==================== if_stage
Figure 1. Wire density map (if_stage).
Scale bar: 20 um. 20 x 29 tiles, from dark purple (low) to yellow (high), scaled to the fullest tile. Values are wire area over tile area, all layers added.
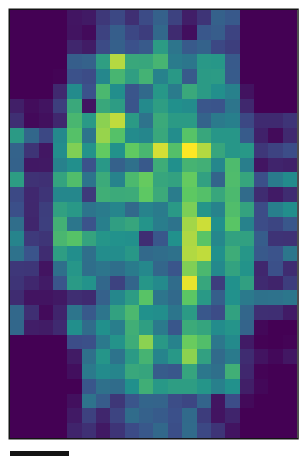

**config.mk**
```make
export PLATFORM = sky130hd
export DESIGN_NAME = if_stage
export DESIGN_NICKNAME = d
export VERILOG_FILES = /design/src/rtl/if_stage.sv
export SDC_FILE = /design/constraint.sdc
export NUM_CORES = 1
export LEC_CHECK = 0
export ABC_AREA = 1
export CELL_PAD_IN_SITES_DETAIL_PLACEMENT = 0
export CELL_PAD_IN_SITES_GLOBAL_PLACEMENT = 1
export CORE_ASPECT_RATIO = 1.5
export CORE_UTILIZATION = 31
export DETAILED_ROUTE_END_ITERATION = 8
export PLACE_DENSITY = 0.88
export SLEW_MARGIN = 0
export SYNTH_ARGS = -nofsm -noshare
export SYNTH_HDL_FRONTEND = slang
export SYNTH_SLANG_ARGS = --single-unit
```
**constraint.sdc**
```tcl
create_clock -name cpu_clk_50M -period 2 [get_ports cpu_clk_50M]
set_clock_uncertainty 0.05 [all_clocks]
set_input_delay 0.2 -clock cpu_clk_50M [delete_from_list [all_inputs] [get_ports cpu_clk_50M]]
set_output_delay 0.2 -clock cpu_clk_50M [all_outputs]
set_load 0.01 [all_outputs]
```
**src/rtl/if_stage.sv**
```systemverilog
// MiniMIPS32 instruction-fetch stage: owns the PC, drives the per-cycle imem request.
// Optional IF_ADDR_EXC_EN adds misaligned-fetch detection (exc_adel / exc_badvaddr).
module if_stage #(
  parameter logic [31:0] PC_INIT = 32'hBFC0_0000,
  parameter int          PC_STEP = 4
) (
  input  logic        cpu_clk_50M,
  input  logic        cpu_rst,
  input  logic [3:0]  stall,
  input  logic        flush,
  input  logic [31:0] cp0_excaddr,
  input  logic        jump_flag,
  input  logic [31:0] jump_addr,
  input  logic        iack,
  output logic        ice,
  output logic [31:0] iaddr,
  output logic [31:0] pc,
`ifdef IF_ADDR_EXC_EN
  output logic        exc_adel,
  output logic [31:0] exc_badvaddr,
`endif
  output logic        if_valid,
  output logic        stallreq_if
);

  localparam logic STOP = 1'b1;

  typedef enum logic [1:0] {RST, FETCH, HOLD} state_t;

  state_t      state, state_nxt;
  logic        pend_vld;
  logic [31:0] pend_addr;
  logic [31:0] npc;
  logic        misal, advance, to_hold;
  logic        unused_ok;

  assign unused_ok = ^stall[3:1];

  // Redirect targets are word-aligned unless misalignment is reported as an exception.
  function automatic logic [31:0] fix(input logic [31:0] a);
`ifdef IF_ADDR_EXC_EN
    return a;
`else
    return {a[31:2], 2'b00};
`endif
  endfunction

`ifdef IF_ADDR_EXC_EN
  assign misal        = (state == FETCH) && (pc[1:0] != 2'b00);
  assign exc_adel     = misal;
  assign exc_badvaddr = pc;
`else
  assign misal = 1'b0;
`endif

  always_comb begin
    if (flush)         npc = fix(cp0_excaddr);
    else if (pend_vld) npc = pend_addr;
    else if (jump_flag) npc = fix(jump_addr);
    else               npc = pc + 32'(PC_STEP);
  end

  always_comb begin
    ice         = 1'b0;
    iaddr       = pc;
    if_valid    = 1'b0;
    stallreq_if = 1'b0;
    advance     = 1'b0;
    to_hold     = 1'b0;
    state_nxt   = state;
    case (state)
      RST: state_nxt = FETCH;
      FETCH: begin
        if (!misal) begin
          ice         = 1'b1;
          stallreq_if = ~iack;
          if_valid    = iack;
          advance     = iack && (stall[0] != STOP);
          to_hold     = iack && (stall[0] == STOP);
        end
        if (to_hold) state_nxt = HOLD;
      end
      HOLD: begin
        if_valid = 1'b1;
        advance  = (stall[0] != STOP);
        if (advance) state_nxt = FETCH;
      end
      default: state_nxt = RST;
    endcase
    // A flush redirects this cycle, so nothing here is a completed fetch.
    if (flush) if_valid = 1'b0;
  end

  always_ff @(posedge cpu_clk_50M) begin
    if (cpu_rst) begin
      state     <= RST;
      pc        <= PC_INIT;
      pend_vld  <= 1'b0;
      pend_addr <= 32'h0;
    end else if (flush) begin
      state    <= FETCH;
      pc       <= fix(cp0_excaddr);
      pend_vld <= 1'b0;
    end else begin
      state <= state_nxt;
      if (advance) begin
        pc       <= npc;
        pend_vld <= 1'b0;
      end else if (jump_flag && state != RST) begin
        // Delay slot still in flight: remember the target, latest jump wins.
        pend_vld  <= 1'b1;
        pend_addr <= fix(jump_addr);
      end
    end
  end

endmodule
```
==================== alu_result_stage
### src/rtl/alu_pkg.sv
// Shared opcode encodings and result-entry layout for the ALU result stage.
// An entry is packed {y, z, op}: WIDTH result bits, one zero flag, three opcode bits.
package alu_pkg;

  localparam int DEFAULT_WIDTH = 32;
  localparam int OP_W          = 3;
  localparam int ENTRY_META_W  = 1 + OP_W;

  typedef enum logic [OP_W-1:0] {
    OP_ADD = 3'b000,
    OP_SUB = 3'b001,
    OP_MUL = 3'b010,
    OP_DIV = 3'b100
  } alu_op_e;

  function automatic int entry_width(input int width);
    return width + ENTRY_META_W;
  endfunction

  // Undefined opcodes never match OP_DIV, so they can never raise the error.
  function automatic logic is_div_by_zero(input logic [0:OP_W-1] op,
                                          input logic            b_zero);
    return (op == OP_DIV) && b_zero;
  endfunction

endpackage

### src/rtl/result_fifo.sv
// Parameterised synchronous FIFO: wrapping pointers plus a separate 0..DEPTH level counter.
// The head is read combinationally from storage; there is no write-to-read bypass.
module result_fifo #(
  parameter int W     = 36,
  parameter int DEPTH = 4
) (
  input  logic                   clk,
  input  logic                   rst_n,
  input  logic                   push,
  input  logic                   pop,
  input  logic [W-1:0]           din,
  output logic [W-1:0]           dout,
  output logic                   full,
  output logic                   empty,
  output logic [$clog2(DEPTH):0] level
);

  localparam int AW = $clog2(DEPTH);

  logic [W-1:0]  mem [DEPTH];
  logic [AW-1:0] wr_ptr;
  logic [AW-1:0] rd_ptr;
  logic          do_push;
  logic          do_pop;

  assign full    = (level == (AW+1)'(DEPTH));
  assign empty   = (level == '0);
  assign do_push = push && !full;
  assign do_pop  = pop && !empty;

  // NOTE: state registers use non-blocking assignments so every flop samples
  // pre-edge values regardless of statement order.
  always_ff @(posedge clk) begin
    if (!rst_n) begin
      wr_ptr <= '0;
      rd_ptr <= '0;
      level  <= '0;
    end else begin
      if (do_push) wr_ptr <= wr_ptr + 1'b1;
      if (do_pop)  rd_ptr <= rd_ptr + 1'b1;
      case ({do_push, do_pop})
        2'b10:   level <= level + 1'b1;
        2'b01:   level <= level - 1'b1;
        default: level <= level;
      endcase
    end
  end

  // NOTE: storage is deliberately not reset; the pointers and level alone
  // decide which entries are live, so stale contents are never observed.
  always_ff @(posedge clk) begin
    if (do_push) mem[wr_ptr] <= din;
  end

  assign dout = mem[rd_ptr];

endmodule

### src/rtl/alu_result_stage.sv
// Registered stage behind the combinational ALU: buffers {y, z, op} in a FIFO and
// maintains the accumulator, sticky divide-by-zero flag and accepted-operation count.
module alu_result_stage
  import alu_pkg::*;
#(
  parameter int WIDTH = DEFAULT_WIDTH,
  parameter int DEPTH = 4,
  parameter int CNT_W = 16
) (
  input  logic                   clk_in,
  input  logic                   rst_n_in,
  input  logic                   valid_in,
  output logic                   ready_out,
  input  logic [0:WIDTH-1]       y_in,
  input  logic                   z_in,
  input  logic [0:2]             op_in,
  input  logic                   b_zero_in,
  input  logic                   acc_en_in,
  output logic                   valid_out,
  input  logic                   ready_in,
  output logic [0:WIDTH-1]       y_out,
  output logic                   z_out,
  output logic [0:2]             op_out,
  output logic [0:WIDTH-1]       acc_out,
  output logic                   err_out,
  input  logic                   clr_err_in,
  output logic [0:CNT_W-1]       count_out,
  output logic [0:$clog2(DEPTH)] level_out
);

  localparam int ENTRY_W = entry_width(WIDTH);

  logic               push;
  logic               pop;
  logic               fifo_full;
  logic               fifo_empty;
  logic [ENTRY_W-1:0] fifo_din;
  logic [ENTRY_W-1:0] fifo_dout;
  logic [0:WIDTH-1]   head_y;
  logic               head_z;
  logic [0:2]         head_op;

  // ready_out depends only on the registered level, never on ready_in.
  assign ready_out = !fifo_full;
  assign valid_out = !fifo_empty;
  assign push      = valid_in && ready_out;
  assign pop       = valid_out && ready_in;

  assign fifo_din                    = {y_in, z_in, op_in};
  assign {head_y, head_z, head_op}   = fifo_dout;

  result_fifo #(
    .W     (ENTRY_W),
    .DEPTH (DEPTH)
  ) u_fifo (
    .clk   (clk_in),
    .rst_n (rst_n_in),
    .push  (push),
    .pop   (pop),
    .din   (fifo_din),
    .dout  (fifo_dout),
    .full  (fifo_full),
    .empty (fifo_empty),
    .level (level_out)
  );

  // Stale storage is masked so the head reads zero while the FIFO is empty.
  assign y_out  = valid_out ? head_y  : '0;
  assign z_out  = valid_out ? head_z  : 1'b0;
  assign op_out = valid_out ? head_op : '0;

  always_ff @(posedge clk_in) begin
    if (!rst_n_in) begin
      acc_out   <= '0;
      err_out   <= 1'b0;
      count_out <= '0;
    end else begin
      if (push && acc_en_in) acc_out <= y_in;
      // A new divide-by-zero wins over a simultaneous clear.
      if (push && is_div_by_zero(op_in, b_zero_in)) err_out <= 1'b1;
      else if (clr_err_in)                          err_out <= 1'b0;
      if (push) count_out <= count_out + 1'b1;
    end
  end

endmodule

### config.mk
export PLATFORM = sky130hd
export DESIGN_NAME = alu_result_stage
export DESIGN_NICKNAME = d
export VERILOG_FILES = /design/src/rtl/alu_pkg.sv /design/src/rtl/result_fifo.sv /design/src/rtl/alu_result_stage.sv
export SDC_FILE = /design/constraint.sdc
export NUM_CORES = 1
export LEC_CHECK = 0
export CELL_PAD_IN_SITES_DETAIL_PLACEMENT = 1
export CELL_PAD_IN_SITES_GLOBAL_PLACEMENT = 2
export CORE_MARGIN = 10
export CORE_UTILIZATION = 35
export CTS_BUF_LIST = sky130_fd_sc_hd__clkbuf_8
export DETAILED_ROUTE_END_ITERATION = 16
export PLACE_DENSITY_LB_ADDON = 0.1
export SLEW_MARGIN = 20
export SYNTH_ARGS = -nofsm -noshare
export SYNTH_HDL_FRONTEND = slang
export SYNTH_SLANG_ARGS = --single-unit
export TNS_END_PERCENT = 10
### constraint.sdc
create_clock -name clk_in -period 2.3 [get_ports clk_in]
set_input_delay 0.23 -clock clk_in [delete_from_list [all_inputs] [get_ports clk_in]]
set_output_delay 0.23 -clock clk_in [all_outputs]
set_load 0.02 [all_outputs]
Figure 2. Met4 routing (alu_result_stage).
Scale bar: 50 um. Supply wires on this layer in gray.
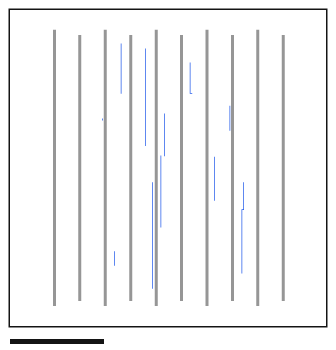
longest straight run: 56.4 um
main direction: vertical
share of all routed wire: 1.6%
nets with wire on the layer: 7
wire length on this layer: 306 um
WL final: 19600 um
DR vias: 4756

==> results.toml, alu_result_stage <==
# flow metrics
[status]
run_status = "completed"

[setup_path]
critPathMaxStageDelay_ns = 0.48

[placed_design]
gp_congestion = 0.723

[logic_synthesis]
synth-edff-count = 144
ys_sh_mux_pct = 10.6
syn_area_sq_um = 7730
avgSynthCellArea_sq_um = 15.2

[clock_tree]
cts_buffers = 36
cts_buffer_depth = 3
cts_max_level = 2
post_cts_buffers = 0

[die]
chipArea_sq_um = 28400
die_w_um = 169

[sta]
max_freq_mhz = 447
tightest_slew_ns = 0.470

[final_layout]
clock_area_share_pct = 6.49
mi_logic_area_sq_um = 2130
ff_count = 202
flop_area_sq_um = 5490

[pwr]
pwr_density_cell_nw_per_um2 = 1090
p_leak_nw = 3.50
finalPower_w = 0.0110

[global_routing]
grt.total_usage_pct = 13.7

[min_path]
hold_class = "primary input to flop"
min-delay-start = "z_in"

[routing]
post_drt_wl_per_cell_um = 20.0
[alu_result_stage: per-layer routing]
layer,GRT usage (%),vias up,routed length [um]
li1,-,2216,-
met1,16.0,2392,8220
met2,23.3,123,9740
met3,4.63,25,1310
met4,4.09,0,305
met5,0,-,0
[alu_result_stage: flip-flops by register name (all words and copies together) (netlist names), named ones only]
signal and count:
u_fifo.level 3, u_fifo.mem 144, acc_out 32, u_fifo.rd_ptr 2
err_out 1, u_fifo.wr_ptr 2, count_out 16
Figure 3. Clock network drawn from the DEF (if_stage).
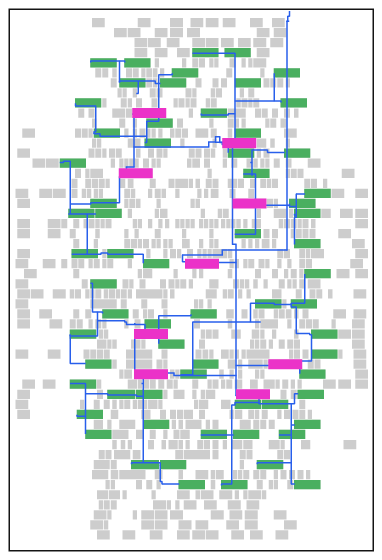
[cells driving clock nets] magenta | count: 9
[flip-flops] green | count: 65
[clock wires] blue | length: 935 um
routed clock nets: 10

## Picture notes: Figure 1
tiles over half the peak: 27%
mean over tiles: 0.15
emptiest ninth of the die: south-west
Total GRT Usage: 20.1%
WL per Instance: 14.5 um
WL final: 14000 um
DR vias: 4675

==> results.toml, if_stage <==
# flow metrics
[final_layout]
ff_count = 65
num_antenna_cells = 0
final_util_pct = 44.0
drive_gt1_share_pct = 7.97
nFillCells = 1458

[logic_synthesis]
synthArstFlopShare_pct = 0
synth_area_leader_cell = "dfxtp_1"
fp_nets = 775
avgSynthCellArea_sq_um = 6.18
synth_seq_share_pct = 30.3

[status]
violations = "design-rule violations"
run_status = "complete, but fails checks"

[die]
die_height_um = 146
core_area_sq_um = 13500

[setup_path]
timing_worst_setup_path_type = "flop to output port"

[placed_design]
io_buffers = 132
pre_cts_slack_ns = 0.141

[clock_tree]
post_cts_buffers = 0
clkLatencyLatePin_ns = 0.33

[flow_run]
maxCapViolCount = 0

[routing]
wl_met3_um = 572
drcViolationCount = 6

[pwr]
clockPowerShare_pct = 38.6

[sta]
min_period_over_period_pct = 93.2

[global_routing]
grt_use_met2_pct = 37.3
-- if_stage: path summary, 6_finish.rpt --
| kind | slack [ns] | cells past startpoint | to |
|---|---|---|---|
| hold / removal | 0.40 | 2 | pend_addr[13] |
| setup / recovery | 0.14 | 5 | stallreq_if |
| hold reg to reg | 0.40 | 2 | pend_addr[13] |
| setup reg to reg | 0.23 | 11 | pend_addr[15] |
-- if_stage: cell families after synthesis --
logic type	synth area share [%]
simple gates	26.1
flops	30.3
buf+inv	17.7
compound gates	23.2
fa+ha+maj	1.75
xor+xnor	1.02

==> screenshots <==
Sequential cells colored by netlist name.
Other sequential cells in the stronger gray, the rest of the logic in the fainter gray.
picture 1
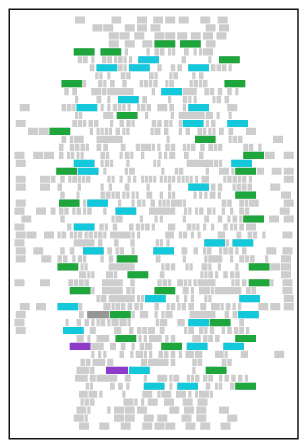
picture 2
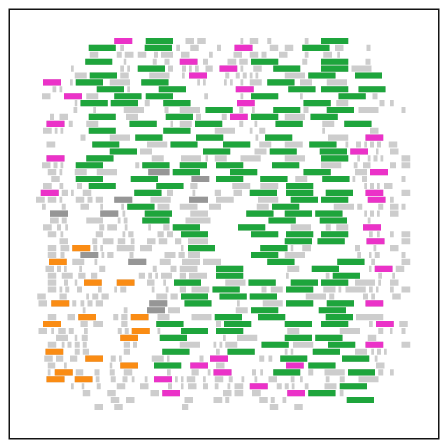
Of these, most sequential cells: picture 2
alu_result_stage: picture 2
if_stage: picture 1

Key to picture 1:
[state] purple | flops: 2
[iaddr] cyan | flops: 32
[pend_addr] green | flops: 30 | where: all over the die
not colored: 1


==================== regfile_wb_arbiter
Figure 4. Met4 routing (regfile_wb_arbiter).
Scale bar: 50 um. Supply wires on this layer in gray.
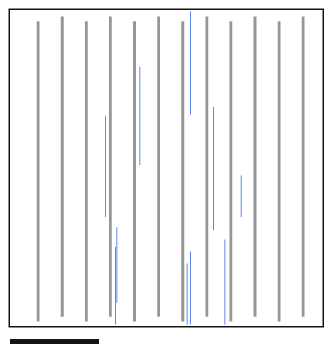

===== src/rtl/regfile_wb_arbiter_pkg.sv =====
// Shared defaults and requester IDs for the register-file writeback arbiter.
package regfile_wb_arbiter_pkg;

   localparam int unsigned XLEN_DEF   = 64;
   localparam int unsigned REG_AW_DEF = 5;

   // Requester slot assignment on the writeback port
   localparam int unsigned REQ_ALU = 0;
   localparam int unsigned REQ_LSU = 1;
   localparam int unsigned REQ_MDU = 2;

   // Width of a requester index / round-robin pointer; never zero
   function automatic int unsigned idx_w(input int unsigned n);
      return (n > 1) ? $clog2(n) : 1;
   endfunction

endpackage


===== src/rtl/regfile_wb_arbiter_rr_arbiter.sv =====
// Combinational round-robin pick: searches upward from ptr+1 (mod N) and
// grants the first valid requester. grant is one-hot or zero.
module rr_arbiter
   import regfile_wb_arbiter_pkg::*;
#(
   parameter int unsigned N = 3
) (
   input  logic [N-1:0]          valid,
   input  logic [idx_w(N)-1:0]   ptr,
   output logic [N-1:0]          grant,
   output logic [idx_w(N)-1:0]   gidx
);

   localparam int unsigned PW = idx_w(N);

   // Rotate-and-pick: first valid requester after the last winner
   always_comb begin
      logic found;
      int   idx;
      grant = '0;
      gidx  = '0;
      found = 1'b0;
      idx   = 0;
      for (int k = 1; k <= int'(N); k++) begin
         idx = (int'(ptr) + k) % int'(N);
         if (!found && valid[idx]) begin
            found      = 1'b1;
            grant[idx] = 1'b1;
            gidx       = PW'(idx);
         end
      end
   end

endmodule


===== src/rtl/regfile_wb_arbiter.sv =====
// Register-file writeback arbiter: round-robin sharing of the single write
// port among NREQ requesters, one registered writeback stage.
// Optional feature: define REGFILE_WB_BYPASS_EN to forward the staged write
// to the two consumer read ports; otherwise the bypass outputs are tied to 0.
module regfile_wb_arbiter
   import regfile_wb_arbiter_pkg::*;
#(
   parameter int unsigned NREQ   = 3,
   parameter int unsigned XLEN   = XLEN_DEF,
   parameter int unsigned REG_AW = REG_AW_DEF
) (
   input  logic                     clk,
   input  logic                     rstn,
   input  logic [NREQ-1:0]          req_valid,
   output logic [NREQ-1:0]          req_ready,
   input  logic [NREQ*REG_AW-1:0]   req_rd,
   input  logic [NREQ*XLEN-1:0]     req_data,
   output logic                     wb_wen,
   output logic [REG_AW-1:0]        wb_rd,
   output logic [XLEN-1:0]          wb_data,
   input  logic [REG_AW-1:0]        byp_rs1_idx,
   output logic                     byp_rs1_hit,
   output logic [XLEN-1:0]          byp_rs1_data,
   input  logic [REG_AW-1:0]        byp_rs2_idx,
   output logic                     byp_rs2_hit,
   output logic [XLEN-1:0]          byp_rs2_data
);

   localparam int unsigned PW = idx_w(NREQ);

   logic [NREQ-1:0]   grant;
   logic [PW-1:0]     gidx;
   logic              xfer;
   logic [REG_AW-1:0] sel_rd;
   logic [XLEN-1:0]   sel_data;

   logic              wb_wen_q, wb_wen_d;
   logic [REG_AW-1:0] wb_rd_q, wb_rd_d;
   logic [XLEN-1:0]   wb_data_q, wb_data_d;
   logic [PW-1:0]     rr_ptr_q, rr_ptr_d;

   rr_arbiter #(
      .N (NREQ)
   ) u_rr_arbiter (
      .valid (req_valid),
      .ptr   (rr_ptr_q),
      .grant (grant),
      .gidx  (gidx)
   );

   // Ready is the grant, forced low while reset is asserted
   always_comb begin
      req_ready = rstn ? grant : '0;
      xfer      = rstn & (|grant);
   end

   // One-hot grant selects the winner's index and data
   always_comb begin
      sel_rd   = '0;
      sel_data = '0;
      for (int i = 0; i < int'(NREQ); i++) begin
         if (grant[i]) begin
            sel_rd   = sel_rd   | req_rd[i*REG_AW +: REG_AW];
            sel_data = sel_data | req_data[i*XLEN +: XLEN];
         end
      end
   end

   // Next state of the writeback stage and round-robin pointer
   always_comb begin
      wb_wen_d  = 1'b0;
      wb_rd_d   = wb_rd_q;
      wb_data_d = wb_data_q;
      rr_ptr_d  = rr_ptr_q;
      if (xfer) begin
         // rd==0 is accepted and rotates the pointer but never writes x0
         wb_wen_d  = (sel_rd != '0);
         wb_rd_d   = sel_rd;
         wb_data_d = sel_data;
         rr_ptr_d  = gidx;
      end
   end

   // Stage registers; reset drops any write in flight
   always_ff @(posedge clk or negedge rstn) begin
      if (!rstn) begin
         wb_wen_q  <= 1'b0;
         wb_rd_q   <= '0;
         wb_data_q <= '0;
         rr_ptr_q  <= PW'(NREQ - 1);
      end else begin
         wb_wen_q  <= wb_wen_d;
         wb_rd_q   <= wb_rd_d;
         wb_data_q <= wb_data_d;
         rr_ptr_q  <= rr_ptr_d;
      end
   end

   // Drive the regfile write port from the stage
   always_comb begin
      wb_wen  = wb_wen_q;
      wb_rd   = wb_rd_q;
      wb_data = wb_data_q;
   end

`ifdef REGFILE_WB_BYPASS_EN
   // Forward the staged write during the cycle before it lands in the regfile
   always_comb begin
      byp_rs1_hit  = wb_wen_q && (wb_rd_q == byp_rs1_idx) && (byp_rs1_idx != '0);
      byp_rs2_hit  = wb_wen_q && (wb_rd_q == byp_rs2_idx) && (byp_rs2_idx != '0);
      byp_rs1_data = byp_rs1_hit ? wb_data_q : '0;
      byp_rs2_data = byp_rs2_hit ? wb_data_q : '0;
   end
`else
   logic unused_byp_idx;

   // Bypass disabled: ports kept, outputs tied off
   always_comb begin
      unused_byp_idx = ^{byp_rs1_idx, byp_rs2_idx};
      byp_rs1_hit    = 1'b0;
      byp_rs2_hit    = 1'b0;
      byp_rs1_data   = '0;
      byp_rs2_data   = '0;
   end
`endif

endmodule


===== config.mk =====
export PLATFORM = sky130hd
export DESIGN_NAME = regfile_wb_arbiter
export DESIGN_NICKNAME = d
export VERILOG_FILES = /design/src/rtl/regfile_wb_arbiter_pkg.sv /design/src/rtl/regfile_wb_arbiter_rr_arbiter.sv /design/src/rtl/regfile_wb_arbiter.sv
export SDC_FILE = /design/constraint.sdc
export NUM_CORES = 1
export LEC_CHECK = 0
export CAP_MARGIN = 5
export CELL_PAD_IN_SITES_DETAIL_PLACEMENT = 2
export CELL_PAD_IN_SITES_GLOBAL_PLACEMENT = 2
export CORE_AREA = 2 2 174 176
export CTS_BUF_LIST = sky130_fd_sc_hd__clkbuf_8
export CTS_CLUSTER_DIAMETER = 80
export CTS_CLUSTER_SIZE = 30
export DETAILED_ROUTE_END_ITERATION = 12
export DIE_AREA = 0 0 176 178
export GPL_ROUTABILITY_DRIVEN = 0
export PLACE_DENSITY_LB_ADDON = 0.12
export SLEW_MARGIN = 20
export SYNTH_ARGS = -nofsm -noshare
export SYNTH_HDL_FRONTEND = slang
export SYNTH_SLANG_ARGS = --single-unit

===== constraint.sdc =====
create_clock -name clk -period 3.5 [get_ports clk]
set_clock_uncertainty 0.05 [all_clocks]
set_input_delay 0.7 -clock clk [delete_from_list [all_inputs] [get_ports clk]]
set_output_delay 0.7 -clock clk [all_outputs]
set_load 0.03 [all_outputs]

==================== pipeline_hazard_ctrl
--- src/rtl/hazard_pkg.sv ---
// Shared types and constants for the RV32I pipeline hazard controller.
// Forwarding select encodings and the memory-wait FSM states live here.
package hazard_pkg;

  typedef enum logic [1:0] {
    FWD_RF  = 2'b00,
    FWD_WB  = 2'b01,
    FWD_MEM = 2'b10
  } fwd_sel_t;

  typedef enum logic {
    RUN      = 1'b0,
    MEM_WAIT = 1'b1
  } hz_state_t;

  localparam logic [31:0] NOP_INSN = 32'h00000013;

endpackage

--- src/rtl/fwd_unit.sv ---
// Combinational forwarding select for one EX-stage source operand.
// MEM is the younger producer, so it wins over WB; x0 is never forwarded.
module fwd_unit
  import hazard_pkg::*;
#(
  parameter int REG_AW = 5
) (
  input  logic [REG_AW-1:0] i_rs_e,
  input  logic [REG_AW-1:0] i_rd_m,
  input  logic              i_reg_wr_m,
  input  logic [REG_AW-1:0] i_rd_w,
  input  logic              i_reg_wr_w,
  output fwd_sel_t          o_sel
);

  logic w_hit_m;
  logic w_hit_w;

  assign w_hit_m = i_reg_wr_m && (i_rd_m != '0) && (i_rd_m == i_rs_e);
  assign w_hit_w = i_reg_wr_w && (i_rd_w != '0) && (i_rd_w == i_rs_e);

  always_comb begin
    o_sel = FWD_RF;
    if (w_hit_m)      o_sel = FWD_MEM;
    else if (w_hit_w) o_sel = FWD_WB;
  end

endmodule

--- src/rtl/pipeline_hazard_ctrl.sv ---
// Central stall/flush/forwarding controller for the 5-stage RV32I pipeline.
// Priority: memory wait, then redirect (live or held), then load-use.
module pipeline_hazard_ctrl
  import hazard_pkg::*;
#(
  parameter int CNT_W  = 16,
  parameter int REG_AW = 5
) (
  input  logic              clk,
  input  logic              rst,
  input  logic [REG_AW-1:0] i_rs1_d,
  input  logic [REG_AW-1:0] i_rs2_d,
  input  logic [REG_AW-1:0] i_rs1_e,
  input  logic [REG_AW-1:0] i_rs2_e,
  input  logic [REG_AW-1:0] i_rd_e,
  input  logic              i_reg_wr_e,
  input  logic              i_mem_rd_e,
  input  logic [REG_AW-1:0] i_rd_m,
  input  logic [REG_AW-1:0] i_rd_w,
  input  logic              i_reg_wr_m,
  input  logic              i_reg_wr_w,
  input  logic              i_branch_taken_e,
  input  logic              i_dmem_req_m,
  input  logic              i_dmem_ready,
  output logic              o_stall_f,
  output logic              o_stall_d,
  output logic              o_flush_d,
  output logic              o_stall_e,
  output logic              o_stall_m,
  output logic              o_flush_e,
  output logic              o_flush_w,
  output logic              o_redirect_ok,
  output logic [1:0]        o_fwd_a_e,
  output logic [1:0]        o_fwd_b_e,
  output logic [CNT_W-1:0]  o_stall_cnt,
  output logic [CNT_W-1:0]  o_flush_cnt
);

  hz_state_t        r_state;
  logic             r_pend_redir;
  logic [CNT_W-1:0] r_stall_cnt;
  logic [CNT_W-1:0] r_flush_cnt;

  fwd_sel_t w_fwd_a;
  fwd_sel_t w_fwd_b;
  logic     w_mem_wait;
  logic     w_redirect;
  logic     w_load_use;

  fwd_unit #(.REG_AW(REG_AW)) u_fwd_a (
    .i_rs_e(i_rs1_e), .i_rd_m(i_rd_m), .i_reg_wr_m(i_reg_wr_m),
    .i_rd_w(i_rd_w), .i_reg_wr_w(i_reg_wr_w), .o_sel(w_fwd_a)
  );

  fwd_unit #(.REG_AW(REG_AW)) u_fwd_b (
    .i_rs_e(i_rs2_e), .i_rd_m(i_rd_m), .i_reg_wr_m(i_reg_wr_m),
    .i_rd_w(i_rd_w), .i_reg_wr_w(i_reg_wr_w), .o_sel(w_fwd_b)
  );

  assign o_fwd_a_e = rst ? FWD_RF : w_fwd_a;
  assign o_fwd_b_e = rst ? FWD_RF : w_fwd_b;

  assign w_mem_wait = ((r_state == RUN) && i_dmem_req_m && !i_dmem_ready) ||
                      ((r_state == MEM_WAIT) && !i_dmem_ready);
  assign w_redirect = !w_mem_wait && (i_branch_taken_e || r_pend_redir);
  assign w_load_use = i_mem_rd_e && i_reg_wr_e && (i_rd_e != '0) &&
                      ((i_rd_e == i_rs1_d) || (i_rd_e == i_rs2_d));

  always_comb begin
    o_stall_f     = 1'b0;
    o_stall_d     = 1'b0;
    o_stall_e     = 1'b0;
    o_stall_m     = 1'b0;
    o_flush_d     = 1'b0;
    o_flush_e     = 1'b0;
    o_flush_w     = 1'b0;
    o_redirect_ok = 1'b0;
    if (!rst) begin
      if (w_mem_wait) begin
        o_stall_f = 1'b1;
        o_stall_d = 1'b1;
        o_stall_e = 1'b1;
        o_stall_m = 1'b1;
        o_flush_w = 1'b1;
      end else if (w_redirect) begin
        // A load-use consumer behind a taken branch is on the wrong path anyway.
        o_flush_d     = 1'b1;
        o_flush_e     = 1'b1;
        o_redirect_ok = 1'b1;
      end else if (w_load_use) begin
        o_stall_f = 1'b1;
        o_stall_d = 1'b1;
        o_flush_e = 1'b1;
      end else begin
        o_redirect_ok = i_branch_taken_e;
      end
    end
  end

  // A branch seen while EX is frozen is remembered until the wait ends.
  always_ff @(posedge clk) begin
    if (rst) begin
      r_state      <= RUN;
      r_pend_redir <= 1'b0;
      r_stall_cnt  <= '0;
      r_flush_cnt  <= '0;
    end else begin
      case (r_state)
        RUN:      if (i_dmem_req_m && !i_dmem_ready) r_state <= MEM_WAIT;
        MEM_WAIT: if (i_dmem_ready) r_state <= RUN;
        default:  r_state <= RUN;
      endcase
      if (w_mem_wait) begin
        if (i_branch_taken_e) r_pend_redir <= 1'b1;
      end else begin
        r_pend_redir <= 1'b0;
      end
      if (o_stall_f && (r_stall_cnt != '1)) r_stall_cnt <= r_stall_cnt + 1'b1;
      if (o_flush_d && (r_flush_cnt != '1)) r_flush_cnt <= r_flush_cnt + 1'b1;
    end
  end

  assign o_stall_cnt = r_stall_cnt;
  assign o_flush_cnt = r_flush_cnt;

endmodule

--- config.mk ---
export PLATFORM = sky130hd
export DESIGN_NAME = pipeline_hazard_ctrl
export DESIGN_NICKNAME = d
export VERILOG_FILES = /design/src/rtl/hazard_pkg.sv /design/src/rtl/fwd_unit.sv /design/src/rtl/pipeline_hazard_ctrl.sv
export SDC_FILE = /design/constraint.sdc
export NUM_CORES = 1
export LEC_CHECK = 0
export ABC_AREA = 0
export CORE_UTILIZATION = 39
export DETAILED_ROUTE_END_ITERATION = 6
export GPL_ROUTABILITY_DRIVEN = 0
export MAX_ROUTING_LAYER = met4
export PLACE_DENSITY = 0.76
export SLEW_MARGIN = 15
export SYNTH_ARGS = -nofsm -noshare
export SYNTH_HDL_FRONTEND = slang
export SYNTH_HIERARCHICAL = 1
export SYNTH_SLANG_ARGS = --single-unit
--- constraint.sdc ---
create_clock -name clk -period 2.2 [get_ports clk]
set_clock_uncertainty 0.15 [all_clocks]
set_input_delay 0.33 -clock clk [delete_from_list [all_inputs] [get_ports clk]]
set_output_delay 0.33 -clock clk [all_outputs]
set_load 0.02 [all_outputs]
==================== serial_adder
$ cat src/rtl/serial_adder.sv
// Bit-serial adder: one full-adder cell computes A + B + Cin LSB first, one bit per clock.
// Sum/Cout/Ovf are registered only at completion, so intermediate values are never visible.
module serial_adder #(
  parameter int WIDTH = 8,
  parameter int CNT_W = 3
) (
  input  logic             clk,
  input  logic             rst,
  input  logic             start,
  input  logic [WIDTH-1:0] A,
  input  logic [WIDTH-1:0] B,
  input  logic             Cin,
  output logic             busy,
  output logic             done,
  output logic [WIDTH-1:0] Sum,
  output logic             Cout,
  output logic             Ovf
);

  typedef enum logic [1:0] {IDLE, RUN, DONE} state_t;

  state_t           state_q, state_d;
  logic [WIDTH-1:0] opa_q, opa_d, opb_q, opb_d;
  logic [WIDTH-1:0] res_q, res_d, sum_q, sum_d;
  logic [CNT_W-1:0] cnt_q, cnt_d;
  logic             carry_q, carry_d, cout_q, cout_d, ovf_q, ovf_d;
  logic             bit_s, bit_c;

  always_comb begin
    bit_s   = opa_q[0] ^ opb_q[0] ^ carry_q;
    bit_c   = (opa_q[0] & opb_q[0]) | (carry_q & (opa_q[0] ^ opb_q[0]));
    state_d = state_q;
    opa_d   = opa_q;
    opb_d   = opb_q;
    res_d   = res_q;
    cnt_d   = cnt_q;
    carry_d = carry_q;
    sum_d   = sum_q;
    cout_d  = cout_q;
    ovf_d   = ovf_q;
    case (state_q)
      IDLE, DONE: begin
        if (start) begin
          opa_d   = A;
          opb_d   = B;
          carry_d = Cin;
          res_d   = '0;
          cnt_d   = '0;
          state_d = RUN;
        end else begin
          state_d = IDLE;
        end
      end
      RUN: begin
        opa_d   = opa_q >> 1;
        opb_d   = opb_q >> 1;
        carry_d = bit_c;
        res_d   = {bit_s, res_q[WIDTH-1:1]};
        cnt_d   = cnt_q + CNT_W'(1);
        if (cnt_q == CNT_W'(WIDTH - 1)) begin
          // carry_q here is the carry into the MSB, bit_c the carry out of it
          state_d = DONE;
          sum_d   = {bit_s, res_q[WIDTH-1:1]};
          cout_d  = bit_c;
          ovf_d   = carry_q ^ bit_c;
        end
      end
      default: state_d = IDLE;
    endcase
  end

  always_ff @(posedge clk) begin
    if (rst) begin
      state_q <= IDLE;
      opa_q   <= '0;
      opb_q   <= '0;
      res_q   <= '0;
      cnt_q   <= '0;
      carry_q <= 1'b0;
      sum_q   <= '0;
      cout_q  <= 1'b0;
      ovf_q   <= 1'b0;
    end else begin
      state_q <= state_d;
      opa_q   <= opa_d;
      opb_q   <= opb_d;
      res_q   <= res_d;
      cnt_q   <= cnt_d;
      carry_q <= carry_d;
      sum_q   <= sum_d;
      cout_q  <= cout_d;
      ovf_q   <= ovf_d;
    end
  end

  assign busy = (state_q == RUN);
  assign done = (state_q == DONE);
  assign Sum  = sum_q;
  assign Cout = cout_q;
  assign Ovf  = ovf_q;

endmodule

$ cat config.mk
export PLATFORM = sky130hd
export DESIGN_NAME = serial_adder
export DESIGN_NICKNAME = d
export VERILOG_FILES = /design/src/rtl/serial_adder.sv
export SDC_FILE = /design/constraint.sdc
export NUM_CORES = 1
export LEC_CHECK = 0
export CELL_PAD_IN_SITES_DETAIL_PLACEMENT = 0
export CELL_PAD_IN_SITES_GLOBAL_PLACEMENT = 1
export CORE_AREA = 8 8 73 75
export CTS_CLUSTER_SIZE = 12
export DETAILED_ROUTE_END_ITERATION = 10
export DIE_AREA = 0 0 81 83
export PLACE_DENSITY_LB_ADDON = 0.12
export SYNTH_ARGS = -nofsm -noshare
export SYNTH_HDL_FRONTEND = slang
export SYNTH_SLANG_ARGS = --single-unit
$ cat constraint.sdc
create_clock -name clk -period 2.69 [get_ports clk]
set_input_delay 0.4035 -clock clk [delete_from_list [all_inputs] [get_ports clk]]
set_output_delay 0.4035 -clock clk [all_outputs]
set_load 0.01 [all_outputs]
Figure 5. Wire density map (regfile_wb_arbiter).
Scale bar: 50 um. 35 x 36 tiles, from dark purple (low) to yellow (high), scaled to the fullest tile. Values are wire area over tile area, all layers added.
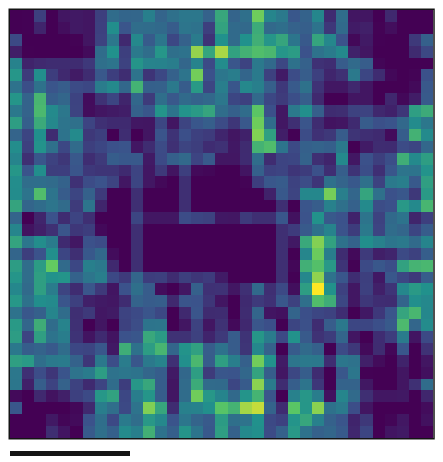
mean over tiles: 0.11
densest ninth of the die: north
emptiest ninth of the die: center
nearly empty tiles: 15%
tiles over half the peak: 11%
fullest tile: 0.42

## Picture notes: Figure 4
nets with wire on the layer: 9
wire length on this layer: 470 um
longest straight run: 69.4 um

==> results.toml, regfile_wb_arbiter <==
# flow metrics
[final_layout]
sh_seq_area_pct = 22.5
lay_top_cells = "280 x clkdlybuf4s50_1, 130 x conb_1, 75 x inv_1"

[min_path]
hold_class = "primary input to asynchronous set/reset pin"

[global_routing]
use_met1_pct = 12.9

[setup_path]
cp_cell_sequence = "inv_1 > ha_1 > nand2_1 > a21boi_1 > o221ai_1 > o21ai_4 > and2_1 > buf_4"
end_kind = "output port"
cp-startpoint = "rr_ptr_q[0]"

[logic_synthesis]
synth.logic.top_family = "buffers and inverters"
numSynthFlops = 72
ys_top_cells_by_count = "137 x buf_4, 75 x inv_1, 72 x mux2i_1"
synthArstFlopShare_pct = 100
avgSynthCellArea_sq_um = 10.0
yosysChipArea_sq_um = 4960

[sta]
slew_violations = 0
rsz0062_at_grt = "no"
setup_viol = 0
hold_viol_final = 0

[routing]
wl_met3_um = 1420
highest_layer = "met4"
num_vias = 4641

[die]
rows = 63
ios = 425

[status]
run_status = "completed"

[placed_design]
dpl.cell_count = 1148
==> regfile_wb_arbiter: report_power, final <==
part / switching [W] / leakage, nW / internal (W) / total [W]
Sequential: 0.000216 / 0.890 / 0.00126 / 0.00147
Combinational: 0.00292 / 2.46 / 0.00197 / 0.00490
Clock: 0.000367 / 0.126 / 0.000512 / 0.000879
Total: 0.00350 / 3.48 / 0.00374 / 0.00725
==> regfile_wb_arbiter: flip-flops by register name, indices dropped and copies added, names as in the netlist <==
register  flops
wb_rd         5
rr_ptr_q      2
wb_data      64
wb_wen        1
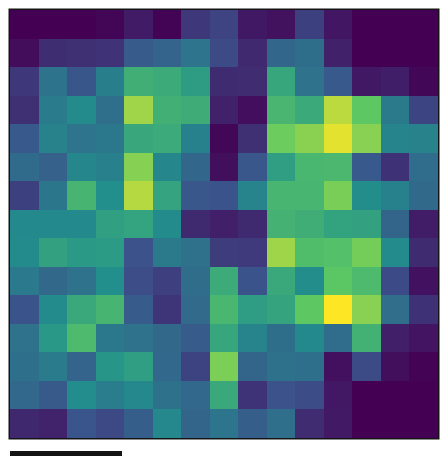
Figure 6: pipeline_hazard_ctrl, wire density map.
Scale bar: 20 um. 15 x 15 tiles, from dark purple (low) to yellow (high), scaled to the fullest tile. Values are wire area over tile area, all layers added.
tiles over half the peak: 27%
nearly empty tiles: 8.9%
emptiest ninth of the die: south-east
mean over tiles: 0.18
fullest tile: 0.50

Figure 7. Cell sizes after repair (pipeline_hazard_ctrl).
Scale bar: 20 um.
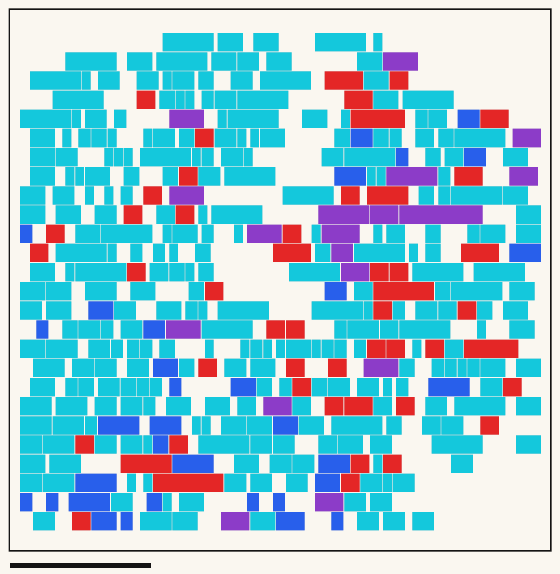
[drive 1 or less] cyan | cells: 284
[drive 3 to 4] red | cells: 49
[drive 6 and up] purple | cells: 18
[drive 2] blue | cells: 33

==> results.toml, pipeline_hazard_ctrl <==
# flow metrics
[placed_design]
dpl.cell_count = 436

[global_routing]
grt.total_usage_pct = 23.1
antenna_found_initial = 0

[pwr]
swShare_pct = 27.4

[sta]
setup_viol = 2
layout_setup_ws_ns = -0.0670
max_freq_mhz = 441
min_period_over_period_pct = 103
max_slew_margin_pct = 62.3

[setup_path]
crit_required_ns = 1.72
timing.rr.start = "o_stall_cnt[8]"
cp-startpoint = "i_rd_e[1]"

[final_layout]
ff_count = 34
clock_area_share_pct = 2.51

[status]
run_status = "complete, but fails checks"
violations = "negative setup slack"

[die]
core_area_sq_um = 5240

[logic_synthesis]
numSynthFlops = 34
aoi_share_pct = 15.3
synth-edff-count = 0
synthMostInstantiatedCell = "dfxtp_1"

[routing]
routed_wl_um = 6740
-- pipeline_hazard_ctrl: layer usage --
metal / track usage [%] / wire length [um] / up-vias
li1: - / - / 1191
met1: 25.0 / 2790 / 1170
met2: 42.4 / 3500 / 83
met3: 3.45 / 330 / 12
met4: 8.85 / 110 / 0
met5: - / 0 / -
-- pipeline_hazard_ctrl: cells by family after synthesis --
family	count (synthesis)
fa+ha+maj	2
mux	5
compound gates	44
buf+inv	22
flops	34
simple gates	119
xor+xnor	38
Figure 8. Placed standard cells (serial_adder).
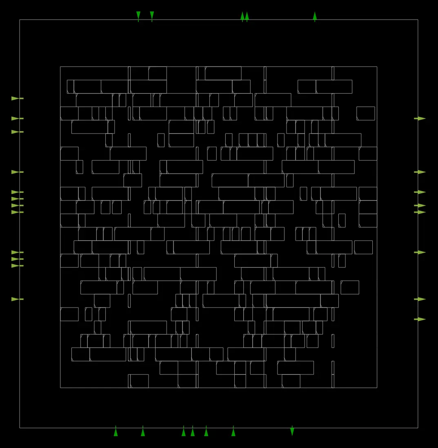
fraction of area in registers: 37.9%
final core occ: 49.0%
fillers: 407

==> results.toml, serial_adder <==
# flow metrics
[global_routing]
grt_pass1_vias = 1335

[placed_design]
place_area_sq_um = 1940

[final_layout]
fin_nets = 244
drive_gt1_share_pct = 9.46

[min_path]
hold_class = "flop to flop"

[clock_tree]
clock-sinks = 39
cts_buffer_depth = 2

[routing]
post_drt_wl_per_cell_um = 12.8
vias_per_cell = 5.08

[pwr]
comb_power_share_pct = 11.8

[setup_path]
ff2ff_path_depth = 5

[sta]
hold_viol_final = 0

[status]
run_status = "completed"

[logic_synthesis]
simple_gate_area_share_pct = 24.4

[die]
tap_cells = 52

[flow_run]
tool_warnings = 26
==> serial_adder: cells by family (layout without fill, tap and decap cells) <==
group / Yosys count / in the layout
AND-OR/OR-AND: 38 / 38
XOR/XNOR: 1 / 1
adder cells (fa/ha/maj): 3 / 3
buffers and inverters: 17 / 45
flip-flops: 39 / 39
AND/OR/NAND/NOR: 96 / 96
==> serial_adder: routing by layer <==
layer | track usage, % | up-vias
met5 | 0 | -
met4 | 3.41 | 0
met3 | 4.31 | 7
met2 | 16.9 | 30
met1 | 13.5 | 651
li1 | - | 705

==================== pipe_hazard_unit
Figure 9. Sequential cells colored by netlist name (pipe_hazard_unit).
Other sequential cells in the stronger gray, the rest of the logic in the fainter gray.
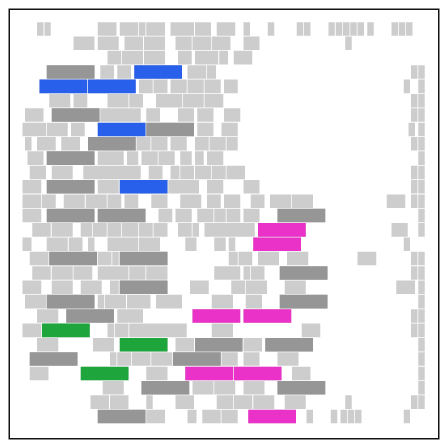

File: src/rtl/pipe_hazard_unit.sv
// pipe_hazard_unit: control pipeline with load-use detection and forwarding selects (optional PERF_CNT_EN counters)
module pipe_hazard_unit #(
    parameter int STAGES = 2,
    parameter logic [1:0] WB_MEM = 2'b01,
    localparam int SELW = $clog2(STAGES + 1)
) (
    input  logic              clk,
    input  logic              rst,
    input  logic [31:0]       inst_d,
    input  logic              valid_d,
    input  logic              reg_wr,
    input  logic [1:0]        wb_sel,
    input  logic              stall_in,
    input  logic              flush_in,
    output logic              load_use,
    output logic [SELW-1:0]   fwd_rs1,
    output logic [SELW-1:0]   fwd_rs2,
    output logic [STAGES-1:0] stage_valid,
    output logic              reg_wr_wb,
    output logic [1:0]        wb_sel_wb,
    output logic [4:0]        rd_wb,
    output logic [2:0]        funct3_wb,
    output logic [6:0]        opcode_wb,
    output logic [31:0]       lu_cnt,
    output logic [31:0]       fl_cnt
);
    logic [STAGES-1:0] valid_q;
    logic [STAGES-1:0] reg_wr_q;
    logic [STAGES-1:0] prod;
    logic [1:0]        wb_sel_q [STAGES];
    logic [4:0]        rd_q     [STAGES];
    logic [2:0]        funct3_q [STAGES];
    logic [6:0]        opcode_q [STAGES];
    logic [6:0]        op;
    logic [4:0]        rs1;
    logic [4:0]        rs2;
    logic              use1;
    logic              use2;

    assign op  = inst_d[6:0];
    assign rs1 = inst_d[19:15];
    assign rs2 = inst_d[24:20];

    // which register sources the decoded opcode actually reads
    always_comb begin
        use1 = 1'b0;
        use2 = 1'b0;
        case (op)
            7'b0010011, 7'b0000011, 7'b1100111: use1 = 1'b1;
            7'b0110011, 7'b0100011, 7'b1100011: begin
                use1 = 1'b1;
                use2 = 1'b1;
            end
            default: ;
        endcase
    end

    // hazard detection and forwarding; the downward scan lets the youngest match win
    always_comb begin
        prod    = valid_q & reg_wr_q;
        fwd_rs1 = '0;
        fwd_rs2 = '0;
        for (int k = STAGES - 1; k >= 0; k--) begin
            prod[k] = prod[k] && (rd_q[k] != 5'd0);
            if (prod[k] && use1 && rd_q[k] == rs1)
                fwd_rs1 = (k == 0 && wb_sel_q[0] == WB_MEM) ? '0 : SELW'(k + 1);
            if (prod[k] && use2 && rd_q[k] == rs2)
                fwd_rs2 = (k == 0 && wb_sel_q[0] == WB_MEM) ? '0 : SELW'(k + 1);
        end
        load_use = valid_d && prod[0] && wb_sel_q[0] == WB_MEM &&
                   ((use1 && rd_q[0] == rs1) || (use2 && rd_q[0] == rs2));
    end

    // stage registers: shift when not stalled, flush kills stage 1 even under stall
    always_ff @(posedge clk or posedge rst) begin
        if (rst) begin
            valid_q  <= '0;
            reg_wr_q <= '0;
            for (int k = 0; k < STAGES; k++) begin
                wb_sel_q[k] <= '0;
                rd_q[k]     <= '0;
                funct3_q[k] <= '0;
                opcode_q[k] <= '0;
            end
        end else if (stall_in) begin
            if (flush_in) valid_q[0] <= 1'b0;
        end else begin
            for (int k = STAGES - 1; k >= 1; k--) begin
                valid_q[k]  <= valid_q[k-1];
                reg_wr_q[k] <= reg_wr_q[k-1];
                wb_sel_q[k] <= wb_sel_q[k-1];
                rd_q[k]     <= rd_q[k-1];
                funct3_q[k] <= funct3_q[k-1];
                opcode_q[k] <= opcode_q[k-1];
            end
            valid_q[0]  <= valid_d && !flush_in && !load_use;
            reg_wr_q[0] <= reg_wr;
            wb_sel_q[0] <= wb_sel;
            rd_q[0]     <= inst_d[11:7];
            funct3_q[0] <= inst_d[14:12];
            opcode_q[0] <= op;
        end
    end

    assign stage_valid = valid_q;
    assign reg_wr_wb   = reg_wr_q[STAGES-1] && valid_q[STAGES-1];
    assign wb_sel_wb   = wb_sel_q[STAGES-1];
    assign rd_wb       = rd_q[STAGES-1];
    assign funct3_wb   = funct3_q[STAGES-1];
    assign opcode_wb   = opcode_q[STAGES-1];

`ifdef PERF_CNT_EN
    // event counters for stall and flush activity, wrapping naturally
    always_ff @(posedge clk or posedge rst) begin
        if (rst) begin
            lu_cnt <= '0;
            fl_cnt <= '0;
        end else begin
            if (load_use && !stall_in) lu_cnt <= lu_cnt + 32'd1;
            if (flush_in) fl_cnt <= fl_cnt + 32'd1;
        end
    end
`else
    assign lu_cnt = '0;
    assign fl_cnt = '0;
`endif
endmodule
File: config.mk
export PLATFORM = sky130hd
export DESIGN_NAME = pipe_hazard_unit
export DESIGN_NICKNAME = d
export VERILOG_FILES = /design/src/rtl/pipe_hazard_unit.sv
export SDC_FILE = /design/constraint.sdc
export NUM_CORES = 1
export LEC_CHECK = 0
export CAP_MARGIN = 25
export CORE_MARGIN = 2
export CORE_UTILIZATION = 40
export CTS_BUF_LIST = sky130_fd_sc_hd__clkbuf_4 sky130_fd_sc_hd__clkbuf_8
export CTS_CLUSTER_SIZE = 24
export DETAILED_ROUTE_END_ITERATION = 10
export PLACE_DENSITY = 0.88
export SLEW_MARGIN = 30
export SYNTH_ARGS = -nofsm -noshare
export SYNTH_HDL_FRONTEND = slang
export SYNTH_SLANG_ARGS = --single-unit
File: constraint.sdc
create_clock -name clk -period 2.1 [get_ports clk]
set_clock_uncertainty 0.2 [all_clocks]
set_input_delay 0.42 -clock clk [delete_from_list [all_inputs] [get_ports clk]]
set_output_delay 0.42 -clock clk [all_outputs]
set_load 0.01 [all_outputs]
==================== redmule_tcdm_arbiter
<file path="src/rtl/redmule_pkg.sv">
// Shared types and defaults for the RedMulE TCDM arbiter slice.
package redmule_pkg;

  localparam int unsigned ARB_MAX_OUT_DEFAULT = 4;
  localparam int unsigned TCDM_ADDR_W         = 32;
  localparam int unsigned TCDM_DATA_W         = 32;

  typedef struct packed {
    logic [TCDM_ADDR_W-1:0]   add;
    logic                     wen;
    logic [TCDM_DATA_W/8-1:0] be;
    logic [TCDM_DATA_W-1:0]   data;
  } tcdm_req_t;

  typedef struct packed {
    logic [TCDM_DATA_W-1:0] r_data;
    logic                   r_valid;
  } tcdm_rsp_t;

endpackage

</file>
<file path="src/rtl/redmule_arb_id_fifo.sv">
// In-order FIFO of requester indices for transactions still awaiting a response.
module redmule_arb_id_fifo #(
  parameter int unsigned IdW    = 1,
  parameter int unsigned MaxOut = 4
) (
  input  logic           clk_i,
  input  logic           rst_ni,
  input  logic           push_i,
  input  logic           pop_i,
  input  logic [IdW-1:0] id_i,
  output logic [IdW-1:0] head_o,
  output logic           full_o,
  output logic           empty_o
);

  localparam int unsigned PtrW = $clog2(MaxOut);

  logic [IdW-1:0]  mem_q [MaxOut];
  logic [PtrW-1:0] wr_ptr_q, rd_ptr_q;
  logic [PtrW:0]   cnt_q;
  logic            push_ok, pop_ok;

  assign full_o  = (cnt_q == (PtrW+1)'(MaxOut));
  assign empty_o = (cnt_q == '0);
  assign push_ok = push_i & ~full_o;
  assign pop_ok  = pop_i & ~empty_o;
  assign head_o  = mem_q[rd_ptr_q];

  // MaxOut is a power of two, so pointers wrap by plain overflow.
  always_ff @(posedge clk_i or negedge rst_ni) begin
    if (!rst_ni) begin
      wr_ptr_q <= '0;
      rd_ptr_q <= '0;
      cnt_q    <= '0;
    end else begin
      if (push_ok) wr_ptr_q <= wr_ptr_q + 1'b1;
      if (pop_ok)  rd_ptr_q <= rd_ptr_q + 1'b1;
      case ({push_ok, pop_ok})
        2'b10:   cnt_q <= cnt_q + 1'b1;
        2'b01:   cnt_q <= cnt_q - 1'b1;
        default: cnt_q <= cnt_q;
      endcase
    end
  end

  always_ff @(posedge clk_i) begin
    if (push_ok) mem_q[wr_ptr_q] <= id_i;
  end

endmodule

</file>
<file path="src/rtl/redmule_tcdm_arbiter.sv">
// Round-robin arbiter sharing one TCDM port between NumReq requesters, with in-order response routing.
// Optional stall counters are enabled by defining REDMULE_TCDM_ARB_PERF_EN.
module redmule_tcdm_arbiter
  import redmule_pkg::*;
#(
  parameter int unsigned NumReq = 2,
  parameter int unsigned AddrW  = TCDM_ADDR_W,
  parameter int unsigned DataW  = TCDM_DATA_W,
  parameter int unsigned MaxOut = ARB_MAX_OUT_DEFAULT,
  parameter int unsigned IdW    = $clog2(NumReq)
) (
  input  logic                             clk_i,
  input  logic                             rst_ni,
  input  logic [NumReq-1:0]                req_i,
  output logic [NumReq-1:0]                gnt_o,
  input  logic [NumReq-1:0][AddrW-1:0]     add_i,
  input  logic [NumReq-1:0]                wen_i,
  input  logic [NumReq-1:0][DataW/8-1:0]   be_i,
  input  logic [NumReq-1:0][DataW-1:0]     data_i,
  output logic [NumReq-1:0][DataW-1:0]     r_data_o,
  output logic [NumReq-1:0]                r_valid_o,
  output logic                             tgt_req_o,
  input  logic                             tgt_gnt_i,
  output logic [AddrW-1:0]                 tgt_add_o,
  output logic                             tgt_wen_o,
  output logic [DataW/8-1:0]               tgt_be_o,
  output logic [DataW-1:0]                 tgt_data_o,
  input  logic [DataW-1:0]                 tgt_r_data_i,
  input  logic                             tgt_r_valid_i,
  output logic                             busy_o
`ifdef REDMULE_TCDM_ARB_PERF_EN
  ,
  input  logic                             clr_cnt_i,
  output logic [NumReq-1:0][31:0]          stall_cnt_o
`endif
);

  logic [IdW-1:0] rr_q, rr_d;
  logic [IdW-1:0] sel, cand, head;
  logic           found;
  logic           handshake, rsp_ok;
  logic           fifo_full, fifo_empty;

  // Search upward from the pointer, wrapping at NumReq (need not be a power of two).
  always_comb begin
    sel   = '0;
    found = 1'b0;
    cand  = rr_q;
    for (int k = 0; k < int'(NumReq); k++) begin
      if (!found && req_i[cand]) begin
        found = 1'b1;
        sel   = cand;
      end
      cand = (cand == IdW'(NumReq-1)) ? '0 : cand + 1'b1;
    end
  end

  // Requests are ignored while reset is asserted.
  assign tgt_req_o  = rst_ni & (|req_i) & ~fifo_full;
  assign handshake  = tgt_req_o & tgt_gnt_i;
  assign tgt_add_o  = add_i[sel];
  assign tgt_wen_o  = wen_i[sel];
  assign tgt_be_o   = be_i[sel];
  assign tgt_data_o = data_i[sel];

  always_comb begin
    gnt_o      = '0;
    gnt_o[sel] = handshake;
    rr_d       = rr_q;
    if (handshake) rr_d = (sel == IdW'(NumReq-1)) ? '0 : sel + 1'b1;
  end

  always_ff @(posedge clk_i or negedge rst_ni) begin
    if (!rst_ni) rr_q <= '0;
    else         rr_q <= rr_d;
  end

  // A response with nothing outstanding is dropped.
  assign rsp_ok   = tgt_r_valid_i & ~fifo_empty;
  assign r_data_o = {NumReq{tgt_r_data_i}};

  always_comb begin
    r_valid_o       = '0;
    r_valid_o[head] = rsp_ok;
  end

  assign busy_o = ~fifo_empty;

  redmule_arb_id_fifo #(
    .IdW    (IdW),
    .MaxOut (MaxOut)
  ) i_id_fifo (
    .clk_i   (clk_i),
    .rst_ni  (rst_ni),
    .push_i  (handshake),
    .pop_i   (rsp_ok),
    .id_i    (sel),
    .head_o  (head),
    .full_o  (fifo_full),
    .empty_o (fifo_empty)
  );

`ifdef REDMULE_TCDM_ARB_PERF_EN
  for (genvar gi = 0; gi < int'(NumReq); gi++) begin : g_stall_cnt
    logic [31:0] cnt_q;
    always_ff @(posedge clk_i or negedge rst_ni) begin
      if (!rst_ni)                                     cnt_q <= '0;
      else if (clr_cnt_i)                              cnt_q <= '0;
      else if (req_i[gi] && !gnt_o[gi] && cnt_q != '1) cnt_q <= cnt_q + 1'b1;
    end
    assign stall_cnt_o[gi] = cnt_q;
  end
`endif

`ifndef SYNTHESIS
  always @(posedge clk_i) begin
    if (rst_ni) begin
      assert (!(tgt_r_valid_i && fifo_empty))
        else $warning("redmule_tcdm_arbiter: response with no outstanding transaction dropped");
    end
  end
`endif

endmodule

</file>
<file path="config.mk">
export PLATFORM = sky130hd
export DESIGN_NAME = redmule_tcdm_arbiter
export DESIGN_NICKNAME = d
export VERILOG_FILES = /design/src/rtl/redmule_pkg.sv /design/src/rtl/redmule_arb_id_fifo.sv /design/src/rtl/redmule_tcdm_arbiter.sv
export SDC_FILE = /design/constraint.sdc
export NUM_CORES = 1
export LEC_CHECK = 0
export CAP_MARGIN = 25
export CELL_PAD_IN_SITES_DETAIL_PLACEMENT = 1
export CELL_PAD_IN_SITES_GLOBAL_PLACEMENT = 1
export CORE_AREA = 2 2 123 125
export CTS_BUF_LIST = sky130_fd_sc_hd__clkbuf_16
export CTS_CLUSTER_DIAMETER = 150
export DETAILED_ROUTE_END_ITERATION = 6
export DIE_AREA = 0 0 125 127
export PLACE_DENSITY = 0.8
export SYNTH_ARGS = -nofsm -noshare
export SYNTH_HDL_FRONTEND = slang
export SYNTH_SLANG_ARGS = --single-unit
</file>
<file path="constraint.sdc">
create_clock -name clk_i -period 4.6 [get_ports clk_i]
set_input_delay 0.92 -clock clk_i [delete_from_list [all_inputs] [get_ports clk_i]]
set_output_delay 0.92 -clock clk_i [all_outputs]
set_load 0.01 [all_outputs]
</file>
==================== fetch_mem_responder_flat
File: src/rtl/fetch_mem_responder_if.sv
// rtl/fetch_mem_responder_if.sv - fetcher/LSU request bus plus byte-wide RAM port
interface fetch_mem_responder_if #(
    parameter int RAM_ADDR_WIDTH = 17
);
    logic                      in_fetch_ena;
    logic [31:0]               in_fetch_addr;
    logic                      out_fetch_ready;
    logic [31:0]               out_fetch_inst;
    logic                      in_data_ena;
    logic                      in_data_wr;
    logic [1:0]                in_data_size;
    logic [31:0]               in_data_addr;
    logic [31:0]               in_data_wdata;
    logic                      out_data_ready;
    logic [31:0]               out_data_rdata;
    logic                      in_clear;
    logic [RAM_ADDR_WIDTH-1:0] out_ram_addr;
    logic                      out_ram_wr;
    logic [7:0]                out_ram_wdata;
    logic [7:0]                in_ram_data;

    modport slave (
        input  in_fetch_ena, in_fetch_addr, in_data_ena, in_data_wr, in_data_size,
               in_data_addr, in_data_wdata, in_clear, in_ram_data,
        output out_fetch_ready, out_fetch_inst, out_data_ready, out_data_rdata,
               out_ram_addr, out_ram_wr, out_ram_wdata
    );

    modport master (
        output in_fetch_ena, in_fetch_addr, in_data_ena, in_data_wr, in_data_size,
               in_data_addr, in_data_wdata, in_clear, in_ram_data,
        input  out_fetch_ready, out_fetch_inst, out_data_ready, out_data_rdata,
               out_ram_addr, out_ram_wr, out_ram_wdata
    );
endinterface

File: src/rtl/fetch_mem_responder.sv
// rtl/fetch_mem_responder.sv - arbitrates fetch/data requests onto a byte-wide synchronous RAM
module fetch_mem_responder #(
    parameter int RAM_ADDR_WIDTH = 17
) (
    input  logic                  clk,
    input  logic                  rst,
    fetch_mem_responder_if.slave  bus
);
    typedef enum logic [1:0] {IDLE, READ, WRITE} state_e;

    state_e                    state_q, state_d;
    logic                      fpend_q, fpend_d;
    logic [RAM_ADDR_WIDTH-1:0] faddr_q, faddr_d;
    logic                      dpend_q, dpend_d;
    logic                      dwr_q, dwr_d;
    logic [1:0]                dsize_q, dsize_d;
    logic [RAM_ADDR_WIDTH-1:0] daddr_q, daddr_d;
    logic [31:0]               dwdata_q, dwdata_d;
    logic                      is_fetch_q, is_fetch_d;
    logic [RAM_ADDR_WIDTH-1:0] base_q, base_d;
    logic [2:0]                cnt_q, cnt_d;
    logic [2:0]                len_q, len_d;
    logic [31:0]               buf_q, buf_d;
    logic                      fready_q, fready_d;
    logic [31:0]               finst_q, finst_d;
    logic                      dready_q, dready_d;
    logic [31:0]               drdata_q, drdata_d;
    logic [1:0]                cap_idx;
    logic                      unused_addr_bits;

    assign unused_addr_bits = ^{bus.in_fetch_addr[31:RAM_ADDR_WIDTH], bus.in_data_addr[31:RAM_ADDR_WIDTH]};

    // The byte arriving now belongs to the address driven one cycle earlier.
    assign cap_idx = cnt_q[1:0] - 2'd1;

    function automatic logic [2:0] size_len(input logic [1:0] size);
        case (size)
            2'd0:    size_len = 3'd1;
            2'd1:    size_len = 3'd2;
            default: size_len = 3'd4;
        endcase
    endfunction

    always_ff @(posedge clk) begin
        if (!rst) begin
            state_q    <= IDLE;
            fpend_q    <= 1'b0;
            faddr_q    <= '0;
            dpend_q    <= 1'b0;
            dwr_q      <= 1'b0;
            dsize_q    <= 2'd0;
            daddr_q    <= '0;
            dwdata_q   <= '0;
            is_fetch_q <= 1'b0;
            base_q     <= '0;
            cnt_q      <= 3'd0;
            len_q      <= 3'd0;
            buf_q      <= '0;
            fready_q   <= 1'b0;
            finst_q    <= '0;
            dready_q   <= 1'b0;
            drdata_q   <= '0;
        end else begin
            state_q    <= state_d;
            fpend_q    <= fpend_d;
            faddr_q    <= faddr_d;
            dpend_q    <= dpend_d;
            dwr_q      <= dwr_d;
            dsize_q    <= dsize_d;
            daddr_q    <= daddr_d;
            dwdata_q   <= dwdata_d;
            is_fetch_q <= is_fetch_d;
            base_q     <= base_d;
            cnt_q      <= cnt_d;
            len_q      <= len_d;
            buf_q      <= buf_d;
            fready_q   <= fready_d;
            finst_q    <= finst_d;
            dready_q   <= dready_d;
            drdata_q   <= drdata_d;
        end
    end

    always_comb begin
        state_d    = state_q;
        fpend_d    = fpend_q;
        faddr_d    = faddr_q;
        dpend_d    = dpend_q;
        dwr_d      = dwr_q;
        dsize_d    = dsize_q;
        daddr_d    = daddr_q;
        dwdata_d   = dwdata_q;
        is_fetch_d = is_fetch_q;
        base_d     = base_q;
        cnt_d      = cnt_q;
        len_d      = len_q;
        buf_d      = buf_q;
        fready_d   = 1'b0;
        finst_d    = finst_q;
        dready_d   = 1'b0;
        drdata_d   = drdata_q;

        // Same-cycle pulses join the pending view so an idle FSM starts without delay.
        if (bus.in_fetch_ena) begin
            fpend_d = 1'b1;
            faddr_d = bus.in_fetch_addr[RAM_ADDR_WIDTH-1:0];
        end
        if (bus.in_clear) begin
            fpend_d = 1'b0;
        end
        if (bus.in_data_ena) begin
            dpend_d  = 1'b1;
            dwr_d    = bus.in_data_wr;
            dsize_d  = bus.in_data_size;
            daddr_d  = bus.in_data_addr[RAM_ADDR_WIDTH-1:0];
            dwdata_d = bus.in_data_wdata;
        end

        case (state_q)
            IDLE: begin
                cnt_d = 3'd0;
                buf_d = '0;
                if (dpend_d) begin
                    dpend_d    = 1'b0;
                    is_fetch_d = 1'b0;
                    base_d     = daddr_d;
                    len_d      = size_len(dsize_d);
                    buf_d      = dwr_d ? dwdata_d : 32'd0;
                    state_d    = dwr_d ? WRITE : READ;
                end else if (fpend_d) begin
                    fpend_d    = 1'b0;
                    is_fetch_d = 1'b1;
                    base_d     = faddr_d;
                    len_d      = 3'd4;
                    state_d    = READ;
                end
            end
            READ: begin
                if (is_fetch_q && bus.in_clear) begin
                    state_d = IDLE;
                    cnt_d   = 3'd0;
                end else begin
                    cnt_d = cnt_q + 3'd1;
                    if (cnt_q != 3'd0) begin
                        buf_d[{cap_idx, 3'b000} +: 8] = bus.in_ram_data;
                    end
                    if (cnt_q == len_q) begin
                        state_d = IDLE;
                        cnt_d   = 3'd0;
                        if (is_fetch_q) begin
                            fready_d = 1'b1;
                            finst_d  = buf_d;
                        end else begin
                            dready_d = 1'b1;
                            drdata_d = buf_d;
                        end
                    end
                end
            end
            WRITE: begin
                cnt_d = cnt_q + 3'd1;
                if (cnt_q == len_q - 3'd1) begin
                    state_d  = IDLE;
                    cnt_d    = 3'd0;
                    dready_d = 1'b1;
                    drdata_d = '0;
                end
            end
            default: state_d = IDLE;
        endcase
    end

    assign bus.out_fetch_ready = fready_q;
    assign bus.out_fetch_inst  = finst_q;
    assign bus.out_data_ready  = dready_q;
    assign bus.out_data_rdata  = drdata_q;
    assign bus.out_ram_wr      = (state_q == WRITE);
    assign bus.out_ram_wdata   = (state_q == WRITE) ? buf_q[{cnt_q[1:0], 3'b000} +: 8] : 8'd0;
    assign bus.out_ram_addr    = (state_q == IDLE) ? '0 : base_q + RAM_ADDR_WIDTH'(cnt_q);
endmodule

File: src/flat_wrapper.sv
// flat-port wrapper written by rule: the top's interface ports become plain ports
module fetch_mem_responder_flat 
#(
    parameter int RAM_ADDR_WIDTH = 17
)
  (clk, rst, bus_in_fetch_ena, bus_in_fetch_addr, bus_in_data_ena, bus_in_data_wr, bus_in_data_size, bus_in_data_addr, bus_in_data_wdata, bus_in_clear, bus_in_ram_data, bus_out_fetch_ready, bus_out_fetch_inst, bus_out_data_ready, bus_out_data_rdata, bus_out_ram_addr, bus_out_ram_wr, bus_out_ram_wdata);
  fetch_mem_responder_if #(.RAM_ADDR_WIDTH(RAM_ADDR_WIDTH)) bus_i ();
  input  logic clk;
  input  logic rst;
  input wire logic [$bits(bus_i.in_fetch_ena)-1:0] bus_in_fetch_ena;
  input wire logic [$bits(bus_i.in_fetch_addr)-1:0] bus_in_fetch_addr;
  input wire logic [$bits(bus_i.in_data_ena)-1:0] bus_in_data_ena;
  input wire logic [$bits(bus_i.in_data_wr)-1:0] bus_in_data_wr;
  input wire logic [$bits(bus_i.in_data_size)-1:0] bus_in_data_size;
  input wire logic [$bits(bus_i.in_data_addr)-1:0] bus_in_data_addr;
  input wire logic [$bits(bus_i.in_data_wdata)-1:0] bus_in_data_wdata;
  input wire logic [$bits(bus_i.in_clear)-1:0] bus_in_clear;
  input wire logic [$bits(bus_i.in_ram_data)-1:0] bus_in_ram_data;
  output wire logic [$bits(bus_i.out_fetch_ready)-1:0] bus_out_fetch_ready;
  output wire logic [$bits(bus_i.out_fetch_inst)-1:0] bus_out_fetch_inst;
  output wire logic [$bits(bus_i.out_data_ready)-1:0] bus_out_data_ready;
  output wire logic [$bits(bus_i.out_data_rdata)-1:0] bus_out_data_rdata;
  output wire logic [$bits(bus_i.out_ram_addr)-1:0] bus_out_ram_addr;
  output wire logic [$bits(bus_i.out_ram_wr)-1:0] bus_out_ram_wr;
  output wire logic [$bits(bus_i.out_ram_wdata)-1:0] bus_out_ram_wdata;
  assign bus_i.in_fetch_ena = bus_in_fetch_ena;
  assign bus_i.in_fetch_addr = bus_in_fetch_addr;
  assign bus_i.in_data_ena = bus_in_data_ena;
  assign bus_i.in_data_wr = bus_in_data_wr;
  assign bus_i.in_data_size = bus_in_data_size;
  assign bus_i.in_data_addr = bus_in_data_addr;
  assign bus_i.in_data_wdata = bus_in_data_wdata;
  assign bus_i.in_clear = bus_in_clear;
  assign bus_i.in_ram_data = bus_in_ram_data;
  assign bus_out_fetch_ready = bus_i.out_fetch_ready;
  assign bus_out_fetch_inst = bus_i.out_fetch_inst;
  assign bus_out_data_ready = bus_i.out_data_ready;
  assign bus_out_data_rdata = bus_i.out_data_rdata;
  assign bus_out_ram_addr = bus_i.out_ram_addr;
  assign bus_out_ram_wr = bus_i.out_ram_wr;
  assign bus_out_ram_wdata = bus_i.out_ram_wdata;
  fetch_mem_responder #(.RAM_ADDR_WIDTH(RAM_ADDR_WIDTH)) u_core (.clk(clk), .rst(rst), .bus(bus_i));
endmodule
File: config.mk
export PLATFORM = sky130hd
export DESIGN_NAME = fetch_mem_responder_flat
export DESIGN_NICKNAME = d
export VERILOG_FILES = /design/src/rtl/fetch_mem_responder_if.sv /design/src/rtl/fetch_mem_responder.sv /design/src/flat_wrapper.sv
export SDC_FILE = /design/constraint.sdc
export NUM_CORES = 1
export LEC_CHECK = 0
export CAP_MARGIN = 0
export CORE_MARGIN = 2
export CORE_UTILIZATION = 46
export DETAILED_ROUTE_END_ITERATION = 10
export HOLD_SLACK_MARGIN = 0.06
export PLACE_DENSITY = 0.77
export SLEW_MARGIN = 5
export SYNTH_ARGS = -nofsm -noshare
export SYNTH_HDL_FRONTEND = slang
export SYNTH_SLANG_ARGS = --single-unit
File: constraint.sdc
create_clock -name clk -period 2.89 [get_ports clk]
set_input_delay 0.578 -clock clk [delete_from_list [all_inputs] [get_ports clk]]
set_output_delay 0.578 -clock clk [all_outputs]
set_load 0.1 [all_outputs]
Figure 10. Clock network drawn from the DEF (pipe_hazard_unit).
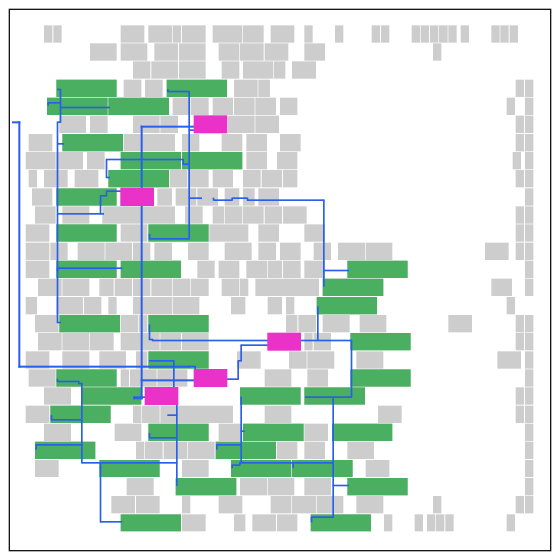
[cells driving clock nets] magenta | count: 5
[flip-flops] green | count: 38
[clock wires] blue | length: 505 um
routed clock nets: 6
clock latency on the worst-skew pair: 0.29 ns
Clk pwr share: 34.1%

Figure 11. Cell sizes after repair (pipe_hazard_unit).
Scale bar: 20 um.
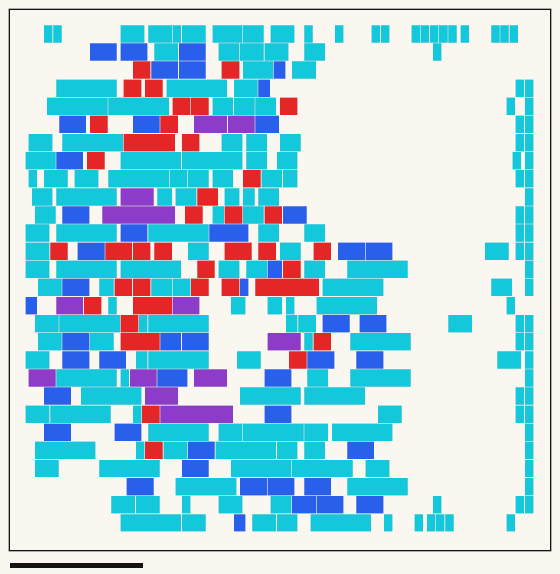
[drive 6 and up] purple | cells: 12
[drive 2] blue | cells: 48
[drive 1 or less] cyan | cells: 194
[drive 3 to 4] red | cells: 39
Finished Cell Area: 3120 sq um
Non-clock buffers: 92
post-route setup slack: -0.422 ns
area growth from synthesis to layout: 31.1%

About Figure 9:
[rd_wb] blue | flops: 5 | where: north-west
[funct3_q] green | flops: 3
[opcode_q] magenta | flops: 7
not colored: 23
final core occ: 53.6%
register area: 951 sq um

==> results.toml, pipe_hazard_unit <==
# flow metrics
[status]
run_status = "complete, but fails checks"
violations = "negative setup slack"

[logic_synthesis]
yosys_warnings = 0
simple_gate_area_share_pct = 5.89
aoi_share_pct = 2.89
synth_cell_types = 30

[routing]
drt_first_pass_iters = 4
detail-route-antenna-nets = 0

[setup_path]
critPathMaxStageDelay_ns = 0.58
cp_max_fo = 4
timing_worst_setup_path_type = "flop to output port"

[final_layout]
clock_buffers = 5
ff_count = 38
sh_seq_area_pct = 30.5

[die]
core_area_sq_um = 5820
fp-utilization_pct = 40.9
chipArea_sq_um = 6580

[clock_tree]
clk_pin_slew_ns = 0.08
cts_buffers = 5
clock-sinks = 38

[sta]
setup_viol = 5
layout_setup_ws_ns = -0.422

[placed_design]
pre_cts_slack_ns = -1.01

[pwr]
pwr_density_cell_nw_per_um2 = 706

[global_routing]
grt_pass1_vias = 1513
## pipe_hazard_unit: critical path: cells and delay by family, from the launching register on
kind                   cells  cell delay, ns
AND/OR/NAND/NOR            1            0.58
flip-flops                 1            0.38
buffers and inverters      2            0.27
AND-OR/OR-AND              1            0.19
XOR/XNOR                   1            0.18
## pipe_hazard_unit: where the power goes
group	leakage (nW)	switching, W	total, W	internal, W
registers	0.449	0.0000612	0.000881	0.000820
logic	0.961	0.000250	0.000570	0.000321
clock network	0.0683	0.000275	0.000751	0.000476
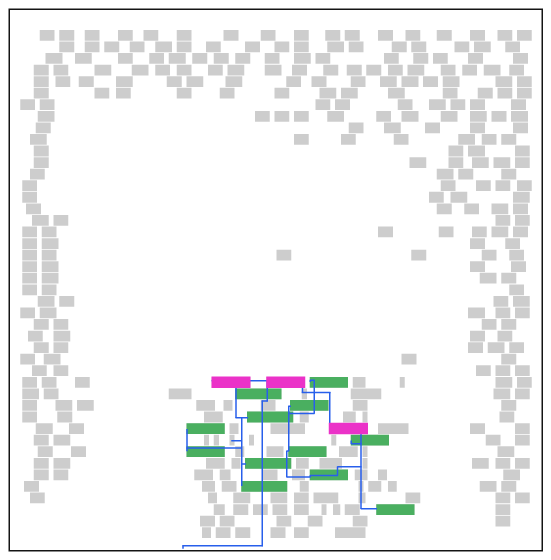
Figure 12: redmule_tcdm_arbiter, clock network drawn from the DEF.
[cells driving clock nets] magenta | count: 3
[clock wires] blue | length: 224 um
[flip-flops] green | count: 12
routed clock nets: 4

==> results.toml, redmule_tcdm_arbiter <==
# flow metrics
[final_layout]
nFillCells = 1655
clock_buffers = 3
drive_gt1_share_pct = 21.8
num-nonclk-inverters = 9
buffers_excl_clock = 221

[logic_synthesis]
synth_seq_share_pct = 15.9
synth_xor_xnor_area_share_pct = 2.61

[placed_design]
dpl.cell_count = 528

[sta]
rsz0062_at_grt = "no"
hold_slack_ns = 0.522

[status]
run_status = "completed"

[global_routing]
antenna_found_initial = 0
grt-busiest-layer = "met2"
grt_pass1_vias = 2303

[routing]
vias_per_cell = 3.72
detail-route-antenna-nets = 0
highest_layer = "met4"

[pwr]
clockPowerShare_pct = 15.2
p_int_w = 0.000704
finalPower_w = 0.00105

[flow_run]
tool_warnings = 29

[setup_path]
r2r-end = "i_id_fifo.cnt_q[2]"
crit_end = "tgt_add_o[2]"
worst_path_most_repeated_cell = "clkdlybuf4s50_1"

[die]
tap_cells = 184
[redmule_tcdm_arbiter: cell usage in the layout (no fill, tap or decap)]
cell             instances
clkdlybuf4s50_1        218
mux2_2                  64
inv_1                   10
dfrtp_1                  8
and2_1                   6
mux2_1                   5
ha_1                     5
edfxtp_1                 4
xor2_1                   3
xnor2_1                  3
clkbuf_16                3
nor2b_1                  2
mux2_4                   2
buf_4                    2
o21ai_4                  1
o31a_1                   1
nor2_2                   1
o21ai_1                  1
a211oi_4                 1
mux4_2                   1
or3_1                    1
a21oi_1                  1
nor2_1                   1
nand2_1                  1
mux2i_1                  1
fa_1                     1
buf_12                   1
Figure 13. Wire density map (fetch_mem_responder_flat).
Scale bar: 50 um. 29 x 29 tiles, from dark purple (low) to yellow (high), scaled to the fullest tile. Values are wire area over tile area, all layers added.
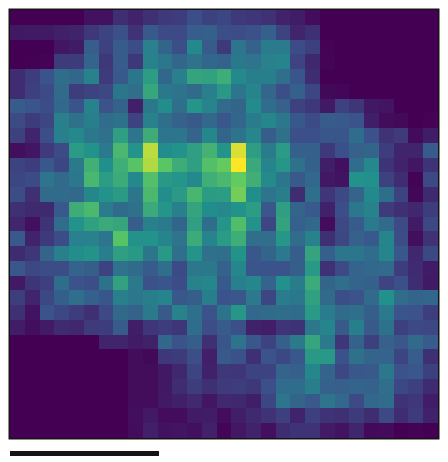
fullest tile: 0.79
densest ninth of the die: center
mean over tiles: 0.20
nearly empty tiles: 15%
emptiest ninth of the die: south-west
tiles over half the peak: 11%

==> results.toml, fetch_mem_responder_flat <==
# flow metrics
[status]
run_status = "complete, but fails checks"
violations = "negative setup slack"

[placed_design]
dp_hpwl_um = 18200

[logic_synthesis]
numSynthFlops = 195
syn_area_sq_um = 8940
yosysTopAreaCellShare_pct = 43.7

[die]
fp-utilization_pct = 47.3
die_height_um = 143
die_w_um = 143

[sta]
hold_slack_ns = 0.468
max_freq_mhz = 337
setup_viol = 2
layout_setup_ws_ns = -0.0813

[flow_run]
maxCapViolCount = 0

[routing]
vias_per_cell = 5.71
routed_wl_um = 25800

[pwr]
vdd_ir_drop_max_v = 0.000442

[min_path]
min-delay-start = "u_core.bus.out_data_rdata[29]"

[final_layout]
layout_top_cell = "dfxtp_1"
clock_area_share_pct = 5.07

[clock_tree]
root_buffer = "clkbuf_16"

[global_routing]
grt_overflow = 0
-- fetch_mem_responder_flat: logic make-up (layout without fill, tap and decap cells) --
logic type	Yosys count	count (layout)	synth area share [%]
XOR/XNOR	12	12	1.34
AND/OR/NAND/NOR	325	325	18.2
adder cells (fa/ha/maj)	15	15	2.18
AND-OR/OR-AND	252	252	20.2
buffers and inverters	92	255	4.16
flip-flops	195	195	43.7
multiplexers	79	79	10.2
-- fetch_mem_responder_flat: where the power goes --
part / switching (W) / internal, W
registers: 0.000173 / 0.00292
clock network: 0.00114 / 0.00124
logic: 0.00125 / 0.000703

==> layout pictures side by side <==
Placed standard cells.
shot_01.png
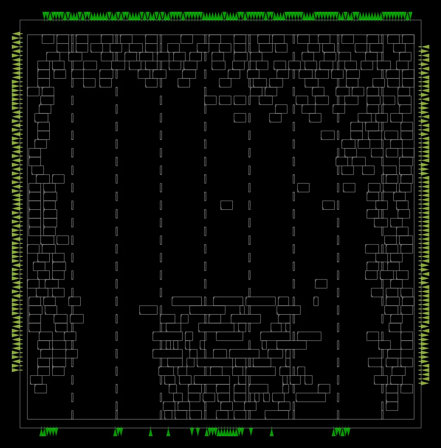
shot_02.png
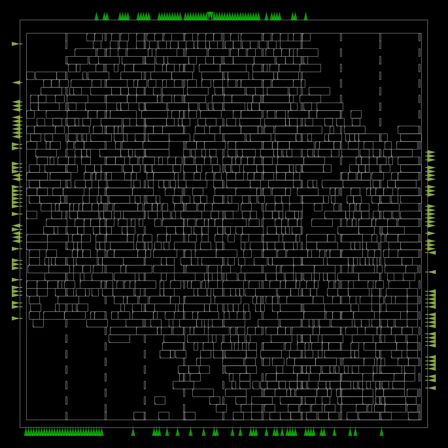
shot_03.png
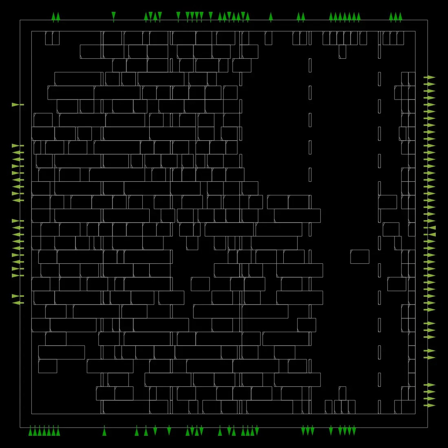
fetch_mem_responder_flat is shot_02.png.
redmule_tcdm_arbiter is shot_01.png.
pipe_hazard_unit is shot_03.png.
The one with the most cells is shot_02.png.


==================== i2s_sample_packer
Figure 14. Clock network drawn from the DEF (i2s_sample_packer).
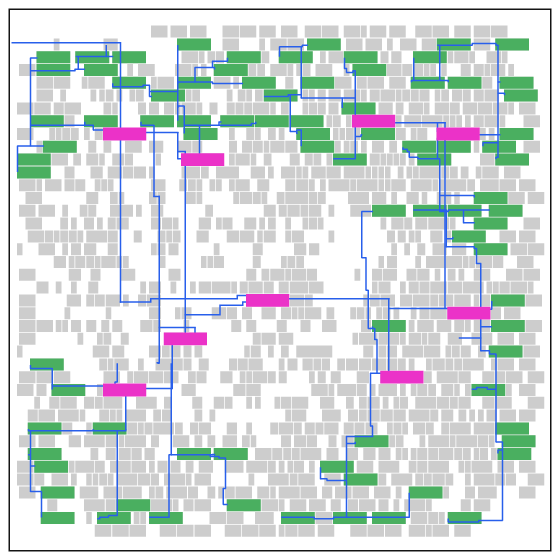

### src/rtl/i2s_sample_packer.sv
`timescale 1ns/1ps
`default_nettype none
// ============================================================================
//  Module   : i2s_sample_packer
//  Purpose  : Pops sign-extended samples from the I2S sample FIFO and packs
//             1, 2 or 4 of them into a 32-bit word on a valid/ready stream.
//             Also tracks the peak absolute sample value and counts emitted
//             words.
//  Ports    : clk, rst            - clock, synchronous active-high reset
//             en                  - allow FIFO pops
//             pack_mode[1:0]      - 00/11: 1x32, 01: 2x16, 10: 4x8 lanes
//             flush               - emit a partial word (zero padded)
//             fifo_empty,
//             fifo_rdata[31:0]    - FIFO head
//             fifo_rd             - combinational pop strobe
//             m_valid, m_ready,
//             m_data[31:0]        - output stream, lane 0 in the LSBs
//             peak_clr, peak      - peak |sample| tracker and its clear
//             word_count[15:0]    - completed handshakes (wrapping)
//  Revision : 1.0 - initial release
// ============================================================================
module i2s_sample_packer (
    input  logic        clk,
    input  logic        rst,
    input  logic        en,
    input  logic [1:0]  pack_mode,
    input  logic        flush,
    input  logic        fifo_empty,
    input  logic [31:0] fifo_rdata,
    output logic        fifo_rd,
    output logic        m_valid,
    input  logic        m_ready,
    output logic [31:0] m_data,
    input  logic        peak_clr,
    output logic [31:0] peak,
    output logic [15:0] word_count
);

    localparam logic [0:0] S_FILL = 1'b0;
    localparam logic [0:0] S_OUT  = 1'b1;

    localparam logic [1:0] c_MODE_32 = 2'b00;
    localparam logic [1:0] c_MODE_16 = 2'b01;
    localparam logic [1:0] c_MODE_8  = 2'b10;

    logic [0:0]  r_state;
    logic [0:0]  w_state_nxt;
    logic [1:0]  r_lane_idx;
    logic [1:0]  w_lane_idx_nxt;
    logic [1:0]  r_mode_q;
    logic [1:0]  w_mode_q_nxt;
    logic [31:0] r_acc;
    logic [31:0] w_acc_nxt;
    logic [31:0] r_peak;
    logic [31:0] w_peak_nxt;
    logic [15:0] r_word_count;

    logic [1:0]  w_mode_raw;
    logic [1:0]  w_mode;
    logic        w_pop;
    logic        w_last;
    logic        w_handshake;
    logic [7:0]  w_abs8;
    logic [15:0] w_abs16;
    logic [31:0] w_abs32;
    logic [31:0] w_abs;

    // The first pop of a word uses the live pack_mode (it is also the cycle
    // mode_q captures it); later lanes stay on the captured mode.
    assign w_mode_raw = (r_lane_idx == 2'd0) ? pack_mode : r_mode_q;
    assign w_mode     = (w_mode_raw == 2'b11) ? c_MODE_32 : w_mode_raw;

    assign w_pop       = (r_state == S_FILL) & en & ~fifo_empty & ~rst;
    assign w_handshake = (r_state == S_OUT) & m_ready;

    always_comb begin
        w_last = 1'b0;
        case (w_mode)
            c_MODE_16: w_last = (r_lane_idx == 2'd1);
            c_MODE_8:  w_last = (r_lane_idx == 2'd3);
            default:   w_last = 1'b1;
        endcase
    end

    // Absolute value at each lane width; the most negative code has no
    // positive counterpart and saturates to the largest positive value.
    assign w_abs8  = fifo_rdata[7]  ? ((fifo_rdata[7:0]  == 8'h80)         ? 8'h7F         : (~fifo_rdata[7:0]  + 8'd1))  : fifo_rdata[7:0];
    assign w_abs16 = fifo_rdata[15] ? ((fifo_rdata[15:0] == 16'h8000)      ? 16'h7FFF      : (~fifo_rdata[15:0] + 16'd1)) : fifo_rdata[15:0];
    assign w_abs32 = fifo_rdata[31] ? ((fifo_rdata       == 32'h8000_0000) ? 32'h7FFF_FFFF : (~fifo_rdata       + 32'd1)) : fifo_rdata;

    always_comb begin
        w_abs = w_abs32;
        case (w_mode)
            c_MODE_16: w_abs = {16'd0, w_abs16};
            c_MODE_8:  w_abs = {24'd0, w_abs8};
            default:   w_abs = w_abs32;
        endcase
    end

    // Next-state, lane and accumulator logic
    always_comb begin
        w_state_nxt    = r_state;
        w_lane_idx_nxt = r_lane_idx;
        w_mode_q_nxt   = r_mode_q;
        w_acc_nxt      = r_acc;
        case (r_state)
            S_FILL: begin
                if (w_pop) begin
                    if (r_lane_idx == 2'd0) begin
                        w_mode_q_nxt = w_mode;
                    end
                    case (w_mode)
                        c_MODE_16: begin
                            if (r_lane_idx[0]) w_acc_nxt[31:16] = fifo_rdata[15:0];
                            else               w_acc_nxt[15:0]  = fifo_rdata[15:0];
                        end
                        c_MODE_8: begin
                            case (r_lane_idx)
                                2'd0:    w_acc_nxt[7:0]   = fifo_rdata[7:0];
                                2'd1:    w_acc_nxt[15:8]  = fifo_rdata[7:0];
                                2'd2:    w_acc_nxt[23:16] = fifo_rdata[7:0];
                                default: w_acc_nxt[31:24] = fifo_rdata[7:0];
                            endcase
                        end
                        default: w_acc_nxt = fifo_rdata;
                    endcase
                    if (w_last) begin
                        w_state_nxt    = S_OUT;
                        w_lane_idx_nxt = 2'd0;
                    end else begin
                        w_lane_idx_nxt = r_lane_idx + 2'd1;
                    end
                end else if (flush && (r_lane_idx != 2'd0)) begin
                    // Unfilled lanes are already zero: acc is cleared on
                    // every handshake and on reset.
                    w_state_nxt    = S_OUT;
                    w_lane_idx_nxt = 2'd0;
                end
            end
            S_OUT: begin
                if (m_ready) begin
                    w_state_nxt = S_FILL;
                    w_acc_nxt   = 32'd0;
                end
            end
            default: begin
                w_state_nxt = S_FILL;
            end
        endcase
    end

    // A pop in the clear cycle restarts tracking from that sample.
    always_comb begin
        w_peak_nxt = r_peak;
        if (w_pop) begin
            if (peak_clr || (w_abs > r_peak)) begin
                w_peak_nxt = w_abs;
            end
        end else if (peak_clr) begin
            w_peak_nxt = 32'd0;
        end
    end

    always_ff @(posedge clk) begin
        if (rst) begin
            r_state      <= S_FILL;
            r_lane_idx   <= 2'd0;
            r_mode_q     <= c_MODE_32;
            r_acc        <= 32'd0;
            r_peak       <= 32'd0;
            r_word_count <= 16'd0;
        end else begin
            r_state    <= w_state_nxt;
            r_lane_idx <= w_lane_idx_nxt;
            r_mode_q   <= w_mode_q_nxt;
            r_acc      <= w_acc_nxt;
            r_peak     <= w_peak_nxt;
            if (w_handshake) begin
                r_word_count <= r_word_count + 16'd1;
            end
        end
    end

    assign fifo_rd    = w_pop;
    assign m_valid    = (r_state == S_OUT);
    assign m_data     = r_acc;
    assign peak       = r_peak;
    assign word_count = r_word_count;

endmodule
`default_nettype wire

### config.mk
export PLATFORM = sky130hd
export DESIGN_NAME = i2s_sample_packer
export DESIGN_NICKNAME = d
export VERILOG_FILES = /design/src/rtl/i2s_sample_packer.sv
export SDC_FILE = /design/constraint.sdc
export NUM_CORES = 1
export LEC_CHECK = 0
export CORE_MARGIN = 1
export CORE_UTILIZATION = 54
export DETAILED_ROUTE_END_ITERATION = 10
export GPL_TIMING_DRIVEN = 0
export PLACE_DENSITY = 0.93
export SKIP_CTS_REPAIR_TIMING = 1
export SYNTH_ARGS = -nofsm -noshare
export SYNTH_HDL_FRONTEND = slang
export SYNTH_SLANG_ARGS = --single-unit
### constraint.sdc
create_clock -name clk -period 11.4 [get_ports clk]
set_input_delay 2.28 -clock clk [delete_from_list [all_inputs] [get_ports clk]]
set_output_delay 2.28 -clock clk [all_outputs]
set_load 0.005 [all_outputs]
==================== in_qualifier
`config.mk`:
```
export PLATFORM = sky130hd
export DESIGN_NAME = in_qualifier
export DESIGN_NICKNAME = d
export VERILOG_FILES = /design/src/rtl/in_qualifier.sv
export SDC_FILE = /design/constraint.sdc
export NUM_CORES = 1
export LEC_CHECK = 0
export CAP_MARGIN = 20
export CORE_AREA = 2 2 50 52
export CTS_CLUSTER_DIAMETER = 40
export DETAILED_ROUTE_END_ITERATION = 7
export DIE_AREA = 0 0 52 54
export PLACE_DENSITY = 0.74
export SKIP_LAST_GASP = 1
export SLEW_MARGIN = 10
export SYNTH_ARGS = -nofsm -noshare
export SYNTH_HDL_FRONTEND = slang
export SYNTH_SLANG_ARGS = --single-unit
```
`constraint.sdc`:
```
create_clock -name CLK -period 3 [get_ports CLK]
set_clock_uncertainty 0.2 [all_clocks]
set_input_delay 0.45 -clock CLK [delete_from_list [all_inputs] [get_ports CLK]]
set_output_delay 0.45 -clock CLK [all_outputs]
set_load 0.05 [all_outputs]
```
`src/rtl/in_qualifier.sv`:
```
// Qualifies an asynchronous data/enable pair: two-flop synchronizers, a debounce FSM
// that emits a one-cycle strobe once the data has been stable, and a saturating restart counter.
module in_qualifier #(
   parameter int unsigned DEBOUNCE_CNT = 4,
   parameter int unsigned GLITCH_W     = 8
) (
   input  logic                CLK,
   input  logic                RST,
   input  logic                RAW_DATA,
   input  logic                RAW_EN,
   output logic                OUT_DATA,
   output logic                OUT_EN,
   output logic [1:0]          STATE,
   output logic [GLITCH_W-1:0] GLITCH_CNT
);

   typedef enum logic [1:0] {
      StIdle    = 2'b00,
      StSettle  = 2'b01,
      StArmed   = 2'b10,
      StIllegal = 2'b11
   } state_e;

   localparam logic [3:0] CntLast = 4'(DEBOUNCE_CNT - 1);

   logic [1:0]          data_sync_q, en_sync_q;
   logic                s_data, s_en;
   state_e              state_q, state_d;
   logic                cand_q, cand_d;
   logic [3:0]          cnt_q, cnt_d;
   logic                out_data_q, out_data_d;
   logic                out_en_q, out_en_d;
   logic [GLITCH_W-1:0] glitch_q, glitch_d;
   logic                glitch_inc;

   always_ff @(posedge CLK or negedge RST) begin
      if (!RST) begin
         data_sync_q <= 2'b00;
         en_sync_q   <= 2'b00;
      end else begin
         data_sync_q <= {data_sync_q[0], RAW_DATA};
         en_sync_q   <= {en_sync_q[0], RAW_EN};
      end
   end

   assign s_data = data_sync_q[1];
   assign s_en   = en_sync_q[1];

   always_comb begin
      state_d    = state_q;
      cand_d     = cand_q;
      cnt_d      = cnt_q;
      out_data_d = out_data_q;
      out_en_d   = 1'b0;
      glitch_inc = 1'b0;
      case (state_q)
         StIdle: begin
            if (s_en) begin
               state_d = StSettle;
               cand_d  = s_data;
               cnt_d   = 4'd0;
            end
         end
         StSettle: begin
            // Losing the enable wins over any data change seen on the same sample.
            if (!s_en) begin
               state_d = StIdle;
            end else if (s_data != cand_q) begin
               cand_d     = s_data;
               cnt_d      = 4'd0;
               glitch_inc = 1'b1;
            end else if (cnt_q != CntLast) begin
               cnt_d = cnt_q + 4'd1;
            end else begin
               state_d    = StArmed;
               out_data_d = cand_q;
               out_en_d   = 1'b1;
            end
         end
         StArmed: begin
            if (!s_en) begin
               state_d = StIdle;
            end else if (s_data != out_data_q) begin
               state_d    = StSettle;
               cand_d     = s_data;
               cnt_d      = 4'd0;
               glitch_inc = 1'b1;
            end
         end
         default: state_d = StIdle;
      endcase
      glitch_d = (glitch_inc && (glitch_q != '1)) ? glitch_q + 1'b1 : glitch_q;
   end

   always_ff @(posedge CLK or negedge RST) begin
      if (!RST) begin
         state_q    <= StIdle;
         cand_q     <= 1'b0;
         cnt_q      <= 4'd0;
         out_data_q <= 1'b0;
         out_en_q   <= 1'b0;
         glitch_q   <= '0;
      end else begin
         state_q    <= state_d;
         cand_q     <= cand_d;
         cnt_q      <= cnt_d;
         out_data_q <= out_data_d;
         out_en_q   <= out_en_d;
         glitch_q   <= glitch_d;
      end
   end

   assign OUT_DATA   = out_data_q;
   assign OUT_EN     = out_en_q;
   assign STATE      = state_q;
   assign GLITCH_CNT = glitch_q;

endmodule
```
==================== xi_bus_capture_flat
## src/rtl/xi_bus_capture_if.sv

```systemverilog
// XI host parallel port bundle: raw host pins in, registered XI record out.
// master = host/pin side, slave = capture block side.
interface xi_bus_capture_if #(
   parameter int XA_BITS       = 3,
   parameter int XSUBA_MAX     = 7,
   parameter int I2C_TYPE_BITS = 1
);
   logic                      x_wrn;
   logic                      x_rdn;
   logic [XA_BITS-1:0]        x_addr;
   logic [7:0]                x_data;

   logic                      p_wr;
   logic [2**XA_BITS-1:0]     p_rwa;
   logic                      p_rd_active;
   logic                      p_rd_finished;
   logic [XSUBA_MAX:0]        p_rd_suba;
   logic [7-I2C_TYPE_BITS:0]  p_d;
   logic [I2C_TYPE_BITS-1:0]  p_d_type;
   logic                      p_bus_err;

   modport master (
      output x_wrn, x_rdn, x_addr, x_data,
      input  p_wr, p_rwa, p_rd_active, p_rd_finished, p_rd_suba, p_d, p_d_type, p_bus_err
   );

   modport slave (
      input  x_wrn, x_rdn, x_addr, x_data,
      output p_wr, p_rwa, p_rd_active, p_rd_finished, p_rd_suba, p_d, p_d_type, p_bus_err
   );
endinterface

```

## src/rtl/xi_bus_capture.sv

```systemverilog
// XI host port capture: synchronises host strobes/address/data into clk and
// turns strobe activity into the registered XI record signals.
// Optional macro XI_GLITCH_FILTER_EN: strobe lows shorter than MIN_LOW
// synchronised cycles are discarded.
//
// state | meaning
// BOOT  | after reset; waits for sync pipeline to fill and both strobes high
// IDLE  | waiting for a falling strobe
// WRITE | write strobe low; holding address/data
// READ  | read strobe low; p_rd_active high
// ERROR | both strobes seen low together; waits for both high
module xi_bus_capture #(
   parameter int XA_BITS       = 3,
   parameter int XSUBA_MAX     = 7,
   parameter int I2C_TYPE_BITS = 1,
   parameter int SYNC_STAGES   = 2,
   parameter int MIN_LOW       = 2
) (
   input  logic            clk,
   input  logic            rst,
   xi_bus_capture_if.slave bus
);
   localparam int NA     = 2**XA_BITS;
   localparam int BOOT_W = $clog2(SYNC_STAGES+1);

   typedef enum logic [2:0] {BOOT, IDLE, WRITE, READ, ERROR} state_t;

   state_t state, state_nxt;

   logic [SYNC_STAGES-1:0] wrn_sync, rdn_sync;
   logic [XA_BITS-1:0]     addr_sync [SYNC_STAGES];
   logic [7:0]             data_sync [SYNC_STAGES];
   logic                   wrn_s, rdn_s, wrn_e, rdn_e, wrn_p, rdn_p;
   logic [XA_BITS-1:0]     addr_s;
   logic [7:0]             data_s;
   logic                   wr_fall, rd_fall;
   logic [BOOT_W-1:0]      boot_cnt;

   logic                   hold_ld, wr_done, rd_entry, rd_done, err_set;
   logic [XA_BITS-1:0]     hold_addr, last_rd_addr;
   logic [7:0]             hold_data;

   logic                   p_wr_q, p_rd_active_q, p_rd_finished_q, p_bus_err_q;
   logic [NA-1:0]          p_rwa_q;
   logic [XSUBA_MAX:0]     p_rd_suba_q;
   logic [7-I2C_TYPE_BITS:0] p_d_q;
   logic [I2C_TYPE_BITS-1:0] p_d_type_q;

   // synchroniser chains; strobes idle high, address/data idle zero
   always_ff @(posedge clk) begin
      if (rst) begin
         wrn_sync <= '1;
         rdn_sync <= '1;
         for (int i = 0; i < SYNC_STAGES; i++) begin
            addr_sync[i] <= '0;
            data_sync[i] <= '0;
         end
      end else begin
         wrn_sync     <= {wrn_sync[SYNC_STAGES-2:0], bus.x_wrn};
         rdn_sync     <= {rdn_sync[SYNC_STAGES-2:0], bus.x_rdn};
         addr_sync[0] <= bus.x_addr;
         data_sync[0] <= bus.x_data;
         for (int i = 1; i < SYNC_STAGES; i++) begin
            addr_sync[i] <= addr_sync[i-1];
            data_sync[i] <= data_sync[i-1];
         end
      end
   end

   assign wrn_s  = wrn_sync[SYNC_STAGES-1];
   assign rdn_s  = rdn_sync[SYNC_STAGES-1];
   assign addr_s = addr_sync[SYNC_STAGES-1];
   assign data_s = data_sync[SYNC_STAGES-1];

`ifdef XI_GLITCH_FILTER_EN
   localparam int CNT_W = (MIN_LOW < 2) ? 1 : $clog2(MIN_LOW+1);
   localparam logic [CNT_W-1:0] LO_SAT = CNT_W'(MIN_LOW-1);
   logic [CNT_W-1:0] wr_lo_cnt, rd_lo_cnt;

   // saturating count of consecutive low samples; a high sample releases at once
   always_ff @(posedge clk) begin
      if (rst) begin
         wr_lo_cnt <= '0;
         rd_lo_cnt <= '0;
      end else begin
         wr_lo_cnt <= wrn_s ? '0 : ((wr_lo_cnt == LO_SAT) ? wr_lo_cnt : wr_lo_cnt + 1'b1);
         rd_lo_cnt <= rdn_s ? '0 : ((rd_lo_cnt == LO_SAT) ? rd_lo_cnt : rd_lo_cnt + 1'b1);
      end
   end

   assign wrn_e = wrn_s | (wr_lo_cnt != LO_SAT);
   assign rdn_e = rdn_s | (rd_lo_cnt != LO_SAT);
`else
   assign wrn_e = wrn_s;
   assign rdn_e = rdn_s;
`endif

   // previous-cycle strobes for edge detection, plus boot timer that lets the
   // sync pipeline fill with real pin values before BOOT may exit
   always_ff @(posedge clk) begin
      if (rst) begin
         wrn_p    <= 1'b1;
         rdn_p    <= 1'b1;
         boot_cnt <= BOOT_W'(SYNC_STAGES);
      end else begin
         wrn_p <= wrn_e;
         rdn_p <= rdn_e;
         if (boot_cnt != '0) boot_cnt <= boot_cnt - 1'b1;
      end
   end

   assign wr_fall = wrn_p & ~wrn_e;
   assign rd_fall = rdn_p & ~rdn_e;

   // state register
   always_ff @(posedge clk) begin
      if (rst) state <= BOOT;
      else     state <= state_nxt;
   end

   // next-state and transaction events
   always_comb begin
      state_nxt = state;
      hold_ld   = 1'b0;
      wr_done   = 1'b0;
      rd_entry  = 1'b0;
      rd_done   = 1'b0;
      err_set   = 1'b0;
      case (state)
         BOOT: if (boot_cnt == '0 && wrn_e && rdn_e) state_nxt = IDLE;
         IDLE: begin
            if (!wrn_e && !rdn_e && (wr_fall || rd_fall)) begin
               state_nxt = ERROR;
               err_set   = 1'b1;
            end else if (wr_fall) begin
               state_nxt = WRITE;
               hold_ld   = 1'b1;
            end else if (rd_fall) begin
               state_nxt = READ;
               rd_entry  = 1'b1;
            end
         end
         WRITE: begin
            if (!wrn_e) hold_ld = 1'b1;
            else begin
               state_nxt = IDLE;
               wr_done   = 1'b1;
            end
         end
         READ: begin
            if (rdn_e) begin
               state_nxt = IDLE;
               rd_done   = 1'b1;
            end
         end
         ERROR: if (wrn_e && rdn_e) state_nxt = IDLE;
         default: state_nxt = BOOT;
      endcase
   end

   // registered XI record outputs and holding registers
   always_ff @(posedge clk) begin
      if (rst) begin
         hold_addr       <= '0;
         hold_data       <= '0;
         last_rd_addr    <= '0;
         p_wr_q          <= 1'b0;
         p_rwa_q         <= '0;
         p_rd_active_q   <= 1'b0;
         p_rd_finished_q <= 1'b0;
         p_rd_suba_q     <= '0;
         p_d_q           <= '0;
         p_d_type_q      <= '0;
         p_bus_err_q     <= 1'b0;
      end else begin
         p_wr_q          <= wr_done;
         p_rd_finished_q <= rd_done;
         if (hold_ld) begin
            hold_addr <= addr_s;
            hold_data <= data_s;
         end
         if (err_set) p_bus_err_q <= 1'b1;
         if (wr_done) begin
            p_rwa_q    <= NA'(1) << hold_addr;
            p_d_q      <= hold_data[7:I2C_TYPE_BITS];
            p_d_type_q <= hold_data[I2C_TYPE_BITS-1:0];
         end
         if (rd_entry) begin
            p_rwa_q       <= NA'(1) << addr_s;
            p_rd_active_q <= 1'b1;
            last_rd_addr  <= addr_s;
         end
         if (rd_done) p_rd_active_q <= 1'b0;
         // the increment lands the cycle after the finish pulse so consumers
         // see the sub-address that was just read
         if (wr_done || (rd_entry && addr_s != last_rd_addr))
            p_rd_suba_q <= '0;
         else if (p_rd_finished_q)
            p_rd_suba_q <= p_rd_suba_q + 1'b1;
      end
   end

   assign bus.p_wr          = p_wr_q;
   assign bus.p_rwa         = p_rwa_q;
   assign bus.p_rd_active   = p_rd_active_q;
   assign bus.p_rd_finished = p_rd_finished_q;
   assign bus.p_rd_suba     = p_rd_suba_q;
   assign bus.p_d           = p_d_q;
   assign bus.p_d_type      = p_d_type_q;
   assign bus.p_bus_err     = p_bus_err_q;
endmodule
```

## src/flat_wrapper.sv

```systemverilog
// flat-port wrapper written by rule: the top's interface ports become plain ports
module xi_bus_capture_flat 
#(
   parameter int XA_BITS       = 3,
   parameter int XSUBA_MAX     = 7,
   parameter int I2C_TYPE_BITS = 1,
   parameter int SYNC_STAGES   = 2,
   parameter int MIN_LOW       = 2
)
  (clk, rst, bus_x_wrn, bus_x_rdn, bus_x_addr, bus_x_data, bus_p_wr, bus_p_rwa, bus_p_rd_active, bus_p_rd_finished, bus_p_rd_suba, bus_p_d, bus_p_d_type, bus_p_bus_err);
  xi_bus_capture_if #(.XA_BITS(XA_BITS), .XSUBA_MAX(XSUBA_MAX), .I2C_TYPE_BITS(I2C_TYPE_BITS)) bus_i ();
  input  logic clk;
  input  logic rst;
  input wire logic [$bits(bus_i.x_wrn)-1:0] bus_x_wrn;
  input wire logic [$bits(bus_i.x_rdn)-1:0] bus_x_rdn;
  input wire logic [$bits(bus_i.x_addr)-1:0] bus_x_addr;
  input wire logic [$bits(bus_i.x_data)-1:0] bus_x_data;
  output wire logic [$bits(bus_i.p_wr)-1:0] bus_p_wr;
  output wire logic [$bits(bus_i.p_rwa)-1:0] bus_p_rwa;
  output wire logic [$bits(bus_i.p_rd_active)-1:0] bus_p_rd_active;
  output wire logic [$bits(bus_i.p_rd_finished)-1:0] bus_p_rd_finished;
  output wire logic [$bits(bus_i.p_rd_suba)-1:0] bus_p_rd_suba;
  output wire logic [$bits(bus_i.p_d)-1:0] bus_p_d;
  output wire logic [$bits(bus_i.p_d_type)-1:0] bus_p_d_type;
  output wire logic [$bits(bus_i.p_bus_err)-1:0] bus_p_bus_err;
  assign bus_i.x_wrn = bus_x_wrn;
  assign bus_i.x_rdn = bus_x_rdn;
  assign bus_i.x_addr = bus_x_addr;
  assign bus_i.x_data = bus_x_data;
  assign bus_p_wr = bus_i.p_wr;
  assign bus_p_rwa = bus_i.p_rwa;
  assign bus_p_rd_active = bus_i.p_rd_active;
  assign bus_p_rd_finished = bus_i.p_rd_finished;
  assign bus_p_rd_suba = bus_i.p_rd_suba;
  assign bus_p_d = bus_i.p_d;
  assign bus_p_d_type = bus_i.p_d_type;
  assign bus_p_bus_err = bus_i.p_bus_err;
  xi_bus_capture #(.XA_BITS(XA_BITS), .XSUBA_MAX(XSUBA_MAX), .I2C_TYPE_BITS(I2C_TYPE_BITS), .SYNC_STAGES(SYNC_STAGES), .MIN_LOW(MIN_LOW)) u_core (.clk(clk), .rst(rst), .bus(bus_i));
endmodule
```

## config.mk

```make
export PLATFORM = sky130hd
export DESIGN_NAME = xi_bus_capture_flat
export DESIGN_NICKNAME = d
export VERILOG_FILES = /design/src/rtl/xi_bus_capture_if.sv /design/src/rtl/xi_bus_capture.sv /design/src/flat_wrapper.sv
export SDC_FILE = /design/constraint.sdc
export NUM_CORES = 1
export LEC_CHECK = 0
export CAP_MARGIN = 20
export CORE_MARGIN = 1.5
export CORE_UTILIZATION = 55
export DETAILED_ROUTE_END_ITERATION = 12
export DONT_BUFFER_PORTS = 1
export PLACE_DENSITY_LB_ADDON = 0.12
export SYNTH_ARGS = -nofsm -noshare
export SYNTH_HDL_FRONTEND = slang
export SYNTH_SLANG_ARGS = --single-unit
```

## constraint.sdc

```tcl
create_clock -name clk -period 1.3 [get_ports clk]
set_input_delay 0.26 -clock clk [delete_from_list [all_inputs] [get_ports clk]]
set_output_delay 0.26 -clock clk [all_outputs]
set_load 0.02 [all_outputs]
```

Figure 15. Clock network drawn from the DEF (in_qualifier).
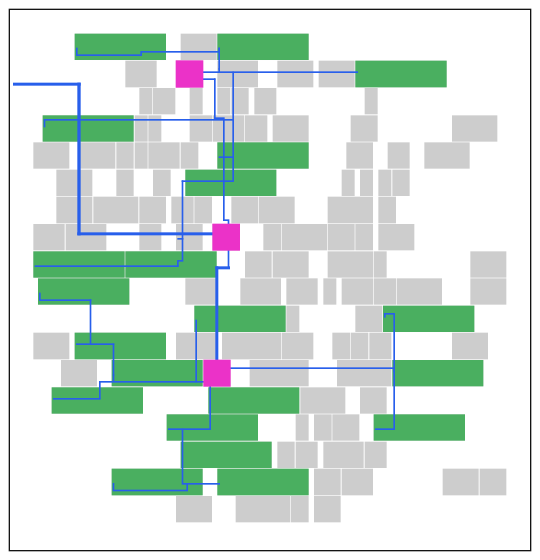
[cells driving clock nets] magenta | count: 3
[clock wires] blue | length: 267 um
[flip-flops] green | count: 21
flops lie: all over the die
routed clock nets: 4

==> results.toml, in_qualifier <==
# flow metrics
[final_layout]
final_util_pct = 58.5
mi_logic_area_sq_um = 592
comb_cells = 77
fin_cells = 151
num_antenna_cells = 0
comb_share_pct = 43.6
largest_class = "logic gates"

[setup_path]
worst_path_most_repeated_cell = "mux2i_1"
startpoint_type = "flop"

[logic_synthesis]
synth_cell_types = 34
yosys-stat-cells = 102
synth-edff-count = 0
yosysTopAreaCellShare_pct = 46.3
top_cells_by_area = "dfrtp_1 46%, ha_1 8.8%, mux2_2 4.0%, nand3_1 3.5%, mux2i_1 2.6%"

[sta]
layout_min_cycle_time_ns = 2.29
hold_viol_final = 0
tightest_slew_ns = 0.517

[pwr]
p_seq_share_pct = 37.3
comb_power_share_pct = 50.2
pg_comb_w = 0.000580

[clock_tree]
cts_max_level = 1

[placed_design]
pre_cts_slack_ns = 0.736
dp_hpwl_um = 1570
place_area_sq_um = 1330

[routing]
drcViolationCount = 0

[status]
run_status = "completed"

[die]
ios = 16
[in_qualifier: cells by family after synthesis]
logic type	Yosys count	synth area share, %
compound gates	20	13.0
simple gates	36	17.9
xor+xnor	5	4.52
buf+inv	4	1.54
fa+ha+maj	8	8.82
flops	21	46.3
mux	8	7.94
[in_qualifier: flip-flops by register name (all words and copies together), names as in the netlist]
| signal | flops |
|---|---|
| GLITCH_CNT | 8 |
| cnt_q | 4 |
| STATE | 2 |
| data_sync_q | 2 |
| en_sync_q | 2 |
| OUT_DATA | 1 |
| OUT_EN | 1 |
| cand_q | 1 |
Figure 16. Clock network drawn from the DEF (xi_bus_capture_flat).
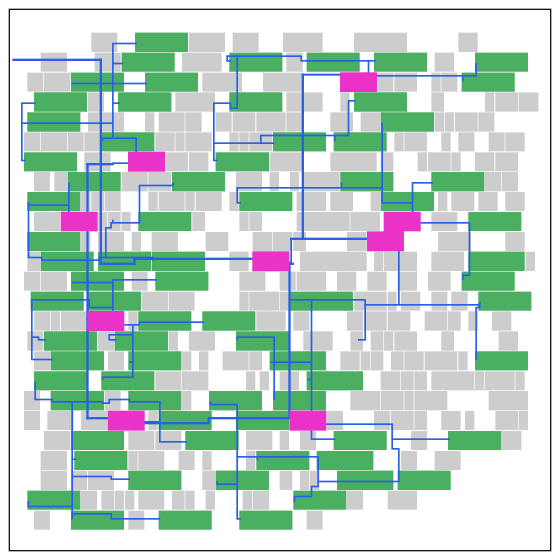
[cells driving clock nets] magenta | count: 9
[flip-flops] green | count: 75
[clock wires] blue | length: 801 um
routed clock nets: 10

Figure 17. Cell sizes after repair (xi_bus_capture_flat).
Scale bar: 20 um.
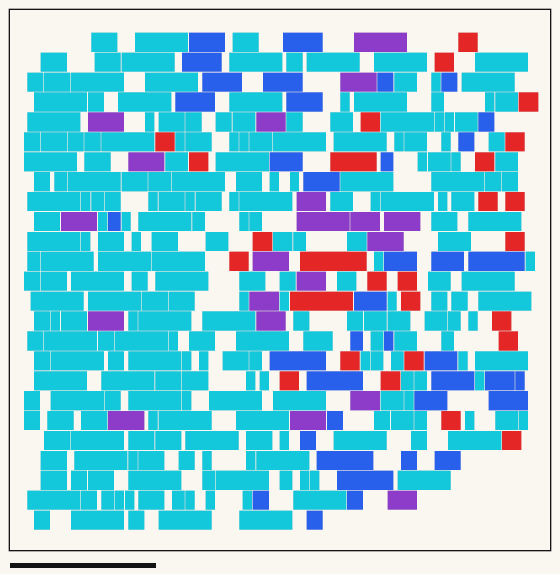
[drive 6 and up] purple | cells: 20
[drive 1 or less] cyan | cells: 247
[drive 3 to 4] red | cells: 27
[drive 2] blue | cells: 38
area growth from synthesis to layout: 29.5%
Finished Cell Area: 3570 sq um
post-route setup slack: -0.165 ns

==> results.toml, xi_bus_capture_flat <==
# flow metrics
[status]
run_status = "complete, but fails checks"
violations = "negative setup slack"

[sta]
layout_setup_ws_ns = -0.165
tightest_slew_ns = 0.357
setup_viol = 32

[pwr]
finalPower_w = 0.00458
clk-power_w = 0.00150

[final_layout]
mi_logic_area_sq_um = 1250
clock_buffers = 12
layout_top_cell = "dfxtp_1"

[logic_synthesis]
synth_cell_types = 44
yosys_warnings = 0
yosysTopAreaCellShare_pct = 54.5

[global_routing]
grt-busiest-layer = "met2"
grt_max_degree = 64

[die]
chipArea_sq_um = 5440
core_area_sq_um = 4790
tap_cells = 67

[clock_tree]
cts.repair.resized = 10

[setup_path]
ff2ff_path_depth = 5
xi_bus_capture_flat: worst max-delay path, stage by stage, from the launching register on:
cell	delay, ns
dfxtp_2	0.34
and4bb_2	0.36
nand3_4	0.11
buf_12	0.16
o31a_1	0.29
o2bb2ai_1	0.14
xi_bus_capture_flat: logic make-up (layout without fill, tap and decap cells):
logic type | count (synthesis) | count (layout)
DFF | 75 | 75
buffers and inverters | 23 | 78
and+or+nand+nor | 106 | 106
adders and majority gates | 2 | 2
xor gates and xnor gates | 11 | 11
muxes | 19 | 19
AOI/OAI and AO/OA | 41 | 41
Figure 18. Sequential cells colored by netlist name (i2s_sample_packer).
Other sequential cells in the stronger gray, the rest of the logic in the fainter gray.
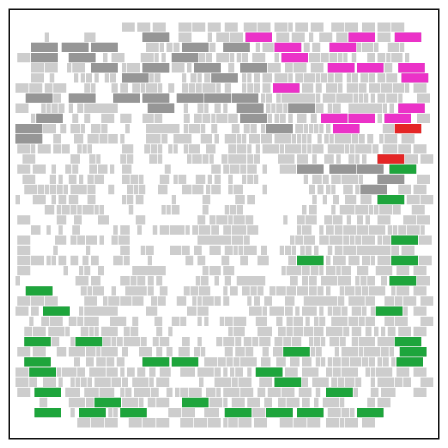
[peak] green | flops: 32
[r_mode_q] red | flops: 2
[word_count] magenta | flops: 16 | where: north-east
not colored: 35
total sequential power: 0.000311 W
fraction of area in registers: 20.0%
register area: 1700 sq um
final core occ: 69.7%

## Picture notes: Figure 14
[flip-flops] green | count: 85
[clock wires] blue | length: 1230 um
[cells driving clock nets] magenta | count: 9
flops lie: all over the die
routed clock nets: 10

==> results.toml, i2s_sample_packer <==
# flow metrics
[status]
run_status = "completed"

[sta]
tightest_slew_ns = 1.30
min_period_over_period_pct = 71.7

[pwr]
swShare_pct = 35.7
p_switching_w = 0.000311
power_leader = "registers"

[final_layout]
drive_gt1_share_pct = 5.72
layout_top_cell = "clkdlybuf4s50_1"

[logic_synthesis]
yosysChipArea_sq_um = 6870
simple_gate_area_share_pct = 27.8

[global_routing]
antenna_found_initial = 0

[clock_tree]
clk_pin_slew_ns = 0.07

[routing]
highest_layer = "met4"

[flow_run]
maxCapViolCount = 0

[setup_path]
end_kind = "flop"
worstPathArrival_ns = 8.42
timing.rr.start = "r_lane_idx[0]"
cp-startpoint = "fifo_rdata[0]"
startpoint_type = "primary input"

[die]
rows = 40
i2s_sample_packer: layout make-up:
type,instances,area [sq um]
Tap cell,168,210
Clock inverter,7,67.6
Sequential cell,85,1700
Clock buffer,9,225
Inverter,49,184
Timing Repair Buffer,114,1140
Fill cell,1064,3700
Buffer,76,339
Multi-Input combinational cell,709,4640
i2s_sample_packer: flip-flops by register name, summed over array words and instances (netlist names):
| register | cells |
|---|---|
| word_count | 16 |
| m_valid | 1 |
| r_lane_idx | 2 |
| r_mode_q | 2 |
| m_data | 32 |
| peak | 32 |

==================== fetch_stage
Figure 19. Clock network drawn from the DEF (fetch_stage).
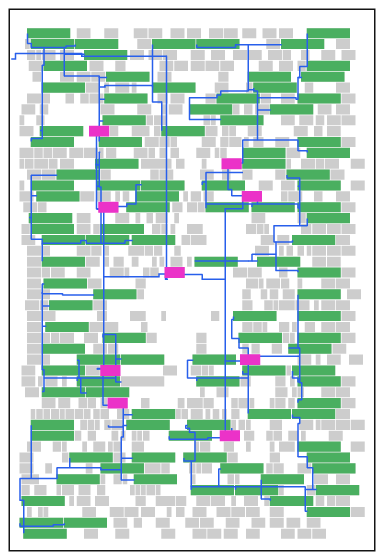

===== src/rtl/fetch_stage.sv =====
`default_nettype none
// ============================================================================
//  Module      : fetch_stage
//  Description : Instruction-fetch stage of the 5-stage ARM pipeline. Owns
//                the PC and the IF/ID pipeline register. It drives the
//                instruction RAM address, computes PC+4, and latches the
//                fetched word into IF/ID. Hazard detection can stall the
//                stage. A taken branch resolved in ID redirects the PC and
//                squashes the wrong-path fetch into a NOP bubble.
//  Revision    : 1.0  initial release
// ----------------------------------------------------------------------------
//  Parameters
//    RESET_PC     PC value loaded on reset
//    CNT_W        width of the saturating fetched-instruction counter
//  Ports
//    CLK          clock; all state updates on the rising edge
//    CLR          synchronous active-high reset
//    stall        hold PC and IF/ID this cycle
//    br_taken     branch in ID resolved taken this cycle
//    br_target    branch target byte address (low two bits ignored)
//    imem_data    instruction word from the combinational instruction RAM
//    imem_addr    instruction RAM address (equals pc)
//    pc           current PC
//    ifid_inst    IF/ID instruction word (all zeros is a NOP)
//    ifid_pc4     PC+4 of the instruction held in IF/ID
//    ifid_valid   IF/ID holds a real fetched instruction
//    fetch_count  instructions accepted into IF/ID, saturating
// ============================================================================
module fetch_stage #(
    parameter logic [31:0] RESET_PC = 32'h0000_0000,
    parameter int          CNT_W    = 16
) (
    input  logic             CLK,
    input  logic             CLR,
    input  logic             stall,
    input  logic             br_taken,
    input  logic [31:0]      br_target,
    input  logic [31:0]      imem_data,
    output logic [31:0]      imem_addr,
    output logic [31:0]      pc,
    output logic [31:0]      ifid_inst,
    output logic [31:0]      ifid_pc4,
    output logic             ifid_valid,
    output logic [CNT_W-1:0] fetch_count
);

    // Per-edge action, decoded from the control inputs in priority order.
    typedef enum logic [1:0] {
        ACT_ADVANCE  = 2'd0,
        ACT_HOLD     = 2'd1,
        ACT_REDIRECT = 2'd2,
        ACT_RESET    = 2'd3
    } action_t;

    localparam logic [31:0] c_PC_STEP = 32'd4;
    // Word-alignment mask for branch targets.
    localparam logic [31:0] c_ALIGN_MASK = 32'hFFFF_FFFC;

    logic [31:0]      r_pc;
    logic [31:0]      r_ifid_inst;
    logic [31:0]      r_ifid_pc4;
    logic             r_ifid_valid;
    logic [CNT_W-1:0] r_fetch_count;

    action_t          w_action;
    logic [31:0]      w_pc_plus4;
    logic [31:0]      w_target_aligned;
    logic             w_cnt_full;
    logic [CNT_W-1:0] w_cnt_next;

    // ------------------------------------------------------------------------
    // Combinational datapath
    // ------------------------------------------------------------------------
    // Wraps modulo 2^32, so 32'hFFFFFFFC steps to 0.
    assign w_pc_plus4       = r_pc + c_PC_STEP;
    assign w_target_aligned = br_target & c_ALIGN_MASK;
    assign w_cnt_full       = &r_fetch_count;
    assign w_cnt_next       = w_cnt_full ? r_fetch_count
                                         : r_fetch_count + {{(CNT_W-1){1'b0}}, 1'b1};

    // A stalled branch is not final yet, so the redirect only wins when the
    // stage is not stalled. Reset overrides everything.
    always_comb begin
        w_action = ACT_ADVANCE;
        if (CLR) begin
            w_action = ACT_RESET;
        end else if (br_taken && !stall) begin
            w_action = ACT_REDIRECT;
        end else if (stall) begin
            w_action = ACT_HOLD;
        end
    end

    // ------------------------------------------------------------------------
    // PC and IF/ID register
    // ------------------------------------------------------------------------
    always_ff @(posedge CLK) begin
        case (w_action)
            ACT_RESET: begin
                r_pc          <= RESET_PC;
                r_ifid_inst   <= 32'h0;
                r_ifid_pc4    <= 32'h0;
                r_ifid_valid  <= 1'b0;
                r_fetch_count <= '0;
            end
            ACT_REDIRECT: begin
                // The word on imem_data is wrong-path; insert one bubble.
                r_pc          <= w_target_aligned;
                r_ifid_inst   <= 32'h0;
                r_ifid_pc4    <= 32'h0;
                r_ifid_valid  <= 1'b0;
            end
            ACT_HOLD: begin
                r_pc          <= r_pc;
                r_ifid_inst   <= r_ifid_inst;
                r_ifid_pc4    <= r_ifid_pc4;
                r_ifid_valid  <= r_ifid_valid;
                r_fetch_count <= r_fetch_count;
            end
            default: begin
                // A zero word fetched here is a genuine NOP: valid and counted.
                r_pc          <= w_pc_plus4;
                r_ifid_inst   <= imem_data;
                r_ifid_pc4    <= w_pc_plus4;
                r_ifid_valid  <= 1'b1;
                r_fetch_count <= w_cnt_next;
            end
        endcase
    end

    // ------------------------------------------------------------------------
    // Outputs
    // ------------------------------------------------------------------------
    assign imem_addr   = r_pc;
    assign pc          = r_pc;
    assign ifid_inst   = r_ifid_inst;
    assign ifid_pc4    = r_ifid_pc4;
    assign ifid_valid  = r_ifid_valid;
    assign fetch_count = r_fetch_count;

endmodule
`default_nettype wire


===== config.mk =====
export PLATFORM = sky130hd
export DESIGN_NAME = fetch_stage
export DESIGN_NICKNAME = d
export VERILOG_FILES = /design/src/rtl/fetch_stage.sv
export SDC_FILE = /design/constraint.sdc
export NUM_CORES = 1
export LEC_CHECK = 0
export ABC_CLOCK_PERIOD_IN_PS = 9000
export CORE_AREA = 2 2 89 133
export CTS_BUF_LIST = sky130_fd_sc_hd__clkbuf_8
export DETAILED_ROUTE_END_ITERATION = 10
export DIE_AREA = 0 0 91 135
export PLACE_DENSITY_LB_ADDON = 0.1
export SLEW_MARGIN = 5
export SYNTH_ARGS = -nofsm -noshare
export SYNTH_HDL_FRONTEND = slang
export SYNTH_SLANG_ARGS = --single-unit

===== constraint.sdc =====
create_clock -name CLK -period 9 [get_ports CLK]
set_clock_uncertainty 0.2 [all_clocks]
set_input_delay 0.9 -clock CLK [delete_from_list [all_inputs] [get_ports CLK]]
set_output_delay 0.9 -clock CLK [all_outputs]
set_load 0.01 [all_outputs]

==================== oam_dma_arbiter_flat
==> src/rtl/oam_dma_arbiter_if.sv <==
// oam_dma_arbiter_if: core-side and system-bus signals of the sprite DMA arbiter.
// slave is the arbiter; master is the core/bus environment driving it.
interface oam_dma_arbiter_if;
    logic [15:0] I_cpu_addr;
    logic [7:0]  I_cpu_wr_data;
    logic        I_cpu_rdwr;
    logic [7:0]  I_rd_data;
    logic        O_cpu_ready;
    logic [15:0] O_addr;
    logic [7:0]  O_wr_data;
    logic        O_rdwr;
    logic        O_phy2;
    logic        O_dma_busy;

    modport slave (
        input  I_cpu_addr,
        input  I_cpu_wr_data,
        input  I_cpu_rdwr,
        input  I_rd_data,
        output O_cpu_ready,
        output O_addr,
        output O_wr_data,
        output O_rdwr,
        output O_phy2,
        output O_dma_busy
    );

    modport master (
        output I_cpu_addr,
        output I_cpu_wr_data,
        output I_cpu_rdwr,
        output I_rd_data,
        input  O_cpu_ready,
        input  O_addr,
        input  O_wr_data,
        input  O_rdwr,
        input  O_phy2,
        input  O_dma_busy
    );
endinterface

==> src/rtl/oam_dma_arbiter.sv <==
// oam_dma_arbiter: halts the core and copies one page to the OAM data port.
// Define OAM_DMA_ALIGN_EN to insert the odd-cycle ALIGN dummy cycle.
module oam_dma_arbiter #(
    parameter int unsigned CYCLE_TICKS  = 12,
    parameter logic [15:0] DMA_REG_ADDR = 16'h4014,
    parameter logic [15:0] DMA_DST_ADDR = 16'h2004,
    parameter int unsigned DMA_LENGTH   = 256
) (
    input  logic             I_clock,
    input  logic             I_reset,
    input  logic             I_ready,
    oam_dma_arbiter_if.slave bus
);
    localparam int unsigned CW =
        (CYCLE_TICKS > 1) ? $clog2(CYCLE_TICKS) : 1;
    localparam logic [CW-1:0] CNT_LAST = CW'(CYCLE_TICKS - 1);
    localparam logic [CW-1:0] CNT_HALF = CW'(CYCLE_TICKS / 2);
    localparam logic [7:0]    IDX_LAST = 8'(DMA_LENGTH - 1);

    typedef enum logic [2:0] {
        S_IDLE,
        S_HALT,
        S_READ,
        S_WRITE
`ifdef OAM_DMA_ALIGN_EN
        , S_ALIGN
`endif
    } state_t;

    state_t        state_q;
    logic [CW-1:0] cnt_q;
    logic [CW-1:0] cnt_d;
    logic [7:0]    page_q;
    logic [7:0]    index_q;
    logic [7:0]    data_q;
    logic          rdy_q;
    logic          cyc_end;
`ifdef OAM_DMA_ALIGN_EN
    logic          parity_q;
`endif

    // Phase counter advances only while the external ready is high.
    always_comb begin
        cnt_d = cnt_q;
        if (I_ready) begin
            cnt_d = (cnt_q == CNT_LAST) ? '0 : cnt_q + 1'b1;
        end
    end

    assign cyc_end = I_ready && (cnt_q == CNT_LAST);

    // Bus-cycle timebase register.
    always_ff @(posedge I_clock or negedge I_reset) begin
        if (!I_reset) begin
            cnt_q <= '0;
        end else begin
            cnt_q <= cnt_d;
        end
    end

    // Transfer sequencer; every update lands on the cycle-end edge.
    always_ff @(posedge I_clock or negedge I_reset) begin
        if (!I_reset) begin
            state_q  <= S_IDLE;
            page_q   <= '0;
            index_q  <= '0;
            data_q   <= '0;
            rdy_q    <= 1'b1;
`ifdef OAM_DMA_ALIGN_EN
            parity_q <= 1'b0;
`endif
        end else if (cyc_end) begin
`ifdef OAM_DMA_ALIGN_EN
            parity_q <= ~parity_q;
`endif
            unique case (state_q)
                S_IDLE: begin
                    if (!bus.I_cpu_rdwr &&
                        bus.I_cpu_addr == DMA_REG_ADDR) begin
                        page_q  <= bus.I_cpu_wr_data;
                        index_q <= '0;
                        state_q <= S_HALT;
                        rdy_q   <= 1'b0;
                    end
                end
                S_HALT: begin
`ifdef OAM_DMA_ALIGN_EN
                    // Next cycle is odd when this one is even.
                    state_q <= parity_q ? S_READ : S_ALIGN;
`else
                    state_q <= S_READ;
`endif
                end
`ifdef OAM_DMA_ALIGN_EN
                S_ALIGN: state_q <= S_READ;
`endif
                S_READ: begin
                    data_q  <= bus.I_rd_data;
                    state_q <= S_WRITE;
                end
                S_WRITE: begin
                    index_q <= index_q + 8'd1;
                    if (index_q == IDX_LAST) begin
                        state_q <= S_IDLE;
                        rdy_q   <= 1'b1;
                    end else begin
                        state_q <= S_READ;
                    end
                end
                default: state_q <= S_IDLE;
            endcase
        end
    end

    // Bus drive: core pass-through when idle, DMA addresses otherwise.
    always_comb begin
        bus.O_addr    = bus.I_cpu_addr;
        bus.O_wr_data = bus.I_cpu_wr_data;
        bus.O_rdwr    = bus.I_cpu_rdwr;
        unique case (state_q)
            S_IDLE: begin
            end
            S_READ: begin
                bus.O_addr = {page_q, index_q};
                bus.O_rdwr = 1'b1;
            end
            S_WRITE: begin
                bus.O_addr    = DMA_DST_ADDR;
                bus.O_wr_data = data_q;
                bus.O_rdwr    = 1'b0;
            end
            default: bus.O_rdwr = 1'b1;
        endcase
    end

    assign bus.O_cpu_ready = rdy_q & I_ready;
    assign bus.O_dma_busy  = (state_q != S_IDLE);
    assign bus.O_phy2      = (cnt_q >= CNT_HALF);
endmodule

==> src/flat_wrapper.sv <==
// flat-port wrapper written by rule: the top's interface ports become plain ports
module oam_dma_arbiter_flat 
#(
    parameter int unsigned CYCLE_TICKS  = 12,
    parameter logic [15:0] DMA_REG_ADDR = 16'h4014,
    parameter logic [15:0] DMA_DST_ADDR = 16'h2004,
    parameter int unsigned DMA_LENGTH   = 256
)
  (I_clock, I_reset, I_ready, bus_I_cpu_addr, bus_I_cpu_wr_data, bus_I_cpu_rdwr, bus_I_rd_data, bus_O_cpu_ready, bus_O_addr, bus_O_wr_data, bus_O_rdwr, bus_O_phy2, bus_O_dma_busy);
  oam_dma_arbiter_if bus_i ();
  input  logic I_clock;
  input  logic I_reset;
  input  logic I_ready;
  input wire logic [$bits(bus_i.I_cpu_addr)-1:0] bus_I_cpu_addr;
  input wire logic [$bits(bus_i.I_cpu_wr_data)-1:0] bus_I_cpu_wr_data;
  input wire logic [$bits(bus_i.I_cpu_rdwr)-1:0] bus_I_cpu_rdwr;
  input wire logic [$bits(bus_i.I_rd_data)-1:0] bus_I_rd_data;
  output wire logic [$bits(bus_i.O_cpu_ready)-1:0] bus_O_cpu_ready;
  output wire logic [$bits(bus_i.O_addr)-1:0] bus_O_addr;
  output wire logic [$bits(bus_i.O_wr_data)-1:0] bus_O_wr_data;
  output wire logic [$bits(bus_i.O_rdwr)-1:0] bus_O_rdwr;
  output wire logic [$bits(bus_i.O_phy2)-1:0] bus_O_phy2;
  output wire logic [$bits(bus_i.O_dma_busy)-1:0] bus_O_dma_busy;
  assign bus_i.I_cpu_addr = bus_I_cpu_addr;
  assign bus_i.I_cpu_wr_data = bus_I_cpu_wr_data;
  assign bus_i.I_cpu_rdwr = bus_I_cpu_rdwr;
  assign bus_i.I_rd_data = bus_I_rd_data;
  assign bus_O_cpu_ready = bus_i.O_cpu_ready;
  assign bus_O_addr = bus_i.O_addr;
  assign bus_O_wr_data = bus_i.O_wr_data;
  assign bus_O_rdwr = bus_i.O_rdwr;
  assign bus_O_phy2 = bus_i.O_phy2;
  assign bus_O_dma_busy = bus_i.O_dma_busy;
  oam_dma_arbiter #(.CYCLE_TICKS(CYCLE_TICKS), .DMA_REG_ADDR(DMA_REG_ADDR), .DMA_DST_ADDR(DMA_DST_ADDR), .DMA_LENGTH(DMA_LENGTH)) u_core (.I_clock(I_clock), .I_reset(I_reset), .I_ready(I_ready), .bus(bus_i));
endmodule
==> config.mk <==
export PLATFORM = sky130hd
export DESIGN_NAME = oam_dma_arbiter_flat
export DESIGN_NICKNAME = d
export VERILOG_FILES = /design/src/rtl/oam_dma_arbiter_if.sv /design/src/rtl/oam_dma_arbiter.sv /design/src/flat_wrapper.sv
export SDC_FILE = /design/constraint.sdc
export NUM_CORES = 1
export LEC_CHECK = 0
export CELL_PAD_IN_SITES_DETAIL_PLACEMENT = 1
export CELL_PAD_IN_SITES_GLOBAL_PLACEMENT = 2
export CORE_ASPECT_RATIO = 0.5
export CORE_MARGIN = 5
export CORE_UTILIZATION = 29
export DETAILED_ROUTE_END_ITERATION = 12
export PLACE_DENSITY = 0.89
export SLEW_MARGIN = 20
export SYNTH_ARGS = -nofsm -noshare
export SYNTH_HDL_FRONTEND = slang
export SYNTH_SLANG_ARGS = --single-unit
==> constraint.sdc <==
create_clock -name I_clock -period 4.5 [get_ports I_clock]
set_input_delay 0.9 -clock I_clock [delete_from_list [all_inputs] [get_ports I_clock]]
set_output_delay 0.9 -clock I_clock [all_outputs]
set_load 0.01 [all_outputs]
==================== stripe_scroll_ctrl
### config.mk
export PLATFORM = sky130hd
export DESIGN_NAME = stripe_scroll_ctrl
export DESIGN_NICKNAME = d
export VERILOG_FILES = /design/src/rtl/stripe_ctrl_pkg.sv /design/src/rtl/frame_debounce.sv /design/src/rtl/stripe_scroll_ctrl.sv
export SDC_FILE = /design/constraint.sdc
export NUM_CORES = 1
export LEC_CHECK = 0
export CAP_MARGIN = 10
export CORE_MARGIN = 2
export CORE_UTILIZATION = 55
export CTS_BUF_LIST = sky130_fd_sc_hd__clkbuf_4
export CTS_CLUSTER_DIAMETER = 30
export DETAILED_ROUTE_END_ITERATION = 7
export HOLD_SLACK_MARGIN = 0.02
export PLACE_DENSITY = 0.76
export RECOVER_POWER = 100
export SLEW_MARGIN = 20
export SYNTH_ARGS = -nofsm -noshare
export SYNTH_HDL_FRONTEND = slang
export SYNTH_SLANG_ARGS = --single-unit
### constraint.sdc
create_clock -name clk -period 4.1 [get_ports clk]
set_clock_uncertainty 0.15 [all_clocks]
set_input_delay 0.82 -clock clk [delete_from_list [all_inputs] [get_ports clk]]
set_output_delay 0.82 -clock clk [all_outputs]
set_load 0.1 [all_outputs]
### src/rtl/stripe_ctrl_pkg.sv
// Shared types and default sizing for the stripe scroll controller.
package stripe_ctrl_pkg;

  localparam int unsigned OFFSET_W_DEF = 10;
  localparam int unsigned LIMIT_DEF    = 1023;
  localparam int unsigned DEB_CNT_W    = 3;

  typedef enum logic [1:0] {
    ST_IDLE  = 2'd0,
    ST_RUN   = 2'd1,
    ST_PAUSE = 2'd2
  } state_e;

endpackage

### src/rtl/frame_debounce.sv
// Two-flop synchroniser plus frame-rate debouncer for one button pin.
// The _c outputs give the level/edge decided at the current frame tick so the
// caller can act on it in that same cycle.
module frame_debounce
  import stripe_ctrl_pkg::*;
#(
  parameter int unsigned DEB_FRAMES = 2
) (
  input  logic clk,
  input  logic rst_n,
  input  logic pin_i,
  input  logic tick_i,
  output logic level_c_o,
  output logic rise_c_o
);

  localparam logic [DEB_CNT_W-1:0] DEB_LAST = DEB_CNT_W'(DEB_FRAMES - 1);

  logic                 sync1_q, sync2_q;
  logic [DEB_CNT_W-1:0] cnt_q, cnt_d;
  logic                 level_q, level_d;
  logic                 differs, accept;

  // Metastability synchroniser for the raw pin.
  always_ff @(posedge clk or negedge rst_n) begin
    if (!rst_n) begin
      sync1_q <= 1'b0;
      sync2_q <= 1'b0;
    end else begin
      sync1_q <= pin_i;
      sync2_q <= sync1_q;
    end
  end

  assign differs = (sync2_q != level_q);
  assign accept  = tick_i && differs && (cnt_q == DEB_LAST);

  // Count consecutive tick samples disagreeing with the accepted level.
  always_comb begin
    cnt_d   = cnt_q;
    level_d = level_q;
    if (tick_i) begin
      if (!differs) begin
        cnt_d = '0;
      end else if (accept) begin
        cnt_d   = '0;
        level_d = sync2_q;
      end else begin
        cnt_d = cnt_q + DEB_CNT_W'(1);
      end
    end
  end

  // Debounce state registers.
  always_ff @(posedge clk or negedge rst_n) begin
    if (!rst_n) begin
      cnt_q   <= '0;
      level_q <= 1'b0;
    end else begin
      cnt_q   <= cnt_d;
      level_q <= level_d;
    end
  end

  assign level_c_o = level_d;
  assign rise_c_o  = accept && sync2_q;

endmodule

### src/rtl/stripe_scroll_ctrl.sv
// Frame-synchronous scroll sequencer: debounced controls drive a small FSM
// and an offset/direction datapath that moves once per frame.
module stripe_scroll_ctrl
  import stripe_ctrl_pkg::*;
#(
  parameter int unsigned OFFSET_W   = OFFSET_W_DEF,
  parameter int unsigned LIMIT      = LIMIT_DEF,
  parameter int unsigned DEB_FRAMES = 2
) (
  input  logic                clk,
  input  logic                rst_n,
  input  logic                frame_tick,
  input  logic                btn_run,
  input  logic                btn_step,
  input  logic                btn_dir,
  input  logic                btn_clr,
  input  logic                mode_bounce,
  input  logic [2:0]          speed,
  output logic [OFFSET_W-1:0] offset,
  output logic                dir,
  output logic [1:0]          state
);

  localparam int unsigned EXT_W = OFFSET_W + 1;

  logic [3:0] pin_vec, lvl_c, rise_c;
  logic       run_lvl, step_rise, dir_rise, clr_rise;
  logic       unused_lvl;

  logic       mode_s1_q, mode_s2_q;
  logic [2:0] speed_s1_q, speed_s2_q;

  state_e              state_q, state_d;
  logic [OFFSET_W-1:0] offset_q, offset_d;
  logic                dir_q, dir_d;

  logic             move, clamp;
  logic [EXT_W-1:0] ext, inc, sum, diff;

  assign pin_vec = {btn_clr, btn_dir, btn_step, btn_run};

  // One debouncer per button: 0 run, 1 step, 2 dir, 3 clr.
  for (genvar g = 0; g < 4; g++) begin : g_deb
    frame_debounce #(.DEB_FRAMES(DEB_FRAMES)) u_deb (
      .clk       (clk),
      .rst_n     (rst_n),
      .pin_i     (pin_vec[g]),
      .tick_i    (frame_tick),
      .level_c_o (lvl_c[g]),
      .rise_c_o  (rise_c[g])
    );
  end

  assign run_lvl    = lvl_c[0];
  assign step_rise  = rise_c[1];
  assign dir_rise   = rise_c[2];
  assign clr_rise   = rise_c[3];
  assign unused_lvl = ^{lvl_c[3:1], rise_c[0]};

  // Synchronise the undebounced level controls.
  always_ff @(posedge clk or negedge rst_n) begin
    if (!rst_n) begin
      mode_s1_q  <= 1'b0;
      mode_s2_q  <= 1'b0;
      speed_s1_q <= '0;
      speed_s2_q <= '0;
    end else begin
      mode_s1_q  <= mode_bounce;
      mode_s2_q  <= mode_s1_q;
      speed_s1_q <= speed;
      speed_s2_q <= speed_s1_q;
    end
  end

  // FSM state register.
  always_ff @(posedge clk or negedge rst_n) begin
    if (!rst_n) state_q <= ST_IDLE;
    else        state_q <= state_d;
  end

  // Next state: clear beats run/pause, which beats step.
  always_comb begin
    state_d = state_q;
    if (frame_tick) begin
      if (clr_rise) begin
        state_d = ST_IDLE;
      end else begin
        case (state_q)
          ST_IDLE: begin
            if (run_lvl)        state_d = ST_RUN;
            else if (step_rise) state_d = ST_PAUSE;
          end
          ST_RUN:   if (!run_lvl) state_d = ST_PAUSE;
          ST_PAUSE: if (run_lvl)  state_d = ST_RUN;
          default:  state_d = ST_IDLE;
        endcase
      end
    end
  end

  // Offset/dir update, decided from the pre-transition state.
  always_comb begin
    offset_d = offset_q;
    dir_d    = dir_q;
    move     = 1'b0;
    clamp    = 1'b0;
    inc      = '0;
    ext      = EXT_W'(offset_q);
    if (frame_tick && !clr_rise) begin
      case (state_q)
        ST_RUN: begin
          move = 1'b1;
          inc  = EXT_W'(speed_s2_q) + EXT_W'(1);
        end
        ST_IDLE, ST_PAUSE: begin
          if (!run_lvl && step_rise) begin
            move = 1'b1;
            inc  = EXT_W'(1);
          end
        end
        default: ;
      endcase
    end
    sum  = ext + inc;
    diff = ext - inc;
    if (frame_tick && clr_rise) begin
      offset_d = '0;
      dir_d    = 1'b1;
    end else begin
      if (move) begin
        if (mode_s2_q) begin
          if (dir_q) begin
            if (sum >= EXT_W'(LIMIT)) begin
              offset_d = OFFSET_W'(LIMIT);
              dir_d    = 1'b0;
              clamp    = 1'b1;
            end else begin
              offset_d = sum[OFFSET_W-1:0];
            end
          end else begin
            if (ext <= inc) begin
              offset_d = '0;
              dir_d    = 1'b1;
              clamp    = 1'b1;
            end else begin
              offset_d = diff[OFFSET_W-1:0];
            end
          end
        end else begin
          offset_d = dir_q ? sum[OFFSET_W-1:0] : diff[OFFSET_W-1:0];
        end
      end
      // A bounce clamp already fixed the direction; a same-tick toggle is dropped.
      if (dir_rise && !clamp) dir_d = ~dir_q;
    end
  end

  // Offset and direction registers.
  always_ff @(posedge clk or negedge rst_n) begin
    if (!rst_n) begin
      offset_q <= '0;
      dir_q    <= 1'b1;
    end else begin
      offset_q <= offset_d;
      dir_q    <= dir_d;
    end
  end

  assign offset = offset_q;
  assign dir    = dir_q;
  assign state  = state_q;

endmodule

==================== stage_1_fetch_flat
File: config.mk
export PLATFORM = sky130hd
export DESIGN_NAME = stage_1_fetch_flat
export DESIGN_NICKNAME = d
export VERILOG_FILES = /design/src/rtl/stage_1_fetch_pkg.sv /design/src/rtl/stage_1_fetch_if.sv /design/src/rtl/stage_1_fetch_watchdog.sv /design/src/rtl/stage_1_fetch.sv /design/src/flat_wrapper.sv
export SDC_FILE = /design/constraint.sdc
export NUM_CORES = 1
export LEC_CHECK = 0
export CAP_MARGIN = 40
export CORE_MARGIN = 2
export CORE_UTILIZATION = 40
export CTS_CLUSTER_SIZE = 28
export DETAILED_ROUTE_END_ITERATION = 8
export GPL_ROUTABILITY_DRIVEN = 0
export PLACE_DENSITY = 0.81
export RECOVER_POWER = 100
export SYNTH_ARGS = -nofsm -noshare
export SYNTH_HDL_FRONTEND = slang
export SYNTH_SLANG_ARGS = --single-unit
File: constraint.sdc
create_clock -name clock -period 2.6 [get_ports clock]
set_input_delay 0.26 -clock clock [delete_from_list [all_inputs] [get_ports clock]]
set_output_delay 0.26 -clock clock [all_outputs]
set_load 0.01 [all_outputs]
File: src/rtl/stage_1_fetch_pkg.sv
// ----------------------------------------------------------------------------
// stage_1_fetch_pkg
// Shared definitions for the instruction-fetch stage: reset PC default, NOP
// encoding, fetch FSM state encoding and the watchdog counter width.
// ----------------------------------------------------------------------------
package stage_1_fetch_pkg;

    localparam logic [31:0] RESET_PC_DEFAULT = 32'h0040_0000;
    localparam logic [31:0] NOP_INSTR        = 32'h0000_0000;
    localparam int          WDOG_W           = 8;

    typedef enum logic [1:0] {
        S_FETCH = 2'b00,
        S_HOLD  = 2'b01,
        S_FAULT = 2'b10
    } fetch_state_e;

endpackage

File: src/rtl/stage_1_fetch_if.sv
// ----------------------------------------------------------------------------
// stage_1_fetch_if
// Instruction-memory request/response bus.
//   imem_req    fetch -> memory  request strobe (registered in the fetch stage)
//   imem_addr   fetch -> memory  word address of the request
//   imem_ready  memory -> fetch  response strobe, rdata valid in same cycle
//   imem_rdata  memory -> fetch  instruction word
// Modports: master (fetch stage side), slave (memory side).
// ----------------------------------------------------------------------------
interface stage_1_fetch_if;

    logic        imem_req;
    logic [31:0] imem_addr;
    logic        imem_ready;
    logic [31:0] imem_rdata;

    modport master (
        output imem_req,
        output imem_addr,
        input  imem_ready,
        input  imem_rdata
    );

    modport slave (
        input  imem_req,
        input  imem_addr,
        output imem_ready,
        output imem_rdata
    );

endinterface

File: src/rtl/stage_1_fetch_watchdog.sv
// ----------------------------------------------------------------------------
// stage_1_fetch_watchdog
// Counts request cycles that go unanswered and flags the cycle in which the
// count reaches TIMEOUT_CYCLES.
// Ports:
//   clock      system clock
//   reset      asynchronous active-high reset, clears the count
//   clear_i    synchronous clear (new fetch starts)
//   inc_i      one unanswered request cycle
//   timeout_o  high in the cycle whose increment reaches TIMEOUT_CYCLES
// ----------------------------------------------------------------------------
module stage_1_fetch_watchdog
    import stage_1_fetch_pkg::*;
#(
    parameter int TIMEOUT_CYCLES = 16
) (
    input  logic clock,
    input  logic reset,
    input  logic clear_i,
    input  logic inc_i,
    output logic timeout_o
);

    // Count value from which one more increment reaches the limit.
    localparam logic [WDOG_W-1:0] LAST_CNT = WDOG_W'(TIMEOUT_CYCLES - 1);

    logic [WDOG_W-1:0] cnt_q;
    logic [WDOG_W-1:0] cnt_d;

    always_comb begin
        cnt_d = cnt_q;
        if (clear_i) begin
            cnt_d = '0;
        end else if (inc_i) begin
            cnt_d = cnt_q + WDOG_W'(1);
        end
    end

    assign timeout_o = inc_i && !clear_i && (cnt_q == LAST_CNT);

    always_ff @(posedge clock or posedge reset) begin
        if (reset) begin
            cnt_q <= '0;
        end else begin
            cnt_q <= cnt_d;
        end
    end

endmodule

File: src/rtl/stage_1_fetch.sv
// ----------------------------------------------------------------------------
// stage_1_fetch
// Instruction-fetch stage. Holds the architectural PC, fetches the word at
// pc over the imem bus, presents it to decode/execute until advance, then
// loads the next PC from pc_result. A hung memory access becomes a sticky
// fault (cleared only by reset).
// Ports:
//   clock, reset   clock and asynchronous active-high reset
//   advance        downstream consumed the instruction; take pc_result
//   pc_result      next PC from execute
//   imem           instruction memory bus (master side)
//   instr          captured instruction, NOP when not valid
//   instr_valid    instr/pc/pc_4 valid
//   pc, pc_4       PC of instr and pc + 4 (wraps modulo 2^32)
//   fetch_fault    sticky fault flag
// Build option: FETCH_ALIGN_CHECK_EN -- when defined, an advance to a
// misaligned pc_result faults instead of silently aligning the PC.
// ----------------------------------------------------------------------------
module stage_1_fetch
    import stage_1_fetch_pkg::*;
#(
    parameter logic [31:0] RESET_PC       = RESET_PC_DEFAULT,
    parameter int          TIMEOUT_CYCLES = 16
) (
    input  logic                   clock,
    input  logic                   reset,
    input  logic                   advance,
    input  logic [31:0]            pc_result,
    stage_1_fetch_if.master        imem,
    output logic [31:0]            instr,
    output logic                   instr_valid,
    output logic [31:0]            pc,
    output logic [31:0]            pc_4,
    output logic                   fetch_fault
);

    fetch_state_e state_q, state_d;
    logic [31:0]  pc_q, pc_d;
    logic [31:0]  instr_q, instr_d;
    logic         valid_q, valid_d;
    logic         req_q, req_d;
    logic         fault_q, fault_d;
    logic         wd_clear, wd_inc, wd_timeout;

    stage_1_fetch_watchdog #(
        .TIMEOUT_CYCLES (TIMEOUT_CYCLES)
    ) u_watchdog (
        .clock     (clock),
        .reset     (reset),
        .clear_i   (wd_clear),
        .inc_i     (wd_inc),
        .timeout_o (wd_timeout)
    );

    always_comb begin
        state_d  = state_q;
        pc_d     = pc_q;
        instr_d  = instr_q;
        valid_d  = valid_q;
        req_d    = req_q;
        fault_d  = fault_q;
        wd_clear = 1'b0;
        wd_inc   = 1'b0;

        unique case (state_q)
            S_FETCH: begin
                if (!req_q) begin
                    // First cycle in S_FETCH: raise the request.
                    req_d = 1'b1;
                end else if (imem.imem_ready) begin
                    // Ready wins over a timeout reached in the same cycle.
                    instr_d = imem.imem_rdata;
                    valid_d = 1'b1;
                    req_d   = 1'b0;
                    state_d = S_HOLD;
                end else begin
                    wd_inc = 1'b1;
                    if (wd_timeout) begin
                        req_d   = 1'b0;
                        fault_d = 1'b1;
                        state_d = S_FAULT;
                    end
                end
            end

            S_HOLD: begin
                if (advance) begin
                    valid_d  = 1'b0;
                    instr_d  = NOP_INSTR;
                    wd_clear = 1'b1;
`ifdef FETCH_ALIGN_CHECK_EN
                    pc_d = pc_result;
                    if (pc_result[1:0] != 2'b00) begin
                        fault_d = 1'b1;
                        req_d   = 1'b0;
                        state_d = S_FAULT;
                    end else begin
                        req_d   = 1'b1;
                        state_d = S_FETCH;
                    end
`else
                    pc_d    = pc_result & 32'hFFFF_FFFC;
                    req_d   = 1'b1;
                    state_d = S_FETCH;
`endif
                end
            end

            S_FAULT: begin
                req_d   = 1'b0;
                valid_d = 1'b0;
                instr_d = NOP_INSTR;
                fault_d = 1'b1;
            end

            default: begin
                req_d   = 1'b0;
                valid_d = 1'b0;
                instr_d = NOP_INSTR;
                fault_d = 1'b1;
                state_d = S_FAULT;
            end
        endcase
    end

    always_ff @(posedge clock or posedge reset) begin
        if (reset) begin
            state_q <= S_FETCH;
            pc_q    <= RESET_PC;
            instr_q <= NOP_INSTR;
            valid_q <= 1'b0;
            req_q   <= 1'b0;
            fault_q <= 1'b0;
        end else begin
            state_q <= state_d;
            pc_q    <= pc_d;
            instr_q <= instr_d;
            valid_q <= valid_d;
            req_q   <= req_d;
            fault_q <= fault_d;
        end
    end

    assign imem.imem_req  = req_q;
    assign imem.imem_addr = pc_q;
    assign instr          = instr_q;
    assign instr_valid    = valid_q;
    assign pc             = pc_q;
    assign pc_4           = pc_q + 32'd4;
    assign fetch_fault    = fault_q;

endmodule

File: src/flat_wrapper.sv
// flat-port wrapper written by rule: the top's interface ports become plain ports
module stage_1_fetch_flat import stage_1_fetch_pkg::*;
#(
    parameter logic [31:0] RESET_PC       = RESET_PC_DEFAULT,
    parameter int          TIMEOUT_CYCLES = 16
)
  (clock, reset, advance, pc_result, instr, instr_valid, pc, pc_4, fetch_fault, imem_imem_req, imem_imem_addr, imem_imem_ready, imem_imem_rdata);
  stage_1_fetch_if imem_i ();
  input  logic clock;
  input  logic reset;
  input  logic advance;
  input  logic [31:0] pc_result;
  output logic [31:0] instr;
  output logic instr_valid;
  output logic [31:0] pc;
  output logic [31:0] pc_4;
  output logic fetch_fault;
  output wire logic [$bits(imem_i.imem_req)-1:0] imem_imem_req;
  output wire logic [$bits(imem_i.imem_addr)-1:0] imem_imem_addr;
  input wire logic [$bits(imem_i.imem_ready)-1:0] imem_imem_ready;
  input wire logic [$bits(imem_i.imem_rdata)-1:0] imem_imem_rdata;
  assign imem_imem_req = imem_i.imem_req;
  assign imem_imem_addr = imem_i.imem_addr;
  assign imem_i.imem_ready = imem_imem_ready;
  assign imem_i.imem_rdata = imem_imem_rdata;
  stage_1_fetch #(.RESET_PC(RESET_PC), .TIMEOUT_CYCLES(TIMEOUT_CYCLES)) u_core (.clock(clock), .reset(reset), .advance(advance), .pc_result(pc_result), .imem(imem_i), .instr(instr), .instr_valid(instr_valid), .pc(pc), .pc_4(pc_4), .fetch_fault(fetch_fault));
endmodule
Figure 20. Met4 routing (stage_1_fetch_flat).
Scale bar: 20 um. Supply wires on this layer in gray.
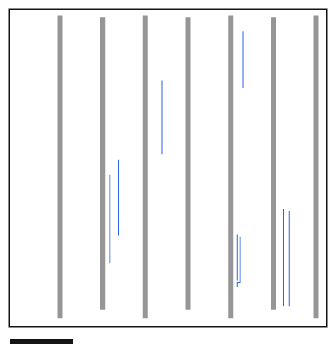
longest straight run: 30.6 um
nets with wire on the layer: 7
wire length on this layer: 184 um
main direction: vertical
share of all routed wire: 1.9%

==> results.toml, stage_1_fetch_flat <==
# flow metrics
[final_layout]
nFillCells = 741
drive_gt1_share_pct = 17.4
lay_top_cells = "97 x dlygate4sd3_1, 82 x clkdlybuf4s50_1, 66 x dfrtp_1"
comb_cells = 192

[global_routing]
use_met1_pct = 21.7

[sta]
max_freq_mhz = 401
hold_viol_final = 0
slew_violations = 0
max_slew_margin_pct = 3.24

[placed_design]
io_buffers = 190

[die]
core_area_sq_um = 9110
ios = 199

[logic_synthesis]
ys_top_cells_by_count = "74 x dfrtp_1, 36 x buf_4, 32 x a22o_1"
syn_area_sq_um = 3720

[pwr]
pwr_density_cell_nw_per_um2 = 1160
comb_power_share_pct = 53.4

[min_path]
hold_class = "primary input to flop"

[status]
run_status = "completed"

[clock_tree]
cts_hold_buf = 0
[stage_1_fetch_flat: final timing paths]
path,from,to,cells past startpoint
min in group asynchronous,reset,u_core.imem.imem_addr[25],2
worst max-delay path,u_core.imem.imem_addr[3],pc_4[13],6
worst min-delay path,pc_result[2],u_core.imem.imem_addr[2],3
worst max register to register,u_core.state_q[1],u_core.instr[13],3
worst min register to register,u_core.fetch_fault,u_core.fetch_fault,1
max in group asynchronous,reset,u_core.imem.imem_addr[5],3
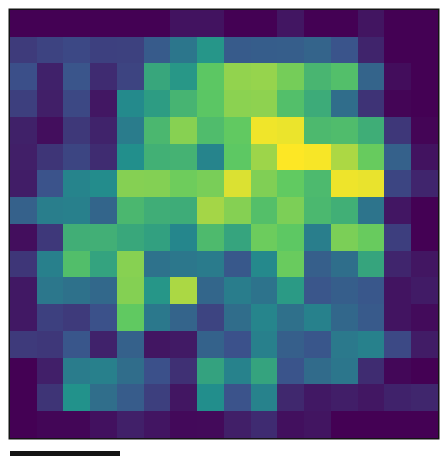
Figure 21: stripe_scroll_ctrl, wire density map.
Scale bar: 20 um. 16 x 16 tiles, from dark purple (low) to yellow (high), scaled to the fullest tile. Values are wire area over tile area, all layers added.
mean over tiles: 0.18
tiles over half the peak: 29%
nearly empty tiles: 12%
densest ninth of the die: center

==> results.toml, stripe_scroll_ctrl <==
# flow metrics
[die]
core_area_sq_um = 5170
die_height_um = 77.8
chipArea_sq_um = 6050

[logic_synthesis]
yosysChipArea_sq_um = 3000
synthCells = 320
avgSynthCellArea_sq_um = 9.36
fp_nets = 351
syn_area_sq_um = 3000

[setup_path]
cp-startpoint = "g_deb[3].u_deb.cnt_q[0]"
ff2ff_path_depth = 14
cp_num_cells = 14

[pwr]
vdd_ir_drop_max_v = 0.000418
p_leak_nw = 1.49

[global_routing]
grt_overflow = 0
grt.total_usage_pct = 24.6

[status]
violations = "max-capacitance violations, max-slew violations"
run_status = "complete, but fails checks"

[min_path]
min-delay-start = "speed_s1_q[1]"

[final_layout]
top_register = "g_deb.u_deb.cnt_q"
fin_nets = 393

[flow_run]
maxCapViolCount = 1

[routing]
detail-route-antenna-nets = 0
wl_met1_um = 3020
drt_first_pass_iters = 5
num_vias = 2522

[placed_design]
dp_hpwl_um = 5160

[sta]
slew_violations = 46
[stripe_scroll_ctrl: layout make-up]
cell class                      count  area, sq um  share of cell area (%)
Inverter                           30          113                    3.27
Clock buffer                        6         45.0                    1.31
Clock inverter                      2         13.8                   0.400
Sequential cell                    45         1130                    32.8
Timing Repair Buffer               51          407                    11.8
Tap cell                           70         87.6                    2.54
Multi-Input combinational cell    229         1650                    47.9
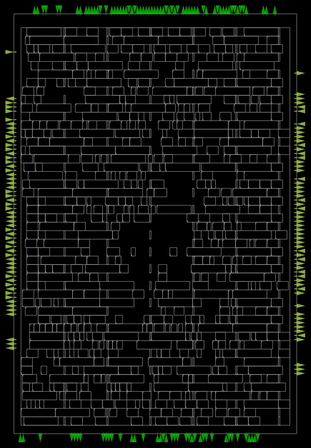
Figure 22: fetch_stage, placed standard cells.
row count: 47
fraction of area in registers: 44.1%
Seq cells: 109
fillers: 894
non-filler cells, final: 764

Notes on Figure 19 above:
[flip-flops] green | count: 109
[clock wires] blue | length: 1180 um
[cells driving clock nets] magenta | count: 9
routed clock nets: 10
Clk pwr share: 24.0%
clock latency on the worst-skew pair: 0.36 ns

==> results.toml, fetch_stage <==
# flow metrics
[logic_synthesis]
synthAdderAreaFrac_pct = 0.470
yosysChipArea_sq_um = 5330
syn_area_sq_um = 5330

[min_path]
min-delay-start = "fetch_count[0]"

[global_routing]
grt_pass1_vias = 4059

[placed_design]
gp_congestion = 0.771

[setup_path]
ff2ff_path_depth = 4
cp_cell_sequence = "clkdlybuf4s50_1 > nor2b_1 > or2_2 > inv_1 > buf_4 > o311a_1 > a221o_1"

[clock_tree]
cts_max_level = 3
cts_buffers = 9

[final_layout]
buffer_area_share_pct = 27.9
lay_top_cells = "204 x clkdlybuf4s50_1, 109 x edfxtp_1, 43 x nand2_1"

[routing]
wl_met3_um = 985
drt_iter0_drc = 185
wl_met1_um = 4660

[status]
run_status = "completed"

[pwr]
pwr_density_cell_nw_per_um2 = 158
[fetch_stage: metrics by stage]
stage / util [%] / instances / instance area [sq um]
2_1_floorplan: - / 449 / 5350
3_3_place_gp: 65.5 / 748 / 7240
3_5_place_dp: 65.5 / 748 / 7240
4_1_cts: 67.2 / 764 / 7430
5_1_grt: 67.2 / 764 / 7430
6_report: 67.2 / 764 / 7430
[fetch_stage: report_power, final]
group          switching (W)  internal, W  total (W)
combinational      0.0000976     0.000141   0.000239
sequential         0.0000395     0.000612   0.000652
clock               0.000157     0.000125   0.000282
Figure 23. Wire density map (oam_dma_arbiter_flat).
Scale bar: 50 um. 25 x 14 tiles, from dark purple (low) to yellow (high), scaled to the fullest tile. Values are wire area over tile area, all layers added.
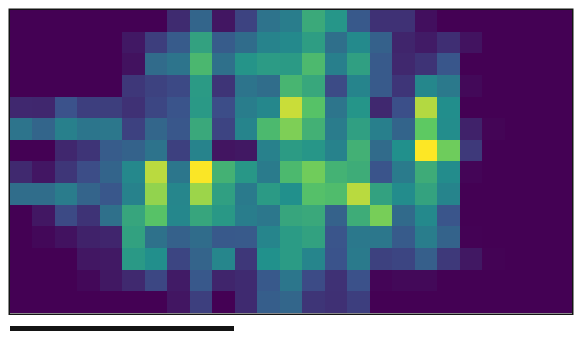
mean over tiles: 0.10
nearly empty tiles: 32%
emptiest ninth of the die: south-east
tiles over half the peak: 17%
WL per Instance: 16.4 um
DR vias: 1730
WL final: 5850 um

Figure 24. Clock network drawn from the DEF (oam_dma_arbiter_flat).
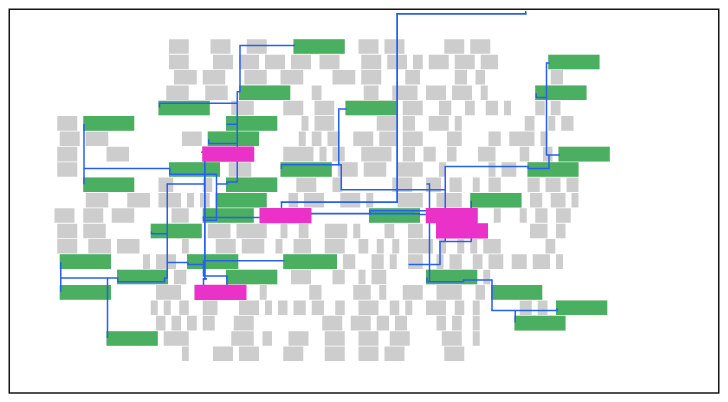
[cells driving clock nets] magenta | count: 5
[flip-flops] green | count: 31
[clock wires] blue | length: 539 um
routed clock nets: 6
Clk pwr share: 40.8%
clock latency on the worst-skew pair: 0.28 ns
worst clock skew: 0.00783 ns

==> results.toml, oam_dma_arbiter_flat <==
# flow metrics
[min_path]
hold_class = "flop to flop"
min-delay-start = "u_core.data_q[1]"

[setup_path]
rrSetupSlack_ns = 2.11
cp-startpoint = "u_core.state_q[0]"
end_kind = "output port"
timing.rr.start = "u_core.cnt_q[1]"
timing_worst_setup_path_type = "flop to output port"
critPathMaxStageDelay_ns = 0.63

[logic_synthesis]
yosysTopAreaCellShare_pct = 38.9
synthMostInstantiatedCell = "dfrtp_1"

[clock_tree]
cts.repair.resized = 0

[final_layout]
lay_top_cells = "63 x clkdlybuf4s50_1, 30 x dfrtp_1, 28 x nand2_1"

[status]
run_status = "completed"

[pwr]
swShare_pct = 27.4

[placed_design]
place_area_sq_um = 2640

[routing]
highest_layer = "met4"

[global_routing]
grt.total_usage_pct = 13.9

[sta]
max_freq_mhz = 293
## oam_dma_arbiter_flat: cells by family (layout without fill, tap and decap cells)
family | count (synthesis) | count (layout) | synth area share (%)
mux | 27 | 27 | 16.3
buf+inv | 16 | 79 | 4.15
simple gates | 82 | 82 | 22.9
compound gates | 38 | 38 | 11.9
flops | 31 | 31 | 40.3
fa+ha+maj | 7 | 7 | 4.54
## oam_dma_arbiter_flat: registers in the layout, summed over array words and instances (netlist names)
signal	flops
u_core.index_q	8
u_core.data_q	8
u_core.rdy_q	1
u_core.page_q	8
u_core.cnt_q	4
u_core.state_q	2


## Gallery

Wire density map.
(a)
Scale bar: 20 um. 15 x 15 tiles, from dark purple (low) to yellow (high), scaled to the fullest tile. Values are wire area over tile area, all layers added.
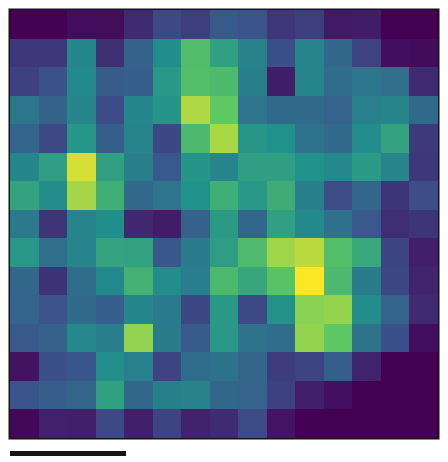
(b)
Scale bar: 20 um. 20 x 20 tiles, from dark purple (low) to yellow (high), scaled to the fullest tile. Values are wire area over tile area, all layers added.
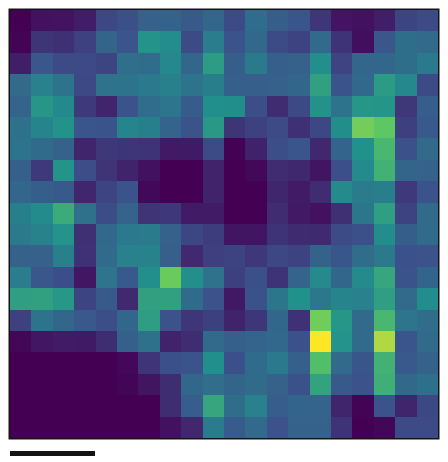
(c)
Scale bar: 20 um. 23 x 23 tiles, from dark purple (low) to yellow (high), scaled to the fullest tile. Values are wire area over tile area, all layers added.
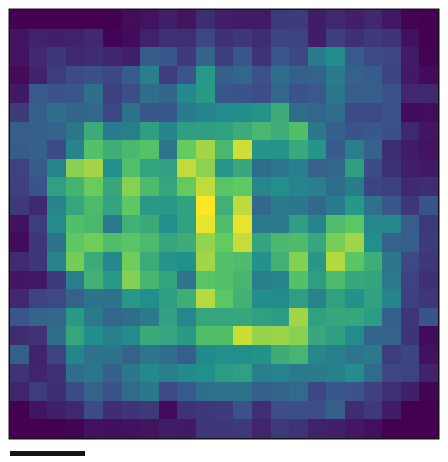
(d)
Scale bar: 50 um. 34 x 34 tiles, from dark purple (low) to yellow (high), scaled to the fullest tile. Values are wire area over tile area, all layers added.
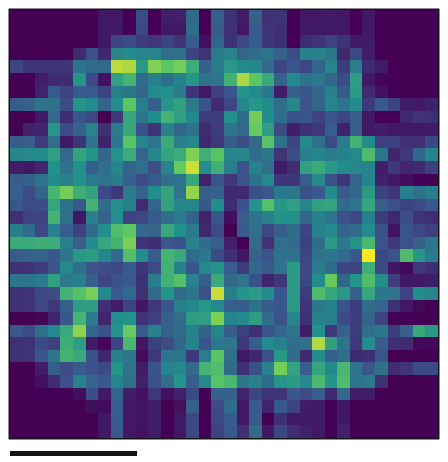
(e)
Scale bar: 50 um. 25 x 25 tiles, from dark purple (low) to yellow (high), scaled to the fullest tile. Values are wire area over tile area, all layers added.
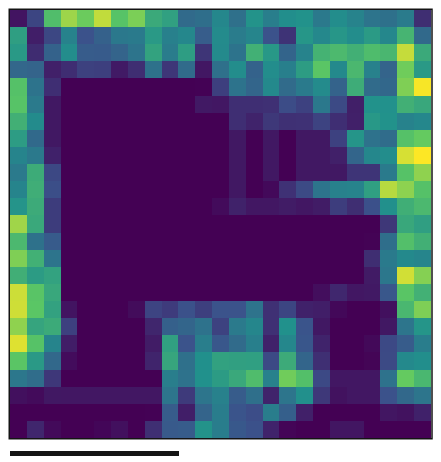
(f)
Scale bar: 20 um. 16 x 16 tiles, from dark purple (low) to yellow (high), scaled to the fullest tile. Values are wire area over tile area, all layers added.
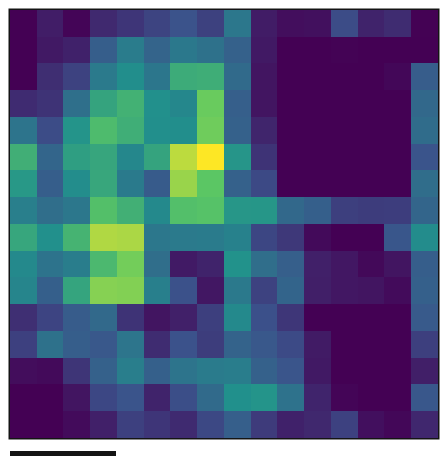
- largest die: (d)
- smallest die: (a)
stage_1_fetch_flat is (b).
pipe_hazard_unit is (f).
alu_result_stage is (d).
xi_bus_capture_flat is (a).
i2s_sample_packer is (c).
redmule_tcdm_arbiter is (e).


==> notes/layouts.md <==
Pictures saved along the way, in no particular order.

Met4 routing.
image #1
Scale bar: 50 um. Supply wires on this layer in gray.
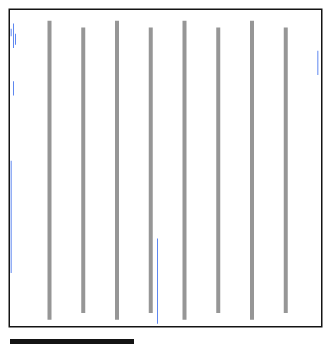
image #2
Scale bar: 20 um. Supply wires on this layer in gray.
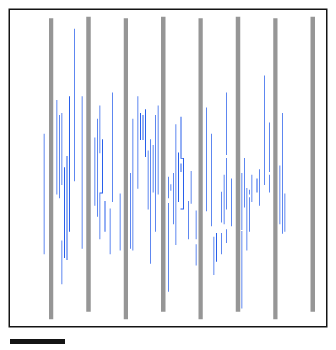
image #3
Scale bar: 20 um. Supply wires on this layer in gray.
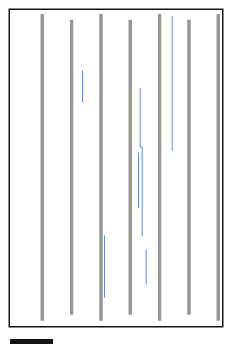
image #4
Scale bar: 20 um. Supply wires on this layer in gray.
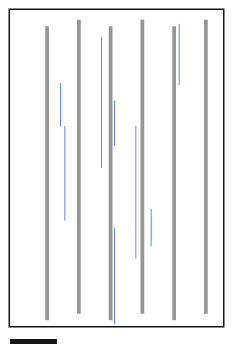
image #5
Scale bar: 50 um. Supply wires on this layer in gray.
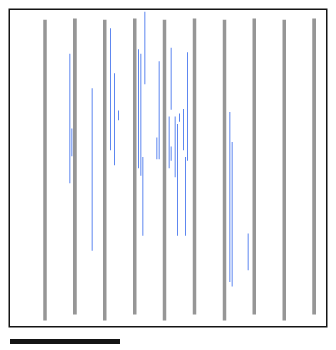
Image #4 comes from fetch_stage.
Image #1 comes from redmule_tcdm_arbiter.
Image #2 comes from i2s_sample_packer.
Image #5 comes from fetch_mem_responder_flat.
Image #3 comes from if_stage.
Of these, largest die: image #5

Power figures rest on the tool's default switching activity, not on a simulated workload.
